######## branch_seq ########
Fig. 1: branch_seq, signal metal coverage by tile
Drawn at 3 px/um. The die is cut into 27 by 27 equal tiles; dark purple is low, yellow is high, scaled to the fullest tile. Values are wire area over tile area, all layers added.
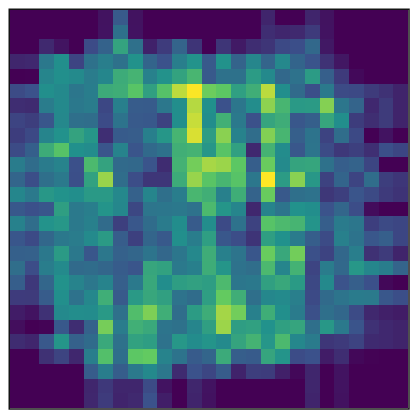

`config.mk`:
```
export PLATFORM = sky130hd
export DESIGN_NAME = branch_seq
export DESIGN_NICKNAME = d
export VERILOG_FILES = /design/src/rtl/branch_seq.sv
export SDC_FILE = /design/constraint.sdc
export NUM_CORES = 1
export LEC_CHECK = 0
export ABC_AREA = 1
export CELL_PAD_IN_SITES_DETAIL_PLACEMENT = 1
export CELL_PAD_IN_SITES_GLOBAL_PLACEMENT = 1
export CORE_MARGIN = 10
export CORE_UTILIZATION = 44
export CTS_CLUSTER_DIAMETER = 100
export CTS_CLUSTER_SIZE = 30
export DETAILED_ROUTE_END_ITERATION = 16
export DONT_BUFFER_PORTS = 1
export MAX_ROUTING_LAYER = met4
export PLACE_DENSITY = 0.81
export SLEW_MARGIN = 40
export SYNTH_ARGS = -nofsm -noshare
export SYNTH_HDL_FRONTEND = slang
export SYNTH_SLANG_ARGS = --single-unit
```
`constraint.sdc`:
```
create_clock -name clk -period 2.2 [get_ports clk]
set_input_delay 0.66 -clock clk [delete_from_list [all_inputs] [get_ports clk]]
set_output_delay 0.66 -clock clk [all_outputs]
set_load 0.03 [all_outputs]
```
`src/rtl/branch_seq.sv`:
```
// Four-state conditional-branch sequencer: computes the branch target, samples the
// comparator once, then issues a one-cycle PC load strobe if the branch is taken.
module branch_seq (
  input  logic        clk,
  input  logic        reset,
  input  logic        start,
  input  logic [31:0] pc_in,
  input  logic [15:0] imm,
  input  logic        cond_taken,
  output logic        UC_control,
  output logic [31:0] pc_out,
  output logic        pc_write,
  output logic        busy,
  output logic        done,
  output logic        taken,
  output logic [7:0]  taken_cnt
);

  typedef enum logic [1:0] {
    IDLE    = 2'd0,
    TARGET  = 2'd1,
    COMPARE = 2'd2,
    WRITE   = 2'd3
  } state_t;

  state_t      state_reg, state_next;
  logic [31:0] pc_lat_reg;
  logic [15:0] imm_lat_reg;
  logic [31:0] pc_out_reg;
  logic        taken_reg;
  logic [7:0]  taken_cnt_reg;
  logic [31:0] offset;

  // Word offset: sign-extended immediate scaled by 4; the add wraps modulo 2^32.
  assign offset = {{14{imm_lat_reg[15]}}, imm_lat_reg, 2'b00};

  always_ff @(posedge clk) begin
    if (reset) begin
      state_reg     <= IDLE;
      pc_lat_reg    <= '0;
      imm_lat_reg   <= '0;
      pc_out_reg    <= '0;
      taken_reg     <= 1'b0;
      taken_cnt_reg <= '0;
    end else begin
      state_reg <= state_next;
      if (state_reg == IDLE && start) begin
        pc_lat_reg  <= pc_in;
        imm_lat_reg <= imm;
      end
      if (state_reg == TARGET) begin
        pc_out_reg <= pc_lat_reg + offset;
      end
      if (state_reg == COMPARE) begin
        taken_reg <= cond_taken;
      end
      if (state_reg == WRITE && taken_reg && taken_cnt_reg != 8'hFF) begin
        taken_cnt_reg <= taken_cnt_reg + 8'd1;
      end
    end
  end

  always_comb begin
    state_next = state_reg;
    UC_control = 1'b0;
    pc_write   = 1'b0;
    busy       = 1'b1;
    done       = 1'b0;
    case (state_reg)
      IDLE: begin
        busy = 1'b0;
        if (start) state_next = TARGET;
      end
      TARGET: begin
        state_next = COMPARE;
      end
      COMPARE: begin
        UC_control = 1'b1;
        state_next = WRITE;
      end
      WRITE: begin
        done       = 1'b1;
        pc_write   = taken_reg;
        state_next = IDLE;
      end
      default: state_next = IDLE;
    endcase
  end

  assign pc_out    = pc_out_reg;
  assign taken     = taken_reg;
  assign taken_cnt = taken_cnt_reg;

endmodule
```
######## dmem_arbiter_flat ########
--- src/rtl/dmem_arbiter_pkg.sv ---
// Shared types for the data-memory arbiter: request payload, response owner
// and the response-tracker entry.
package dmem_arbiter_pkg;

  typedef logic [31:0] address_t;
  typedef logic [31:0] word_t;
  typedef logic [3:0]  be_t;

  typedef struct packed {
    logic     we;
    address_t addr;
    word_t    wdata;
    be_t      be;
  } dmem_req_t;

  typedef enum logic {
    OWNER_LS  = 1'b0,
    OWNER_AUX = 1'b1
  } dmem_owner_e;

  typedef struct packed {
    logic        valid;
    dmem_owner_e owner;
  } trk_entry_t;

  // Wide enough for the largest supported MAX_WAIT (15).
  localparam int STARVE_W = 4;

  localparam dmem_req_t REQ_IDLE = '{we: 1'b0, addr: '0, wdata: '0, be: '0};

endpackage

--- src/rtl/dmem_arbiter_if.sv ---
// Bus bundle between the two requesters, the arbiter and the memory.
// Handshake: px_en is "valid", px_gnt is "accepted this cycle"; the requester
// holds px_en and its payload stable until it sees px_gnt high.
interface dmem_arbiter_if;
  import dmem_arbiter_pkg::*;

  logic     p0_en, p0_we;
  address_t p0_addr;
  word_t    p0_wdata;
  be_t      p0_be;
  logic     p0_gnt, p0_rvalid;
  word_t    p0_rdata;

  logic     p1_en, p1_we;
  address_t p1_addr;
  word_t    p1_wdata;
  be_t      p1_be;
  logic     p1_gnt, p1_rvalid;
  word_t    p1_rdata;

  logic     mem_en, mem_we;
  address_t mem_addr;
  word_t    mem_wdata;
  be_t      mem_be;
  word_t    mem_rdata;

  modport slave (
    input  p0_en, p0_we, p0_addr, p0_wdata, p0_be,
    input  p1_en, p1_we, p1_addr, p1_wdata, p1_be,
    input  mem_rdata,
    output p0_gnt, p0_rvalid, p0_rdata,
    output p1_gnt, p1_rvalid, p1_rdata,
    output mem_en, mem_we, mem_addr, mem_wdata, mem_be
  );

  modport master (
    output p0_en, p0_we, p0_addr, p0_wdata, p0_be,
    output p1_en, p1_we, p1_addr, p1_wdata, p1_be,
    output mem_rdata,
    input  p0_gnt, p0_rvalid, p0_rdata,
    input  p1_gnt, p1_rvalid, p1_rdata,
    input  mem_en, mem_we, mem_addr, mem_wdata, mem_be
  );

endinterface

--- src/rtl/dmem_resp_tracker.sv ---
// Fixed-latency read tracker: a MEM_LATENCY-deep shift register of
// {valid, owner}; the last stage raises the owner's rvalid for one cycle.
module dmem_resp_tracker
  import dmem_arbiter_pkg::*;
#(
  parameter int MEM_LATENCY = 2
) (
  input  logic        clk,
  input  logic        rst_n,
  input  logic        push,
  input  dmem_owner_e push_owner,
  output logic        p0_rvalid,
  output logic        p1_rvalid
);

  trk_entry_t sr [MEM_LATENCY];

  always_ff @(posedge clk or negedge rst_n) begin
    if (!rst_n) begin
      for (int i = 0; i < MEM_LATENCY; i++) sr[i] <= '0;
    end else begin
      sr[0] <= '{valid: push, owner: push_owner};
      for (int i = 1; i < MEM_LATENCY; i++) sr[i] <= sr[i-1];
    end
  end

  // Only one stage drains per cycle, so the two strobes are exclusive.
  assign p0_rvalid = sr[MEM_LATENCY-1].valid && (sr[MEM_LATENCY-1].owner == OWNER_LS);
  assign p1_rvalid = sr[MEM_LATENCY-1].valid && (sr[MEM_LATENCY-1].owner == OWNER_AUX);

endmodule

--- src/rtl/dmem_arbiter.sv ---
// Two-port data-memory arbiter: load/store port 0 has priority, port 1 wins a
// conflict once it has lost MAX_WAIT times in a row. Reads return in order.
module dmem_arbiter
  import dmem_arbiter_pkg::*;
#(
  parameter int MEM_LATENCY = 2,
  parameter int MAX_WAIT    = 4
) (
  input  logic                clk,
  input  logic                rst_n,
  dmem_arbiter_if.slave       bus,
  output logic [STARVE_W-1:0] dbg_starve_cnt
);

  localparam logic [STARVE_W-1:0] MAX_WAIT_C = STARVE_W'(MAX_WAIT);

  logic [STARVE_W-1:0] starve_cnt;
  logic                p1_starved;
  logic                p0_gnt, p1_gnt;
  logic                p0_rvalid, p1_rvalid;
  dmem_req_t           p0_req, p1_req, sel_req;

  assign p0_req = '{we: bus.p0_we, addr: bus.p0_addr, wdata: bus.p0_wdata, be: bus.p0_be};
  assign p1_req = '{we: bus.p1_we, addr: bus.p1_addr, wdata: bus.p1_wdata, be: bus.p1_be};

  assign p1_starved = (starve_cnt == MAX_WAIT_C);

  // Grants are gated by reset so nothing reaches memory while rst_n is low.
  always_comb begin
    p0_gnt = 1'b0;
    p1_gnt = 1'b0;
    if (rst_n) begin
      if (bus.p0_en && !(bus.p1_en && p1_starved)) p0_gnt = 1'b1;
      else if (bus.p1_en)                          p1_gnt = 1'b1;
    end
  end

  always_comb begin
    sel_req = REQ_IDLE;
    if (p0_gnt)      sel_req = p0_req;
    else if (p1_gnt) sel_req = p1_req;
  end

  always_ff @(posedge clk or negedge rst_n) begin
    if (!rst_n) begin
      starve_cnt <= '0;
    end else if (p1_gnt) begin
      starve_cnt <= '0;
    end else if (bus.p1_en && !p1_starved) begin
      starve_cnt <= starve_cnt + STARVE_W'(1);
    end
  end

  dmem_resp_tracker #(.MEM_LATENCY(MEM_LATENCY)) u_tracker (
    .clk       (clk),
    .rst_n     (rst_n),
    .push      (bus.mem_en && !sel_req.we),
    .push_owner(p1_gnt ? OWNER_AUX : OWNER_LS),
    .p0_rvalid (p0_rvalid),
    .p1_rvalid (p1_rvalid)
  );

  assign bus.p0_gnt    = p0_gnt;
  assign bus.p1_gnt    = p1_gnt;
  assign bus.mem_en    = p0_gnt | p1_gnt;
  assign bus.mem_we    = sel_req.we;
  assign bus.mem_addr  = sel_req.addr;
  assign bus.mem_wdata = sel_req.wdata;
  assign bus.mem_be    = sel_req.be;

  assign bus.p0_rvalid = p0_rvalid;
  assign bus.p1_rvalid = p1_rvalid;
  assign bus.p0_rdata  = p0_rvalid ? bus.mem_rdata : '0;
  assign bus.p1_rdata  = p1_rvalid ? bus.mem_rdata : '0;

  assign dbg_starve_cnt = starve_cnt;

endmodule

--- src/flat_wrapper.sv ---
// flat-port wrapper written by rule: the top's interface ports become plain ports
module dmem_arbiter_flat import dmem_arbiter_pkg::*;
#(
  parameter int MEM_LATENCY = 2,
  parameter int MAX_WAIT    = 4
)
  (clk, rst_n, dbg_starve_cnt, bus_p0_en, bus_p0_we, bus_p0_addr, bus_p0_wdata, bus_p0_be, bus_p1_en, bus_p1_we, bus_p1_addr, bus_p1_wdata, bus_p1_be, bus_mem_rdata, bus_p0_gnt, bus_p0_rvalid, bus_p0_rdata, bus_p1_gnt, bus_p1_rvalid, bus_p1_rdata, bus_mem_en, bus_mem_we, bus_mem_addr, bus_mem_wdata, bus_mem_be);
  dmem_arbiter_if bus_i ();
  input  logic clk;
  input  logic rst_n;
  output logic [STARVE_W-1:0] dbg_starve_cnt;
  input wire logic [$bits(bus_i.p0_en)-1:0] bus_p0_en;
  input wire logic [$bits(bus_i.p0_we)-1:0] bus_p0_we;
  input wire logic [$bits(bus_i.p0_addr)-1:0] bus_p0_addr;
  input wire logic [$bits(bus_i.p0_wdata)-1:0] bus_p0_wdata;
  input wire logic [$bits(bus_i.p0_be)-1:0] bus_p0_be;
  input wire logic [$bits(bus_i.p1_en)-1:0] bus_p1_en;
  input wire logic [$bits(bus_i.p1_we)-1:0] bus_p1_we;
  input wire logic [$bits(bus_i.p1_addr)-1:0] bus_p1_addr;
  input wire logic [$bits(bus_i.p1_wdata)-1:0] bus_p1_wdata;
  input wire logic [$bits(bus_i.p1_be)-1:0] bus_p1_be;
  input wire logic [$bits(bus_i.mem_rdata)-1:0] bus_mem_rdata;
  output wire logic [$bits(bus_i.p0_gnt)-1:0] bus_p0_gnt;
  output wire logic [$bits(bus_i.p0_rvalid)-1:0] bus_p0_rvalid;
  output wire logic [$bits(bus_i.p0_rdata)-1:0] bus_p0_rdata;
  output wire logic [$bits(bus_i.p1_gnt)-1:0] bus_p1_gnt;
  output wire logic [$bits(bus_i.p1_rvalid)-1:0] bus_p1_rvalid;
  output wire logic [$bits(bus_i.p1_rdata)-1:0] bus_p1_rdata;
  output wire logic [$bits(bus_i.mem_en)-1:0] bus_mem_en;
  output wire logic [$bits(bus_i.mem_we)-1:0] bus_mem_we;
  output wire logic [$bits(bus_i.mem_addr)-1:0] bus_mem_addr;
  output wire logic [$bits(bus_i.mem_wdata)-1:0] bus_mem_wdata;
  output wire logic [$bits(bus_i.mem_be)-1:0] bus_mem_be;
  assign bus_i.p0_en = bus_p0_en;
  assign bus_i.p0_we = bus_p0_we;
  assign bus_i.p0_addr = bus_p0_addr;
  assign bus_i.p0_wdata = bus_p0_wdata;
  assign bus_i.p0_be = bus_p0_be;
  assign bus_i.p1_en = bus_p1_en;
  assign bus_i.p1_we = bus_p1_we;
  assign bus_i.p1_addr = bus_p1_addr;
  assign bus_i.p1_wdata = bus_p1_wdata;
  assign bus_i.p1_be = bus_p1_be;
  assign bus_i.mem_rdata = bus_mem_rdata;
  assign bus_p0_gnt = bus_i.p0_gnt;
  assign bus_p0_rvalid = bus_i.p0_rvalid;
  assign bus_p0_rdata = bus_i.p0_rdata;
  assign bus_p1_gnt = bus_i.p1_gnt;
  assign bus_p1_rvalid = bus_i.p1_rvalid;
  assign bus_p1_rdata = bus_i.p1_rdata;
  assign bus_mem_en = bus_i.mem_en;
  assign bus_mem_we = bus_i.mem_we;
  assign bus_mem_addr = bus_i.mem_addr;
  assign bus_mem_wdata = bus_i.mem_wdata;
  assign bus_mem_be = bus_i.mem_be;
  dmem_arbiter #(.MEM_LATENCY(MEM_LATENCY), .MAX_WAIT(MAX_WAIT)) u_core (.clk(clk), .rst_n(rst_n), .bus(bus_i), .dbg_starve_cnt(dbg_starve_cnt));
endmodule
--- config.mk ---
export PLATFORM = sky130hd
export DESIGN_NAME = dmem_arbiter_flat
export DESIGN_NICKNAME = d
export VERILOG_FILES = /design/src/rtl/dmem_arbiter_pkg.sv /design/src/rtl/dmem_arbiter_if.sv /design/src/rtl/dmem_resp_tracker.sv /design/src/rtl/dmem_arbiter.sv /design/src/flat_wrapper.sv
export SDC_FILE = /design/constraint.sdc
export NUM_CORES = 1
export LEC_CHECK = 0
export ABC_AREA = 0
export CAP_MARGIN = 30
export CORE_AREA = 2 2 124 126
export CTS_CLUSTER_SIZE = 24
export DETAILED_ROUTE_END_ITERATION = 8
export DIE_AREA = 0 0 126 128
export DONT_BUFFER_PORTS = 1
export PLACE_DENSITY = 0.32
export SYNTH_ARGS = -nofsm -noshare
export SYNTH_HDL_FRONTEND = slang
export SYNTH_SLANG_ARGS = --single-unit
--- constraint.sdc ---
create_clock -name clk -period 2.34 [get_ports clk]
set_input_delay 0.468 -clock clk [delete_from_list [all_inputs] [get_ports clk]]
set_output_delay 0.468 -clock clk [all_outputs]
set_load 0.05 [all_outputs]
Fig. 2: dmem_arbiter_flat, placed cells, one color a class
Drawn at 4 px/um.
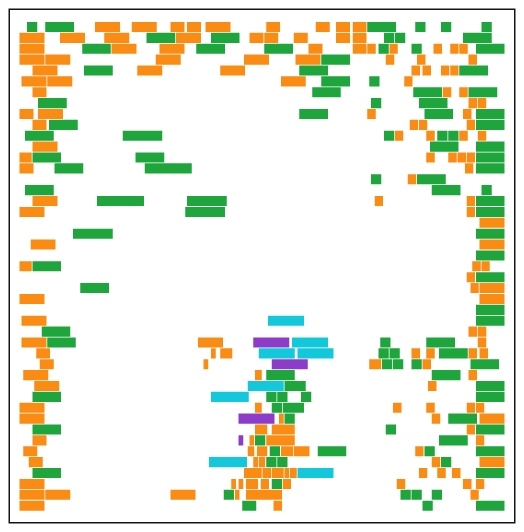
combinational and other logic -> orange  # cells 164, share of their area 45%
other buffers and delay cells -> green  # cells 111, share of their area 48%
clock drivers and dummy loads -> purple  # cells 4, share of their area 2.1%
flops -> cyan  # cells 8, share of their area 5.5%

==> run summary, dmem_arbiter_flat <==
This memo summarizes the results of the implementation run.

Cells and area
The tally of non-filler cells in the final layout is 475. The post-layout net count is 464.

Synthesis
For reference, the mux area share after synthesis is 0%. Each instance of the synthesized netlist takes up on average 8.32 um2. The fraction of registers with async set/reset is 100%.

The synthesized design spends more area on one cell type than any other, namely a22o_1. The post-synthesis instance area is 0.00165 mm2.

GRT
The total routing resource utilization after global routing is 12.3%. The number of antenna violations at the first check in global routing came to 0.

Run status
The final reports fail on negative setup slack. The flow ran to the end, but the final reports show violations.

Power
Total power for the finished layout comes to 2.37 mW.

Drt
After detailed routing, the number of remaining DRC violations is 0.

Floorplan
The overall die width is 126 um. The placeable core area is 0.0149 mm2.

Critical path
Max fanout on the critical path was recorded as 5. The required time at the worst endpoint is listed as 1.87 ns. The number of gates on the worst path with buffers counted is 8.

For reference, the most critical setup path is categorized as register to output pin.

Final timing
The fraction of the cycle the final worst path needs is 101%. Setup slack on the critical path of the routed design comes to -0.0256 ns. The worst-case max-slew headroom was logged as 65.5%.

The total of endpoints with negative setup slack in the final report is 18.

Clocking
The number of buffers inserted during clock tree synthesis is 3. The insertion delay to the later sink of the worst-skew pair is 0.24 ns.

Place
The placed cell area is 0.00325 mm2. The total instance count after detailed placement is 457.

Min path
The worst hold path startpoint is u_core.u_tracker.sr[3]. The instance count along the most critical hold path is 0.
==> dmem_arbiter_flat: routing by layer <==
layer / part of all wire [%] / global-route usage [%] / vias to the layer above
met3: 13 / 4.84 / 10
met2: 53 / 23.8 / 204
met1: 32 / 12.3 / 982
met4: 1.4 / 2.91 / 0
met5: 0 / 0 / -
li1: - / - / 941
==> dmem_arbiter_flat: through the flow <==
| step | setup slack [ns] | util [%] |
|---|---|---|
| after global routing | -0.0812 | 26.6 |
| after CTS | -0.0495 | 25.6 |
| after detailed placement | 0.0708 | 21.9 |
| final | -0.0256 | 26.6 |
| after floorplan | 0.0207 | - |
| after global placement | 0.132 | 21.9 |
==> dmem_arbiter_flat: area by class of cell <==
| type | count | area share, % |
|---|---|---|
| clock buffer | 4 | 2.00 |
| multi-input combinational | 159 | 41.6 |
| inverter | 5 | 0.475 |
| timing repair buffer | 111 | 44.8 |
| sequential | 8 | 5.13 |
| tap | 188 | 5.96 |
==> dmem_arbiter_flat: power by group <==
group | switching (mW) | internal [mW]
Combinational | 1.11 | 0.746
Sequential | 0.0289 | 0.176
Clock | 0.0737 | 0.228
Total | 1.22 | 1.15
Fig. 3: branch_seq, sizing map
Drawn at 2 px/um.
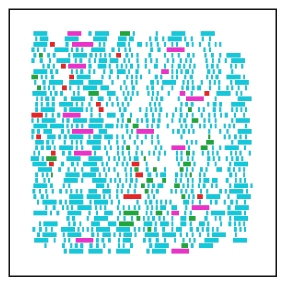
_6 and larger -> magenta  # cells 16, most used clkbuf_16
_2 cells -> green  # cells 35, most used nor2_2
_0 and _1 cells -> cyan  # cells 840, most used nand2_1
_3 and _4 cells -> red  # cells 16, most used buf_4
total non-filler cell area in the finished layout: 0.00620 mm2
Syn-to-layout area delta: 10.9%

Fig. 4: branch_seq, clock routing
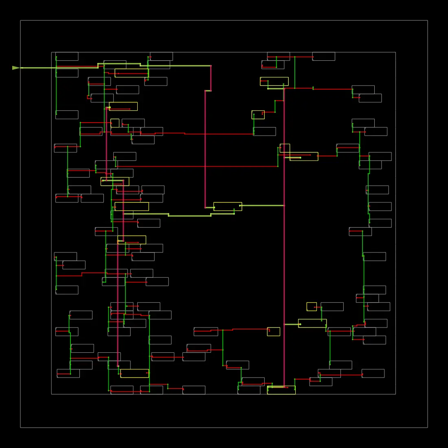
number of buffers inserted during clock tree synthesis: 9
Seq cells: 91
number of clock buffers in the layout: 9

## Picture notes: Fig. 1
densest ninth of the die = center
nearly empty tiles = 16%
mean over tiles = 0.16
fullest tile = 0.50
global router's overall resource usage: 20.8%
routed len/inst: 16.4 um
wirelength, routed: 17700 um
routed vias: 5530

==> run summary, branch_seq <==
This memo summarizes the results of the implementation run.

Run status
The flow ran to the end, and the final reports show no timing, DRC or antenna violations.

Floorplan
The region available for standard cell placement spans 0.0125 mm2. From bottom edge to top edge, the die measures 133 um. The initialized floorplan defines 41 standard-cell rows. Before placement the cells fill 44.7% of the core.

The die covers 0.0176 mm2.

Place
Per the placement report, the placed cell count is 1063.

Critical path
For flop-to-flop paths, the worst setup slack is 0.17 ns. The endpoint of the most critical setup path is pc_out[24]. The endpoint type of the worst setup path is a register. For reference, the critical path is launched at pc_lat_reg[2].

The worst reg2reg path startpoint is pc_lat_reg[2]. The biggest cell delay along the critical path is 0.41 ns. The critical path is of the register to register type.

Synthesis
The portion of the post-synthesis area used by sequential elements is 32.6%. The synthesized-area fraction occupied by and/or/nand/nor cells is 34.8%. The most frequently used flop master after synthesis is dfxtp_1. The synthesized design contains 0 enable-type register cells. Summing every instance area after synthesis gives 0.00560 mm2. Yosys reports the multiplexer fraction of the synthesized area as 0%. After synthesis, the largest family of logic cells by area is simple AND/OR/NAND/NOR gates.

Power
The total power is 8.07 mW. The report lists the power per cell area as 1300 mW/mm2.

Flow run
The count of tool warnings is 30.

GRT
The first global-routing pass estimated 28900 um of wire. The pin count of the biggest net entering global routing is 56. The global routing report lists met1 layer usage as 25.1%.

Final timing
The number of hold violations in the final report is 0. The final timing report gives a worst setup slack of 0.171 ns. Setup repair after global routing left no endpoint under its margin. The highest clock frequency the design can meet is 493 MHz.

The smallest hold slack is 0.392 ns.

Cells and area
The most used logic cell in the final layout is nand2_1. The final standard cell utilization of the core is 49.6%. Registers take 0.00182 mm2.

Clocking
The post-cts gate resize count is 1. The count of H-tree levels built during CTS is 3.

Drt
After detailed routing, the met2 layer carries 7990 um of wire.
[branch_seq: power by group]
group,internal [mW],switching [mW]
Sequential,2.17,0.885
Combinational,1.09,2.15
Clock,1.02,0.755
Total,4.28,3.79
[branch_seq: area by class of cell]
type	count	area share [%]
Clock buffer	9	3.63
Inverter	144	8.71
Tap cell	172	3.47
Timing Repair Buffer	12	1.86
Sequential cell	91	29.4
Multi-Input combinational cell	644	51.2
Clock inverter	7	1.73
[branch_seq: synthesized netlist by cell type (2+ instances only)]
cell / number / area, um2
nand2_2: 5 / 31.3
nand2_1: 214 / 803
clkbuf_1: 17 / 63.8
nand3_1: 42 / 210
nor2_1: 195 / 732
o21ai_0: 71 / 355
o21bai_2: 2 / 22.5
buf_1: 6 / 22.5
nor2_2: 8 / 50.1
dfxtp_1: 91 / 1820
o21bai_1: 2 / 15.0
nor2_4: 2 / 22.5
inv_1: 140 / 526
o21ai_1: 5 / 25.0
inv_2: 4 / 15.0
a21oi_1: 31 / 155
xor2_1: 11 / 96.3
xnor2_1: 2 / 17.5
and2_1: 2 / 12.5
nand4_1: 5 / 31.3
nand3_2: 5 / 50.1
ha_1: 35 / 438

######## fetch_bundle_queue ########
Fig. 5: fetch_bundle_queue, placed cells, one color a class
Drawn at 1.5 px/um.
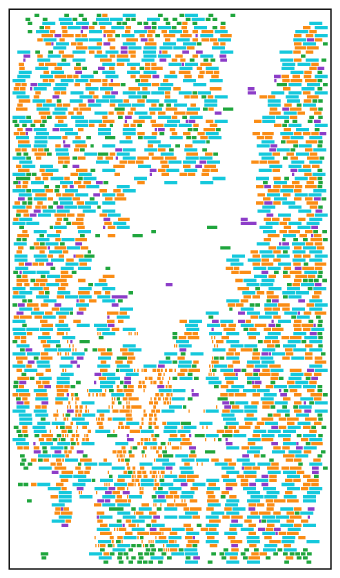

<file path="config.mk">
export PLATFORM = sky130hd
export DESIGN_NAME = fetch_bundle_queue
export DESIGN_NICKNAME = d
export VERILOG_FILES = /design/src/rtl/fetch_bundle_queue_pkg.sv /design/src/rtl/fetch_bundle_queue_fifo.sv /design/src/rtl/fetch_bundle_queue.sv
export SDC_FILE = /design/constraint.sdc
export NUM_CORES = 1
export LEC_CHECK = 0
export CAP_MARGIN = 20
export CORE_ASPECT_RATIO = 1.75
export CORE_MARGIN = 1
export CORE_UTILIZATION = 42
export CTS_BUF_LIST = sky130_fd_sc_hd__clkbuf_8
export DETAILED_ROUTE_END_ITERATION = 16
export PLACE_DENSITY = 0.66
export SLEW_MARGIN = 0
export SYNTH_ARGS = -nofsm -noshare
export SYNTH_HDL_FRONTEND = slang
export SYNTH_HIERARCHICAL = 1
export SYNTH_SLANG_ARGS = --single-unit
</file>
<file path="constraint.sdc">
create_clock -name i_clk -period 4.8 [get_ports i_clk]
set_clock_uncertainty 0.2 [all_clocks]
set_input_delay 0.72 -clock i_clk [delete_from_list [all_inputs] [get_ports i_clk]]
set_output_delay 0.72 -clock i_clk [all_outputs]
set_load 0.01 [all_outputs]
</file>
<file path="src/rtl/fetch_bundle_queue_pkg.sv">
// Shared constants and types for the fetch stage: bundle geometry, slot indices, PC stepping.
package fetch_bundle_queue_pkg;

  localparam int unsigned INST_W   = 32;
  localparam int unsigned SLOTS    = 4;
  localparam int unsigned BUNDLE_W = INST_W * SLOTS;
  localparam int unsigned PC_W     = 32;
  localparam int unsigned PC_STEP  = BUNDLE_W / 8;
  localparam int unsigned DEPTH    = 4;

  localparam int unsigned SLOT_IXU1 = 0;
  localparam int unsigned SLOT_IXU2 = 1;
  localparam int unsigned SLOT_LSU  = 2;
  localparam int unsigned SLOT_BR   = 3;

  typedef logic [INST_W-1:0] inst_t;
  typedef inst_t [SLOTS-1:0] bundle_t;

  // Byte distance between consecutive bundles.
  function automatic int unsigned pc_step(input int unsigned inst_w, input int unsigned slots);
    return (inst_w * slots) / 8;
  endfunction

endpackage

</file>
<file path="src/rtl/fetch_bundle_queue_fifo.sv">
// Synchronous FIFO of {pc, bundle} entries with flush; extra pointer bit separates full from empty.
module fetch_bundle_queue_fifo #(
  parameter int unsigned DEPTH = 4,
  parameter int unsigned DW    = 160
) (
  input  logic                       i_clk,
  input  logic                       i_rst_n,
  input  logic                       i_flush,
  input  logic                       i_push,
  input  logic [DW-1:0]              i_data,
  input  logic                       i_pop,
  output logic [DW-1:0]              o_data,
  output logic                       o_empty,
  output logic [$clog2(DEPTH+1)-1:0] o_count
);

  localparam int unsigned AW = $clog2(DEPTH);

  logic [AW:0]   r_wr_ptr;
  logic [AW:0]   r_rd_ptr;
  logic [DW-1:0] r_mem [DEPTH];

  always_ff @(posedge i_clk or negedge i_rst_n) begin
    if (!i_rst_n) begin
      r_wr_ptr <= '0;
      r_rd_ptr <= '0;
      for (int i = 0; i < int'(DEPTH); i++) begin
        r_mem[i] <= '0;
      end
    end else if (i_flush) begin
      r_wr_ptr <= '0;
      r_rd_ptr <= '0;
    end else begin
      if (i_push) begin
        r_mem[r_wr_ptr[AW-1:0]] <= i_data;
        r_wr_ptr                <= r_wr_ptr + 1'b1;
      end
      if (i_pop) begin
        r_rd_ptr <= r_rd_ptr + 1'b1;
      end
    end
  end

  assign o_count = r_wr_ptr - r_rd_ptr;
  assign o_empty = (r_wr_ptr == r_rd_ptr);
  assign o_data  = r_mem[r_rd_ptr[AW-1:0]];

endmodule

</file>
<file path="src/rtl/fetch_bundle_queue.sv">
// Fetch stage: owns the fetch PC, issues credit-limited bundle reads and queues returned bundles.
module fetch_bundle_queue
  import fetch_bundle_queue_pkg::*;
#(
  parameter int unsigned     INST_W   = fetch_bundle_queue_pkg::INST_W,
  parameter int unsigned     SLOTS    = fetch_bundle_queue_pkg::SLOTS,
  parameter int unsigned     PC_W     = fetch_bundle_queue_pkg::PC_W,
  parameter int unsigned     DEPTH    = fetch_bundle_queue_pkg::DEPTH,
  parameter logic [PC_W-1:0] RESET_PC = '0
) (
  input  logic                       i_clk,
  input  logic                       i_rst_n,
  output logic                       o_mem_req,
  output logic [PC_W-1:0]            o_mem_pc,
  input  logic                       i_mem_rsp_valid,
  input  logic [SLOTS*INST_W-1:0]    i_mem_bundle,
  input  logic                       i_stall,
  input  logic                       i_redirect,
  input  logic [PC_W-1:0]            i_redirect_pc,
  output logic                       o_out_valid,
  output logic [SLOTS*INST_W-1:0]    o_out_bundle,
  output logic [PC_W-1:0]            o_out_pc,
  output logic [$clog2(DEPTH+1)-1:0] o_occupancy
);

  localparam int unsigned     BW   = SLOTS * INST_W;
  localparam int unsigned     CW   = $clog2(DEPTH + 1);
  localparam logic [PC_W-1:0] STEP = PC_W'(pc_step(INST_W, SLOTS));

  logic [PC_W-1:0]    r_fetch_pc;
  logic               r_inflight;
  logic [PC_W-1:0]    r_inflight_pc;
  logic [CW:0]        w_used;
  logic               w_push;
  logic               w_pop;
  logic               w_empty;
  logic [PC_W+BW-1:0] w_head;

  // Entries held plus the one possibly in flight must leave room for its response.
  assign w_used    = {1'b0, o_occupancy} + (CW+1)'(r_inflight);
  assign o_mem_req = i_rst_n & ~i_redirect & (w_used < (CW+1)'(DEPTH));
  assign o_mem_pc  = r_fetch_pc;

  always_ff @(posedge i_clk or negedge i_rst_n) begin
    if (!i_rst_n) begin
      r_fetch_pc    <= RESET_PC;
      r_inflight    <= 1'b0;
      r_inflight_pc <= '0;
    end else if (i_redirect) begin
      r_fetch_pc <= i_redirect_pc;
      r_inflight <= 1'b0;
    end else begin
      r_inflight <= o_mem_req;
      if (o_mem_req) begin
        r_inflight_pc <= r_fetch_pc;
        r_fetch_pc    <= r_fetch_pc + STEP;
      end
    end
  end

  assign w_push      = i_mem_rsp_valid & r_inflight & ~i_redirect;
  assign o_out_valid = ~w_empty & ~i_redirect;
  assign w_pop       = o_out_valid & ~i_stall;

  fetch_bundle_queue_fifo #(
    .DEPTH (DEPTH),
    .DW    (PC_W + BW)
  ) u_fifo (
    .i_clk   (i_clk),
    .i_rst_n (i_rst_n),
    .i_flush (i_redirect),
    .i_push  (w_push),
    .i_data  ({r_inflight_pc, i_mem_bundle}),
    .i_pop   (w_pop),
    .o_data  (w_head),
    .o_empty (w_empty),
    .o_count (o_occupancy)
  );

  assign o_out_pc     = w_head[BW +: PC_W];
  assign o_out_bundle = w_head[BW-1:0];

endmodule

</file>
######## ctrl_sequencer ########
<file path="config.mk">
export PLATFORM = sky130hd
export DESIGN_NAME = ctrl_sequencer
export DESIGN_NICKNAME = d
export VERILOG_FILES = /design/src/rtl/ctrl_seq_pkg.sv /design/src/rtl/ctrl_seq_decode.sv /design/src/rtl/ctrl_sequencer.sv
export SDC_FILE = /design/constraint.sdc
export NUM_CORES = 1
export LEC_CHECK = 0
export ABC_CLOCK_PERIOD_IN_PS = 4400
export CAP_MARGIN = 10
export CORE_MARGIN = 4
export CORE_UTILIZATION = 55
export CTS_BUF_LIST = sky130_fd_sc_hd__clkbuf_8
export DETAILED_ROUTE_END_ITERATION = 16
export GPL_ROUTABILITY_DRIVEN = 1
export HOLD_SLACK_MARGIN = 0.1
export PLACE_DENSITY = 0.92
export SETUP_SLACK_MARGIN = 0.15
export SLEW_MARGIN = 10
export SYNTH_ARGS = -nofsm -noshare
export SYNTH_HDL_FRONTEND = slang
export SYNTH_SLANG_ARGS = --single-unit
</file>
<file path="constraint.sdc">
create_clock -name clk -period 4.4 [get_ports clk]
set_clock_uncertainty 0.2 [all_clocks]
set_input_delay 0.44 -clock clk [delete_from_list [all_inputs] [get_ports clk]]
set_output_delay 0.44 -clock clk [all_outputs]
set_load 0.01 [all_outputs]
</file>
<file path="src/rtl/ctrl_seq_pkg.sv">
// Shared definitions for the datapath strobe sequencer: step encodings,
// FSM state constants and the per-step control word table.
package ctrl_seq_pkg;

    localparam logic [1:0] S1 = 2'd0;
    localparam logic [1:0] S2 = 2'd1;
    localparam logic [1:0] S3 = 2'd2;
    localparam logic [1:0] S4 = 2'd3;

    localparam logic [0:0] ST_IDLE = 1'b0;
    localparam logic [0:0] ST_RUN  = 1'b1;

    typedef struct packed {
        logic sel_a;
        logic sel_b;
        logic mux;
        logic out_en;
    } ctrl_word_t;

    // Load, shift, combine, flush
    localparam ctrl_word_t STEP_WORD [4] = '{
        '{sel_a: 1'b1, sel_b: 1'b0, mux: 1'b0, out_en: 1'b1},
        '{sel_a: 1'b0, sel_b: 1'b1, mux: 1'b0, out_en: 1'b0},
        '{sel_a: 1'b0, sel_b: 1'b1, mux: 1'b1, out_en: 1'b1},
        '{sel_a: 1'b0, sel_b: 1'b0, mux: 1'b0, out_en: 1'b0}
    };

endpackage

</file>
<file path="src/rtl/ctrl_seq_decode.sv">
// Combinational lookup of the control word for one sequencer step.
module ctrl_seq_decode
    import ctrl_seq_pkg::*;
(
    input  logic [1:0] step,
    output ctrl_word_t word
);

    always_comb begin
        word = STEP_WORD[step];
    end

endmodule

</file>
<file path="src/rtl/ctrl_sequencer.sv">
// Multi-channel load/shift/combine/flush strobe sequencer with start/busy/done
// handshake, repeat count, continuous mode, hold and abort.
module ctrl_sequencer
    import ctrl_seq_pkg::*;
#(
    parameter int N_CH  = 2,
    parameter int RPT_W = 4
) (
    input  logic             clk,
    input  logic             rst,
    input  logic             start,
    input  logic             mode_cont,
    input  logic [RPT_W-1:0] rep_cnt,
    input  logic [N_CH-1:0]  ch_en,
    input  logic             hold,
    input  logic             abort,
    output logic [N_CH-1:0]  sel_a,
    output logic [N_CH-1:0]  sel_b,
    output logic [N_CH-1:0]  mux,
    output logic [N_CH-1:0]  out_en,
    output logic [1:0]       step,
    output logic             busy,
    output logic             done
);

    logic [0:0]       state_q, state_n;
    logic [1:0]       step_q, step_n;
    logic [RPT_W-1:0] pass_q, pass_n;
    logic [RPT_W-1:0] rep_q, rep_n;
    logic             mode_q, mode_n;
    logic [N_CH-1:0]  en_q, en_n;
    logic             done_n;
    logic [N_CH-1:0]  sel_a_n, sel_b_n, mux_n, out_en_n;
    ctrl_word_t       word;

    // Next-state logic; strobes are derived from the next step so the
    // registered outputs always line up with the step being shown.
    always_comb begin
        state_n = state_q;
        step_n  = step_q;
        pass_n  = pass_q;
        rep_n   = rep_q;
        mode_n  = mode_q;
        en_n    = en_q;
        done_n  = 1'b0;
        if (state_q == ST_IDLE) begin
            if (start && !abort) begin
                state_n = ST_RUN;
                step_n  = S1;
                pass_n  = '0;
                rep_n   = rep_cnt;
                mode_n  = mode_cont;
                en_n    = ch_en;
            end
        end else if (abort) begin
            state_n = ST_IDLE;
            step_n  = S1;
            pass_n  = '0;
        end else if (!hold) begin
            if (step_q != S4) begin
                step_n = step_q + 2'd1;
            end else if (mode_q || (pass_q < rep_q)) begin
                step_n = S1;
                if (pass_q != '1) begin
                    pass_n = pass_q + 1'b1;
                end
            end else begin
                state_n = ST_IDLE;
                step_n  = S1;
                pass_n  = '0;
                done_n  = 1'b1;
            end
        end
    end

    ctrl_seq_decode u_decode (
        .step (step_n),
        .word (word)
    );

    always_comb begin
        sel_a_n  = '0;
        sel_b_n  = '0;
        mux_n    = '0;
        out_en_n = '0;
        if (state_n == ST_RUN) begin
            sel_a_n  = {N_CH{word.sel_a}}  & en_n;
            sel_b_n  = {N_CH{word.sel_b}}  & en_n;
            mux_n    = {N_CH{word.mux}}    & en_n;
            out_en_n = {N_CH{word.out_en}} & en_n;
        end
    end

    always_ff @(posedge clk) begin
        if (!rst) begin
            state_q <= ST_IDLE;
            step_q  <= S1;
            pass_q  <= '0;
            rep_q   <= '0;
            mode_q  <= 1'b0;
            en_q    <= '0;
            done    <= 1'b0;
            sel_a   <= '0;
            sel_b   <= '0;
            mux     <= '0;
            out_en  <= '0;
        end else begin
            state_q <= state_n;
            step_q  <= step_n;
            pass_q  <= pass_n;
            rep_q   <= rep_n;
            mode_q  <= mode_n;
            en_q    <= en_n;
            done    <= done_n;
            sel_a   <= sel_a_n;
            sel_b   <= sel_b_n;
            mux     <= mux_n;
            out_en  <= out_en_n;
        end
    end

    assign busy = (state_q == ST_RUN);
    assign step = step_q;

endmodule

</file>
Fig. 6: ctrl_sequencer, signal metal coverage by tile
Drawn at 8 px/um. The die is cut into 10 by 10 equal tiles; dark purple is low, yellow is high, scaled to the fullest tile. Values are wire area over tile area, all layers added.
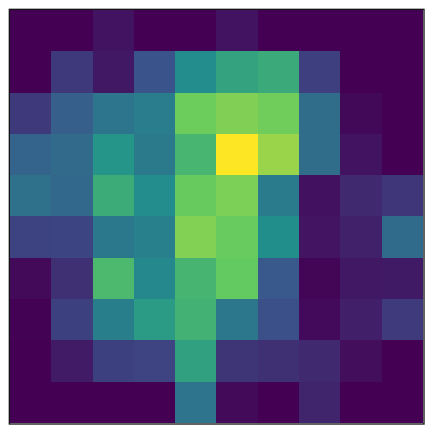
emptiest ninth of the die = lower right
tiles over half the peak = 20%
densest ninth of the die = center
nearly empty tiles = 24%
fullest tile = 0.48
mean over tiles = 0.13

Fig. 7: ctrl_sequencer, M3 wires
Drawn at 8 px/um. Cells faint in the background.
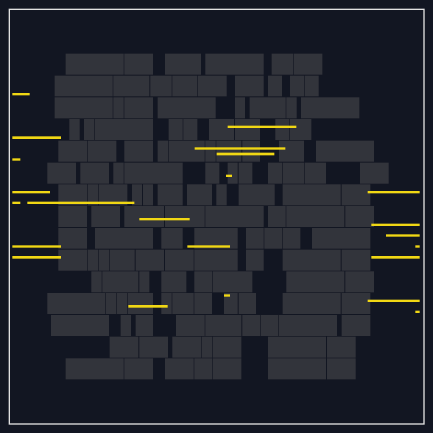
main direction = horizontal
share of all routed wire = 5.0%
longest straight run = 13.1 um
wirelength, routed: 2150 um
met3 track demand over resource in global routing: 2.58%

==> run summary, ctrl_sequencer <==
This memo summarizes the results of the implementation run.

Synthesis
The post-synthesis instance area is 0.00105 mm2. The cell accounting for the most synthesized area is dfxtp_1. The portion of synthesized cell area occupied by the leading cell type is 43.9%. The synthesis report lists the most area-consuming cells as dfxtp_1, ha_1, mux2i_1. The synthesized-area fraction occupied by and/or/nand/nor cells is 17.8%.

Final timing
Setup slack on the critical path of the routed design comes to 2.31 ns. The pin closest to its max-slew limit shows a slew of 0.427 ns. The count of pins over their slew limit is 0.

Drt
Detailed-route iteration 0 reported a violation count of 38. The number of detailed-routing iterations run before antenna repair is 4.

Clocking
TritonCTS reports the number of clock sinks as 23.

Floorplan
The overall die width is 51.7 um. According to the floorplan log, the row count is 15. The placeable core area is 0.00176 mm2.

Per the OpenROAD floorplan log, the area of the die is 0.00267 mm2.

Critical path
The buffers plus inverters on the worst setup path is 0. STA classifies the critical path endpoint as a register. The report lists the cells along the critical path as ha_1 > or3b_1 > a211o_1 > a311oi_2 > and2_1.

Min path
The instance count along the most critical hold path is 2.

Cells and area
The area overhead of the layout relative to synthesis is 29.2%. The number of inserted diodes is 0.

Run status
The flow ran to the end, and the final reports show no timing, DRC or antenna violations.

GRT
The via count of the first global-routing pass is 873. The pin count of the biggest net entering global routing is 15.

Power
The total power divided by cell area is 287 mW/mm2.
ctrl_sequencer: sequential cells by signal (all words and copies together), names as in the netlist:
register,count
mux,2
sel_b,2
rep_q,4
pass_q,4
mode_q,1
done,1
out_en,2
sel_a,2
en_q,2
busy,1
step,2
ctrl_sequencer: report_power, final:
| group | internal (mW) | leakage, nW | switching, mW |
|---|---|---|---|
| Combinational | 0.0230 | 0.293 | 0.0213 |
| Sequential | 0.213 | 0.186 | 0.00372 |
| Clock | 0.0631 | 0.0255 | 0.0656 |
| Total | 0.299 | 0.504 | 0.0906 |
ctrl_sequencer: layout make-up:
type / instances / area (um2)
Clock buffer: 3 / 41.3
Clock inverter: 1 / 5.00
Fill cell: 133 / 409
Inverter: 8 / 30.0
Multi-Input combinational cell: 73 / 549
Sequential cell: 23 / 460
Tap cell: 25 / 31.3
Timing Repair Buffer: 24 / 238
ctrl_sequencer: worst min-delay path: cells and delay by family, from the launching register on:
kind,cells,cell delay (ns)
mux,1,0.07
simple gates,1,0.07
flops,1,0.34
ctrl_sequencer: metal layers:
metal  track usage [%]  wire, um  vias up
met5                 0         0        -
met4              3.93        28        0
li1                  -         -      433
met2              35.2      1110       29
met1              21.5       903      399
met3              2.58       108        4
Fig. 8: fetch_bundle_queue, clock routing
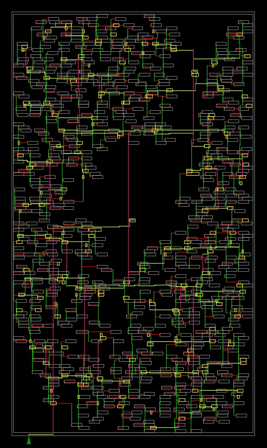
number of clock buffers in the layout: 137
clock latency on the worst-skew pair: 0.76 ns

About Fig. 5:
clock drivers and dummy loads -> purple  # cells 197, share of their area 5.8%
other buffers and delay cells -> green  # cells 410, share of their area 11%
combinational and other logic -> orange  # cells 1100, share of their area 37%
flops -> cyan  # cells 711, share of their area 46%
sequential cell area share: 44.8%
number of cell rows: 135

==> run summary, fetch_bundle_queue <==
This memo summarizes the results of the implementation run.

Cells and area
The clock network takes up 5.60% of total cell area after layout. The number of filler cells placed in the layout is 6595.

Synthesis
The post-synthesis adder-cell area fraction is 0.365%. The number of cells produced by synthesis is 1940. The count of flip-flops with a built-in enable after synthesis is 0. Ranked by instance count, the synthesized netlist is headed by dfrtp_1, mux2_4, mux2_2.

Drt
In the detailed route, the total length drawn on met2 is 41400 um. The count of nets left with antenna violations once routing finished came out at 0.

Floorplan
According to the floorplan report, the die width is 213 um.

Min path
The path class of the lowest-slack min-delay path is input pin to register. The startpoint identified for the worst hold timing path is i_redirect.

Critical path
The startpoint of the most critical setup path is u_fifo/r_rd_ptr[0]. By startpoint and endpoint, the worst setup path is classified as register to output pin.

Power
The report lists the power per cell area as 368 mW/mm2. The switching component of the power is 3.83 mW.

Clocking
The CTS report gives the tree buffer count as 108.

Run status
The run finished with clean final reports.
==> fetch_bundle_queue: placed cells by master, fill, tap and decap left out, types with 6 or more instances in the layout <==
master           count
and3_1               6
nand4_1             12
and4_1               7
clkdlybuf4s50_1    359
mux4_2             160
o211ai_1             8
nand2_1            115
a22oi_1             10
nor2_1               9
buf_4               28
mux2_2             245
nand3_1             14
ha_1                 8
mux2_4             400
diode_2              6
dfrtp_1            709
or4_1                9
buf_12              18
clkinv_2            15
clkbuf_8           137
o21ai_0             12
o311ai_0            16
inv_1               53
==> fetch_bundle_queue: final timing paths <==
kind / to / slack [ns] / depth (start not counted)
max in group asynchronous: u_fifo/r_mem[233] / 1.90 / 4
worst max register to register: o_mem_pc[25] / 1.27 / 10
worst min register to register: r_inflight_pc[1] / 0.30 / 2
worst min-delay path: o_mem_pc[14] / 0.12 / 3
min in group asynchronous: r_inflight_pc[1] / 0.26 / 2
worst max-delay path: o_out_pc[9] / 0.42 / 4
==> fetch_bundle_queue: per-stage QoR <==
stage	power (mW)	setup slack (ns)
floorplan	8.11	1.06
global placement	9.51	1.15
detailed placement	9.59	1.14
CTS	14.8	0.261
global route	15.3	0.180
finish	14.6	0.419

######## vga_timing_gen ########
Fig. 9: vga_timing_gen, clock routing
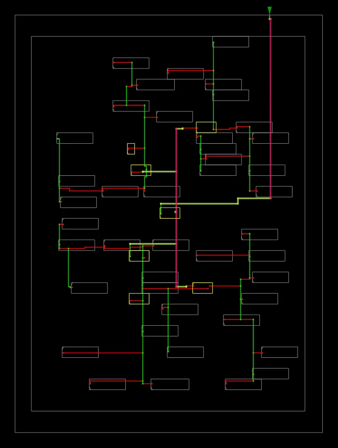

**src/rtl/vga_timing_gen.sv**
```systemverilog
// VGA raster timing generator: pixel/line counters, registered active-low syncs,
// blank-gated colour and the end-of-visible-frame qualifiers for frame capture.
`timescale 1ns/1ps
module vga_timing_gen #(
    parameter int unsigned H_VISIBLE = 640,
    parameter int unsigned H_FRONT   = 16,
    parameter int unsigned H_SYNC    = 96,
    parameter int unsigned H_BACK    = 48,
    parameter int unsigned V_VISIBLE = 480,
    parameter int unsigned V_FRONT   = 10,
    parameter int unsigned V_SYNC    = 2,
    parameter int unsigned V_BACK    = 33
) (
    input  logic        I_25MHZ_CLK,
    input  logic        I_RESET_N,
    input  logic        I_RED,
    input  logic        I_GREEN,
    input  logic        I_BLUE,
    output logic [9:0]  O_H_CNT,
    output logic [9:0]  O_V_CNT,
    output logic        O_RED,
    output logic        O_GREEN,
    output logic        O_BLUE,
    output logic        O_HSYNC,
    output logic        O_VSYNC,
    output logic        O_DISPLAY_DATA,
    output logic        O_DRAW_FINISH,
    output logic [15:0] O_FRAME_CNT
);

    // Both totals must fit the 10-bit counters (<= 1024); larger rasters are unsupported.
    localparam int unsigned H_TOTAL = H_VISIBLE + H_FRONT + H_SYNC + H_BACK;
    localparam int unsigned V_TOTAL = V_VISIBLE + V_FRONT + V_SYNC + V_BACK;

    localparam logic [9:0] H_LAST     = 10'(H_TOTAL - 1);
    localparam logic [9:0] V_LAST     = 10'(V_TOTAL - 1);
    localparam logic [9:0] H_VIS      = 10'(H_VISIBLE);
    localparam logic [9:0] V_VIS      = 10'(V_VISIBLE);
    localparam logic [9:0] HS_FIRST   = 10'(H_VISIBLE + H_FRONT);
    localparam logic [9:0] HS_LAST    = 10'(H_VISIBLE + H_FRONT + H_SYNC - 1);
    localparam logic [9:0] VS_FIRST   = 10'(V_VISIBLE + V_FRONT);
    localparam logic [9:0] VS_LAST    = 10'(V_VISIBLE + V_FRONT + V_SYNC - 1);
    localparam logic [9:0] V_VIS_LAST = 10'(V_VISIBLE - 1);

    logic [9:0]  r_h_cnt;
    logic [9:0]  r_v_cnt;
    logic        r_red;
    logic        r_green;
    logic        r_blue;
    logic        r_hsync;
    logic        r_vsync;
    logic        r_display_data;
    logic        r_draw_finish;
    logic [15:0] r_frame_cnt;

    logic w_h_last;
    logic w_v_last;
    logic w_vis;
    logic w_hsync_on;
    logic w_vsync_on;
    logic w_draw_finish;

    assign w_h_last      = (r_h_cnt == H_LAST);
    assign w_v_last      = (r_v_cnt == V_LAST);
    assign w_vis         = (r_h_cnt < H_VIS) && (r_v_cnt < V_VIS);
    assign w_hsync_on    = (r_h_cnt >= HS_FIRST) && (r_h_cnt <= HS_LAST);
    // Vertical sync is a whole-line decision, so it ignores the horizontal position.
    assign w_vsync_on    = (r_v_cnt >= VS_FIRST) && (r_v_cnt <= VS_LAST);
    assign w_draw_finish = (r_h_cnt == H_VIS) && (r_v_cnt == V_VIS_LAST);

    // NOTE: state is updated with <= so every flop samples the pre-edge counter values.
    always_ff @(posedge I_25MHZ_CLK or negedge I_RESET_N) begin
        if (!I_RESET_N) begin
            r_h_cnt <= '0;
            r_v_cnt <= '0;
        end else if (w_h_last) begin
            r_h_cnt <= '0;
            r_v_cnt <= w_v_last ? 10'd0 : r_v_cnt + 10'd1;
        end else begin
            r_h_cnt <= r_h_cnt + 10'd1;
        end
    end

    always_ff @(posedge I_25MHZ_CLK or negedge I_RESET_N) begin
        if (!I_RESET_N) begin
            r_red          <= 1'b0;
            r_green        <= 1'b0;
            r_blue         <= 1'b0;
            r_hsync        <= 1'b1;
            r_vsync        <= 1'b1;
            r_display_data <= 1'b0;
            r_draw_finish  <= 1'b0;
        end else begin
            r_red          <= I_RED & w_vis;
            r_green        <= I_GREEN & w_vis;
            r_blue         <= I_BLUE & w_vis;
            r_hsync        <= ~w_hsync_on;
            r_vsync        <= ~w_vsync_on;
            r_display_data <= w_vis;
            r_draw_finish  <= w_draw_finish;
        end
    end

    // Counts on the same edge that raises the draw-finish pulse; wraps naturally.
    always_ff @(posedge I_25MHZ_CLK or negedge I_RESET_N) begin
        if (!I_RESET_N) begin
            r_frame_cnt <= '0;
        end else if (w_draw_finish) begin
            r_frame_cnt <= r_frame_cnt + 16'd1;
        end
    end

    assign O_H_CNT        = r_h_cnt;
    assign O_V_CNT        = r_v_cnt;
    assign O_RED          = r_red;
    assign O_GREEN        = r_green;
    assign O_BLUE         = r_blue;
    assign O_HSYNC        = r_hsync;
    assign O_VSYNC        = r_vsync;
    assign O_DISPLAY_DATA = r_display_data;
    assign O_DRAW_FINISH  = r_draw_finish;
    assign O_FRAME_CNT    = r_frame_cnt;

endmodule

```
**config.mk**
```make
export PLATFORM = sky130hd
export DESIGN_NAME = vga_timing_gen
export DESIGN_NICKNAME = d
export VERILOG_FILES = /design/src/rtl/vga_timing_gen.sv
export SDC_FILE = /design/constraint.sdc
export NUM_CORES = 1
export LEC_CHECK = 0
export CORE_ASPECT_RATIO = 1.4
export CORE_MARGIN = 4
export CORE_UTILIZATION = 30
export DETAILED_ROUTE_END_ITERATION = 8
export PLACE_DENSITY = 0.51
export SLEW_MARGIN = 40
export SYNTH_ARGS = -nofsm -noshare
export SYNTH_HDL_FRONTEND = slang
export SYNTH_SLANG_ARGS = --single-unit
```
**constraint.sdc**
```tcl
create_clock -name I_25MHZ_CLK -period 2.6 [get_ports I_25MHZ_CLK]
set_input_delay 0.52 -clock I_25MHZ_CLK [delete_from_list [all_inputs] [get_ports I_25MHZ_CLK]]
set_output_delay 0.52 -clock I_25MHZ_CLK [all_outputs]
set_load 0.005 [all_outputs]
```
######## triangle_wave ########
$ cat config.mk
export PLATFORM = sky130hd
export DESIGN_NAME = triangle_wave
export DESIGN_NICKNAME = d
export VERILOG_FILES = /design/src/rtl/triangle_wave_pkg.sv /design/src/rtl/triangle_wave_step_prescaler.sv /design/src/rtl/triangle_wave.sv
export SDC_FILE = /design/constraint.sdc
export NUM_CORES = 1
export LEC_CHECK = 0
export CAP_MARGIN = 20
export CELL_PAD_IN_SITES_DETAIL_PLACEMENT = 0
export CELL_PAD_IN_SITES_GLOBAL_PLACEMENT = 1
export CORE_MARGIN = 5
export CORE_UTILIZATION = 34
export DETAILED_ROUTE_END_ITERATION = 7
export PLACE_DENSITY = 0.75
export SLEW_MARGIN = 40
export SYNTH_ARGS = -nofsm -noshare
export SYNTH_HDL_FRONTEND = slang
export SYNTH_SLANG_ARGS = --single-unit
$ cat constraint.sdc
create_clock -name clk -period 2 [get_ports clk]
set_input_delay 0.2 -clock clk [delete_from_list [all_inputs] [get_ports clk]]
set_output_delay 0.2 -clock clk [all_outputs]
set_load 0.05 [all_outputs]
$ cat src/rtl/triangle_wave_pkg.sv
// Shared constants for the triangle waveform generator.
package triangle_wave_pkg;

  // Direction flop encoding; the reset direction is rising.
  localparam logic DIR_UP   = 1'b1;
  localparam logic DIR_DOWN = 1'b0;

endpackage : triangle_wave_pkg

$ cat src/rtl/triangle_wave_step_prescaler.sv
// Divides enabled cycles down to waveform steps: one step every DIV enabled
// cycles. Dropping enable restarts the count, so a resumed run always waits a
// full DIV enabled cycles before its next step. With DIV = 1 the counter never
// leaves 0 and step simply follows enable.
module step_prescaler #(
  parameter int DIV = 1
) (
  input  logic clk,
  input  logic reset,
  input  logic enable,
  output logic step
);

  localparam int CW = (DIV > 1) ? $clog2(DIV) : 1;
  localparam logic [CW-1:0] TERM = CW'(DIV - 1);

  logic [CW-1:0] cnt;

  // A step fires on the enabled cycle where the count sits at its terminal value.
  assign step = enable && (cnt == TERM);

  // Count enabled cycles 0..DIV-1, wrapping on a step and clearing while idle.
  always_ff @(posedge clk) begin
    if (reset) begin
      cnt <= '0;
    end else if (!enable || step) begin
      cnt <= '0;
    end else begin
      cnt <= cnt + 1'b1;
    end
  end

endmodule : step_prescaler

$ cat src/rtl/triangle_wave.sv
// Digital triangle waveform between two live bounds. Out-of-range values are
// pulled straight onto the nearest bound at the next step, so a bound change
// never produces a value outside the new range.
//
// dir state | meaning
// DIR_UP    | sweeping towards high_in (also the reset / degenerate-range state)
// DIR_DOWN  | sweeping towards low_in
module triangle_wave
  import triangle_wave_pkg::*;
#(
  parameter int WIDTH = 4,
  parameter int DIV   = 1
) (
  input  logic             clk,
  input  logic             reset,
  input  logic             enable,
  input  logic [WIDTH-1:0] low_in,
  input  logic [WIDTH-1:0] high_in,
  output logic [WIDTH-1:0] mod_out,
  output logic             dir_out,
  output logic             peak_out,
  output logic             trough_out
);

  logic             step;
  logic [WIDTH-1:0] v_inc;
  logic [WIDTH-1:0] v_dec;
  logic [WIDTH-1:0] v_next;
  logic             dir_next;
  logic             peak_next;
  logic             trough_next;

  step_prescaler #(
    .DIV (DIV)
  ) u_step_prescaler (
    .clk    (clk),
    .reset  (reset),
    .enable (enable),
    .step   (step)
  );

  // Increment/decrement are only selected when the value is strictly inside
  // the range, so neither can wrap.
  assign v_inc = mod_out + 1'b1;
  assign v_dec = mod_out - 1'b1;

  // Next value, direction and pulses for a step, in bound-priority order.
  always_comb begin
    v_next      = mod_out;
    dir_next    = dir_out;
    peak_next   = 1'b0;
    trough_next = 1'b0;
    if (low_in >= high_in) begin
      // Degenerate range: park on low_in, no pulses.
      v_next   = low_in;
      dir_next = DIR_UP;
    end else if (mod_out < low_in) begin
      v_next      = low_in;
      dir_next    = DIR_UP;
      trough_next = 1'b1;
    end else if (mod_out > high_in) begin
      v_next    = high_in;
      dir_next  = DIR_DOWN;
      peak_next = 1'b1;
    end else if (dir_out == DIR_UP) begin
      if (mod_out == high_in) begin
        v_next   = v_dec;
        dir_next = DIR_DOWN;
      end else begin
        v_next    = v_inc;
        peak_next = (v_inc == high_in);
      end
    end else begin
      if (mod_out == low_in) begin
        v_next   = v_inc;
        dir_next = DIR_UP;
      end else begin
        v_next      = v_dec;
        trough_next = (v_dec == low_in);
      end
    end
  end

  // Waveform registers advance only on steps; pulses are cleared otherwise.
  always_ff @(posedge clk) begin
    if (reset) begin
      mod_out    <= '0;
      dir_out    <= DIR_UP;
      peak_out   <= 1'b0;
      trough_out <= 1'b0;
    end else if (step) begin
      mod_out    <= v_next;
      dir_out    <= dir_next;
      peak_out   <= peak_next;
      trough_out <= trough_next;
    end else begin
      peak_out   <= 1'b0;
      trough_out <= 1'b0;
    end
  end

endmodule : triangle_wave

######## fetch_queue ########
===== config.mk =====
export PLATFORM = sky130hd
export DESIGN_NAME = fetch_queue
export DESIGN_NICKNAME = d
export VERILOG_FILES = /design/src/rtl/fetch_queue.sv
export SDC_FILE = /design/constraint.sdc
export NUM_CORES = 1
export LEC_CHECK = 0
export CORE_MARGIN = 1.5
export CORE_UTILIZATION = 25
export CTS_CLUSTER_SIZE = 10
export DETAILED_ROUTE_END_ITERATION = 12
export PLACE_DENSITY = 0.44
export REMOVE_ABC_BUFFERS = 1
export SKIP_LAST_GASP = 1
export SYNTH_ARGS = -nofsm -noshare
export SYNTH_HDL_FRONTEND = slang
export SYNTH_SLANG_ARGS = --single-unit

===== constraint.sdc =====
create_clock -name clk -period 2.7 [get_ports clk]
set_input_delay 0.27 -clock clk [delete_from_list [all_inputs] [get_ports clk]]
set_output_delay 0.27 -clock clk [all_outputs]
set_load 0.02 [all_outputs]

===== src/rtl/fetch_queue.sv =====
// Instruction fetch queue: issues reads to a 1-cycle synchronous instruction memory
// and buffers returned words in order, using credits so an in-flight read always has a slot.
module fetch_queue #(
    parameter int ADDR_WIDTH = 12,
    parameter int DATA_WIDTH = 32,
    parameter int DEPTH      = 4
) (
    input  logic                    clk,
    input  logic                    rst,
    input  logic                    flush,
    input  logic                    req_valid,
    input  logic [ADDR_WIDTH-1:0]   req_pc,
    output logic                    req_ready,
    output logic                    mem_rd_en,
    output logic [ADDR_WIDTH-1:0]   mem_addr,
    input  logic [DATA_WIDTH-1:0]   mem_rdata,
    output logic                    out_valid,
    input  logic                    out_ready,
    output logic [DATA_WIDTH-1:0]   out_instr,
    output logic [ADDR_WIDTH-1:0]   out_pc,
    output logic                    out_misalign,
    output logic [$clog2(DEPTH):0]  count
);
    localparam int PW = $clog2(DEPTH);
    localparam int CW = PW + 1;

    logic [DATA_WIDTH-1:0] r_instr [DEPTH];
    logic [ADDR_WIDTH-1:0] r_pc    [DEPTH];
    logic                  r_mis   [DEPTH];

    logic [PW-1:0]         r_head;
    logic [PW-1:0]         r_tail;
    logic [CW-1:0]         r_count;
    logic                  r_inflight_v;
    logic [ADDR_WIDTH-1:0] r_inflight_pc;

    logic w_accept;
    logic w_write;
    logic w_pop;
    logic w_nonempty;

    // The in-flight read holds a credit, so count plus in-flight never exceeds DEPTH.
    assign req_ready  = rst && !flush && ((r_count + CW'(r_inflight_v)) < CW'(DEPTH));
    assign w_accept   = req_valid && req_ready;
    assign mem_rd_en  = w_accept;
    assign mem_addr   = req_pc;

    assign w_nonempty = (r_count != '0);
    assign w_write    = r_inflight_v && !flush;
    assign out_valid  = w_nonempty && !flush;
    assign w_pop      = out_valid && out_ready;

    assign out_instr    = w_nonempty ? r_instr[r_head] : '0;
    assign out_pc       = w_nonempty ? r_pc[r_head]    : '0;
    assign out_misalign = w_nonempty ? r_mis[r_head]   : 1'b0;
    assign count        = r_count;

    always_ff @(posedge clk or negedge rst) begin
        if (!rst) begin
            r_head        <= '0;
            r_tail        <= '0;
            r_count       <= '0;
            r_inflight_v  <= 1'b0;
            r_inflight_pc <= '0;
        end else if (flush) begin
            r_head       <= '0;
            r_tail       <= '0;
            r_count      <= '0;
            r_inflight_v <= 1'b0;
        end else begin
            if (w_write) begin
                assert (r_count < CW'(DEPTH));
                r_tail <= r_tail + PW'(1);
            end
            if (w_pop)
                r_head <= r_head + PW'(1);
            case ({w_write, w_pop})
                2'b10:   r_count <= r_count + CW'(1);
                2'b01:   r_count <= r_count - CW'(1);
                default: r_count <= r_count;
            endcase
            r_inflight_v <= w_accept;
            if (w_accept)
                r_inflight_pc <= req_pc;
        end
    end

    // Storage is never reset; the head outputs are gated while the queue is empty.
    always_ff @(posedge clk) begin
        if (w_write) begin
            r_instr[r_tail] <= mem_rdata;
            r_pc[r_tail]    <= r_inflight_pc;
            r_mis[r_tail]   <= (r_inflight_pc[1:0] != 2'b00);
        end
    end
endmodule


######## cpu_ctrl_seq ########
### src/rtl/cpu_ctrl_seq.sv
// cpu_ctrl_seq - multi-cycle control sequencer for the 8-bit processor core.
//
// Fetches a 16-bit instruction from instruction memory, decodes it and drives
// the external register file, ALU and flag-register controls. Owns the
// program counter and resolves branches from the {Z,N,V,C} flags.
//
// Ports:
//   clk          system clock, rising edge
//   rst          asynchronous active-low reset
//   step         (CPU_CTRL_SINGLE_STEP_EN only) run one instruction per pulse
//   imem_req     fetch request, held until imem_ack
//   imem_addr    fetch address (= pc)
//   imem_ack     fetch data valid; ignored outside FETCH
//   imem_rdata   instruction word
//   flags_in     current flags {Z,N,V,C}
//   rf_ra_addr   regfile read port A (rs1)
//   rf_rb_addr   regfile read port B (rs2)
//   rf_wa_addr   regfile write address (rd)
//   rf_we        regfile write strobe (WB)
//   wb_sel       write-back source: 0 ALU result, 1 imm
//   imm          instr[7:0]
//   alu_op       0 ADD, 1 SUB, 2 AND, 3 OR, 4 XOR, 5 PASS_A
//   flags_we     flag register update strobe (EXEC)
//   pc           program counter
//   retire       1-cycle pulse when an instruction completes
//   halted       high in HALT
//
// Build option: define CPU_CTRL_SINGLE_STEP_EN to add the step port and the
// STEP_WAIT state; without it the sequencer free-runs.
//
// State      | meaning
// -----------+-----------------------------------------------------------
// FETCH      | request instruction at pc, latch word on imem_ack
// DECODE     | register addresses presented from the instruction register
// EXEC       | ALU op + flag strobe, branch condition sampled; HLT retires
// WB         | regfile write strobe, pc update, retire
// HALT       | stopped until reset
// STEP_WAIT  | (single-step build) wait for step before the next fetch

module cpu_ctrl_seq #(
    parameter int unsigned      PC_W     = 8,
    parameter logic [PC_W-1:0]  RESET_PC = '0
) (
    input  logic             clk,
    input  logic             rst,
`ifdef CPU_CTRL_SINGLE_STEP_EN
    input  logic             step,
`endif
    output logic             imem_req,
    output logic [PC_W-1:0]  imem_addr,
    input  logic             imem_ack,
    input  logic [15:0]      imem_rdata,
    input  logic [3:0]       flags_in,
    output logic [2:0]       rf_ra_addr,
    output logic [2:0]       rf_rb_addr,
    output logic [2:0]       rf_wa_addr,
    output logic             rf_we,
    output logic             wb_sel,
    output logic [7:0]       imm,
    output logic [2:0]       alu_op,
    output logic             flags_we,
    output logic [PC_W-1:0]  pc,
    output logic             retire,
    output logic             halted
);

    localparam logic [3:0] OP_NOP = 4'h0;
    localparam logic [3:0] OP_ADD = 4'h1;
    localparam logic [3:0] OP_SUB = 4'h2;
    localparam logic [3:0] OP_AND = 4'h3;
    localparam logic [3:0] OP_OR  = 4'h4;
    localparam logic [3:0] OP_XOR = 4'h5;
    localparam logic [3:0] OP_LDI = 4'h6;
    localparam logic [3:0] OP_MOV = 4'h7;
    localparam logic [3:0] OP_CMP = 4'h8;
    localparam logic [3:0] OP_JMP = 4'h9;
    localparam logic [3:0] OP_BZ  = 4'hA;
    localparam logic [3:0] OP_BN  = 4'hB;
    localparam logic [3:0] OP_BC  = 4'hC;
    localparam logic [3:0] OP_BV  = 4'hD;
    localparam logic [3:0] OP_HLT = 4'hF;

    localparam logic [2:0] ALU_ADD  = 3'd0;
    localparam logic [2:0] ALU_SUB  = 3'd1;
    localparam logic [2:0] ALU_AND  = 3'd2;
    localparam logic [2:0] ALU_OR   = 3'd3;
    localparam logic [2:0] ALU_XOR  = 3'd4;
    localparam logic [2:0] ALU_PASS = 3'd5;

    typedef enum logic [2:0] {
        ST_FETCH  = 3'd0,
        ST_DECODE = 3'd1,
        ST_EXEC   = 3'd2,
        ST_WB     = 3'd3,
        ST_HALT   = 3'd4
`ifdef CPU_CTRL_SINGLE_STEP_EN
        , ST_STEP_WAIT = 3'd5
`endif
    } state_t;

`ifdef CPU_CTRL_SINGLE_STEP_EN
    localparam state_t ST_RESET   = ST_STEP_WAIT;
    localparam state_t ST_RETIRED = ST_STEP_WAIT;
`else
    localparam state_t ST_RESET   = ST_FETCH;
    localparam state_t ST_RETIRED = ST_FETCH;
`endif

    state_t           state_q, state_d;
    logic [PC_W-1:0]  pc_q, pc_d;
    logic [15:0]      ir_q, ir_d;
    logic             take_q, take_d;
    // Holds imem_req low for the first cycle out of reset so the request
    // rises on the first clock edge after release rather than with rst.
    logic             req_en_q;

    logic [3:0]       op;
    logic             is_alu;
    logic             writes_rf;
    logic             writes_flags;
    logic [2:0]       alu_code;
    logic             branch_cond;

    assign op           = ir_q[15:12];
    assign is_alu       = (op == OP_ADD) || (op == OP_SUB) || (op == OP_AND) ||
                          (op == OP_OR)  || (op == OP_XOR);
    assign writes_rf    = is_alu || (op == OP_LDI) || (op == OP_MOV);
    assign writes_flags = is_alu || (op == OP_CMP);

    always_comb begin
        alu_code = ALU_ADD;
        case (op)
            OP_ADD:         alu_code = ALU_ADD;
            OP_SUB, OP_CMP: alu_code = ALU_SUB;
            OP_AND:         alu_code = ALU_AND;
            OP_OR:          alu_code = ALU_OR;
            OP_XOR:         alu_code = ALU_XOR;
            OP_MOV:         alu_code = ALU_PASS;
            default:        alu_code = ALU_ADD;
        endcase
    end

    // flags_in is {Z,N,V,C}
    always_comb begin
        branch_cond = 1'b0;
        case (op)
            OP_JMP:  branch_cond = 1'b1;
            OP_BZ:   branch_cond = flags_in[3];
            OP_BN:   branch_cond = flags_in[2];
            OP_BC:   branch_cond = flags_in[0];
            OP_BV:   branch_cond = flags_in[1];
            default: branch_cond = 1'b0;
        endcase
    end

    always_ff @(posedge clk or negedge rst) begin
        if (!rst) begin
            state_q  <= ST_RESET;
            pc_q     <= RESET_PC;
            ir_q     <= '0;
            take_q   <= 1'b0;
            req_en_q <= 1'b0;
        end else begin
            state_q  <= state_d;
            pc_q     <= pc_d;
            ir_q     <= ir_d;
            take_q   <= take_d;
            req_en_q <= 1'b1;
        end
    end

    always_comb begin
        state_d  = state_q;
        pc_d     = pc_q;
        ir_d     = ir_q;
        take_d   = take_q;
        imem_req = 1'b0;
        rf_we    = 1'b0;
        flags_we = 1'b0;
        retire   = 1'b0;
        halted   = 1'b0;
        alu_op   = ALU_ADD;
        wb_sel   = 1'b0;

        case (state_q)
            ST_FETCH: begin
                imem_req = req_en_q;
                if (req_en_q && imem_ack) begin
                    ir_d    = imem_rdata;
                    state_d = ST_DECODE;
                end
            end
            ST_DECODE: begin
                alu_op  = alu_code;
                wb_sel  = (op == OP_LDI);
                state_d = ST_EXEC;
            end
            ST_EXEC: begin
                alu_op   = alu_code;
                wb_sel   = (op == OP_LDI);
                flags_we = writes_flags;
                take_d   = branch_cond;
                if (op == OP_HLT) begin
                    retire  = 1'b1;
                    state_d = ST_HALT;
                end else begin
                    state_d = ST_WB;
                end
            end
            ST_WB: begin
                // ALU op stays driven so the combinational ALU result is
                // still valid when the regfile captures it.
                alu_op  = alu_code;
                wb_sel  = (op == OP_LDI);
                rf_we   = writes_rf;
                retire  = 1'b1;
                pc_d    = take_q ? PC_W'(ir_q[7:0]) : pc_q + PC_W'(1);
                state_d = ST_RETIRED;
            end
            ST_HALT: begin
                halted = 1'b1;
            end
`ifdef CPU_CTRL_SINGLE_STEP_EN
            ST_STEP_WAIT: begin
                if (step) begin
                    state_d = ST_FETCH;
                end
            end
`endif
            default: begin
                state_d = ST_FETCH;
            end
        endcase
    end

    assign imem_addr  = pc_q;
    assign pc         = pc_q;
    assign rf_wa_addr = ir_q[11:9];
    assign rf_ra_addr = ir_q[8:6];
    assign rf_rb_addr = ir_q[5:3];
    assign imm        = ir_q[7:0];

endmodule

### config.mk
export PLATFORM = sky130hd
export DESIGN_NAME = cpu_ctrl_seq
export DESIGN_NICKNAME = d
export VERILOG_FILES = /design/src/rtl/cpu_ctrl_seq.sv
export SDC_FILE = /design/constraint.sdc
export NUM_CORES = 1
export LEC_CHECK = 0
export CORE_MARGIN = 2
export CORE_UTILIZATION = 48
export CTS_CLUSTER_SIZE = 28
export DETAILED_ROUTE_END_ITERATION = 8
export GPL_TIMING_DRIVEN = 0
export PLACE_DENSITY = 0.86
export REMOVE_ABC_BUFFERS = 1
export SETUP_SLACK_MARGIN = 0.1
export SLEW_MARGIN = 0
export SYNTH_ARGS = -nofsm -noshare
export SYNTH_HDL_FRONTEND = slang
export SYNTH_SLANG_ARGS = --single-unit
### constraint.sdc
create_clock -name clk -period 4.7 [get_ports clk]
set_clock_uncertainty 0.05 [all_clocks]
set_input_delay 0.94 -clock clk [delete_from_list [all_inputs] [get_ports clk]]
set_output_delay 0.94 -clock clk [all_outputs]
set_load 0.01 [all_outputs]

==> gallery <==
M3 wires.
shot_01.png
Drawn at 6 px/um. Cells faint in the background.
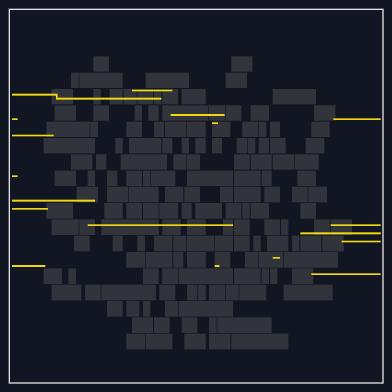
shot_02.png
Drawn at 2 px/um. Cells faint in the background.
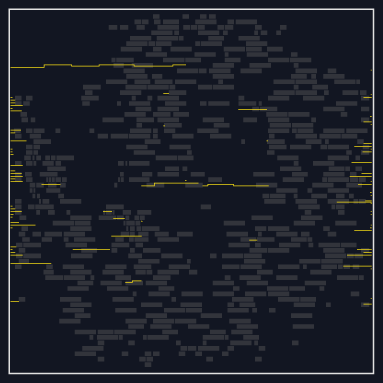
shot_03.png
Drawn at 4 px/um. Cells faint in the background.
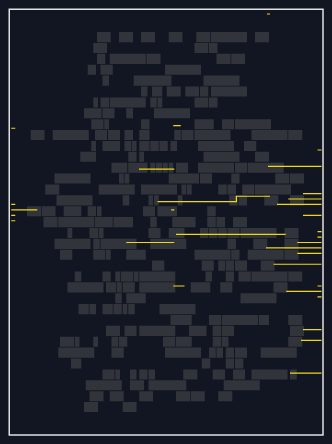
shot_04.png
Drawn at 6 px/um. Cells faint in the background.
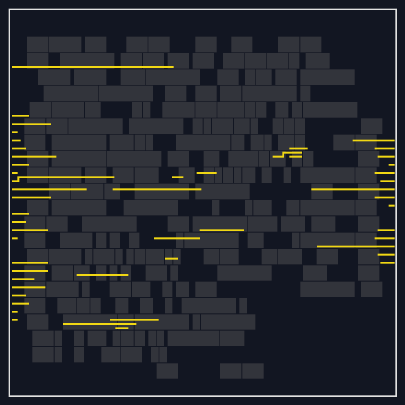
shot_01.png: triangle_wave
shot_02.png: fetch_queue
shot_03.png: vga_timing_gen
shot_04.png: cpu_ctrl_seq
Of these, largest die: shot_02.png

Key to shot_04.png:
main direction = horizontal
wire length on this layer = 256 um
longest straight run = 26.7 um
nets with wire on the layer = 47
share of all routed wire = 7.3%

Fig. 10: vga_timing_gen, placed cells, one color a class
Drawn at 4 px/um.
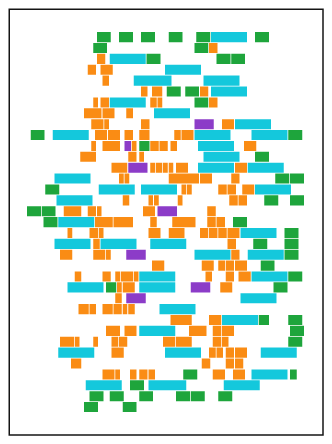
other buffers and delay cells -> green  # cells 50, share of their area 19%
clock drivers and dummy loads -> purple  # cells 7, share of their area 3.3%
combinational and other logic -> orange  # cells 140, share of their area 37%
flops -> cyan  # cells 43, share of their area 41%
number of cell rows: 35
placeable core region: 0.00661 mm2
sequential cell area share: 39.4%
total non-filler cell area in the finished layout: 0.00274 mm2

Fig. 11: vga_timing_gen, signal metal coverage by tile
Drawn at 4 px/um. The die is cut into 16 by 21 equal tiles; dark purple is low, yellow is high, scaled to the fullest tile. Values are wire area over tile area, all layers added.
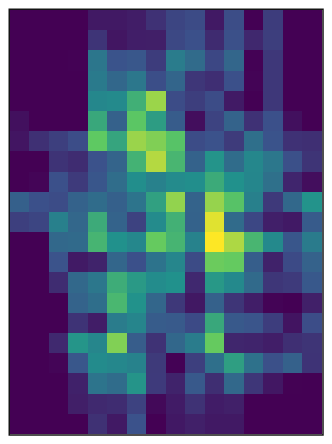
nearly empty tiles = 25%
fullest tile = 0.37
mean over tiles = 0.088
densest ninth of the die = center
routed vias: 1549
routed len/inst: 14.1 um

Notes on Fig. 9 above:
number of clock buffers in the layout: 6
Worst Clk Skew: 0.00655 ns
number of buffers inserted during clock tree synthesis: 5
Seq cells: 43

==> run summary, vga_timing_gen <==
This memo summarizes the results of the implementation run.

Clocking
The clock net in this run drives a total of 43 sinks. Post-CTS repair changed the size of 0 cells. The root buffer cell chosen for the clock tree is clkbuf_8.

Synthesis
The post-synthesis mux area share is 2.31%. Sequential cells were found to cover 52.3% of the synthesized design area. For reference, the top cells by count after synthesis are dfrtp_1, xnor2_1, nand4_1.

By area the synthesized netlist is led by dfrtp_1, xnor2_1, nand4_1. The most frequently used flop master after synthesis is dfrtp_1. The post-synthesis adder-cell area fraction is 3.04%.

The count of flip-flops with a built-in enable after synthesis is 0. The cell accounting for the most synthesized area is dfrtp_1. The most instantiated library cell after synthesis is dfrtp_1.

The share of synthesized area in the top cell type comes to 49.8%.

Critical path
The kind of cell adding the most delay to the critical path is simple AND/OR/NAND/NOR gates. The worst register-to-register path ends at O_FRAME_CNT[1]. The worst setup path is captured at a register. The most critical setup path has its endpoint at O_FRAME_CNT[1]. The nature of the critical path startpoint is a register. The worst-path cell with the longest stage delay is or4b_4. The buffers plus inverters on the worst setup path is 1.

GRT
The via count of the first global-routing pass was 1542. The global-route met3 utilization is 2.37%. Global routing used 21.0% of the available met2 tracks.

Flow run
The tool flagged a number of max-cap violations equal to 0.

Place
The half-perimeter wire length of the detailed placement result is 3590 um.

Drt
The first routing iteration left 53 violations. After detailed routing, the number of vias per cell comes to 4.67.

Run status
The flow ran to the end, and the final reports show no timing, DRC or antenna violations.

Final timing
The count of pins over their slew limit is 0. The transition time recorded at the tightest slew-check pin is 0.570 ns.

Power
The total power is 1.13 mW.
==> vga_timing_gen: cell type report <==
type / count / area share (%)
Multi-Input combinational cell: 133 / 34.4
Tap cell: 92 / 4.20
Sequential cell: 43 / 39.4
Clock buffer: 6 / 3.02
Timing Repair Buffer: 50 / 17.8
Inverter: 7 / 0.959
Clock inverter: 1 / 0.183
==> vga_timing_gen: layer usage <==
metal  routed length [um]  part of all wire (%)
met3                  196                   4.2
met1                 2010                    43
met2                 2390                    51
met4                   85                   1.8
met5                    0                     0
==> vga_timing_gen: state kept, by name, indices dropped and copies added, names as in the netlist <==
name            cells
O_FRAME_CNT        16
O_H_CNT            10
O_V_CNT            10
O_BLUE              1
O_DISPLAY_DATA      1
O_DRAW_FINISH       1
O_GREEN             1
O_HSYNC             1
O_RED               1
O_VSYNC             1
==> vga_timing_gen: where the power goes <==
part | switching [mW] | leakage, nW | total, mW | internal, mW
Combinational | 0.0152 | 0.604 | 0.0265 | 0.0113
Sequential | 0.000624 | 0.567 | 0.671 | 0.671
Clock | 0.219 | 0.0470 | 0.427 | 0.209
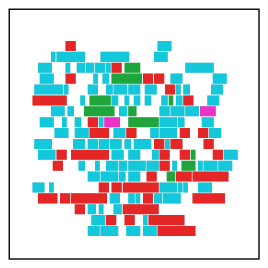
Fig. 12. Sizing map (triangle_wave).
Drawn at 4 px/um.
_3 and _4 cells -> red  # cells 40, most used buf_4
_2 cells -> green  # cells 10, most used dfxtp_2
_6 and larger -> magenta  # cells 2, most used buf_6
_0 and _1 cells -> cyan  # cells 101, most used clkdlybuf4s50_1
Syn-to-layout area delta: 58.3%
worst path setup slack after routing: -0.000899 ns
non-clock buffer count: 43
total non-filler cell area in the finished layout: 0.00146 mm2

==> run summary, triangle_wave <==
This memo summarizes the results of the implementation run.

Floorplan
In this run the full chip footprint comes out at 0.00385 mm2.

Clocking
The clock tree from TritonCTS is yes. Clock tree synthesis found a total of 8 sinks. Per the post-CTS timing run, clock transition at the registers of the reported paths is 0.06 ns. The buffer depth of the longest clock path is 2.

Synthesis
The synthesized design devotes to its leading area cell type 19.0% of total area. After synthesis, the largest family of logic cells by area is simple AND/OR/NAND/NOR gates. Of the total synthesized cell area, the portion taken by AND-OR and OR-AND cells is 20.5%.

The synthesized-area fraction occupied by xor and xnor cells is 10.5%.

Run status
The final reports fail on negative setup slack. The run finished, with violations left.

Flow run
The count of tool warnings is 28. The max-capacitance violation count is 0.

Power
The switching component of the power is 0.249 mW. The internal cell power is 0.433 mW. Per report_power, the combinational group accounts for 53.5% of the total.

In this run the VDD rail shows a maximum IR drop of 0.379 mV. The total leakage power is 0.646 nW. The switching portion of total power is 36.5%.

GRT
The met2 track demand over resource in global routing is 26.0%. Per the GRT log, the top usage layer is met2. The wire length of the first global-routing pass is 4260 um.

Critical path
The data arrival time reported for the critical path is 2.15 ns.

Drt
The iteration count recorded for the first detailed-route pass is 4. The post-route report lists met1 wire length as 1240 um. The script parses the final routing iteration and logs DRC violations as 0.

Min path
The worst hold path belongs to the class input pin to register.

Place
The half-perimeter wire length of the detailed placement result is 2150 um.

Final timing
The total of endpoints with negative setup slack in the final report is 1. The smallest hold slack is 0.471 ns. The worst setup margin is -0.000899 ns.

Cells and area
The register containing the most flip-flops in the final layout is mod_out. The number of inserted diodes is 0.
==> triangle_wave: worst paths after layout <==
check          endpoint  slack, ns  cells past startpoint
max          mod_out[2]    -0.0009                      9
min          mod_out[0]       0.47                      5
max reg2reg  mod_out[2]       0.01                      8
min reg2reg  mod_out[1]       0.61                      3
==> triangle_wave: layout make-up <==
cell class	count	area [um2]
inverters	12	45.0
clock buffers	4	26.3
repair buffers	43	373
multi-input cells	86	808
well taps	30	37.5
flip-flops and latches	8	168
fillers	237	1090
==> triangle_wave: metrics by stage <==
stage,TNS [ns],std cells
2_1_floorplan,0,108
3_3_place_gp,-1.95,180
3_5_place_dp,-2.21,180
4_1_cts,0,183
5_1_grt,-0.184,183
6_report,-0.000899,183
==> triangle_wave: worst register-to-register path, stage by stage, from the launching register on <==
cell     delay, ns
dfxtp_4       0.33
inv_1         0.22
ha_4          0.26
and4_4        0.19
mux2i_4       0.21
buf_6         0.13
mux2i_1       0.19
mux2i_1       0.25
a21oi_1       0.09
==> triangle_wave: what timing repair did <==
action	in CTS	in global routing
pin swaps	7	6
resized	7	9
endpoints found under the setup margin	5	5
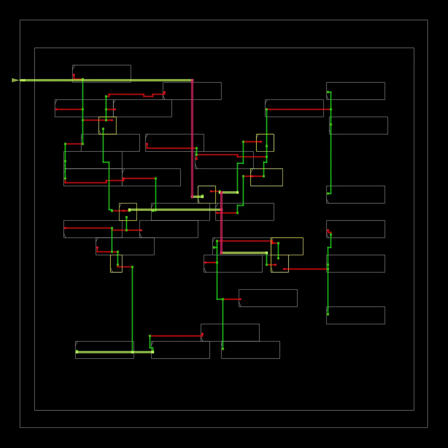
Fig. 13. Clock routing (cpu_ctrl_seq).
number of clock buffers in the layout: 7
clock latency on the worst-skew pair: 0.32 ns
Clock Power: 0.175 mW
CTS sink cnt: 29
number of buffers inserted during clock tree synthesis: 5

==> run summary, cpu_ctrl_seq <==
This memo summarizes the results of the implementation run.

Drt
The via total after detailed routing is 1355. For this run, the detailed router reports a per-instance via density of 5.29. The wire length per cell is 13.8 um.

Min path
The endpoint of the worst hold-timing path is ir_q[9].

Critical path
The slack of the worst reg-to-reg path is 3.06 ns. For reference, the most critical setup path is categorized as register to output pin. The worst-path cell with the longest stage delay is clkdlybuf4s50_1.

The largest single stage delay on the critical path is 0.59 ns.

Synthesis
The number of cells in Yosys stat is 173. The yosys-reported design area after synthesis is 0.00174 mm2. The portion of synthesized cell area occupied by the leading cell type is 41.7%.

GRT
The number of antenna violations at the first check in global routing is 0. The global-route congestion overflow total is 0.

Cells and area
Per the cell usage report, the commonest logic cells after layout are clkdlybuf4s50_1, dfrtp_1, nand2_1.

Final timing
From the final report, the count of setup violators was given as 0.

Floorplan
The vertical die dimension reported for this design is 64.2 um.

Run status
The flow ran to the end, and the final reports show no timing, DRC or antenna violations.
## cpu_ctrl_seq: state kept, by name, summed over array words and instances (netlist names)
name       cells
take_q         1
imem_addr      8
req_en_q       1
state_q        3
ir_q          16
## cpu_ctrl_seq: cell type report
| type | count | share of cell area [%] |
|---|---|---|
| clock buffers | 7 | 2.87 |
| repair buffers | 64 | 28.1 |
| clock inverters | 1 | 0.221 |
| multi-input cells | 107 | 33.9 |
| inverters | 2 | 0.332 |
| flip-flops and latches | 29 | 32.1 |
| well taps | 46 | 2.54 |
## cpu_ctrl_seq: cells by family after synthesis
kind of cell / Yosys count / synth area share (%)
xor gates and xnor gates: 1 / 0.503
muxes: 21 / 15.4
and+or+nand+nor: 55 / 17.1
other: 1 / 0.215
DFF: 29 / 41.7
AOI/OAI and AO/OA: 28 / 10.1
buffers and inverters: 37 / 14.3
adders and majority gates: 1 / 0.718
## cpu_ctrl_seq: power by group
| part | internal, mW | total (mW) | switching (mW) | leakage [nW] |
|---|---|---|---|---|
| sequential | 0.361 | 0.543 | 0.182 | 0.355 |
| clock | 0.0867 | 0.175 | 0.0879 | 0.0413 |
| combinational | 0.489 | 0.796 | 0.307 | 0.576 |
| total | 0.936 | 1.51 | 0.578 | 0.973 |
Fig. 14: fetch_queue, signal metal coverage by tile
Drawn at 2 px/um. The die is cut into 36 by 36 equal tiles; dark purple is low, yellow is high, scaled to the fullest tile. Values are wire area over tile area, all layers added.
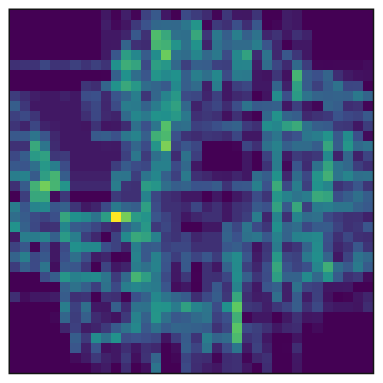
fullest tile = 0.39
tiles over half the peak = 7.4%
mean over tiles = 0.081
wirelength, routed: 17600 um
routed vias: 3949
global router's overall resource usage: 11.0%
routed len/inst: 19.0 um

==> run summary, fetch_queue <==
This memo summarizes the results of the implementation run.

GRT
On met2, the global router reports a usage of 18.3%.

Cells and area
The clock network area share is 5.88%. The library cells used most frequently in the layout, excluding fill and tap cells, are edfxtp_1, clkdlybuf4s50_1, mux4_2.

Drt
The number of DRC markers after the initial detailed-route iteration is 225. In the routed layout, each cell is associated on average with a via count of 4.26.

Clocking
The post-cts gate resize count is 2.

Final timing
The clock period could shrink to 2.61 ns. The slew at the pin closest to its max-slew limit is 0.544 ns. Max-slew check failures listed in the final report amount to 0.

Run status
The run finished with clean final reports.

Place
The routability-driven placement congestion ratio is 0.643. The total instance count after detailed placement is 884.

Floorplan
The report lists the number of standard-cell rows as 65. According to the floorplan report, the die height is 181 um.

Synthesis
After synthesis, the chip area reported by Yosys is 0.00796 mm2.
[fetch_queue: logic make-up (layout without fill, tap and decap cells)]
logic type                 after synthesis  in the layout  synth area share [%]
adders and majority gates                5              5                 0.881
buffers and inverters                   33            178                  2.44
AOI/OAI and AO/OA                        8              8                 0.676
DFF                                    200            200                  74.2
and+or+nand+nor                         68             68                  5.66
muxes                                   60             60                  15.3
xor gates and xnor gates                 7              7                 0.865
[fetch_queue: flip-flops by register name, indices dropped and copies added, names as in the netlist]
name / count
r_mis: 4
r_tail: 2
r_inflight_v: 1
r_inflight_pc: 12
count: 3
r_pc: 48
r_head: 2
r_instr: 128
[fetch_queue: where the power goes]
part / switching (mW) / internal [mW]
clock: 1.22 / 1.41
combinational: 1.15 / 1.30
sequential: 0.146 / 3.55
[fetch_queue: final timing paths]
check / from / end / slack [ns] / cells after the start
min: rst / r_inflight_pc[5] / 0.22 / 2
max in group asynchronous: rst / r_head[1] / 2.26 / 2
max: r_head[0] / out_pc[8] / 0.09 / 4
max reg2reg: count[0] / count[2] / 0.62 / 6
min in group clk: req_valid / r_inflight_v / 0.45 / 2
min reg2reg: r_inflight_pc[5] / r_pc[3][5] / 0.53 / 0

######## cache_mem_arbiter ########
Fig. 15: cache_mem_arbiter, signal metal coverage by tile
Drawn at 1 px/um. The die is cut into 32 by 32 equal tiles; dark purple is low, yellow is high, scaled to the fullest tile. Values are wire area over tile area, all layers added.
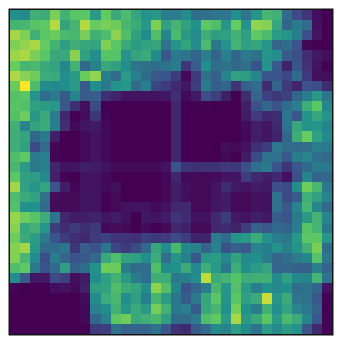

`src/rtl/cache_mem_arbiter.sv`:
```
// rtl/cache_mem_arbiter.sv - serialises I-cache/D-cache refills and D-cache write-backs onto one memory channel
module cache_mem_arbiter #(
    parameter int RD_BEATS = 1
) (
    input  logic         clk,
    input  logic         rst_n,
    input  logic         icr_start_rq,
    input  logic [31:0]  ic_rin_addr,
    output logic [127:0] ic_rdat_m_data,
    output logic [15:0]  ic_rdat_m_mask,
    output logic         ic_rdat_m_valid,
    output logic         ic_finish_mrd,
    input  logic         dcr_start_rq,
    input  logic [31:0]  dcr_rin_addr,
    output logic         rqfull_1,
    output logic [127:0] rdat_m_data,
    output logic         rdat_m_valid,
    output logic         finish_mrd,
    input  logic         dcw_start_rq,
    input  logic [31:0]  dcw_in_addr,
    input  logic [15:0]  dcw_in_mask,
    input  logic [127:0] dcw_in_data,
    output logic         dcw_finish_wresp,
    output logic         mem_req,
    output logic         mem_we,
    output logic [27:0]  mem_addr,
    output logic [15:0]  mem_wmask,
    output logic [127:0] mem_wdata,
    input  logic         mem_ack,
    input  logic         mem_rvalid,
    input  logic [127:0] mem_rdata,
    input  logic         mem_wresp,
    output logic         arb_err
);

    typedef enum logic [1:0] {IDLE, REQ, WAIT_RD, WAIT_WR} state_t;
    typedef enum logic [1:0] {G_IC, G_DR, G_DW} grant_t;

    state_t       state, state_nx;
    grant_t       gnt, gnt_nx;
    logic         ic_occ, dr_occ, dw_occ;
    logic [27:0]  ic_addr_q, dr_addr_q, dw_addr_q;
    logic [15:0]  dw_mask_q;
    logic [127:0] dw_data_q;
    logic [3:0]   beat_cnt;
    logic         ic_acc, dr_acc, dw_acc;
    logic         beat, last_beat, wr_done, any_pend, issue;
    logic [27:0]  sel_addr;
    logic         unused_addr_lsbs;

    assign ic_acc    = icr_start_rq & ~ic_occ;
    assign dr_acc    = dcr_start_rq & ~dr_occ;
    assign dw_acc    = dcw_start_rq & ~dw_occ;
    assign beat      = (state == WAIT_RD) & mem_rvalid;
    assign last_beat = beat & (beat_cnt == 4'(RD_BEATS - 1));
    assign wr_done   = (state == WAIT_WR) & mem_wresp;
    assign any_pend  = ic_occ | dr_occ | dw_occ | icr_start_rq | dcr_start_rq | dcw_start_rq;
    assign issue     = (state == IDLE) & any_pend;
    assign rqfull_1  = dr_occ;
    assign unused_addr_lsbs = ^{ic_rin_addr[3:0], dcr_rin_addr[3:0], dcw_in_addr[3:0]};

    // A start pulse arriving while IDLE is granted directly from the inputs, so mem_req
    // rises one cycle after the pulse. Later assignments win: DC-wr > DC-rd > IC-rd.
    always_comb begin
        gnt_nx   = G_IC;
        sel_addr = ic_occ ? ic_addr_q : ic_rin_addr[31:4];
        if (dr_occ || dcr_start_rq) begin
            gnt_nx   = G_DR;
            sel_addr = dr_occ ? dr_addr_q : dcr_rin_addr[31:4];
        end
        if (dw_occ || dcw_start_rq) begin
            gnt_nx   = G_DW;
            sel_addr = dw_occ ? dw_addr_q : dcw_in_addr[31:4];
        end
    end

    always_ff @(posedge clk) begin
        if (!rst_n) begin
            state <= IDLE;
        end else begin
            state <= state_nx;
        end
    end

    always_comb begin
        state_nx = state;
        case (state)
            IDLE:    if (any_pend) state_nx = REQ;
            REQ:     if (mem_ack) state_nx = mem_we ? WAIT_WR : WAIT_RD;
            WAIT_RD: if (last_beat) state_nx = IDLE;
            WAIT_WR: if (mem_wresp) state_nx = IDLE;
            default: state_nx = IDLE;
        endcase
    end

    always_comb begin
        mem_req = (state == REQ);
    end

    // Slot occupancy: set on an accepted start, cleared together with the finish pulse.
    always_ff @(posedge clk) begin
        if (!rst_n) begin
            ic_occ    <= 1'b0;
            dr_occ    <= 1'b0;
            dw_occ    <= 1'b0;
            ic_addr_q <= '0;
            dr_addr_q <= '0;
            dw_addr_q <= '0;
            dw_mask_q <= '0;
            dw_data_q <= '0;
            arb_err   <= 1'b0;
        end else begin
            if (ic_acc) begin
                ic_occ    <= 1'b1;
                ic_addr_q <= ic_rin_addr[31:4];
            end else if (last_beat && gnt == G_IC) begin
                ic_occ <= 1'b0;
            end
            if (dr_acc) begin
                dr_occ    <= 1'b1;
                dr_addr_q <= dcr_rin_addr[31:4];
            end else if (last_beat && gnt == G_DR) begin
                dr_occ <= 1'b0;
            end
            if (dw_acc) begin
                dw_occ    <= 1'b1;
                dw_addr_q <= dcw_in_addr[31:4];
                dw_mask_q <= dcw_in_mask;
                dw_data_q <= dcw_in_data;
            end else if (wr_done) begin
                dw_occ <= 1'b0;
            end
            if ((icr_start_rq && ic_occ) || (dcr_start_rq && dr_occ) || (dcw_start_rq && dw_occ)) begin
                arb_err <= 1'b1;
            end
        end
    end

    always_ff @(posedge clk) begin
        if (!rst_n) begin
            gnt              <= G_IC;
            mem_we           <= 1'b0;
            mem_addr         <= '0;
            mem_wmask        <= '0;
            mem_wdata        <= '0;
            beat_cnt         <= '0;
            ic_rdat_m_data   <= '0;
            ic_rdat_m_mask   <= '0;
            ic_rdat_m_valid  <= 1'b0;
            ic_finish_mrd    <= 1'b0;
            rdat_m_data      <= '0;
            rdat_m_valid     <= 1'b0;
            finish_mrd       <= 1'b0;
            dcw_finish_wresp <= 1'b0;
        end else begin
            if (issue) begin
                gnt       <= gnt_nx;
                mem_we    <= (gnt_nx == G_DW);
                mem_addr  <= sel_addr;
                mem_wmask <= (gnt_nx == G_DW) ? (dw_occ ? dw_mask_q : dcw_in_mask) : 16'h0;
                mem_wdata <= (gnt_nx == G_DW) ? (dw_occ ? dw_data_q : dcw_in_data) : 128'h0;
            end
            if (state == REQ) begin
                beat_cnt <= '0;
            end else if (beat) begin
                beat_cnt <= last_beat ? 4'd0 : beat_cnt + 4'd1;
            end
            ic_rdat_m_valid  <= beat && gnt == G_IC;
            ic_rdat_m_mask   <= (beat && gnt == G_IC) ? 16'hffff : 16'h0;
            ic_finish_mrd    <= last_beat && gnt == G_IC;
            rdat_m_valid     <= beat && gnt == G_DR;
            finish_mrd       <= last_beat && gnt == G_DR;
            dcw_finish_wresp <= wr_done;
            if (beat && gnt == G_IC) ic_rdat_m_data <= mem_rdata;
            if (beat && gnt == G_DR) rdat_m_data <= mem_rdata;
        end
    end

endmodule

```
`config.mk`:
```
export PLATFORM = sky130hd
export DESIGN_NAME = cache_mem_arbiter
export DESIGN_NICKNAME = d
export VERILOG_FILES = /design/src/rtl/cache_mem_arbiter.sv
export SDC_FILE = /design/constraint.sdc
export NUM_CORES = 1
export LEC_CHECK = 0
export ABC_AREA = 1
export CORE_AREA = 2 2 320 322
export DETAILED_ROUTE_END_ITERATION = 6
export DIE_AREA = 0 0 322 324
export SLEW_MARGIN = 20
export SYNTH_ARGS = -nofsm -noshare
export SYNTH_HDL_FRONTEND = slang
export SYNTH_SLANG_ARGS = --single-unit
```
`constraint.sdc`:
```
create_clock -name clk -period 3.4 [get_ports clk]
set_input_delay 0.85 -clock clk [delete_from_list [all_inputs] [get_ports clk]]
set_output_delay 0.85 -clock clk [all_outputs]
set_load 0.01 [all_outputs]
```
######## inst_fetch ########
File: src/rtl/inst_fetch.sv
// Instruction fetch stage: issues one read per instruction over a req/gnt/rvalid bus and hands
// the returned word with its PC to the core on a valid/ready handshake. Errors are sticky until
// reset.
module inst_fetch #(
    parameter int unsigned DATA_WIDTH     = 64,
    parameter int unsigned INST_WIDTH     = 32,
    parameter int unsigned TIMEOUT_CYCLES = 16
) (
    input  logic                  clk_i,
    input  logic                  rst_i,
    input  logic                  en_i,
    input  logic                  flush_i,
    input  logic [DATA_WIDTH-1:0] pc_i,
    output logic                  mem_req_o,
    output logic [DATA_WIDTH-1:0] mem_addr_o,
    input  logic                  mem_gnt_i,
    input  logic                  mem_rvalid_i,
    input  logic [INST_WIDTH-1:0] mem_rdata_i,
    input  logic                  mem_err_i,
    output logic                  inst_valid_o,
    output logic [INST_WIDTH-1:0] inst_o,
    output logic [DATA_WIDTH-1:0] inst_pc_o,
    input  logic                  inst_ready_i,
    output logic                  fetch_err_o,
    output logic [1:0]            err_cause_o
);

    localparam int unsigned       TimerW    = $clog2(TIMEOUT_CYCLES);
    localparam logic [TimerW-1:0] TimerLast = TimerW'(TIMEOUT_CYCLES - 1);

    localparam logic [1:0] CauseBus     = 2'd1;
    localparam logic [1:0] CauseAlign   = 2'd2;
    localparam logic [1:0] CauseTimeout = 2'd3;

    typedef enum logic [2:0] {
        StIdle,
        StReq,
        StWait,
        StHold,
        StErr
    } state_e;

    state_e              state_q;
    logic [TimerW-1:0]   timer_q;
    // Set when the outstanding response belongs to a flushed fetch and must be discarded.
    logic                drop_q;

    // FSM with all outputs registered; mem_addr_o doubles as the latched fetch PC.
    always_ff @(posedge clk_i) begin
        if (rst_i) begin
            state_q      <= StIdle;
            timer_q      <= '0;
            drop_q       <= 1'b0;
            mem_req_o    <= 1'b0;
            mem_addr_o   <= '0;
            inst_valid_o <= 1'b0;
            inst_o       <= '0;
            inst_pc_o    <= '0;
            fetch_err_o  <= 1'b0;
            err_cause_o  <= 2'd0;
        end else begin
            unique case (state_q)
                StIdle: begin
                    if (en_i && !flush_i) begin
                        if (pc_i[1:0] != 2'b00) begin
                            state_q     <= StErr;
                            fetch_err_o <= 1'b1;
                            err_cause_o <= CauseAlign;
                        end else begin
                            state_q    <= StReq;
                            mem_addr_o <= pc_i;
                            mem_req_o  <= 1'b1;
                        end
                    end
                end

                StReq: begin
                    if (mem_gnt_i) begin
                        // A flush racing the grant still leaves a response to absorb.
                        state_q   <= StWait;
                        mem_req_o <= 1'b0;
                        timer_q   <= '0;
                        drop_q    <= flush_i;
                    end else if (flush_i) begin
                        state_q   <= StIdle;
                        mem_req_o <= 1'b0;
                    end
                end

                StWait: begin
                    if (mem_rvalid_i) begin
                        drop_q <= 1'b0;
                        if (mem_err_i) begin
                            state_q     <= StErr;
                            fetch_err_o <= 1'b1;
                            err_cause_o <= CauseBus;
                        end else if (drop_q || flush_i) begin
                            state_q <= StIdle;
                        end else begin
                            state_q      <= StHold;
                            inst_o       <= mem_rdata_i;
                            inst_pc_o    <= mem_addr_o;
                            inst_valid_o <= 1'b1;
                        end
                    end else begin
                        if (flush_i) begin
                            drop_q <= 1'b1;
                        end
                        if (timer_q == TimerLast) begin
                            state_q     <= StErr;
                            fetch_err_o <= 1'b1;
                            err_cause_o <= CauseTimeout;
                        end else begin
                            timer_q <= timer_q + TimerW'(1);
                        end
                    end
                end

                StHold: begin
                    if (flush_i) begin
                        state_q      <= StIdle;
                        inst_valid_o <= 1'b0;
                    end else if (inst_ready_i) begin
                        inst_valid_o <= 1'b0;
                        if (!en_i) begin
                            state_q <= StIdle;
                        end else if (pc_i[1:0] != 2'b00) begin
                            state_q     <= StErr;
                            fetch_err_o <= 1'b1;
                            err_cause_o <= CauseAlign;
                        end else begin
                            state_q    <= StReq;
                            mem_addr_o <= pc_i;
                            mem_req_o  <= 1'b1;
                        end
                    end
                end

                StErr: begin
                    // Terminal until reset.
                end

                default: begin
                    state_q <= StIdle;
                end
            endcase
        end
    end

endmodule

File: config.mk
export PLATFORM = sky130hd
export DESIGN_NAME = inst_fetch
export DESIGN_NICKNAME = d
export VERILOG_FILES = /design/src/rtl/inst_fetch.sv
export SDC_FILE = /design/constraint.sdc
export NUM_CORES = 1
export LEC_CHECK = 0
export CAP_MARGIN = 0
export CORE_ASPECT_RATIO = 0.8
export CORE_UTILIZATION = 42
export DETAILED_ROUTE_END_ITERATION = 12
export PLACE_DENSITY_LB_ADDON = 0.3
export SLEW_MARGIN = 20
export SYNTH_ARGS = -nofsm -noshare
export SYNTH_HDL_FRONTEND = slang
export SYNTH_SLANG_ARGS = --single-unit
File: constraint.sdc
create_clock -name clk_i -period 1.85 [get_ports clk_i]
set_input_delay 0.2775 -clock clk_i [delete_from_list [all_inputs] [get_ports clk_i]]
set_output_delay 0.2775 -clock clk_i [all_outputs]
set_load 0.01 [all_outputs]
######## ultrasonic_scan_scheduler_flat ########
### config.mk
export PLATFORM = sky130hd
export DESIGN_NAME = ultrasonic_scan_scheduler_flat
export DESIGN_NICKNAME = d
export VERILOG_FILES = /design/src/rtl/ultrasonic_scan_scheduler_pkg.sv /design/src/rtl/ultrasonic_scan_scheduler_if.sv /design/src/rtl/ultrasonic_scan_scheduler_echo_sync.sv /design/src/rtl/ultrasonic_scan_scheduler.sv /design/src/flat_wrapper.sv
export SDC_FILE = /design/constraint.sdc
export NUM_CORES = 1
export LEC_CHECK = 0
export CORE_UTILIZATION = 35
export DETAILED_ROUTE_END_ITERATION = 10
export SLEW_MARGIN = 40
export SYNTH_ARGS = -nofsm -noshare
export SYNTH_HDL_FRONTEND = slang
export SYNTH_SLANG_ARGS = --single-unit
### constraint.sdc
create_clock -name clk -period 11 [get_ports clk]
set_clock_uncertainty 0.05 [all_clocks]
set_input_delay 2.2 -clock clk [delete_from_list [all_inputs] [get_ports clk]]
set_output_delay 2.2 -clock clk [all_outputs]
set_load 0.005 [all_outputs]
### src/rtl/ultrasonic_scan_scheduler_pkg.sv
// Shared types, default timing and the cycles-to-centimetres conversion
// for the round-robin ultrasonic ranger scheduler.
package ultrasonic_pkg;

   typedef enum logic [2:0] {
      IDLE,
      SELECT,
      TRIGGER,
      WAIT_ECHO,
      COUNT,
      STORE,
      GAP
   } state_t;

   localparam int          CNT_W            = 22;
   localparam int          DEF_N_CH         = 4;
   localparam int          DEF_TRIG_CYCLES  = 500;
   localparam int          DEF_WAIT_TIMEOUT = 1_500_000;
   localparam int          DEF_ECHO_MAX     = 1_900_000;
   localparam int          DEF_GAP_CYCLES   = 3_000_000;
   localparam logic [31:0] DEF_CM_SCALE     = 32'h0000_1648;
   localparam logic [7:0]  DIST_OOR         = 8'hFF;

   // scale is unsigned Q8.24 cm per cycle; results beyond one byte clip to DIST_OOR
   function automatic logic [7:0] cycles_to_cm(input logic [CNT_W-1:0] cycles,
                                               input logic [31:0]      scale);
      logic [53:0] product;
      logic [29:0] cm;
      product = 54'(cycles) * 54'(scale);
      cm      = product[53:24];
      return (cm > 30'd255) ? DIST_OOR : cm[7:0];
   endfunction

endpackage

### src/rtl/ultrasonic_scan_scheduler_if.sv
// Per-channel sensor pins and result bus between the scheduler and the board/display side.
interface ultrasonic_scan_scheduler_if #(
   parameter int N_CH = 4
);
   logic [N_CH-1:0]   echo;
   logic [N_CH-1:0]   trig;
   logic [8*N_CH-1:0] distance;
   logic [N_CH-1:0]   dist_valid;
   logic [N_CH-1:0]   timeout;

   modport master (input echo, output trig, distance, dist_valid, timeout);
   modport slave  (output echo, input trig, distance, dist_valid, timeout);
endinterface

### src/rtl/ultrasonic_scan_scheduler_echo_sync.sv
// Two-flop synchronizer for the raw echo pins; data path carries no reset.
module echo_sync #(
   parameter int W = 1
) (
   input  logic         clk,
   input  logic [W-1:0] async_i,
   output logic [W-1:0] sync_o
);
   logic [W-1:0] meta_q;
   logic [W-1:0] sync_q;

   always_ff @(posedge clk) begin
      meta_q <= async_i;
      sync_q <= meta_q;
   end

   assign sync_o = sync_q;
endmodule

### src/rtl/ultrasonic_scan_scheduler.sv
// Round-robin ultrasonic ranger scheduler: one ping at a time, echo timed and stored per channel.
//   state     | meaning
//   IDLE      | not scanning
//   SELECT    | pick next masked-in channel from pointer
//   TRIGGER   | trig pin high for TRIG_CYCLES
//   WAIT_ECHO | wait for echo rise, bounded by WAIT_TIMEOUT
//   COUNT     | count echo-high cycles, bounded by ECHO_MAX
//   STORE     | write slot, pulse dist_valid/scan_done
//   GAP       | settle for GAP_CYCLES before next channel
module ultrasonic_scan_scheduler
   import ultrasonic_pkg::*;
#(
   parameter int          N_CH         = DEF_N_CH,
   parameter int          TRIG_CYCLES  = DEF_TRIG_CYCLES,
   parameter int          WAIT_TIMEOUT = DEF_WAIT_TIMEOUT,
   parameter int          ECHO_MAX     = DEF_ECHO_MAX,
   parameter int          GAP_CYCLES   = DEF_GAP_CYCLES,
   parameter logic [31:0] CM_SCALE     = DEF_CM_SCALE
) (
   input  logic                        clk,
   input  logic                        rst,
   input  logic                        enable_i,
   input  logic [N_CH-1:0]             ch_mask_i,
   ultrasonic_scan_scheduler_if.master bus_if,
   output logic [2:0]                  active_ch_o,
   output logic                        busy_o,
   output logic                        scan_done_o
);

   state_t            state_q, state_d;
   logic [CNT_W-1:0]  timer_q, timer_d;
   logic [CNT_W-1:0]  echo_cnt_q, echo_cnt_d;
   logic [2:0]        active_q, active_d;
   logic [2:0]        ptr_q, ptr_d;
   logic [N_CH-1:0]   mask_q, mask_d;
   logic [N_CH-1:0]   trig_q, trig_d;
   logic [N_CH-1:0]   dist_valid_q, dist_valid_d;
   logic [N_CH-1:0]   timeout_q, timeout_d;
   logic [8*N_CH-1:0] distance_q, distance_d;
   logic              tmo_flag_q, tmo_flag_d;
   logic              scan_done_q, scan_done_d;

   logic [N_CH-1:0]   echo_s;
   logic [7:0]        echo8;
   logic              act_echo;
   logic              sel_found;
   logic [2:0]        sel_ch;
   logic              mask_above;

   echo_sync #(.W(N_CH)) u_echo_sync (
      .clk     (clk),
      .async_i (bus_if.echo),
      .sync_o  (echo_s)
   );

   assign echo8    = 8'(echo_s);
   assign act_echo = echo8[active_q];

   // first masked-in channel at or after the pointer, wrapping modulo N_CH
   always_comb begin
      logic [7:0] mask8;
      logic [3:0] sum;
      mask8     = 8'(ch_mask_i);
      sum       = '0;
      sel_found = 1'b0;
      sel_ch    = '0;
      for (int i = 0; i < N_CH; i++) begin
         sum = {1'b0, ptr_q} + 4'(i);
         if (sum >= 4'(N_CH)) sum = sum - 4'(N_CH);
         if (!sel_found && mask8[sum[2:0]]) begin
            sel_found = 1'b1;
            sel_ch    = sum[2:0];
         end
      end
   end

   always_comb begin
      mask_above = 1'b0;
      for (int k = 0; k < N_CH; k++) begin
         if ((3'(k) > active_q) && mask_q[k]) mask_above = 1'b1;
      end
   end

   always_comb begin
      state_d      = state_q;
      timer_d      = timer_q;
      echo_cnt_d   = echo_cnt_q;
      active_d     = active_q;
      ptr_d        = ptr_q;
      mask_d       = mask_q;
      tmo_flag_d   = tmo_flag_q;
      distance_d   = distance_q;
      timeout_d    = timeout_q;
      dist_valid_d = '0;
      scan_done_d  = 1'b0;
      trig_d       = '0;

      case (state_q)
         IDLE: begin
            if (enable_i && (|ch_mask_i)) state_d = SELECT;
         end
         SELECT: begin
            if (sel_found) begin
               active_d = sel_ch;
               mask_d   = ch_mask_i;
               timer_d  = CNT_W'(TRIG_CYCLES - 1);
               state_d  = TRIGGER;
            end else begin
               state_d = IDLE;
            end
         end
         TRIGGER: begin
            if (timer_q == '0) begin
               timer_d    = CNT_W'(WAIT_TIMEOUT - 1);
               tmo_flag_d = 1'b0;
               state_d    = WAIT_ECHO;
            end else begin
               timer_d = timer_q - 1'b1;
            end
         end
         WAIT_ECHO: begin
            if (act_echo) begin
               echo_cnt_d = CNT_W'(1);
               state_d    = COUNT;
            end else if (timer_q == '0) begin
               echo_cnt_d = '0;
               tmo_flag_d = 1'b1;
               state_d    = STORE;
            end else begin
               timer_d = timer_q - 1'b1;
            end
         end
         COUNT: begin
            if (!act_echo) begin
               state_d = STORE;
            end else if (echo_cnt_q >= CNT_W'(ECHO_MAX - 1)) begin
               echo_cnt_d = CNT_W'(ECHO_MAX);
               tmo_flag_d = 1'b1;
               state_d    = STORE;
            end else begin
               echo_cnt_d = echo_cnt_q + 1'b1;
            end
         end
         STORE: begin
            for (int k = 0; k < N_CH; k++) begin
               if (3'(k) == active_q) begin
                  distance_d[8*k +: 8] = tmo_flag_q ? DIST_OOR
                                                    : cycles_to_cm(echo_cnt_q, CM_SCALE);
                  timeout_d[k]         = tmo_flag_q;
                  dist_valid_d[k]      = 1'b1;
               end
            end
            scan_done_d = !mask_above;
            ptr_d       = (active_q == 3'(N_CH - 1)) ? 3'd0 : active_q + 3'd1;
            timer_d     = CNT_W'(GAP_CYCLES - 1);
            state_d     = GAP;
         end
         GAP: begin
            if (timer_q == '0) begin
               state_d = enable_i ? SELECT : IDLE;
            end else begin
               timer_d = timer_q - 1'b1;
            end
         end
         default: state_d = IDLE;
      endcase

      // registered so the pin is high exactly while the state register sits in TRIGGER
      for (int k = 0; k < N_CH; k++) begin
         trig_d[k] = (state_d == TRIGGER) && (3'(k) == active_d);
      end
   end

   always_ff @(posedge clk) begin
      if (rst) begin
         state_q      <= IDLE;
         timer_q      <= '0;
         echo_cnt_q   <= '0;
         active_q     <= '0;
         ptr_q        <= '0;
         mask_q       <= '0;
         tmo_flag_q   <= 1'b0;
         trig_q       <= '0;
         distance_q   <= {N_CH{DIST_OOR}};
         dist_valid_q <= '0;
         timeout_q    <= '0;
         scan_done_q  <= 1'b0;
      end else begin
         state_q      <= state_d;
         timer_q      <= timer_d;
         echo_cnt_q   <= echo_cnt_d;
         active_q     <= active_d;
         ptr_q        <= ptr_d;
         mask_q       <= mask_d;
         tmo_flag_q   <= tmo_flag_d;
         trig_q       <= trig_d;
         distance_q   <= distance_d;
         dist_valid_q <= dist_valid_d;
         timeout_q    <= timeout_d;
         scan_done_q  <= scan_done_d;
      end
   end

   assign bus_if.trig       = trig_q;
   assign bus_if.distance   = distance_q;
   assign bus_if.dist_valid = dist_valid_q;
   assign bus_if.timeout    = timeout_q;
   assign active_ch_o       = active_q;
   assign busy_o            = (state_q != IDLE);
   assign scan_done_o       = scan_done_q;

endmodule

### src/flat_wrapper.sv
// flat-port wrapper written by rule: the top's interface ports become plain ports
module ultrasonic_scan_scheduler_flat import ultrasonic_pkg::*;
#(
   parameter int          N_CH         = DEF_N_CH,
   parameter int          TRIG_CYCLES  = DEF_TRIG_CYCLES,
   parameter int          WAIT_TIMEOUT = DEF_WAIT_TIMEOUT,
   parameter int          ECHO_MAX     = DEF_ECHO_MAX,
   parameter int          GAP_CYCLES   = DEF_GAP_CYCLES,
   parameter logic [31:0] CM_SCALE     = DEF_CM_SCALE
)
  (clk, rst, enable_i, ch_mask_i, active_ch_o, busy_o, scan_done_o, bus_if_echo, bus_if_trig, bus_if_distance, bus_if_dist_valid, bus_if_timeout);
  ultrasonic_scan_scheduler_if #(.N_CH(N_CH)) bus_if_i ();
  input  logic clk;
  input  logic rst;
  input  logic enable_i;
  input  logic [N_CH-1:0] ch_mask_i;
  output logic [2:0] active_ch_o;
  output logic busy_o;
  output logic scan_done_o;
  input wire logic [$bits(bus_if_i.echo)-1:0] bus_if_echo;
  output wire logic [$bits(bus_if_i.trig)-1:0] bus_if_trig;
  output wire logic [$bits(bus_if_i.distance)-1:0] bus_if_distance;
  output wire logic [$bits(bus_if_i.dist_valid)-1:0] bus_if_dist_valid;
  output wire logic [$bits(bus_if_i.timeout)-1:0] bus_if_timeout;
  assign bus_if_i.echo = bus_if_echo;
  assign bus_if_trig = bus_if_i.trig;
  assign bus_if_distance = bus_if_i.distance;
  assign bus_if_dist_valid = bus_if_i.dist_valid;
  assign bus_if_timeout = bus_if_i.timeout;
  ultrasonic_scan_scheduler #(.N_CH(N_CH), .TRIG_CYCLES(TRIG_CYCLES), .WAIT_TIMEOUT(WAIT_TIMEOUT), .ECHO_MAX(ECHO_MAX), .GAP_CYCLES(GAP_CYCLES), .CM_SCALE(CM_SCALE)) u_core (.clk(clk), .rst(rst), .enable_i(enable_i), .ch_mask_i(ch_mask_i), .bus_if(bus_if_i), .active_ch_o(active_ch_o), .busy_o(busy_o), .scan_done_o(scan_done_o));
endmodule
######## bus16_arbiter ########
===== config.mk =====
export PLATFORM = sky130hd
export DESIGN_NAME = bus16_arbiter
export DESIGN_NICKNAME = d
export VERILOG_FILES = /design/src/rtl/bus16_arbiter_pkg.sv /design/src/rtl/bus16_arbiter_rr_pick.sv /design/src/rtl/bus16_arbiter.sv
export SDC_FILE = /design/constraint.sdc
export NUM_CORES = 1
export LEC_CHECK = 0
export CAP_MARGIN = 20
export CORE_MARGIN = 5
export CORE_UTILIZATION = 38
export CTS_CLUSTER_DIAMETER = 80
export DETAILED_ROUTE_END_ITERATION = 16
export PLACE_DENSITY = 0.74
export SETUP_SLACK_MARGIN = 0.15
export SLEW_MARGIN = 0
export SYNTH_ARGS = -nofsm -noshare
export SYNTH_HDL_FRONTEND = slang
export SYNTH_SLANG_ARGS = --single-unit
export TNS_END_PERCENT = 10

===== constraint.sdc =====
create_clock -name clk -period 2.6 [get_ports clk]
set_clock_uncertainty 0.05 [all_clocks]
set_input_delay 0.39 -clock clk [delete_from_list [all_inputs] [get_ports clk]]
set_output_delay 0.39 -clock clk [all_outputs]
set_load 0.05 [all_outputs]

===== src/rtl/bus16_arbiter_pkg.sv =====
// Shared definitions for bus masters on the Buffer16-driven data bus.
// Provides the bus width, the arbiter state encoding and a modular increment helper.
package bus16_arbiter_pkg;

   localparam int BUS_WIDTH = 16;

   typedef enum logic [1:0] {
      ST_IDLE = 2'd0,
      ST_OWN  = 2'd1,
      ST_GAP  = 2'd2
   } arb_state_t;

   function automatic int unsigned wrap_inc(input int unsigned v, input int unsigned n);
      return (v + 1 >= n) ? 0 : v + 1;
   endfunction

endpackage


===== src/rtl/bus16_arbiter_rr_pick.sv =====
// Combinational round-robin picker: first set request at or after the pointer,
// wrapping past NUM_REQ-1 back to 0. Returns one-hot, index and an any-request flag.
module rr_pick
   import bus16_arbiter_pkg::*;
#(
   parameter int NUM_REQ = 4
) (
   input  logic [NUM_REQ-1:0]         i_req,
   input  logic [$clog2(NUM_REQ)-1:0] i_ptr,
   output logic [NUM_REQ-1:0]         o_onehot,
   output logic [$clog2(NUM_REQ)-1:0] o_idx,
   output logic                       o_any
);

   localparam int          IW  = $clog2(NUM_REQ);
   localparam int unsigned N_U = NUM_REQ;

   always_comb begin
      int unsigned w_pos;
      o_onehot = '0;
      o_idx    = '0;
      o_any    = 1'b0;
      w_pos    = 0;
      for (int unsigned off = 0; off < N_U; off++) begin
         w_pos = int'(i_ptr) + off;
         if (w_pos >= N_U) begin
            w_pos = w_pos - N_U;
         end
         if (!o_any && i_req[w_pos]) begin
            o_any           = 1'b1;
            o_idx           = IW'(w_pos);
            o_onehot[w_pos] = 1'b1;
         end
      end
   end

endmodule


===== src/rtl/bus16_arbiter.sv =====
// Round-robin owner arbitration for the shared registered 16-bit bus, with a
// per-grant hold limit and a one-cycle turnaround gap between owners.
module bus16_arbiter
   import bus16_arbiter_pkg::*;
#(
   parameter int NUM_REQ  = 4,
   parameter int WIDTH    = BUS_WIDTH,
   parameter int MAX_HOLD = 8
) (
   input  logic                       clk,
   input  logic                       rst_n,
   input  logic [NUM_REQ-1:0]         req,
   input  logic [NUM_REQ-1:0]         wvalid,
   input  logic [NUM_REQ*WIDTH-1:0]   wdata,
   output logic [NUM_REQ-1:0]         gnt,
   output logic                       bus_valid,
   output logic [WIDTH-1:0]           bus_data,
   output logic [$clog2(NUM_REQ)-1:0] bus_owner
);

   localparam int          IW  = $clog2(NUM_REQ);
   localparam int          HW  = $clog2(MAX_HOLD) + 1;
   localparam int unsigned N_U = NUM_REQ;

   arb_state_t         r_state;
   logic [NUM_REQ-1:0] r_gnt;
   logic [IW-1:0]      r_ptr;
   logic [IW-1:0]      r_owner;
   logic [HW-1:0]      r_hold;
   logic               r_valid;
   logic [WIDTH-1:0]   r_data;

   logic [NUM_REQ-1:0] w_pick_oh;
   logic [IW-1:0]      w_pick_idx;
   logic               w_pick_any;
   logic               w_owner_req;
   logic               w_owner_wvalid;
   logic [WIDTH-1:0]   w_owner_data;
   logic               w_release;

   rr_pick #(
      .NUM_REQ (NUM_REQ)
   ) u_rr_pick (
      .i_req    (req),
      .i_ptr    (r_ptr),
      .o_onehot (w_pick_oh),
      .o_idx    (w_pick_idx),
      .o_any    (w_pick_any)
   );

   assign w_owner_req    = req[r_owner];
   assign w_owner_wvalid = wvalid[r_owner];
   assign w_owner_data   = wdata[int'(r_owner)*WIDTH +: WIDTH];
   assign w_release      = !w_owner_req || (r_hold == HW'(MAX_HOLD - 1));

   always_ff @(posedge clk or negedge rst_n) begin
      if (!rst_n) begin
         r_state <= ST_IDLE;
         r_gnt   <= '0;
         r_ptr   <= '0;
         r_owner <= '0;
         r_hold  <= '0;
         r_valid <= 1'b0;
         r_data  <= '0;
      end else begin
         // Only the current owner's word reaches the bus, including on its release cycle.
         r_valid <= 1'b0;
         if (r_state == ST_OWN && w_owner_wvalid) begin
            r_valid <= 1'b1;
            r_data  <= w_owner_data;
         end

         case (r_state)
            ST_IDLE: begin
               if (w_pick_any) begin
                  r_gnt   <= w_pick_oh;
                  r_owner <= w_pick_idx;
                  r_hold  <= '0;
                  r_state <= ST_OWN;
               end
            end
            ST_OWN: begin
               if (w_release) begin
                  r_gnt   <= '0;
                  r_ptr   <= IW'(wrap_inc(int'(r_owner), N_U));
                  r_state <= ST_GAP;
               end else begin
                  r_hold <= r_hold + 1'b1;
               end
            end
            ST_GAP: begin
               // Arbitrate here so a waiting request sees exactly one idle bus cycle.
               if (w_pick_any) begin
                  r_gnt   <= w_pick_oh;
                  r_owner <= w_pick_idx;
                  r_hold  <= '0;
                  r_state <= ST_OWN;
               end else begin
                  r_state <= ST_IDLE;
               end
            end
            default: begin
               r_gnt   <= '0;
               r_state <= ST_IDLE;
            end
         endcase
      end
   end

   assign gnt       = r_gnt;
   assign bus_valid = r_valid;
   assign bus_data  = r_data;
   assign bus_owner = r_owner;

endmodule


Fig. 16: ultrasonic_scan_scheduler_flat, M3 wires
Drawn at 2 px/um. Cells faint in the background.
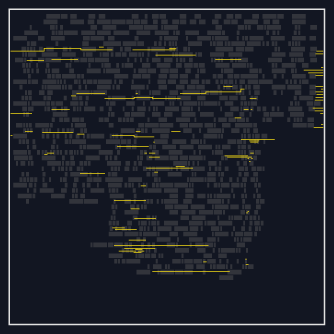
nets with wire on the layer = 62
longest straight run = 46.9 um
main direction = horizontal

Fig. 17: ultrasonic_scan_scheduler_flat, signal metal coverage by tile
Drawn at 2 px/um. The die is cut into 31 by 31 equal tiles; dark purple is low, yellow is high, scaled to the fullest tile. Values are wire area over tile area, all layers added.
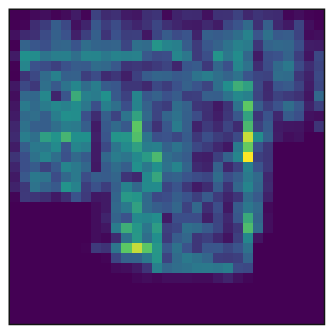
fullest tile = 0.68
nearly empty tiles = 30%
tiles over half the peak = 4.1%
densest ninth of the die = center
emptiest ninth of the die = lower left
mean over tiles = 0.13
global router's overall resource usage: 17.4%
routed len/inst: 14.9 um
wirelength, routed: 20600 um
routed vias: 7077

==> run summary, ultrasonic_scan_scheduler_flat <==
This memo summarizes the results of the implementation run.

Run status
The run finished with clean final reports.

Synthesis
Yosys attributes the largest share of cell area to dfxtp_1, ha_1, fa_1. Of the total synthesized cell area, the portion taken by XOR and XNOR cells is 1.36%. The synthesized design contains 0 enable-type register cells. The post-synthesis instance area is 0.00840 mm2. The net count of the mapped netlist is 1174. The cell accounting for the most synthesized area is dfxtp_1. Synthesis produced 1013 cells.

Final timing
The count of pins over their slew limit is 0. In the post-route analysis, the smallest setup slack over all paths is 5.09 ns. The smallest hold slack is 0.274 ns. Endpoints failing hold in the final report were tallied at 0. Adding up every negative setup slack in the final design gives 0 ns.

Drt
Per the detail_route report, vias per standard cell equal 5.14. The number of DRC markers after the initial detailed-route iteration is 283. The routed length on met2 is 9290 um.

The highest routing layer actually used is met4.

Critical path
Per STA, the worst path accumulates the most delay in the family adder cells. Traced cell by cell, the critical path runs through ha_1 > fa_1 > fa_1 > ha_1 > inv_1 > fa_1 > inv_1 > ha_1 > nand4_1 > nor3_1 > o211ai_1 > a31oi_1 > o221ai_1 > xnor2_1 > nor4b_2 > a21oi_1. The worst setup path is captured at a register. The critical path data arrival time is 6.08 ns. The number of gates on the worst path with buffers counted is 16. Looking at the reg2reg group, the worst path starts from u_core.echo_cnt_q[12]. The nature of the critical path startpoint is a register.

Clocking
Looking at the clock tree report, the H-tree level count equals 3. The later pin in the worst-skew pair is clocked with a latency of 0.37 ns.

Power
The top contributor to total power is sequential cells. The power report attributes to the combinational group a share of 16.0%. In this run the static leakage power is 4.33 nW.

Floorplan
Per the OpenROAD floorplan log, the height of the die is 157 um. For this design the top-level I/O count stands at 60.

Place
The half-perimeter wire length of the detailed placement result is 15700 um.

Cells and area
The flip-flop count of the largest register after layout is 32. The top cell types in the final layout, fill and taps aside, are inv_1, a21oi_1, dfxtp_1.
## ultrasonic_scan_scheduler_flat: worst min-delay path by stage
stage                                       startpoint                            to  slack, ns  depth (start not counted)
after floorplan           u_core.u_echo_sync.meta_q[0]  u_core.u_echo_sync.sync_o[0]       0.26                          0
after global placement    u_core.u_echo_sync.meta_q[2]  u_core.u_echo_sync.sync_o[2]       0.26                          0
after detailed placement  u_core.u_echo_sync.meta_q[1]  u_core.u_echo_sync.sync_o[1]       0.26                          0
after CTS                 u_core.u_echo_sync.meta_q[0]  u_core.u_echo_sync.sync_o[0]       0.28                          0
after global routing      u_core.u_echo_sync.meta_q[0]  u_core.u_echo_sync.sync_o[0]       0.28                          0
final                     u_core.u_echo_sync.meta_q[0]  u_core.u_echo_sync.sync_o[0]       0.27                          0
## ultrasonic_scan_scheduler_flat: area by class of cell
cell class              instances  area [um2]  area share, %
multi-input cells             733        5530           57.9
flip-flops and latches        111        2220           23.2
repair buffers                 63         616           6.44
inverters                     136         510           5.34
well taps                     319         399           4.18
clock buffers                  11         243           2.54
clock inverters                 4        36.3          0.380
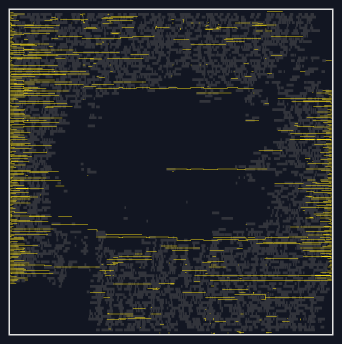
Fig. 18. M3 wires (cache_mem_arbiter).
Drawn at 1 px/um. Cells faint in the background.
wire length on this layer = 7870 um
main direction = horizontal
share of all routed wire = 7.6%
longest straight run = 137 um

Fig. 19: cache_mem_arbiter, clock routing
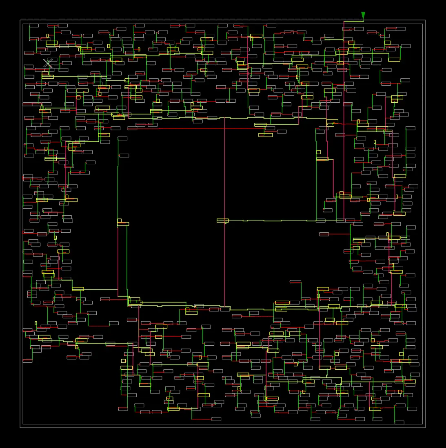
Seq cells: 674
Clock Power: 8.79 mW
CTS sink cnt: 674
number of buffers inserted during clock tree synthesis: 80
clock latency on the worst-skew pair: 0.65 ns

Notes on Fig. 15 above:
fullest tile = 0.49
mean over tiles = 0.16
densest ninth of the die = upper left
routed vias: 25900
global router's overall resource usage: 18.8%
wirelength, routed: 104000 um
routed len/inst: 18.0 um

==> run summary, cache_mem_arbiter <==
This memo summarizes the results of the implementation run.

GRT
Global routing consumed, on the met2 layer, 31.3% of the routing resources. The pin count of the biggest net entering global routing is 162.

Critical path
The critical path data arrival time is 2.06 ns. The slowest stage of the critical path is the clkdlybuf4s50_1 cell. The biggest cell delay along the critical path is 0.66 ns.

Synthesis
The post-synthesis adder-cell area fraction is 0.0955%. The fraction of registers with async set/reset is 0%. The net count of the mapped netlist is 4092.

In the synthesized netlist, the cells that appear most often are nand2_1, nor2_1, dfxtp_1.

Final timing
The final setup TNS is 0 ns. The fraction of the cycle the final worst path needs is 85.6%. After layout, the worst setup slack is 0.490 ns.

Power
The total power is 23.1 mW. The switching portion of total power comes to 30.2%. The internal power of the cells totals 16.1 mW. The total power divided by cell area is 606 mW/mm2. The switching component of the power is 6.98 mW.

Cells and area
Excluding fillers, the count of instances in the completed layout stands at 5785.

Drt
The DRC violations left is 2.

Run status
The final reports fail on design-rule violations. The flow ran to the end, but the final reports show violations.

Place
Including well taps, the total number of placed cells is 5628.
==> cache_mem_arbiter: critical path: cells and delay by family (launching register included) <==
family                 cells  cell delay (ns)
buffers and inverters      2             0.74
flip-flops                 1             0.38
AND/OR/NAND/NOR            1             0.30
==> cache_mem_arbiter: stage by stage <==
step	utilization, %	hold WS (ns)
floorplan	-	0.429
global placement	35.1	0.438
detailed placement	35.1	0.443
CTS	37.7	0.451
global route	37.8	0.471
finish	37.8	0.449
==> cache_mem_arbiter: per-layer routing <==
layer | up-vias | wire length (um)
met1 | 11900 | 43600
met3 | 147 | 7870
met4 | 8 | 2920
met2 | 800 | 49500
li1 | 13000 | -
met5 | - | 45
==> cache_mem_arbiter: layout make-up <==
type | instances | share of cell area, %
Sequential cell | 674 | 35.4
Multi-Input combinational cell | 2634 | 28.6
Timing Repair Buffer | 876 | 23.2
Clock buffer | 105 | 5.86
Tap cell | 1309 | 4.29
Inverter | 135 | 1.38
Clock inverter | 39 | 1.17
Antenna cell | 13 | 0.0853
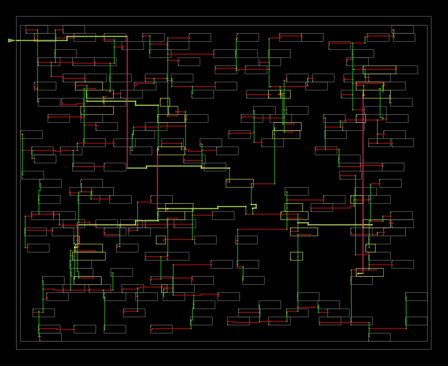
Fig. 20. Clock routing (inst_fetch).
Seq cells: 173
number of clock buffers in the layout: 17
CTS sink cnt: 173
clock latency on the worst-skew pair: 0.42 ns

Fig. 21: inst_fetch, sizing map
Drawn at 2 px/um.
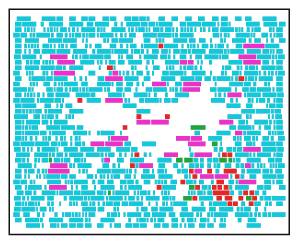
_6 and larger -> magenta  # cells 38, most used clkbuf_16
_0 and _1 cells -> cyan  # cells 990, most used nand2_1
_2 cells -> green  # cells 11
_3 and _4 cells -> red  # cells 34, most used buf_4

==> run summary, inst_fetch <==
This memo summarizes the results of the implementation run.

Critical path
The critical path is of the register to register type. According to the timing report, the critical path is launched from state_q[1]. The endpoint of the most critical setup path is err_cause_o[0].

The nature of the critical path startpoint is a register.

Clocking
The number of buffers inserted during clock tree synthesis is 17. The clock slew at the register clock pins of the worst setup and hold paths is 0.07 ns. The clock tree from TritonCTS is yes.

Synthesis
The number of cells in Yosys stat is 796. The synthesized-area fraction occupied by xor and xnor cells is 0%. In the post-synthesis netlist, the biggest area contributors are dfxtp_1, nand2_1, a21oi_1. The count of flip-flops with a built-in enable after synthesis is 0.

The aoi/oai-family share of the synthesized area is 15.9%.

Place
Routability-driven placement finished with a final weighted congestion of 0.810. Per the detailed placement report, the placed cell area equals 0.00935 mm2.

Run status
The run finished with clean final reports.

Final timing
Per the finish-stage timing summary, setup violations number 0. The max-slew check reports its worst relative slack as 59.2%. Setup total negative slack on the finished layout was measured at 0 ns.

GRT
The via count of the first global-routing pass came to 5966. In the global route stage, met1 resource usage came out at 28.6%.

Cells and area
The repair_antennas step left the layout with diodes totalling 0.

Drt
Nets still carrying antenna violations after routing amount to 0.

Floorplan
According to the floorplan report, the placeable core area is 0.0145 mm2.

Power
Sequential cells account for 46.7% of the total power. The switching portion of total power is 22.8%. The total leakage power is 3.40 nW.
==> inst_fetch: power groups by stage <==
stage | Clock (mW) | Combinational, mW | Sequential [mW]
global placement | 0 | 0.527 | 3.88
finish | 3.80 | 0.532 | 3.79
CTS | 3.86 | 0.534 | 3.79
detailed placement | 0 | 0.529 | 3.88
global route | 4.04 | 0.573 | 3.79
floorplan | 0 | 0.153 | 3.88
==> inst_fetch: cells in the mapped netlist, types with 2 or more instances <==
cell / instances
clkbuf_1: 30
o21a_1: 2
a21oi_1: 165
buf_2: 22
dfxtp_1: 173
nand4_1: 3
o21ai_0: 5
and2_1: 4
a31oi_1: 6
nor2b_1: 2
nand3_1: 2
nand2b_1: 4
buf_4: 5
nand2_1: 319
nor3_1: 3
a2bb2oi_1: 2
or4b_1: 2
nor3b_1: 2
nand3b_1: 2
inv_1: 2
nor2_1: 12
o211ai_1: 2
nor4_1: 2
or3b_2: 2
mux2i_1: 2
and3_1: 2
==> inst_fetch: worst register-to-register path, cell delays in order, from the launching register on <==
cell and delay [ns]:
dfxtp_1 0.48, buf_4 0.22, nor3_1 0.10, or2_2 0.30, o311ai_0 0.37, a31oi_1 0.13
Fig. 22: bus16_arbiter, signal metal coverage by tile
Drawn at 4 px/um. The die is cut into 17 by 17 equal tiles; dark purple is low, yellow is high, scaled to the fullest tile. Values are wire area over tile area, all layers added.
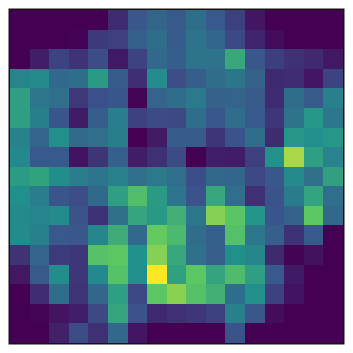
emptiest ninth of the die = lower right
nearly empty tiles = 15%
mean over tiles = 0.13
tiles over half the peak = 16%
fullest tile = 0.42
routed vias: 1742
global router's overall resource usage: 16.1%

==> run summary, bus16_arbiter <==
This memo summarizes the results of the implementation run.

Synthesis
According to the Yosys statistics, the synthesized design has a chip area of 0.00204 mm2. The yosys synthesis warning count is 0. After synthesis the netlist holds a flip-flop and latch count of 31.

For this run, the register share of the synthesized area comes to 38.0%. For reference, the top cells by area after synthesis are dfrtp_1, mux4_2, mux2_1.

Final timing
For the final routed database, the setup TNS stands at 0 ns. The number of hold violations in the final report is 0. Hold timing on the final database bottoms out at a slack of 0.440 ns. The total of endpoints with negative setup slack in the final report is 0. The highest clock rate this design can be run at is 437 MHz.

Clocking
The clock tree from TritonCTS is yes. The buffer depth of the longest clock path is 2.

GRT
Entering global routing, the biggest net connects 32 pins. The number of antenna violations at the first check in global routing came to 0.

Place
The half-perimeter wire length of the detailed placement result is 4220 um. OpenSTA, run right after detailed placement, puts the worst setup slack at 0.0284 ns. The total instance count after detailed placement is 322. The final weighted congestion recorded by global placement is 0.790.

Drt
Wires add up to 5380 um. The highest routing layer actually used is met4. The length of routed wiring on met1 is 2220 um.

Detailed routing placed a total of 439 um of wire on met3. Summed over all nets, wire length on met2 after detailed routing comes to 2680 um. The post-detailed-route count of antenna-violating nets is 0. Per the log, the first TritonRoute iteration ended with a DRC count of 102.

Critical path
STA classifies the critical path endpoint as a register. Grouping stages by cell kind, the critical path spends the most delay in multiplexers. The number of buffers and inverters on the critical path is 1.

The setup check on the worst reg-to-reg path leaves a slack of 0.31 ns. At the worst endpoint, the required time is 2.77 ns.

Run status
The flow ran to the end, and the final reports show no timing, DRC or antenna violations.

Floorplan
Per the OpenROAD floorplan log, the area of the die is 0.00694 mm2. The overall die width is 83.3 um.

Cells and area
The final standard cell utilization of the core is 62.4%. Cells with a size suffix above 1 make up 19.2% of the layout. By instance count after routing, the leading logic cell types are clkdlybuf4s50_1, dfrtp_1, mux4_2.
bus16_arbiter: final cells by class:
class | count | area (um2) | share of cell area [%]
flip-flops and latches | 31 | 776 | 24.0
repair buffers | 109 | 1070 | 33.0
clock inverters | 3 | 15.0 | 0.465
clock buffers | 5 | 68.8 | 2.13
well taps | 70 | 87.6 | 2.72
inverters | 6 | 22.5 | 0.698
multi-input cells | 106 | 1190 | 36.9
bus16_arbiter: power by group:
group	internal (mW)	switching, mW
sequential	0.709	0.136
combinational	1.20	1.49
clock	0.183	0.186
bus16_arbiter: what timing repair did:
action,CTS,global route
endpoints found under the setup margin,0,10
hold endpoints to repair,0,0
setup buffers,0,0
gates resized,0,1
bus16_arbiter: registers in the layout (all words and copies together) (netlist names):
name,flops
bus_data,16
gnt,4
r_hold,4
bus_owner,2
r_ptr,2
r_state,2
bus_valid,1
bus16_arbiter: kinds of logic after synthesis:
kind of cell | share of synthesized area [%]
DFF | 38.0
muxes | 34.8
AOI/OAI and AO/OA | 12.7
and+or+nand+nor | 7.05
buffers and inverters | 3.80
adders and majority gates | 3.68

==> layout pictures side by side <==
Placed cells, one color a class.
Plate I
Drawn at 3 px/um.
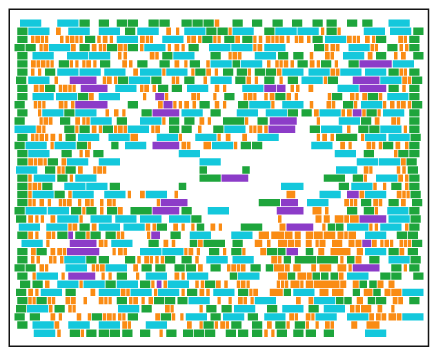
Plate II
Drawn at 6 px/um.
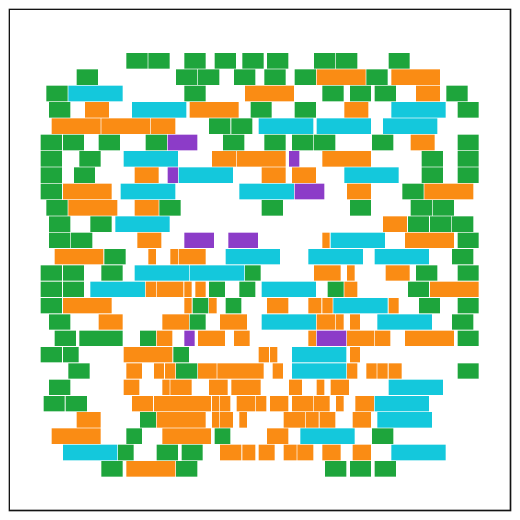
Plate III
Drawn at 1.5 px/um.
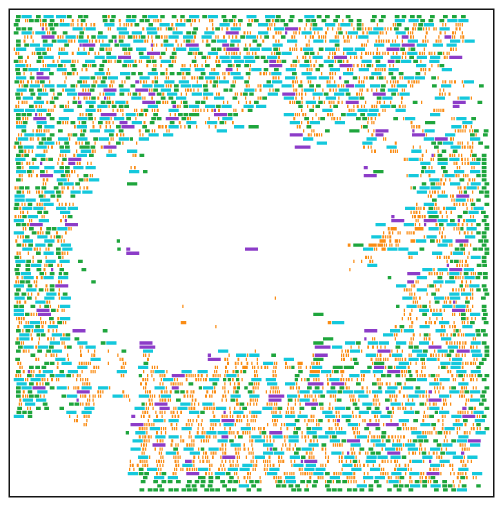
Plate IV
Drawn at 3 px/um.
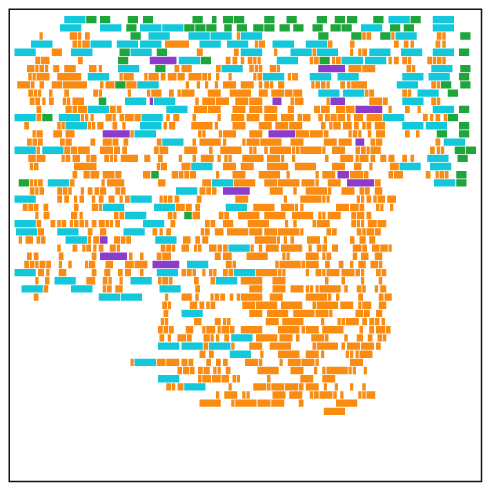
| picture | from |
|---|---|
| Plate II | bus16_arbiter |
| Plate III | cache_mem_arbiter |
| Plate I | inst_fetch |
| Plate IV | ultrasonic_scan_scheduler_flat |
- most cells: Plate III
- largest die: Plate III



==> notes/layouts.md <==
Pictures saved along the way, in no particular order.

Signal metal coverage by tile.
panel A
Drawn at 1.5 px/um. The die is cut into 21 by 37 equal tiles; dark purple is low, yellow is high, scaled to the fullest tile. Values are wire area over tile area, all layers added.
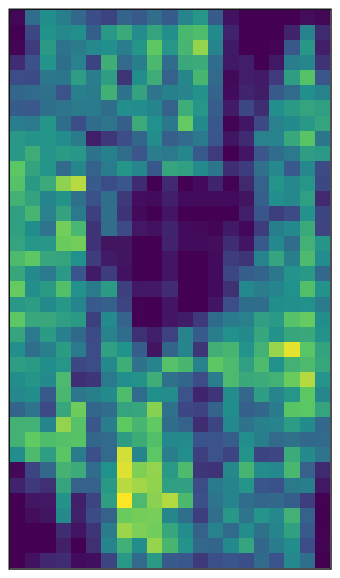
panel B
Drawn at 3 px/um. The die is cut into 28 by 22 equal tiles; dark purple is low, yellow is high, scaled to the fullest tile. Values are wire area over tile area, all layers added.
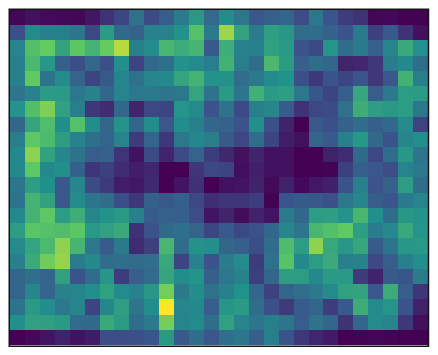
panel C
Drawn at 6 px/um. The die is cut into 12 by 12 equal tiles; dark purple is low, yellow is high, scaled to the fullest tile. Values are wire area over tile area, all layers added.
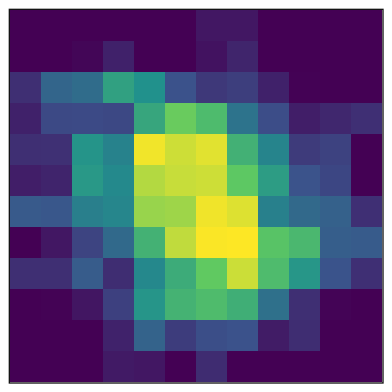
panel D
Drawn at 3 px/um. The die is cut into 25 by 26 equal tiles; dark purple is low, yellow is high, scaled to the fullest tile. Values are wire area over tile area, all layers added.
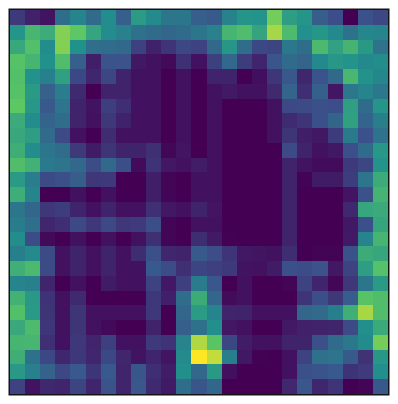
panel E
Drawn at 6 px/um. The die is cut into 13 by 13 equal tiles; dark purple is low, yellow is high, scaled to the fullest tile. Values are wire area over tile area, all layers added.
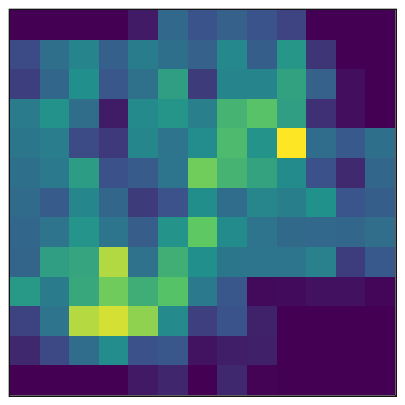
The one with the largest die is panel A.
Panel A is fetch_bundle_queue.
Panel B is inst_fetch.
Panel D is dmem_arbiter_flat.
Panel C is triangle_wave.
Panel E is cpu_ctrl_seq.


==> gallery <==
Placed cells, one color a class.
(a)
Drawn at 8 px/um.
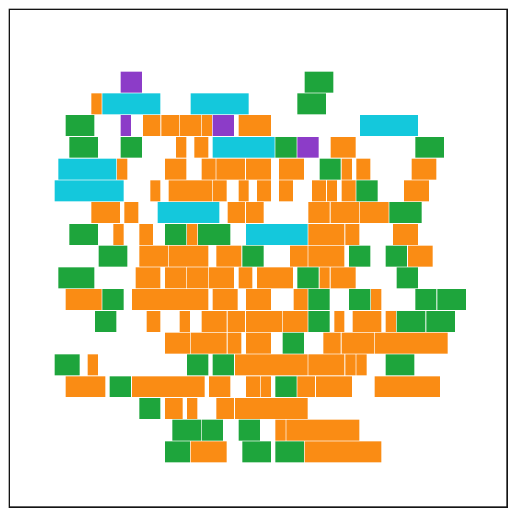
(b)
Drawn at 2 px/um.
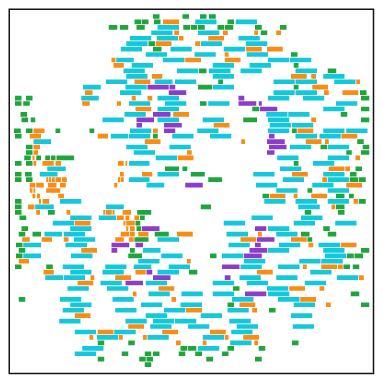
(c)
Drawn at 4 px/um.
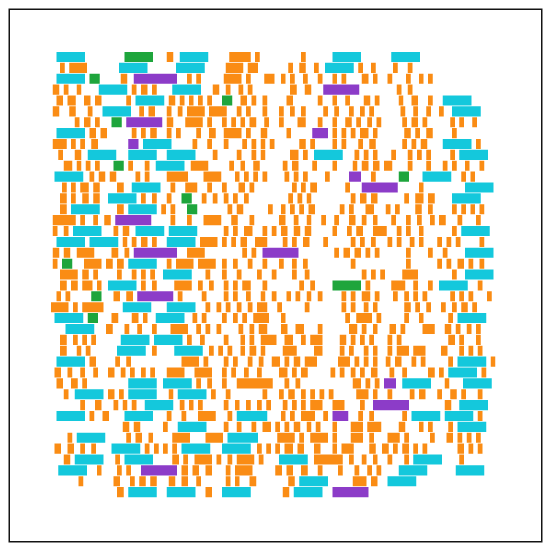
(d)
Drawn at 8 px/um.
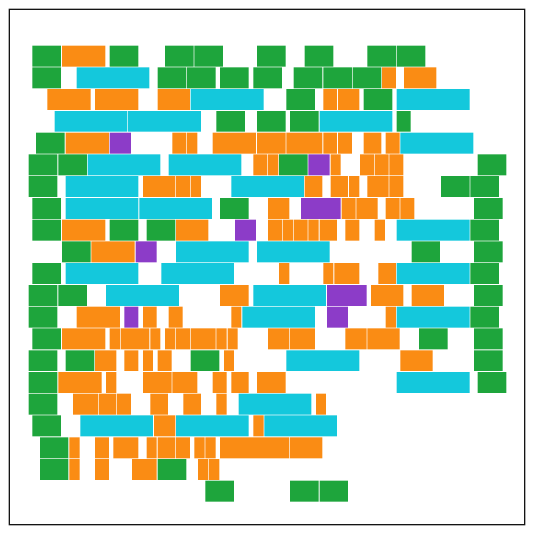
(e)
Drawn at 10 px/um.
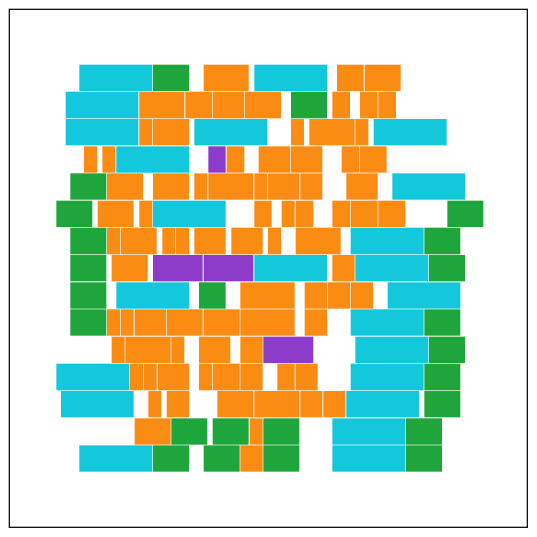
The one with the smallest die is (e).
| from | picture |
|---|---|
| triangle_wave | (a) |
| fetch_queue | (b) |
| ctrl_sequencer | (e) |
| cpu_ctrl_seq | (d) |
| branch_seq | (c) |

Power figures rest on the tool's default switching activity, not on a simulated workload.
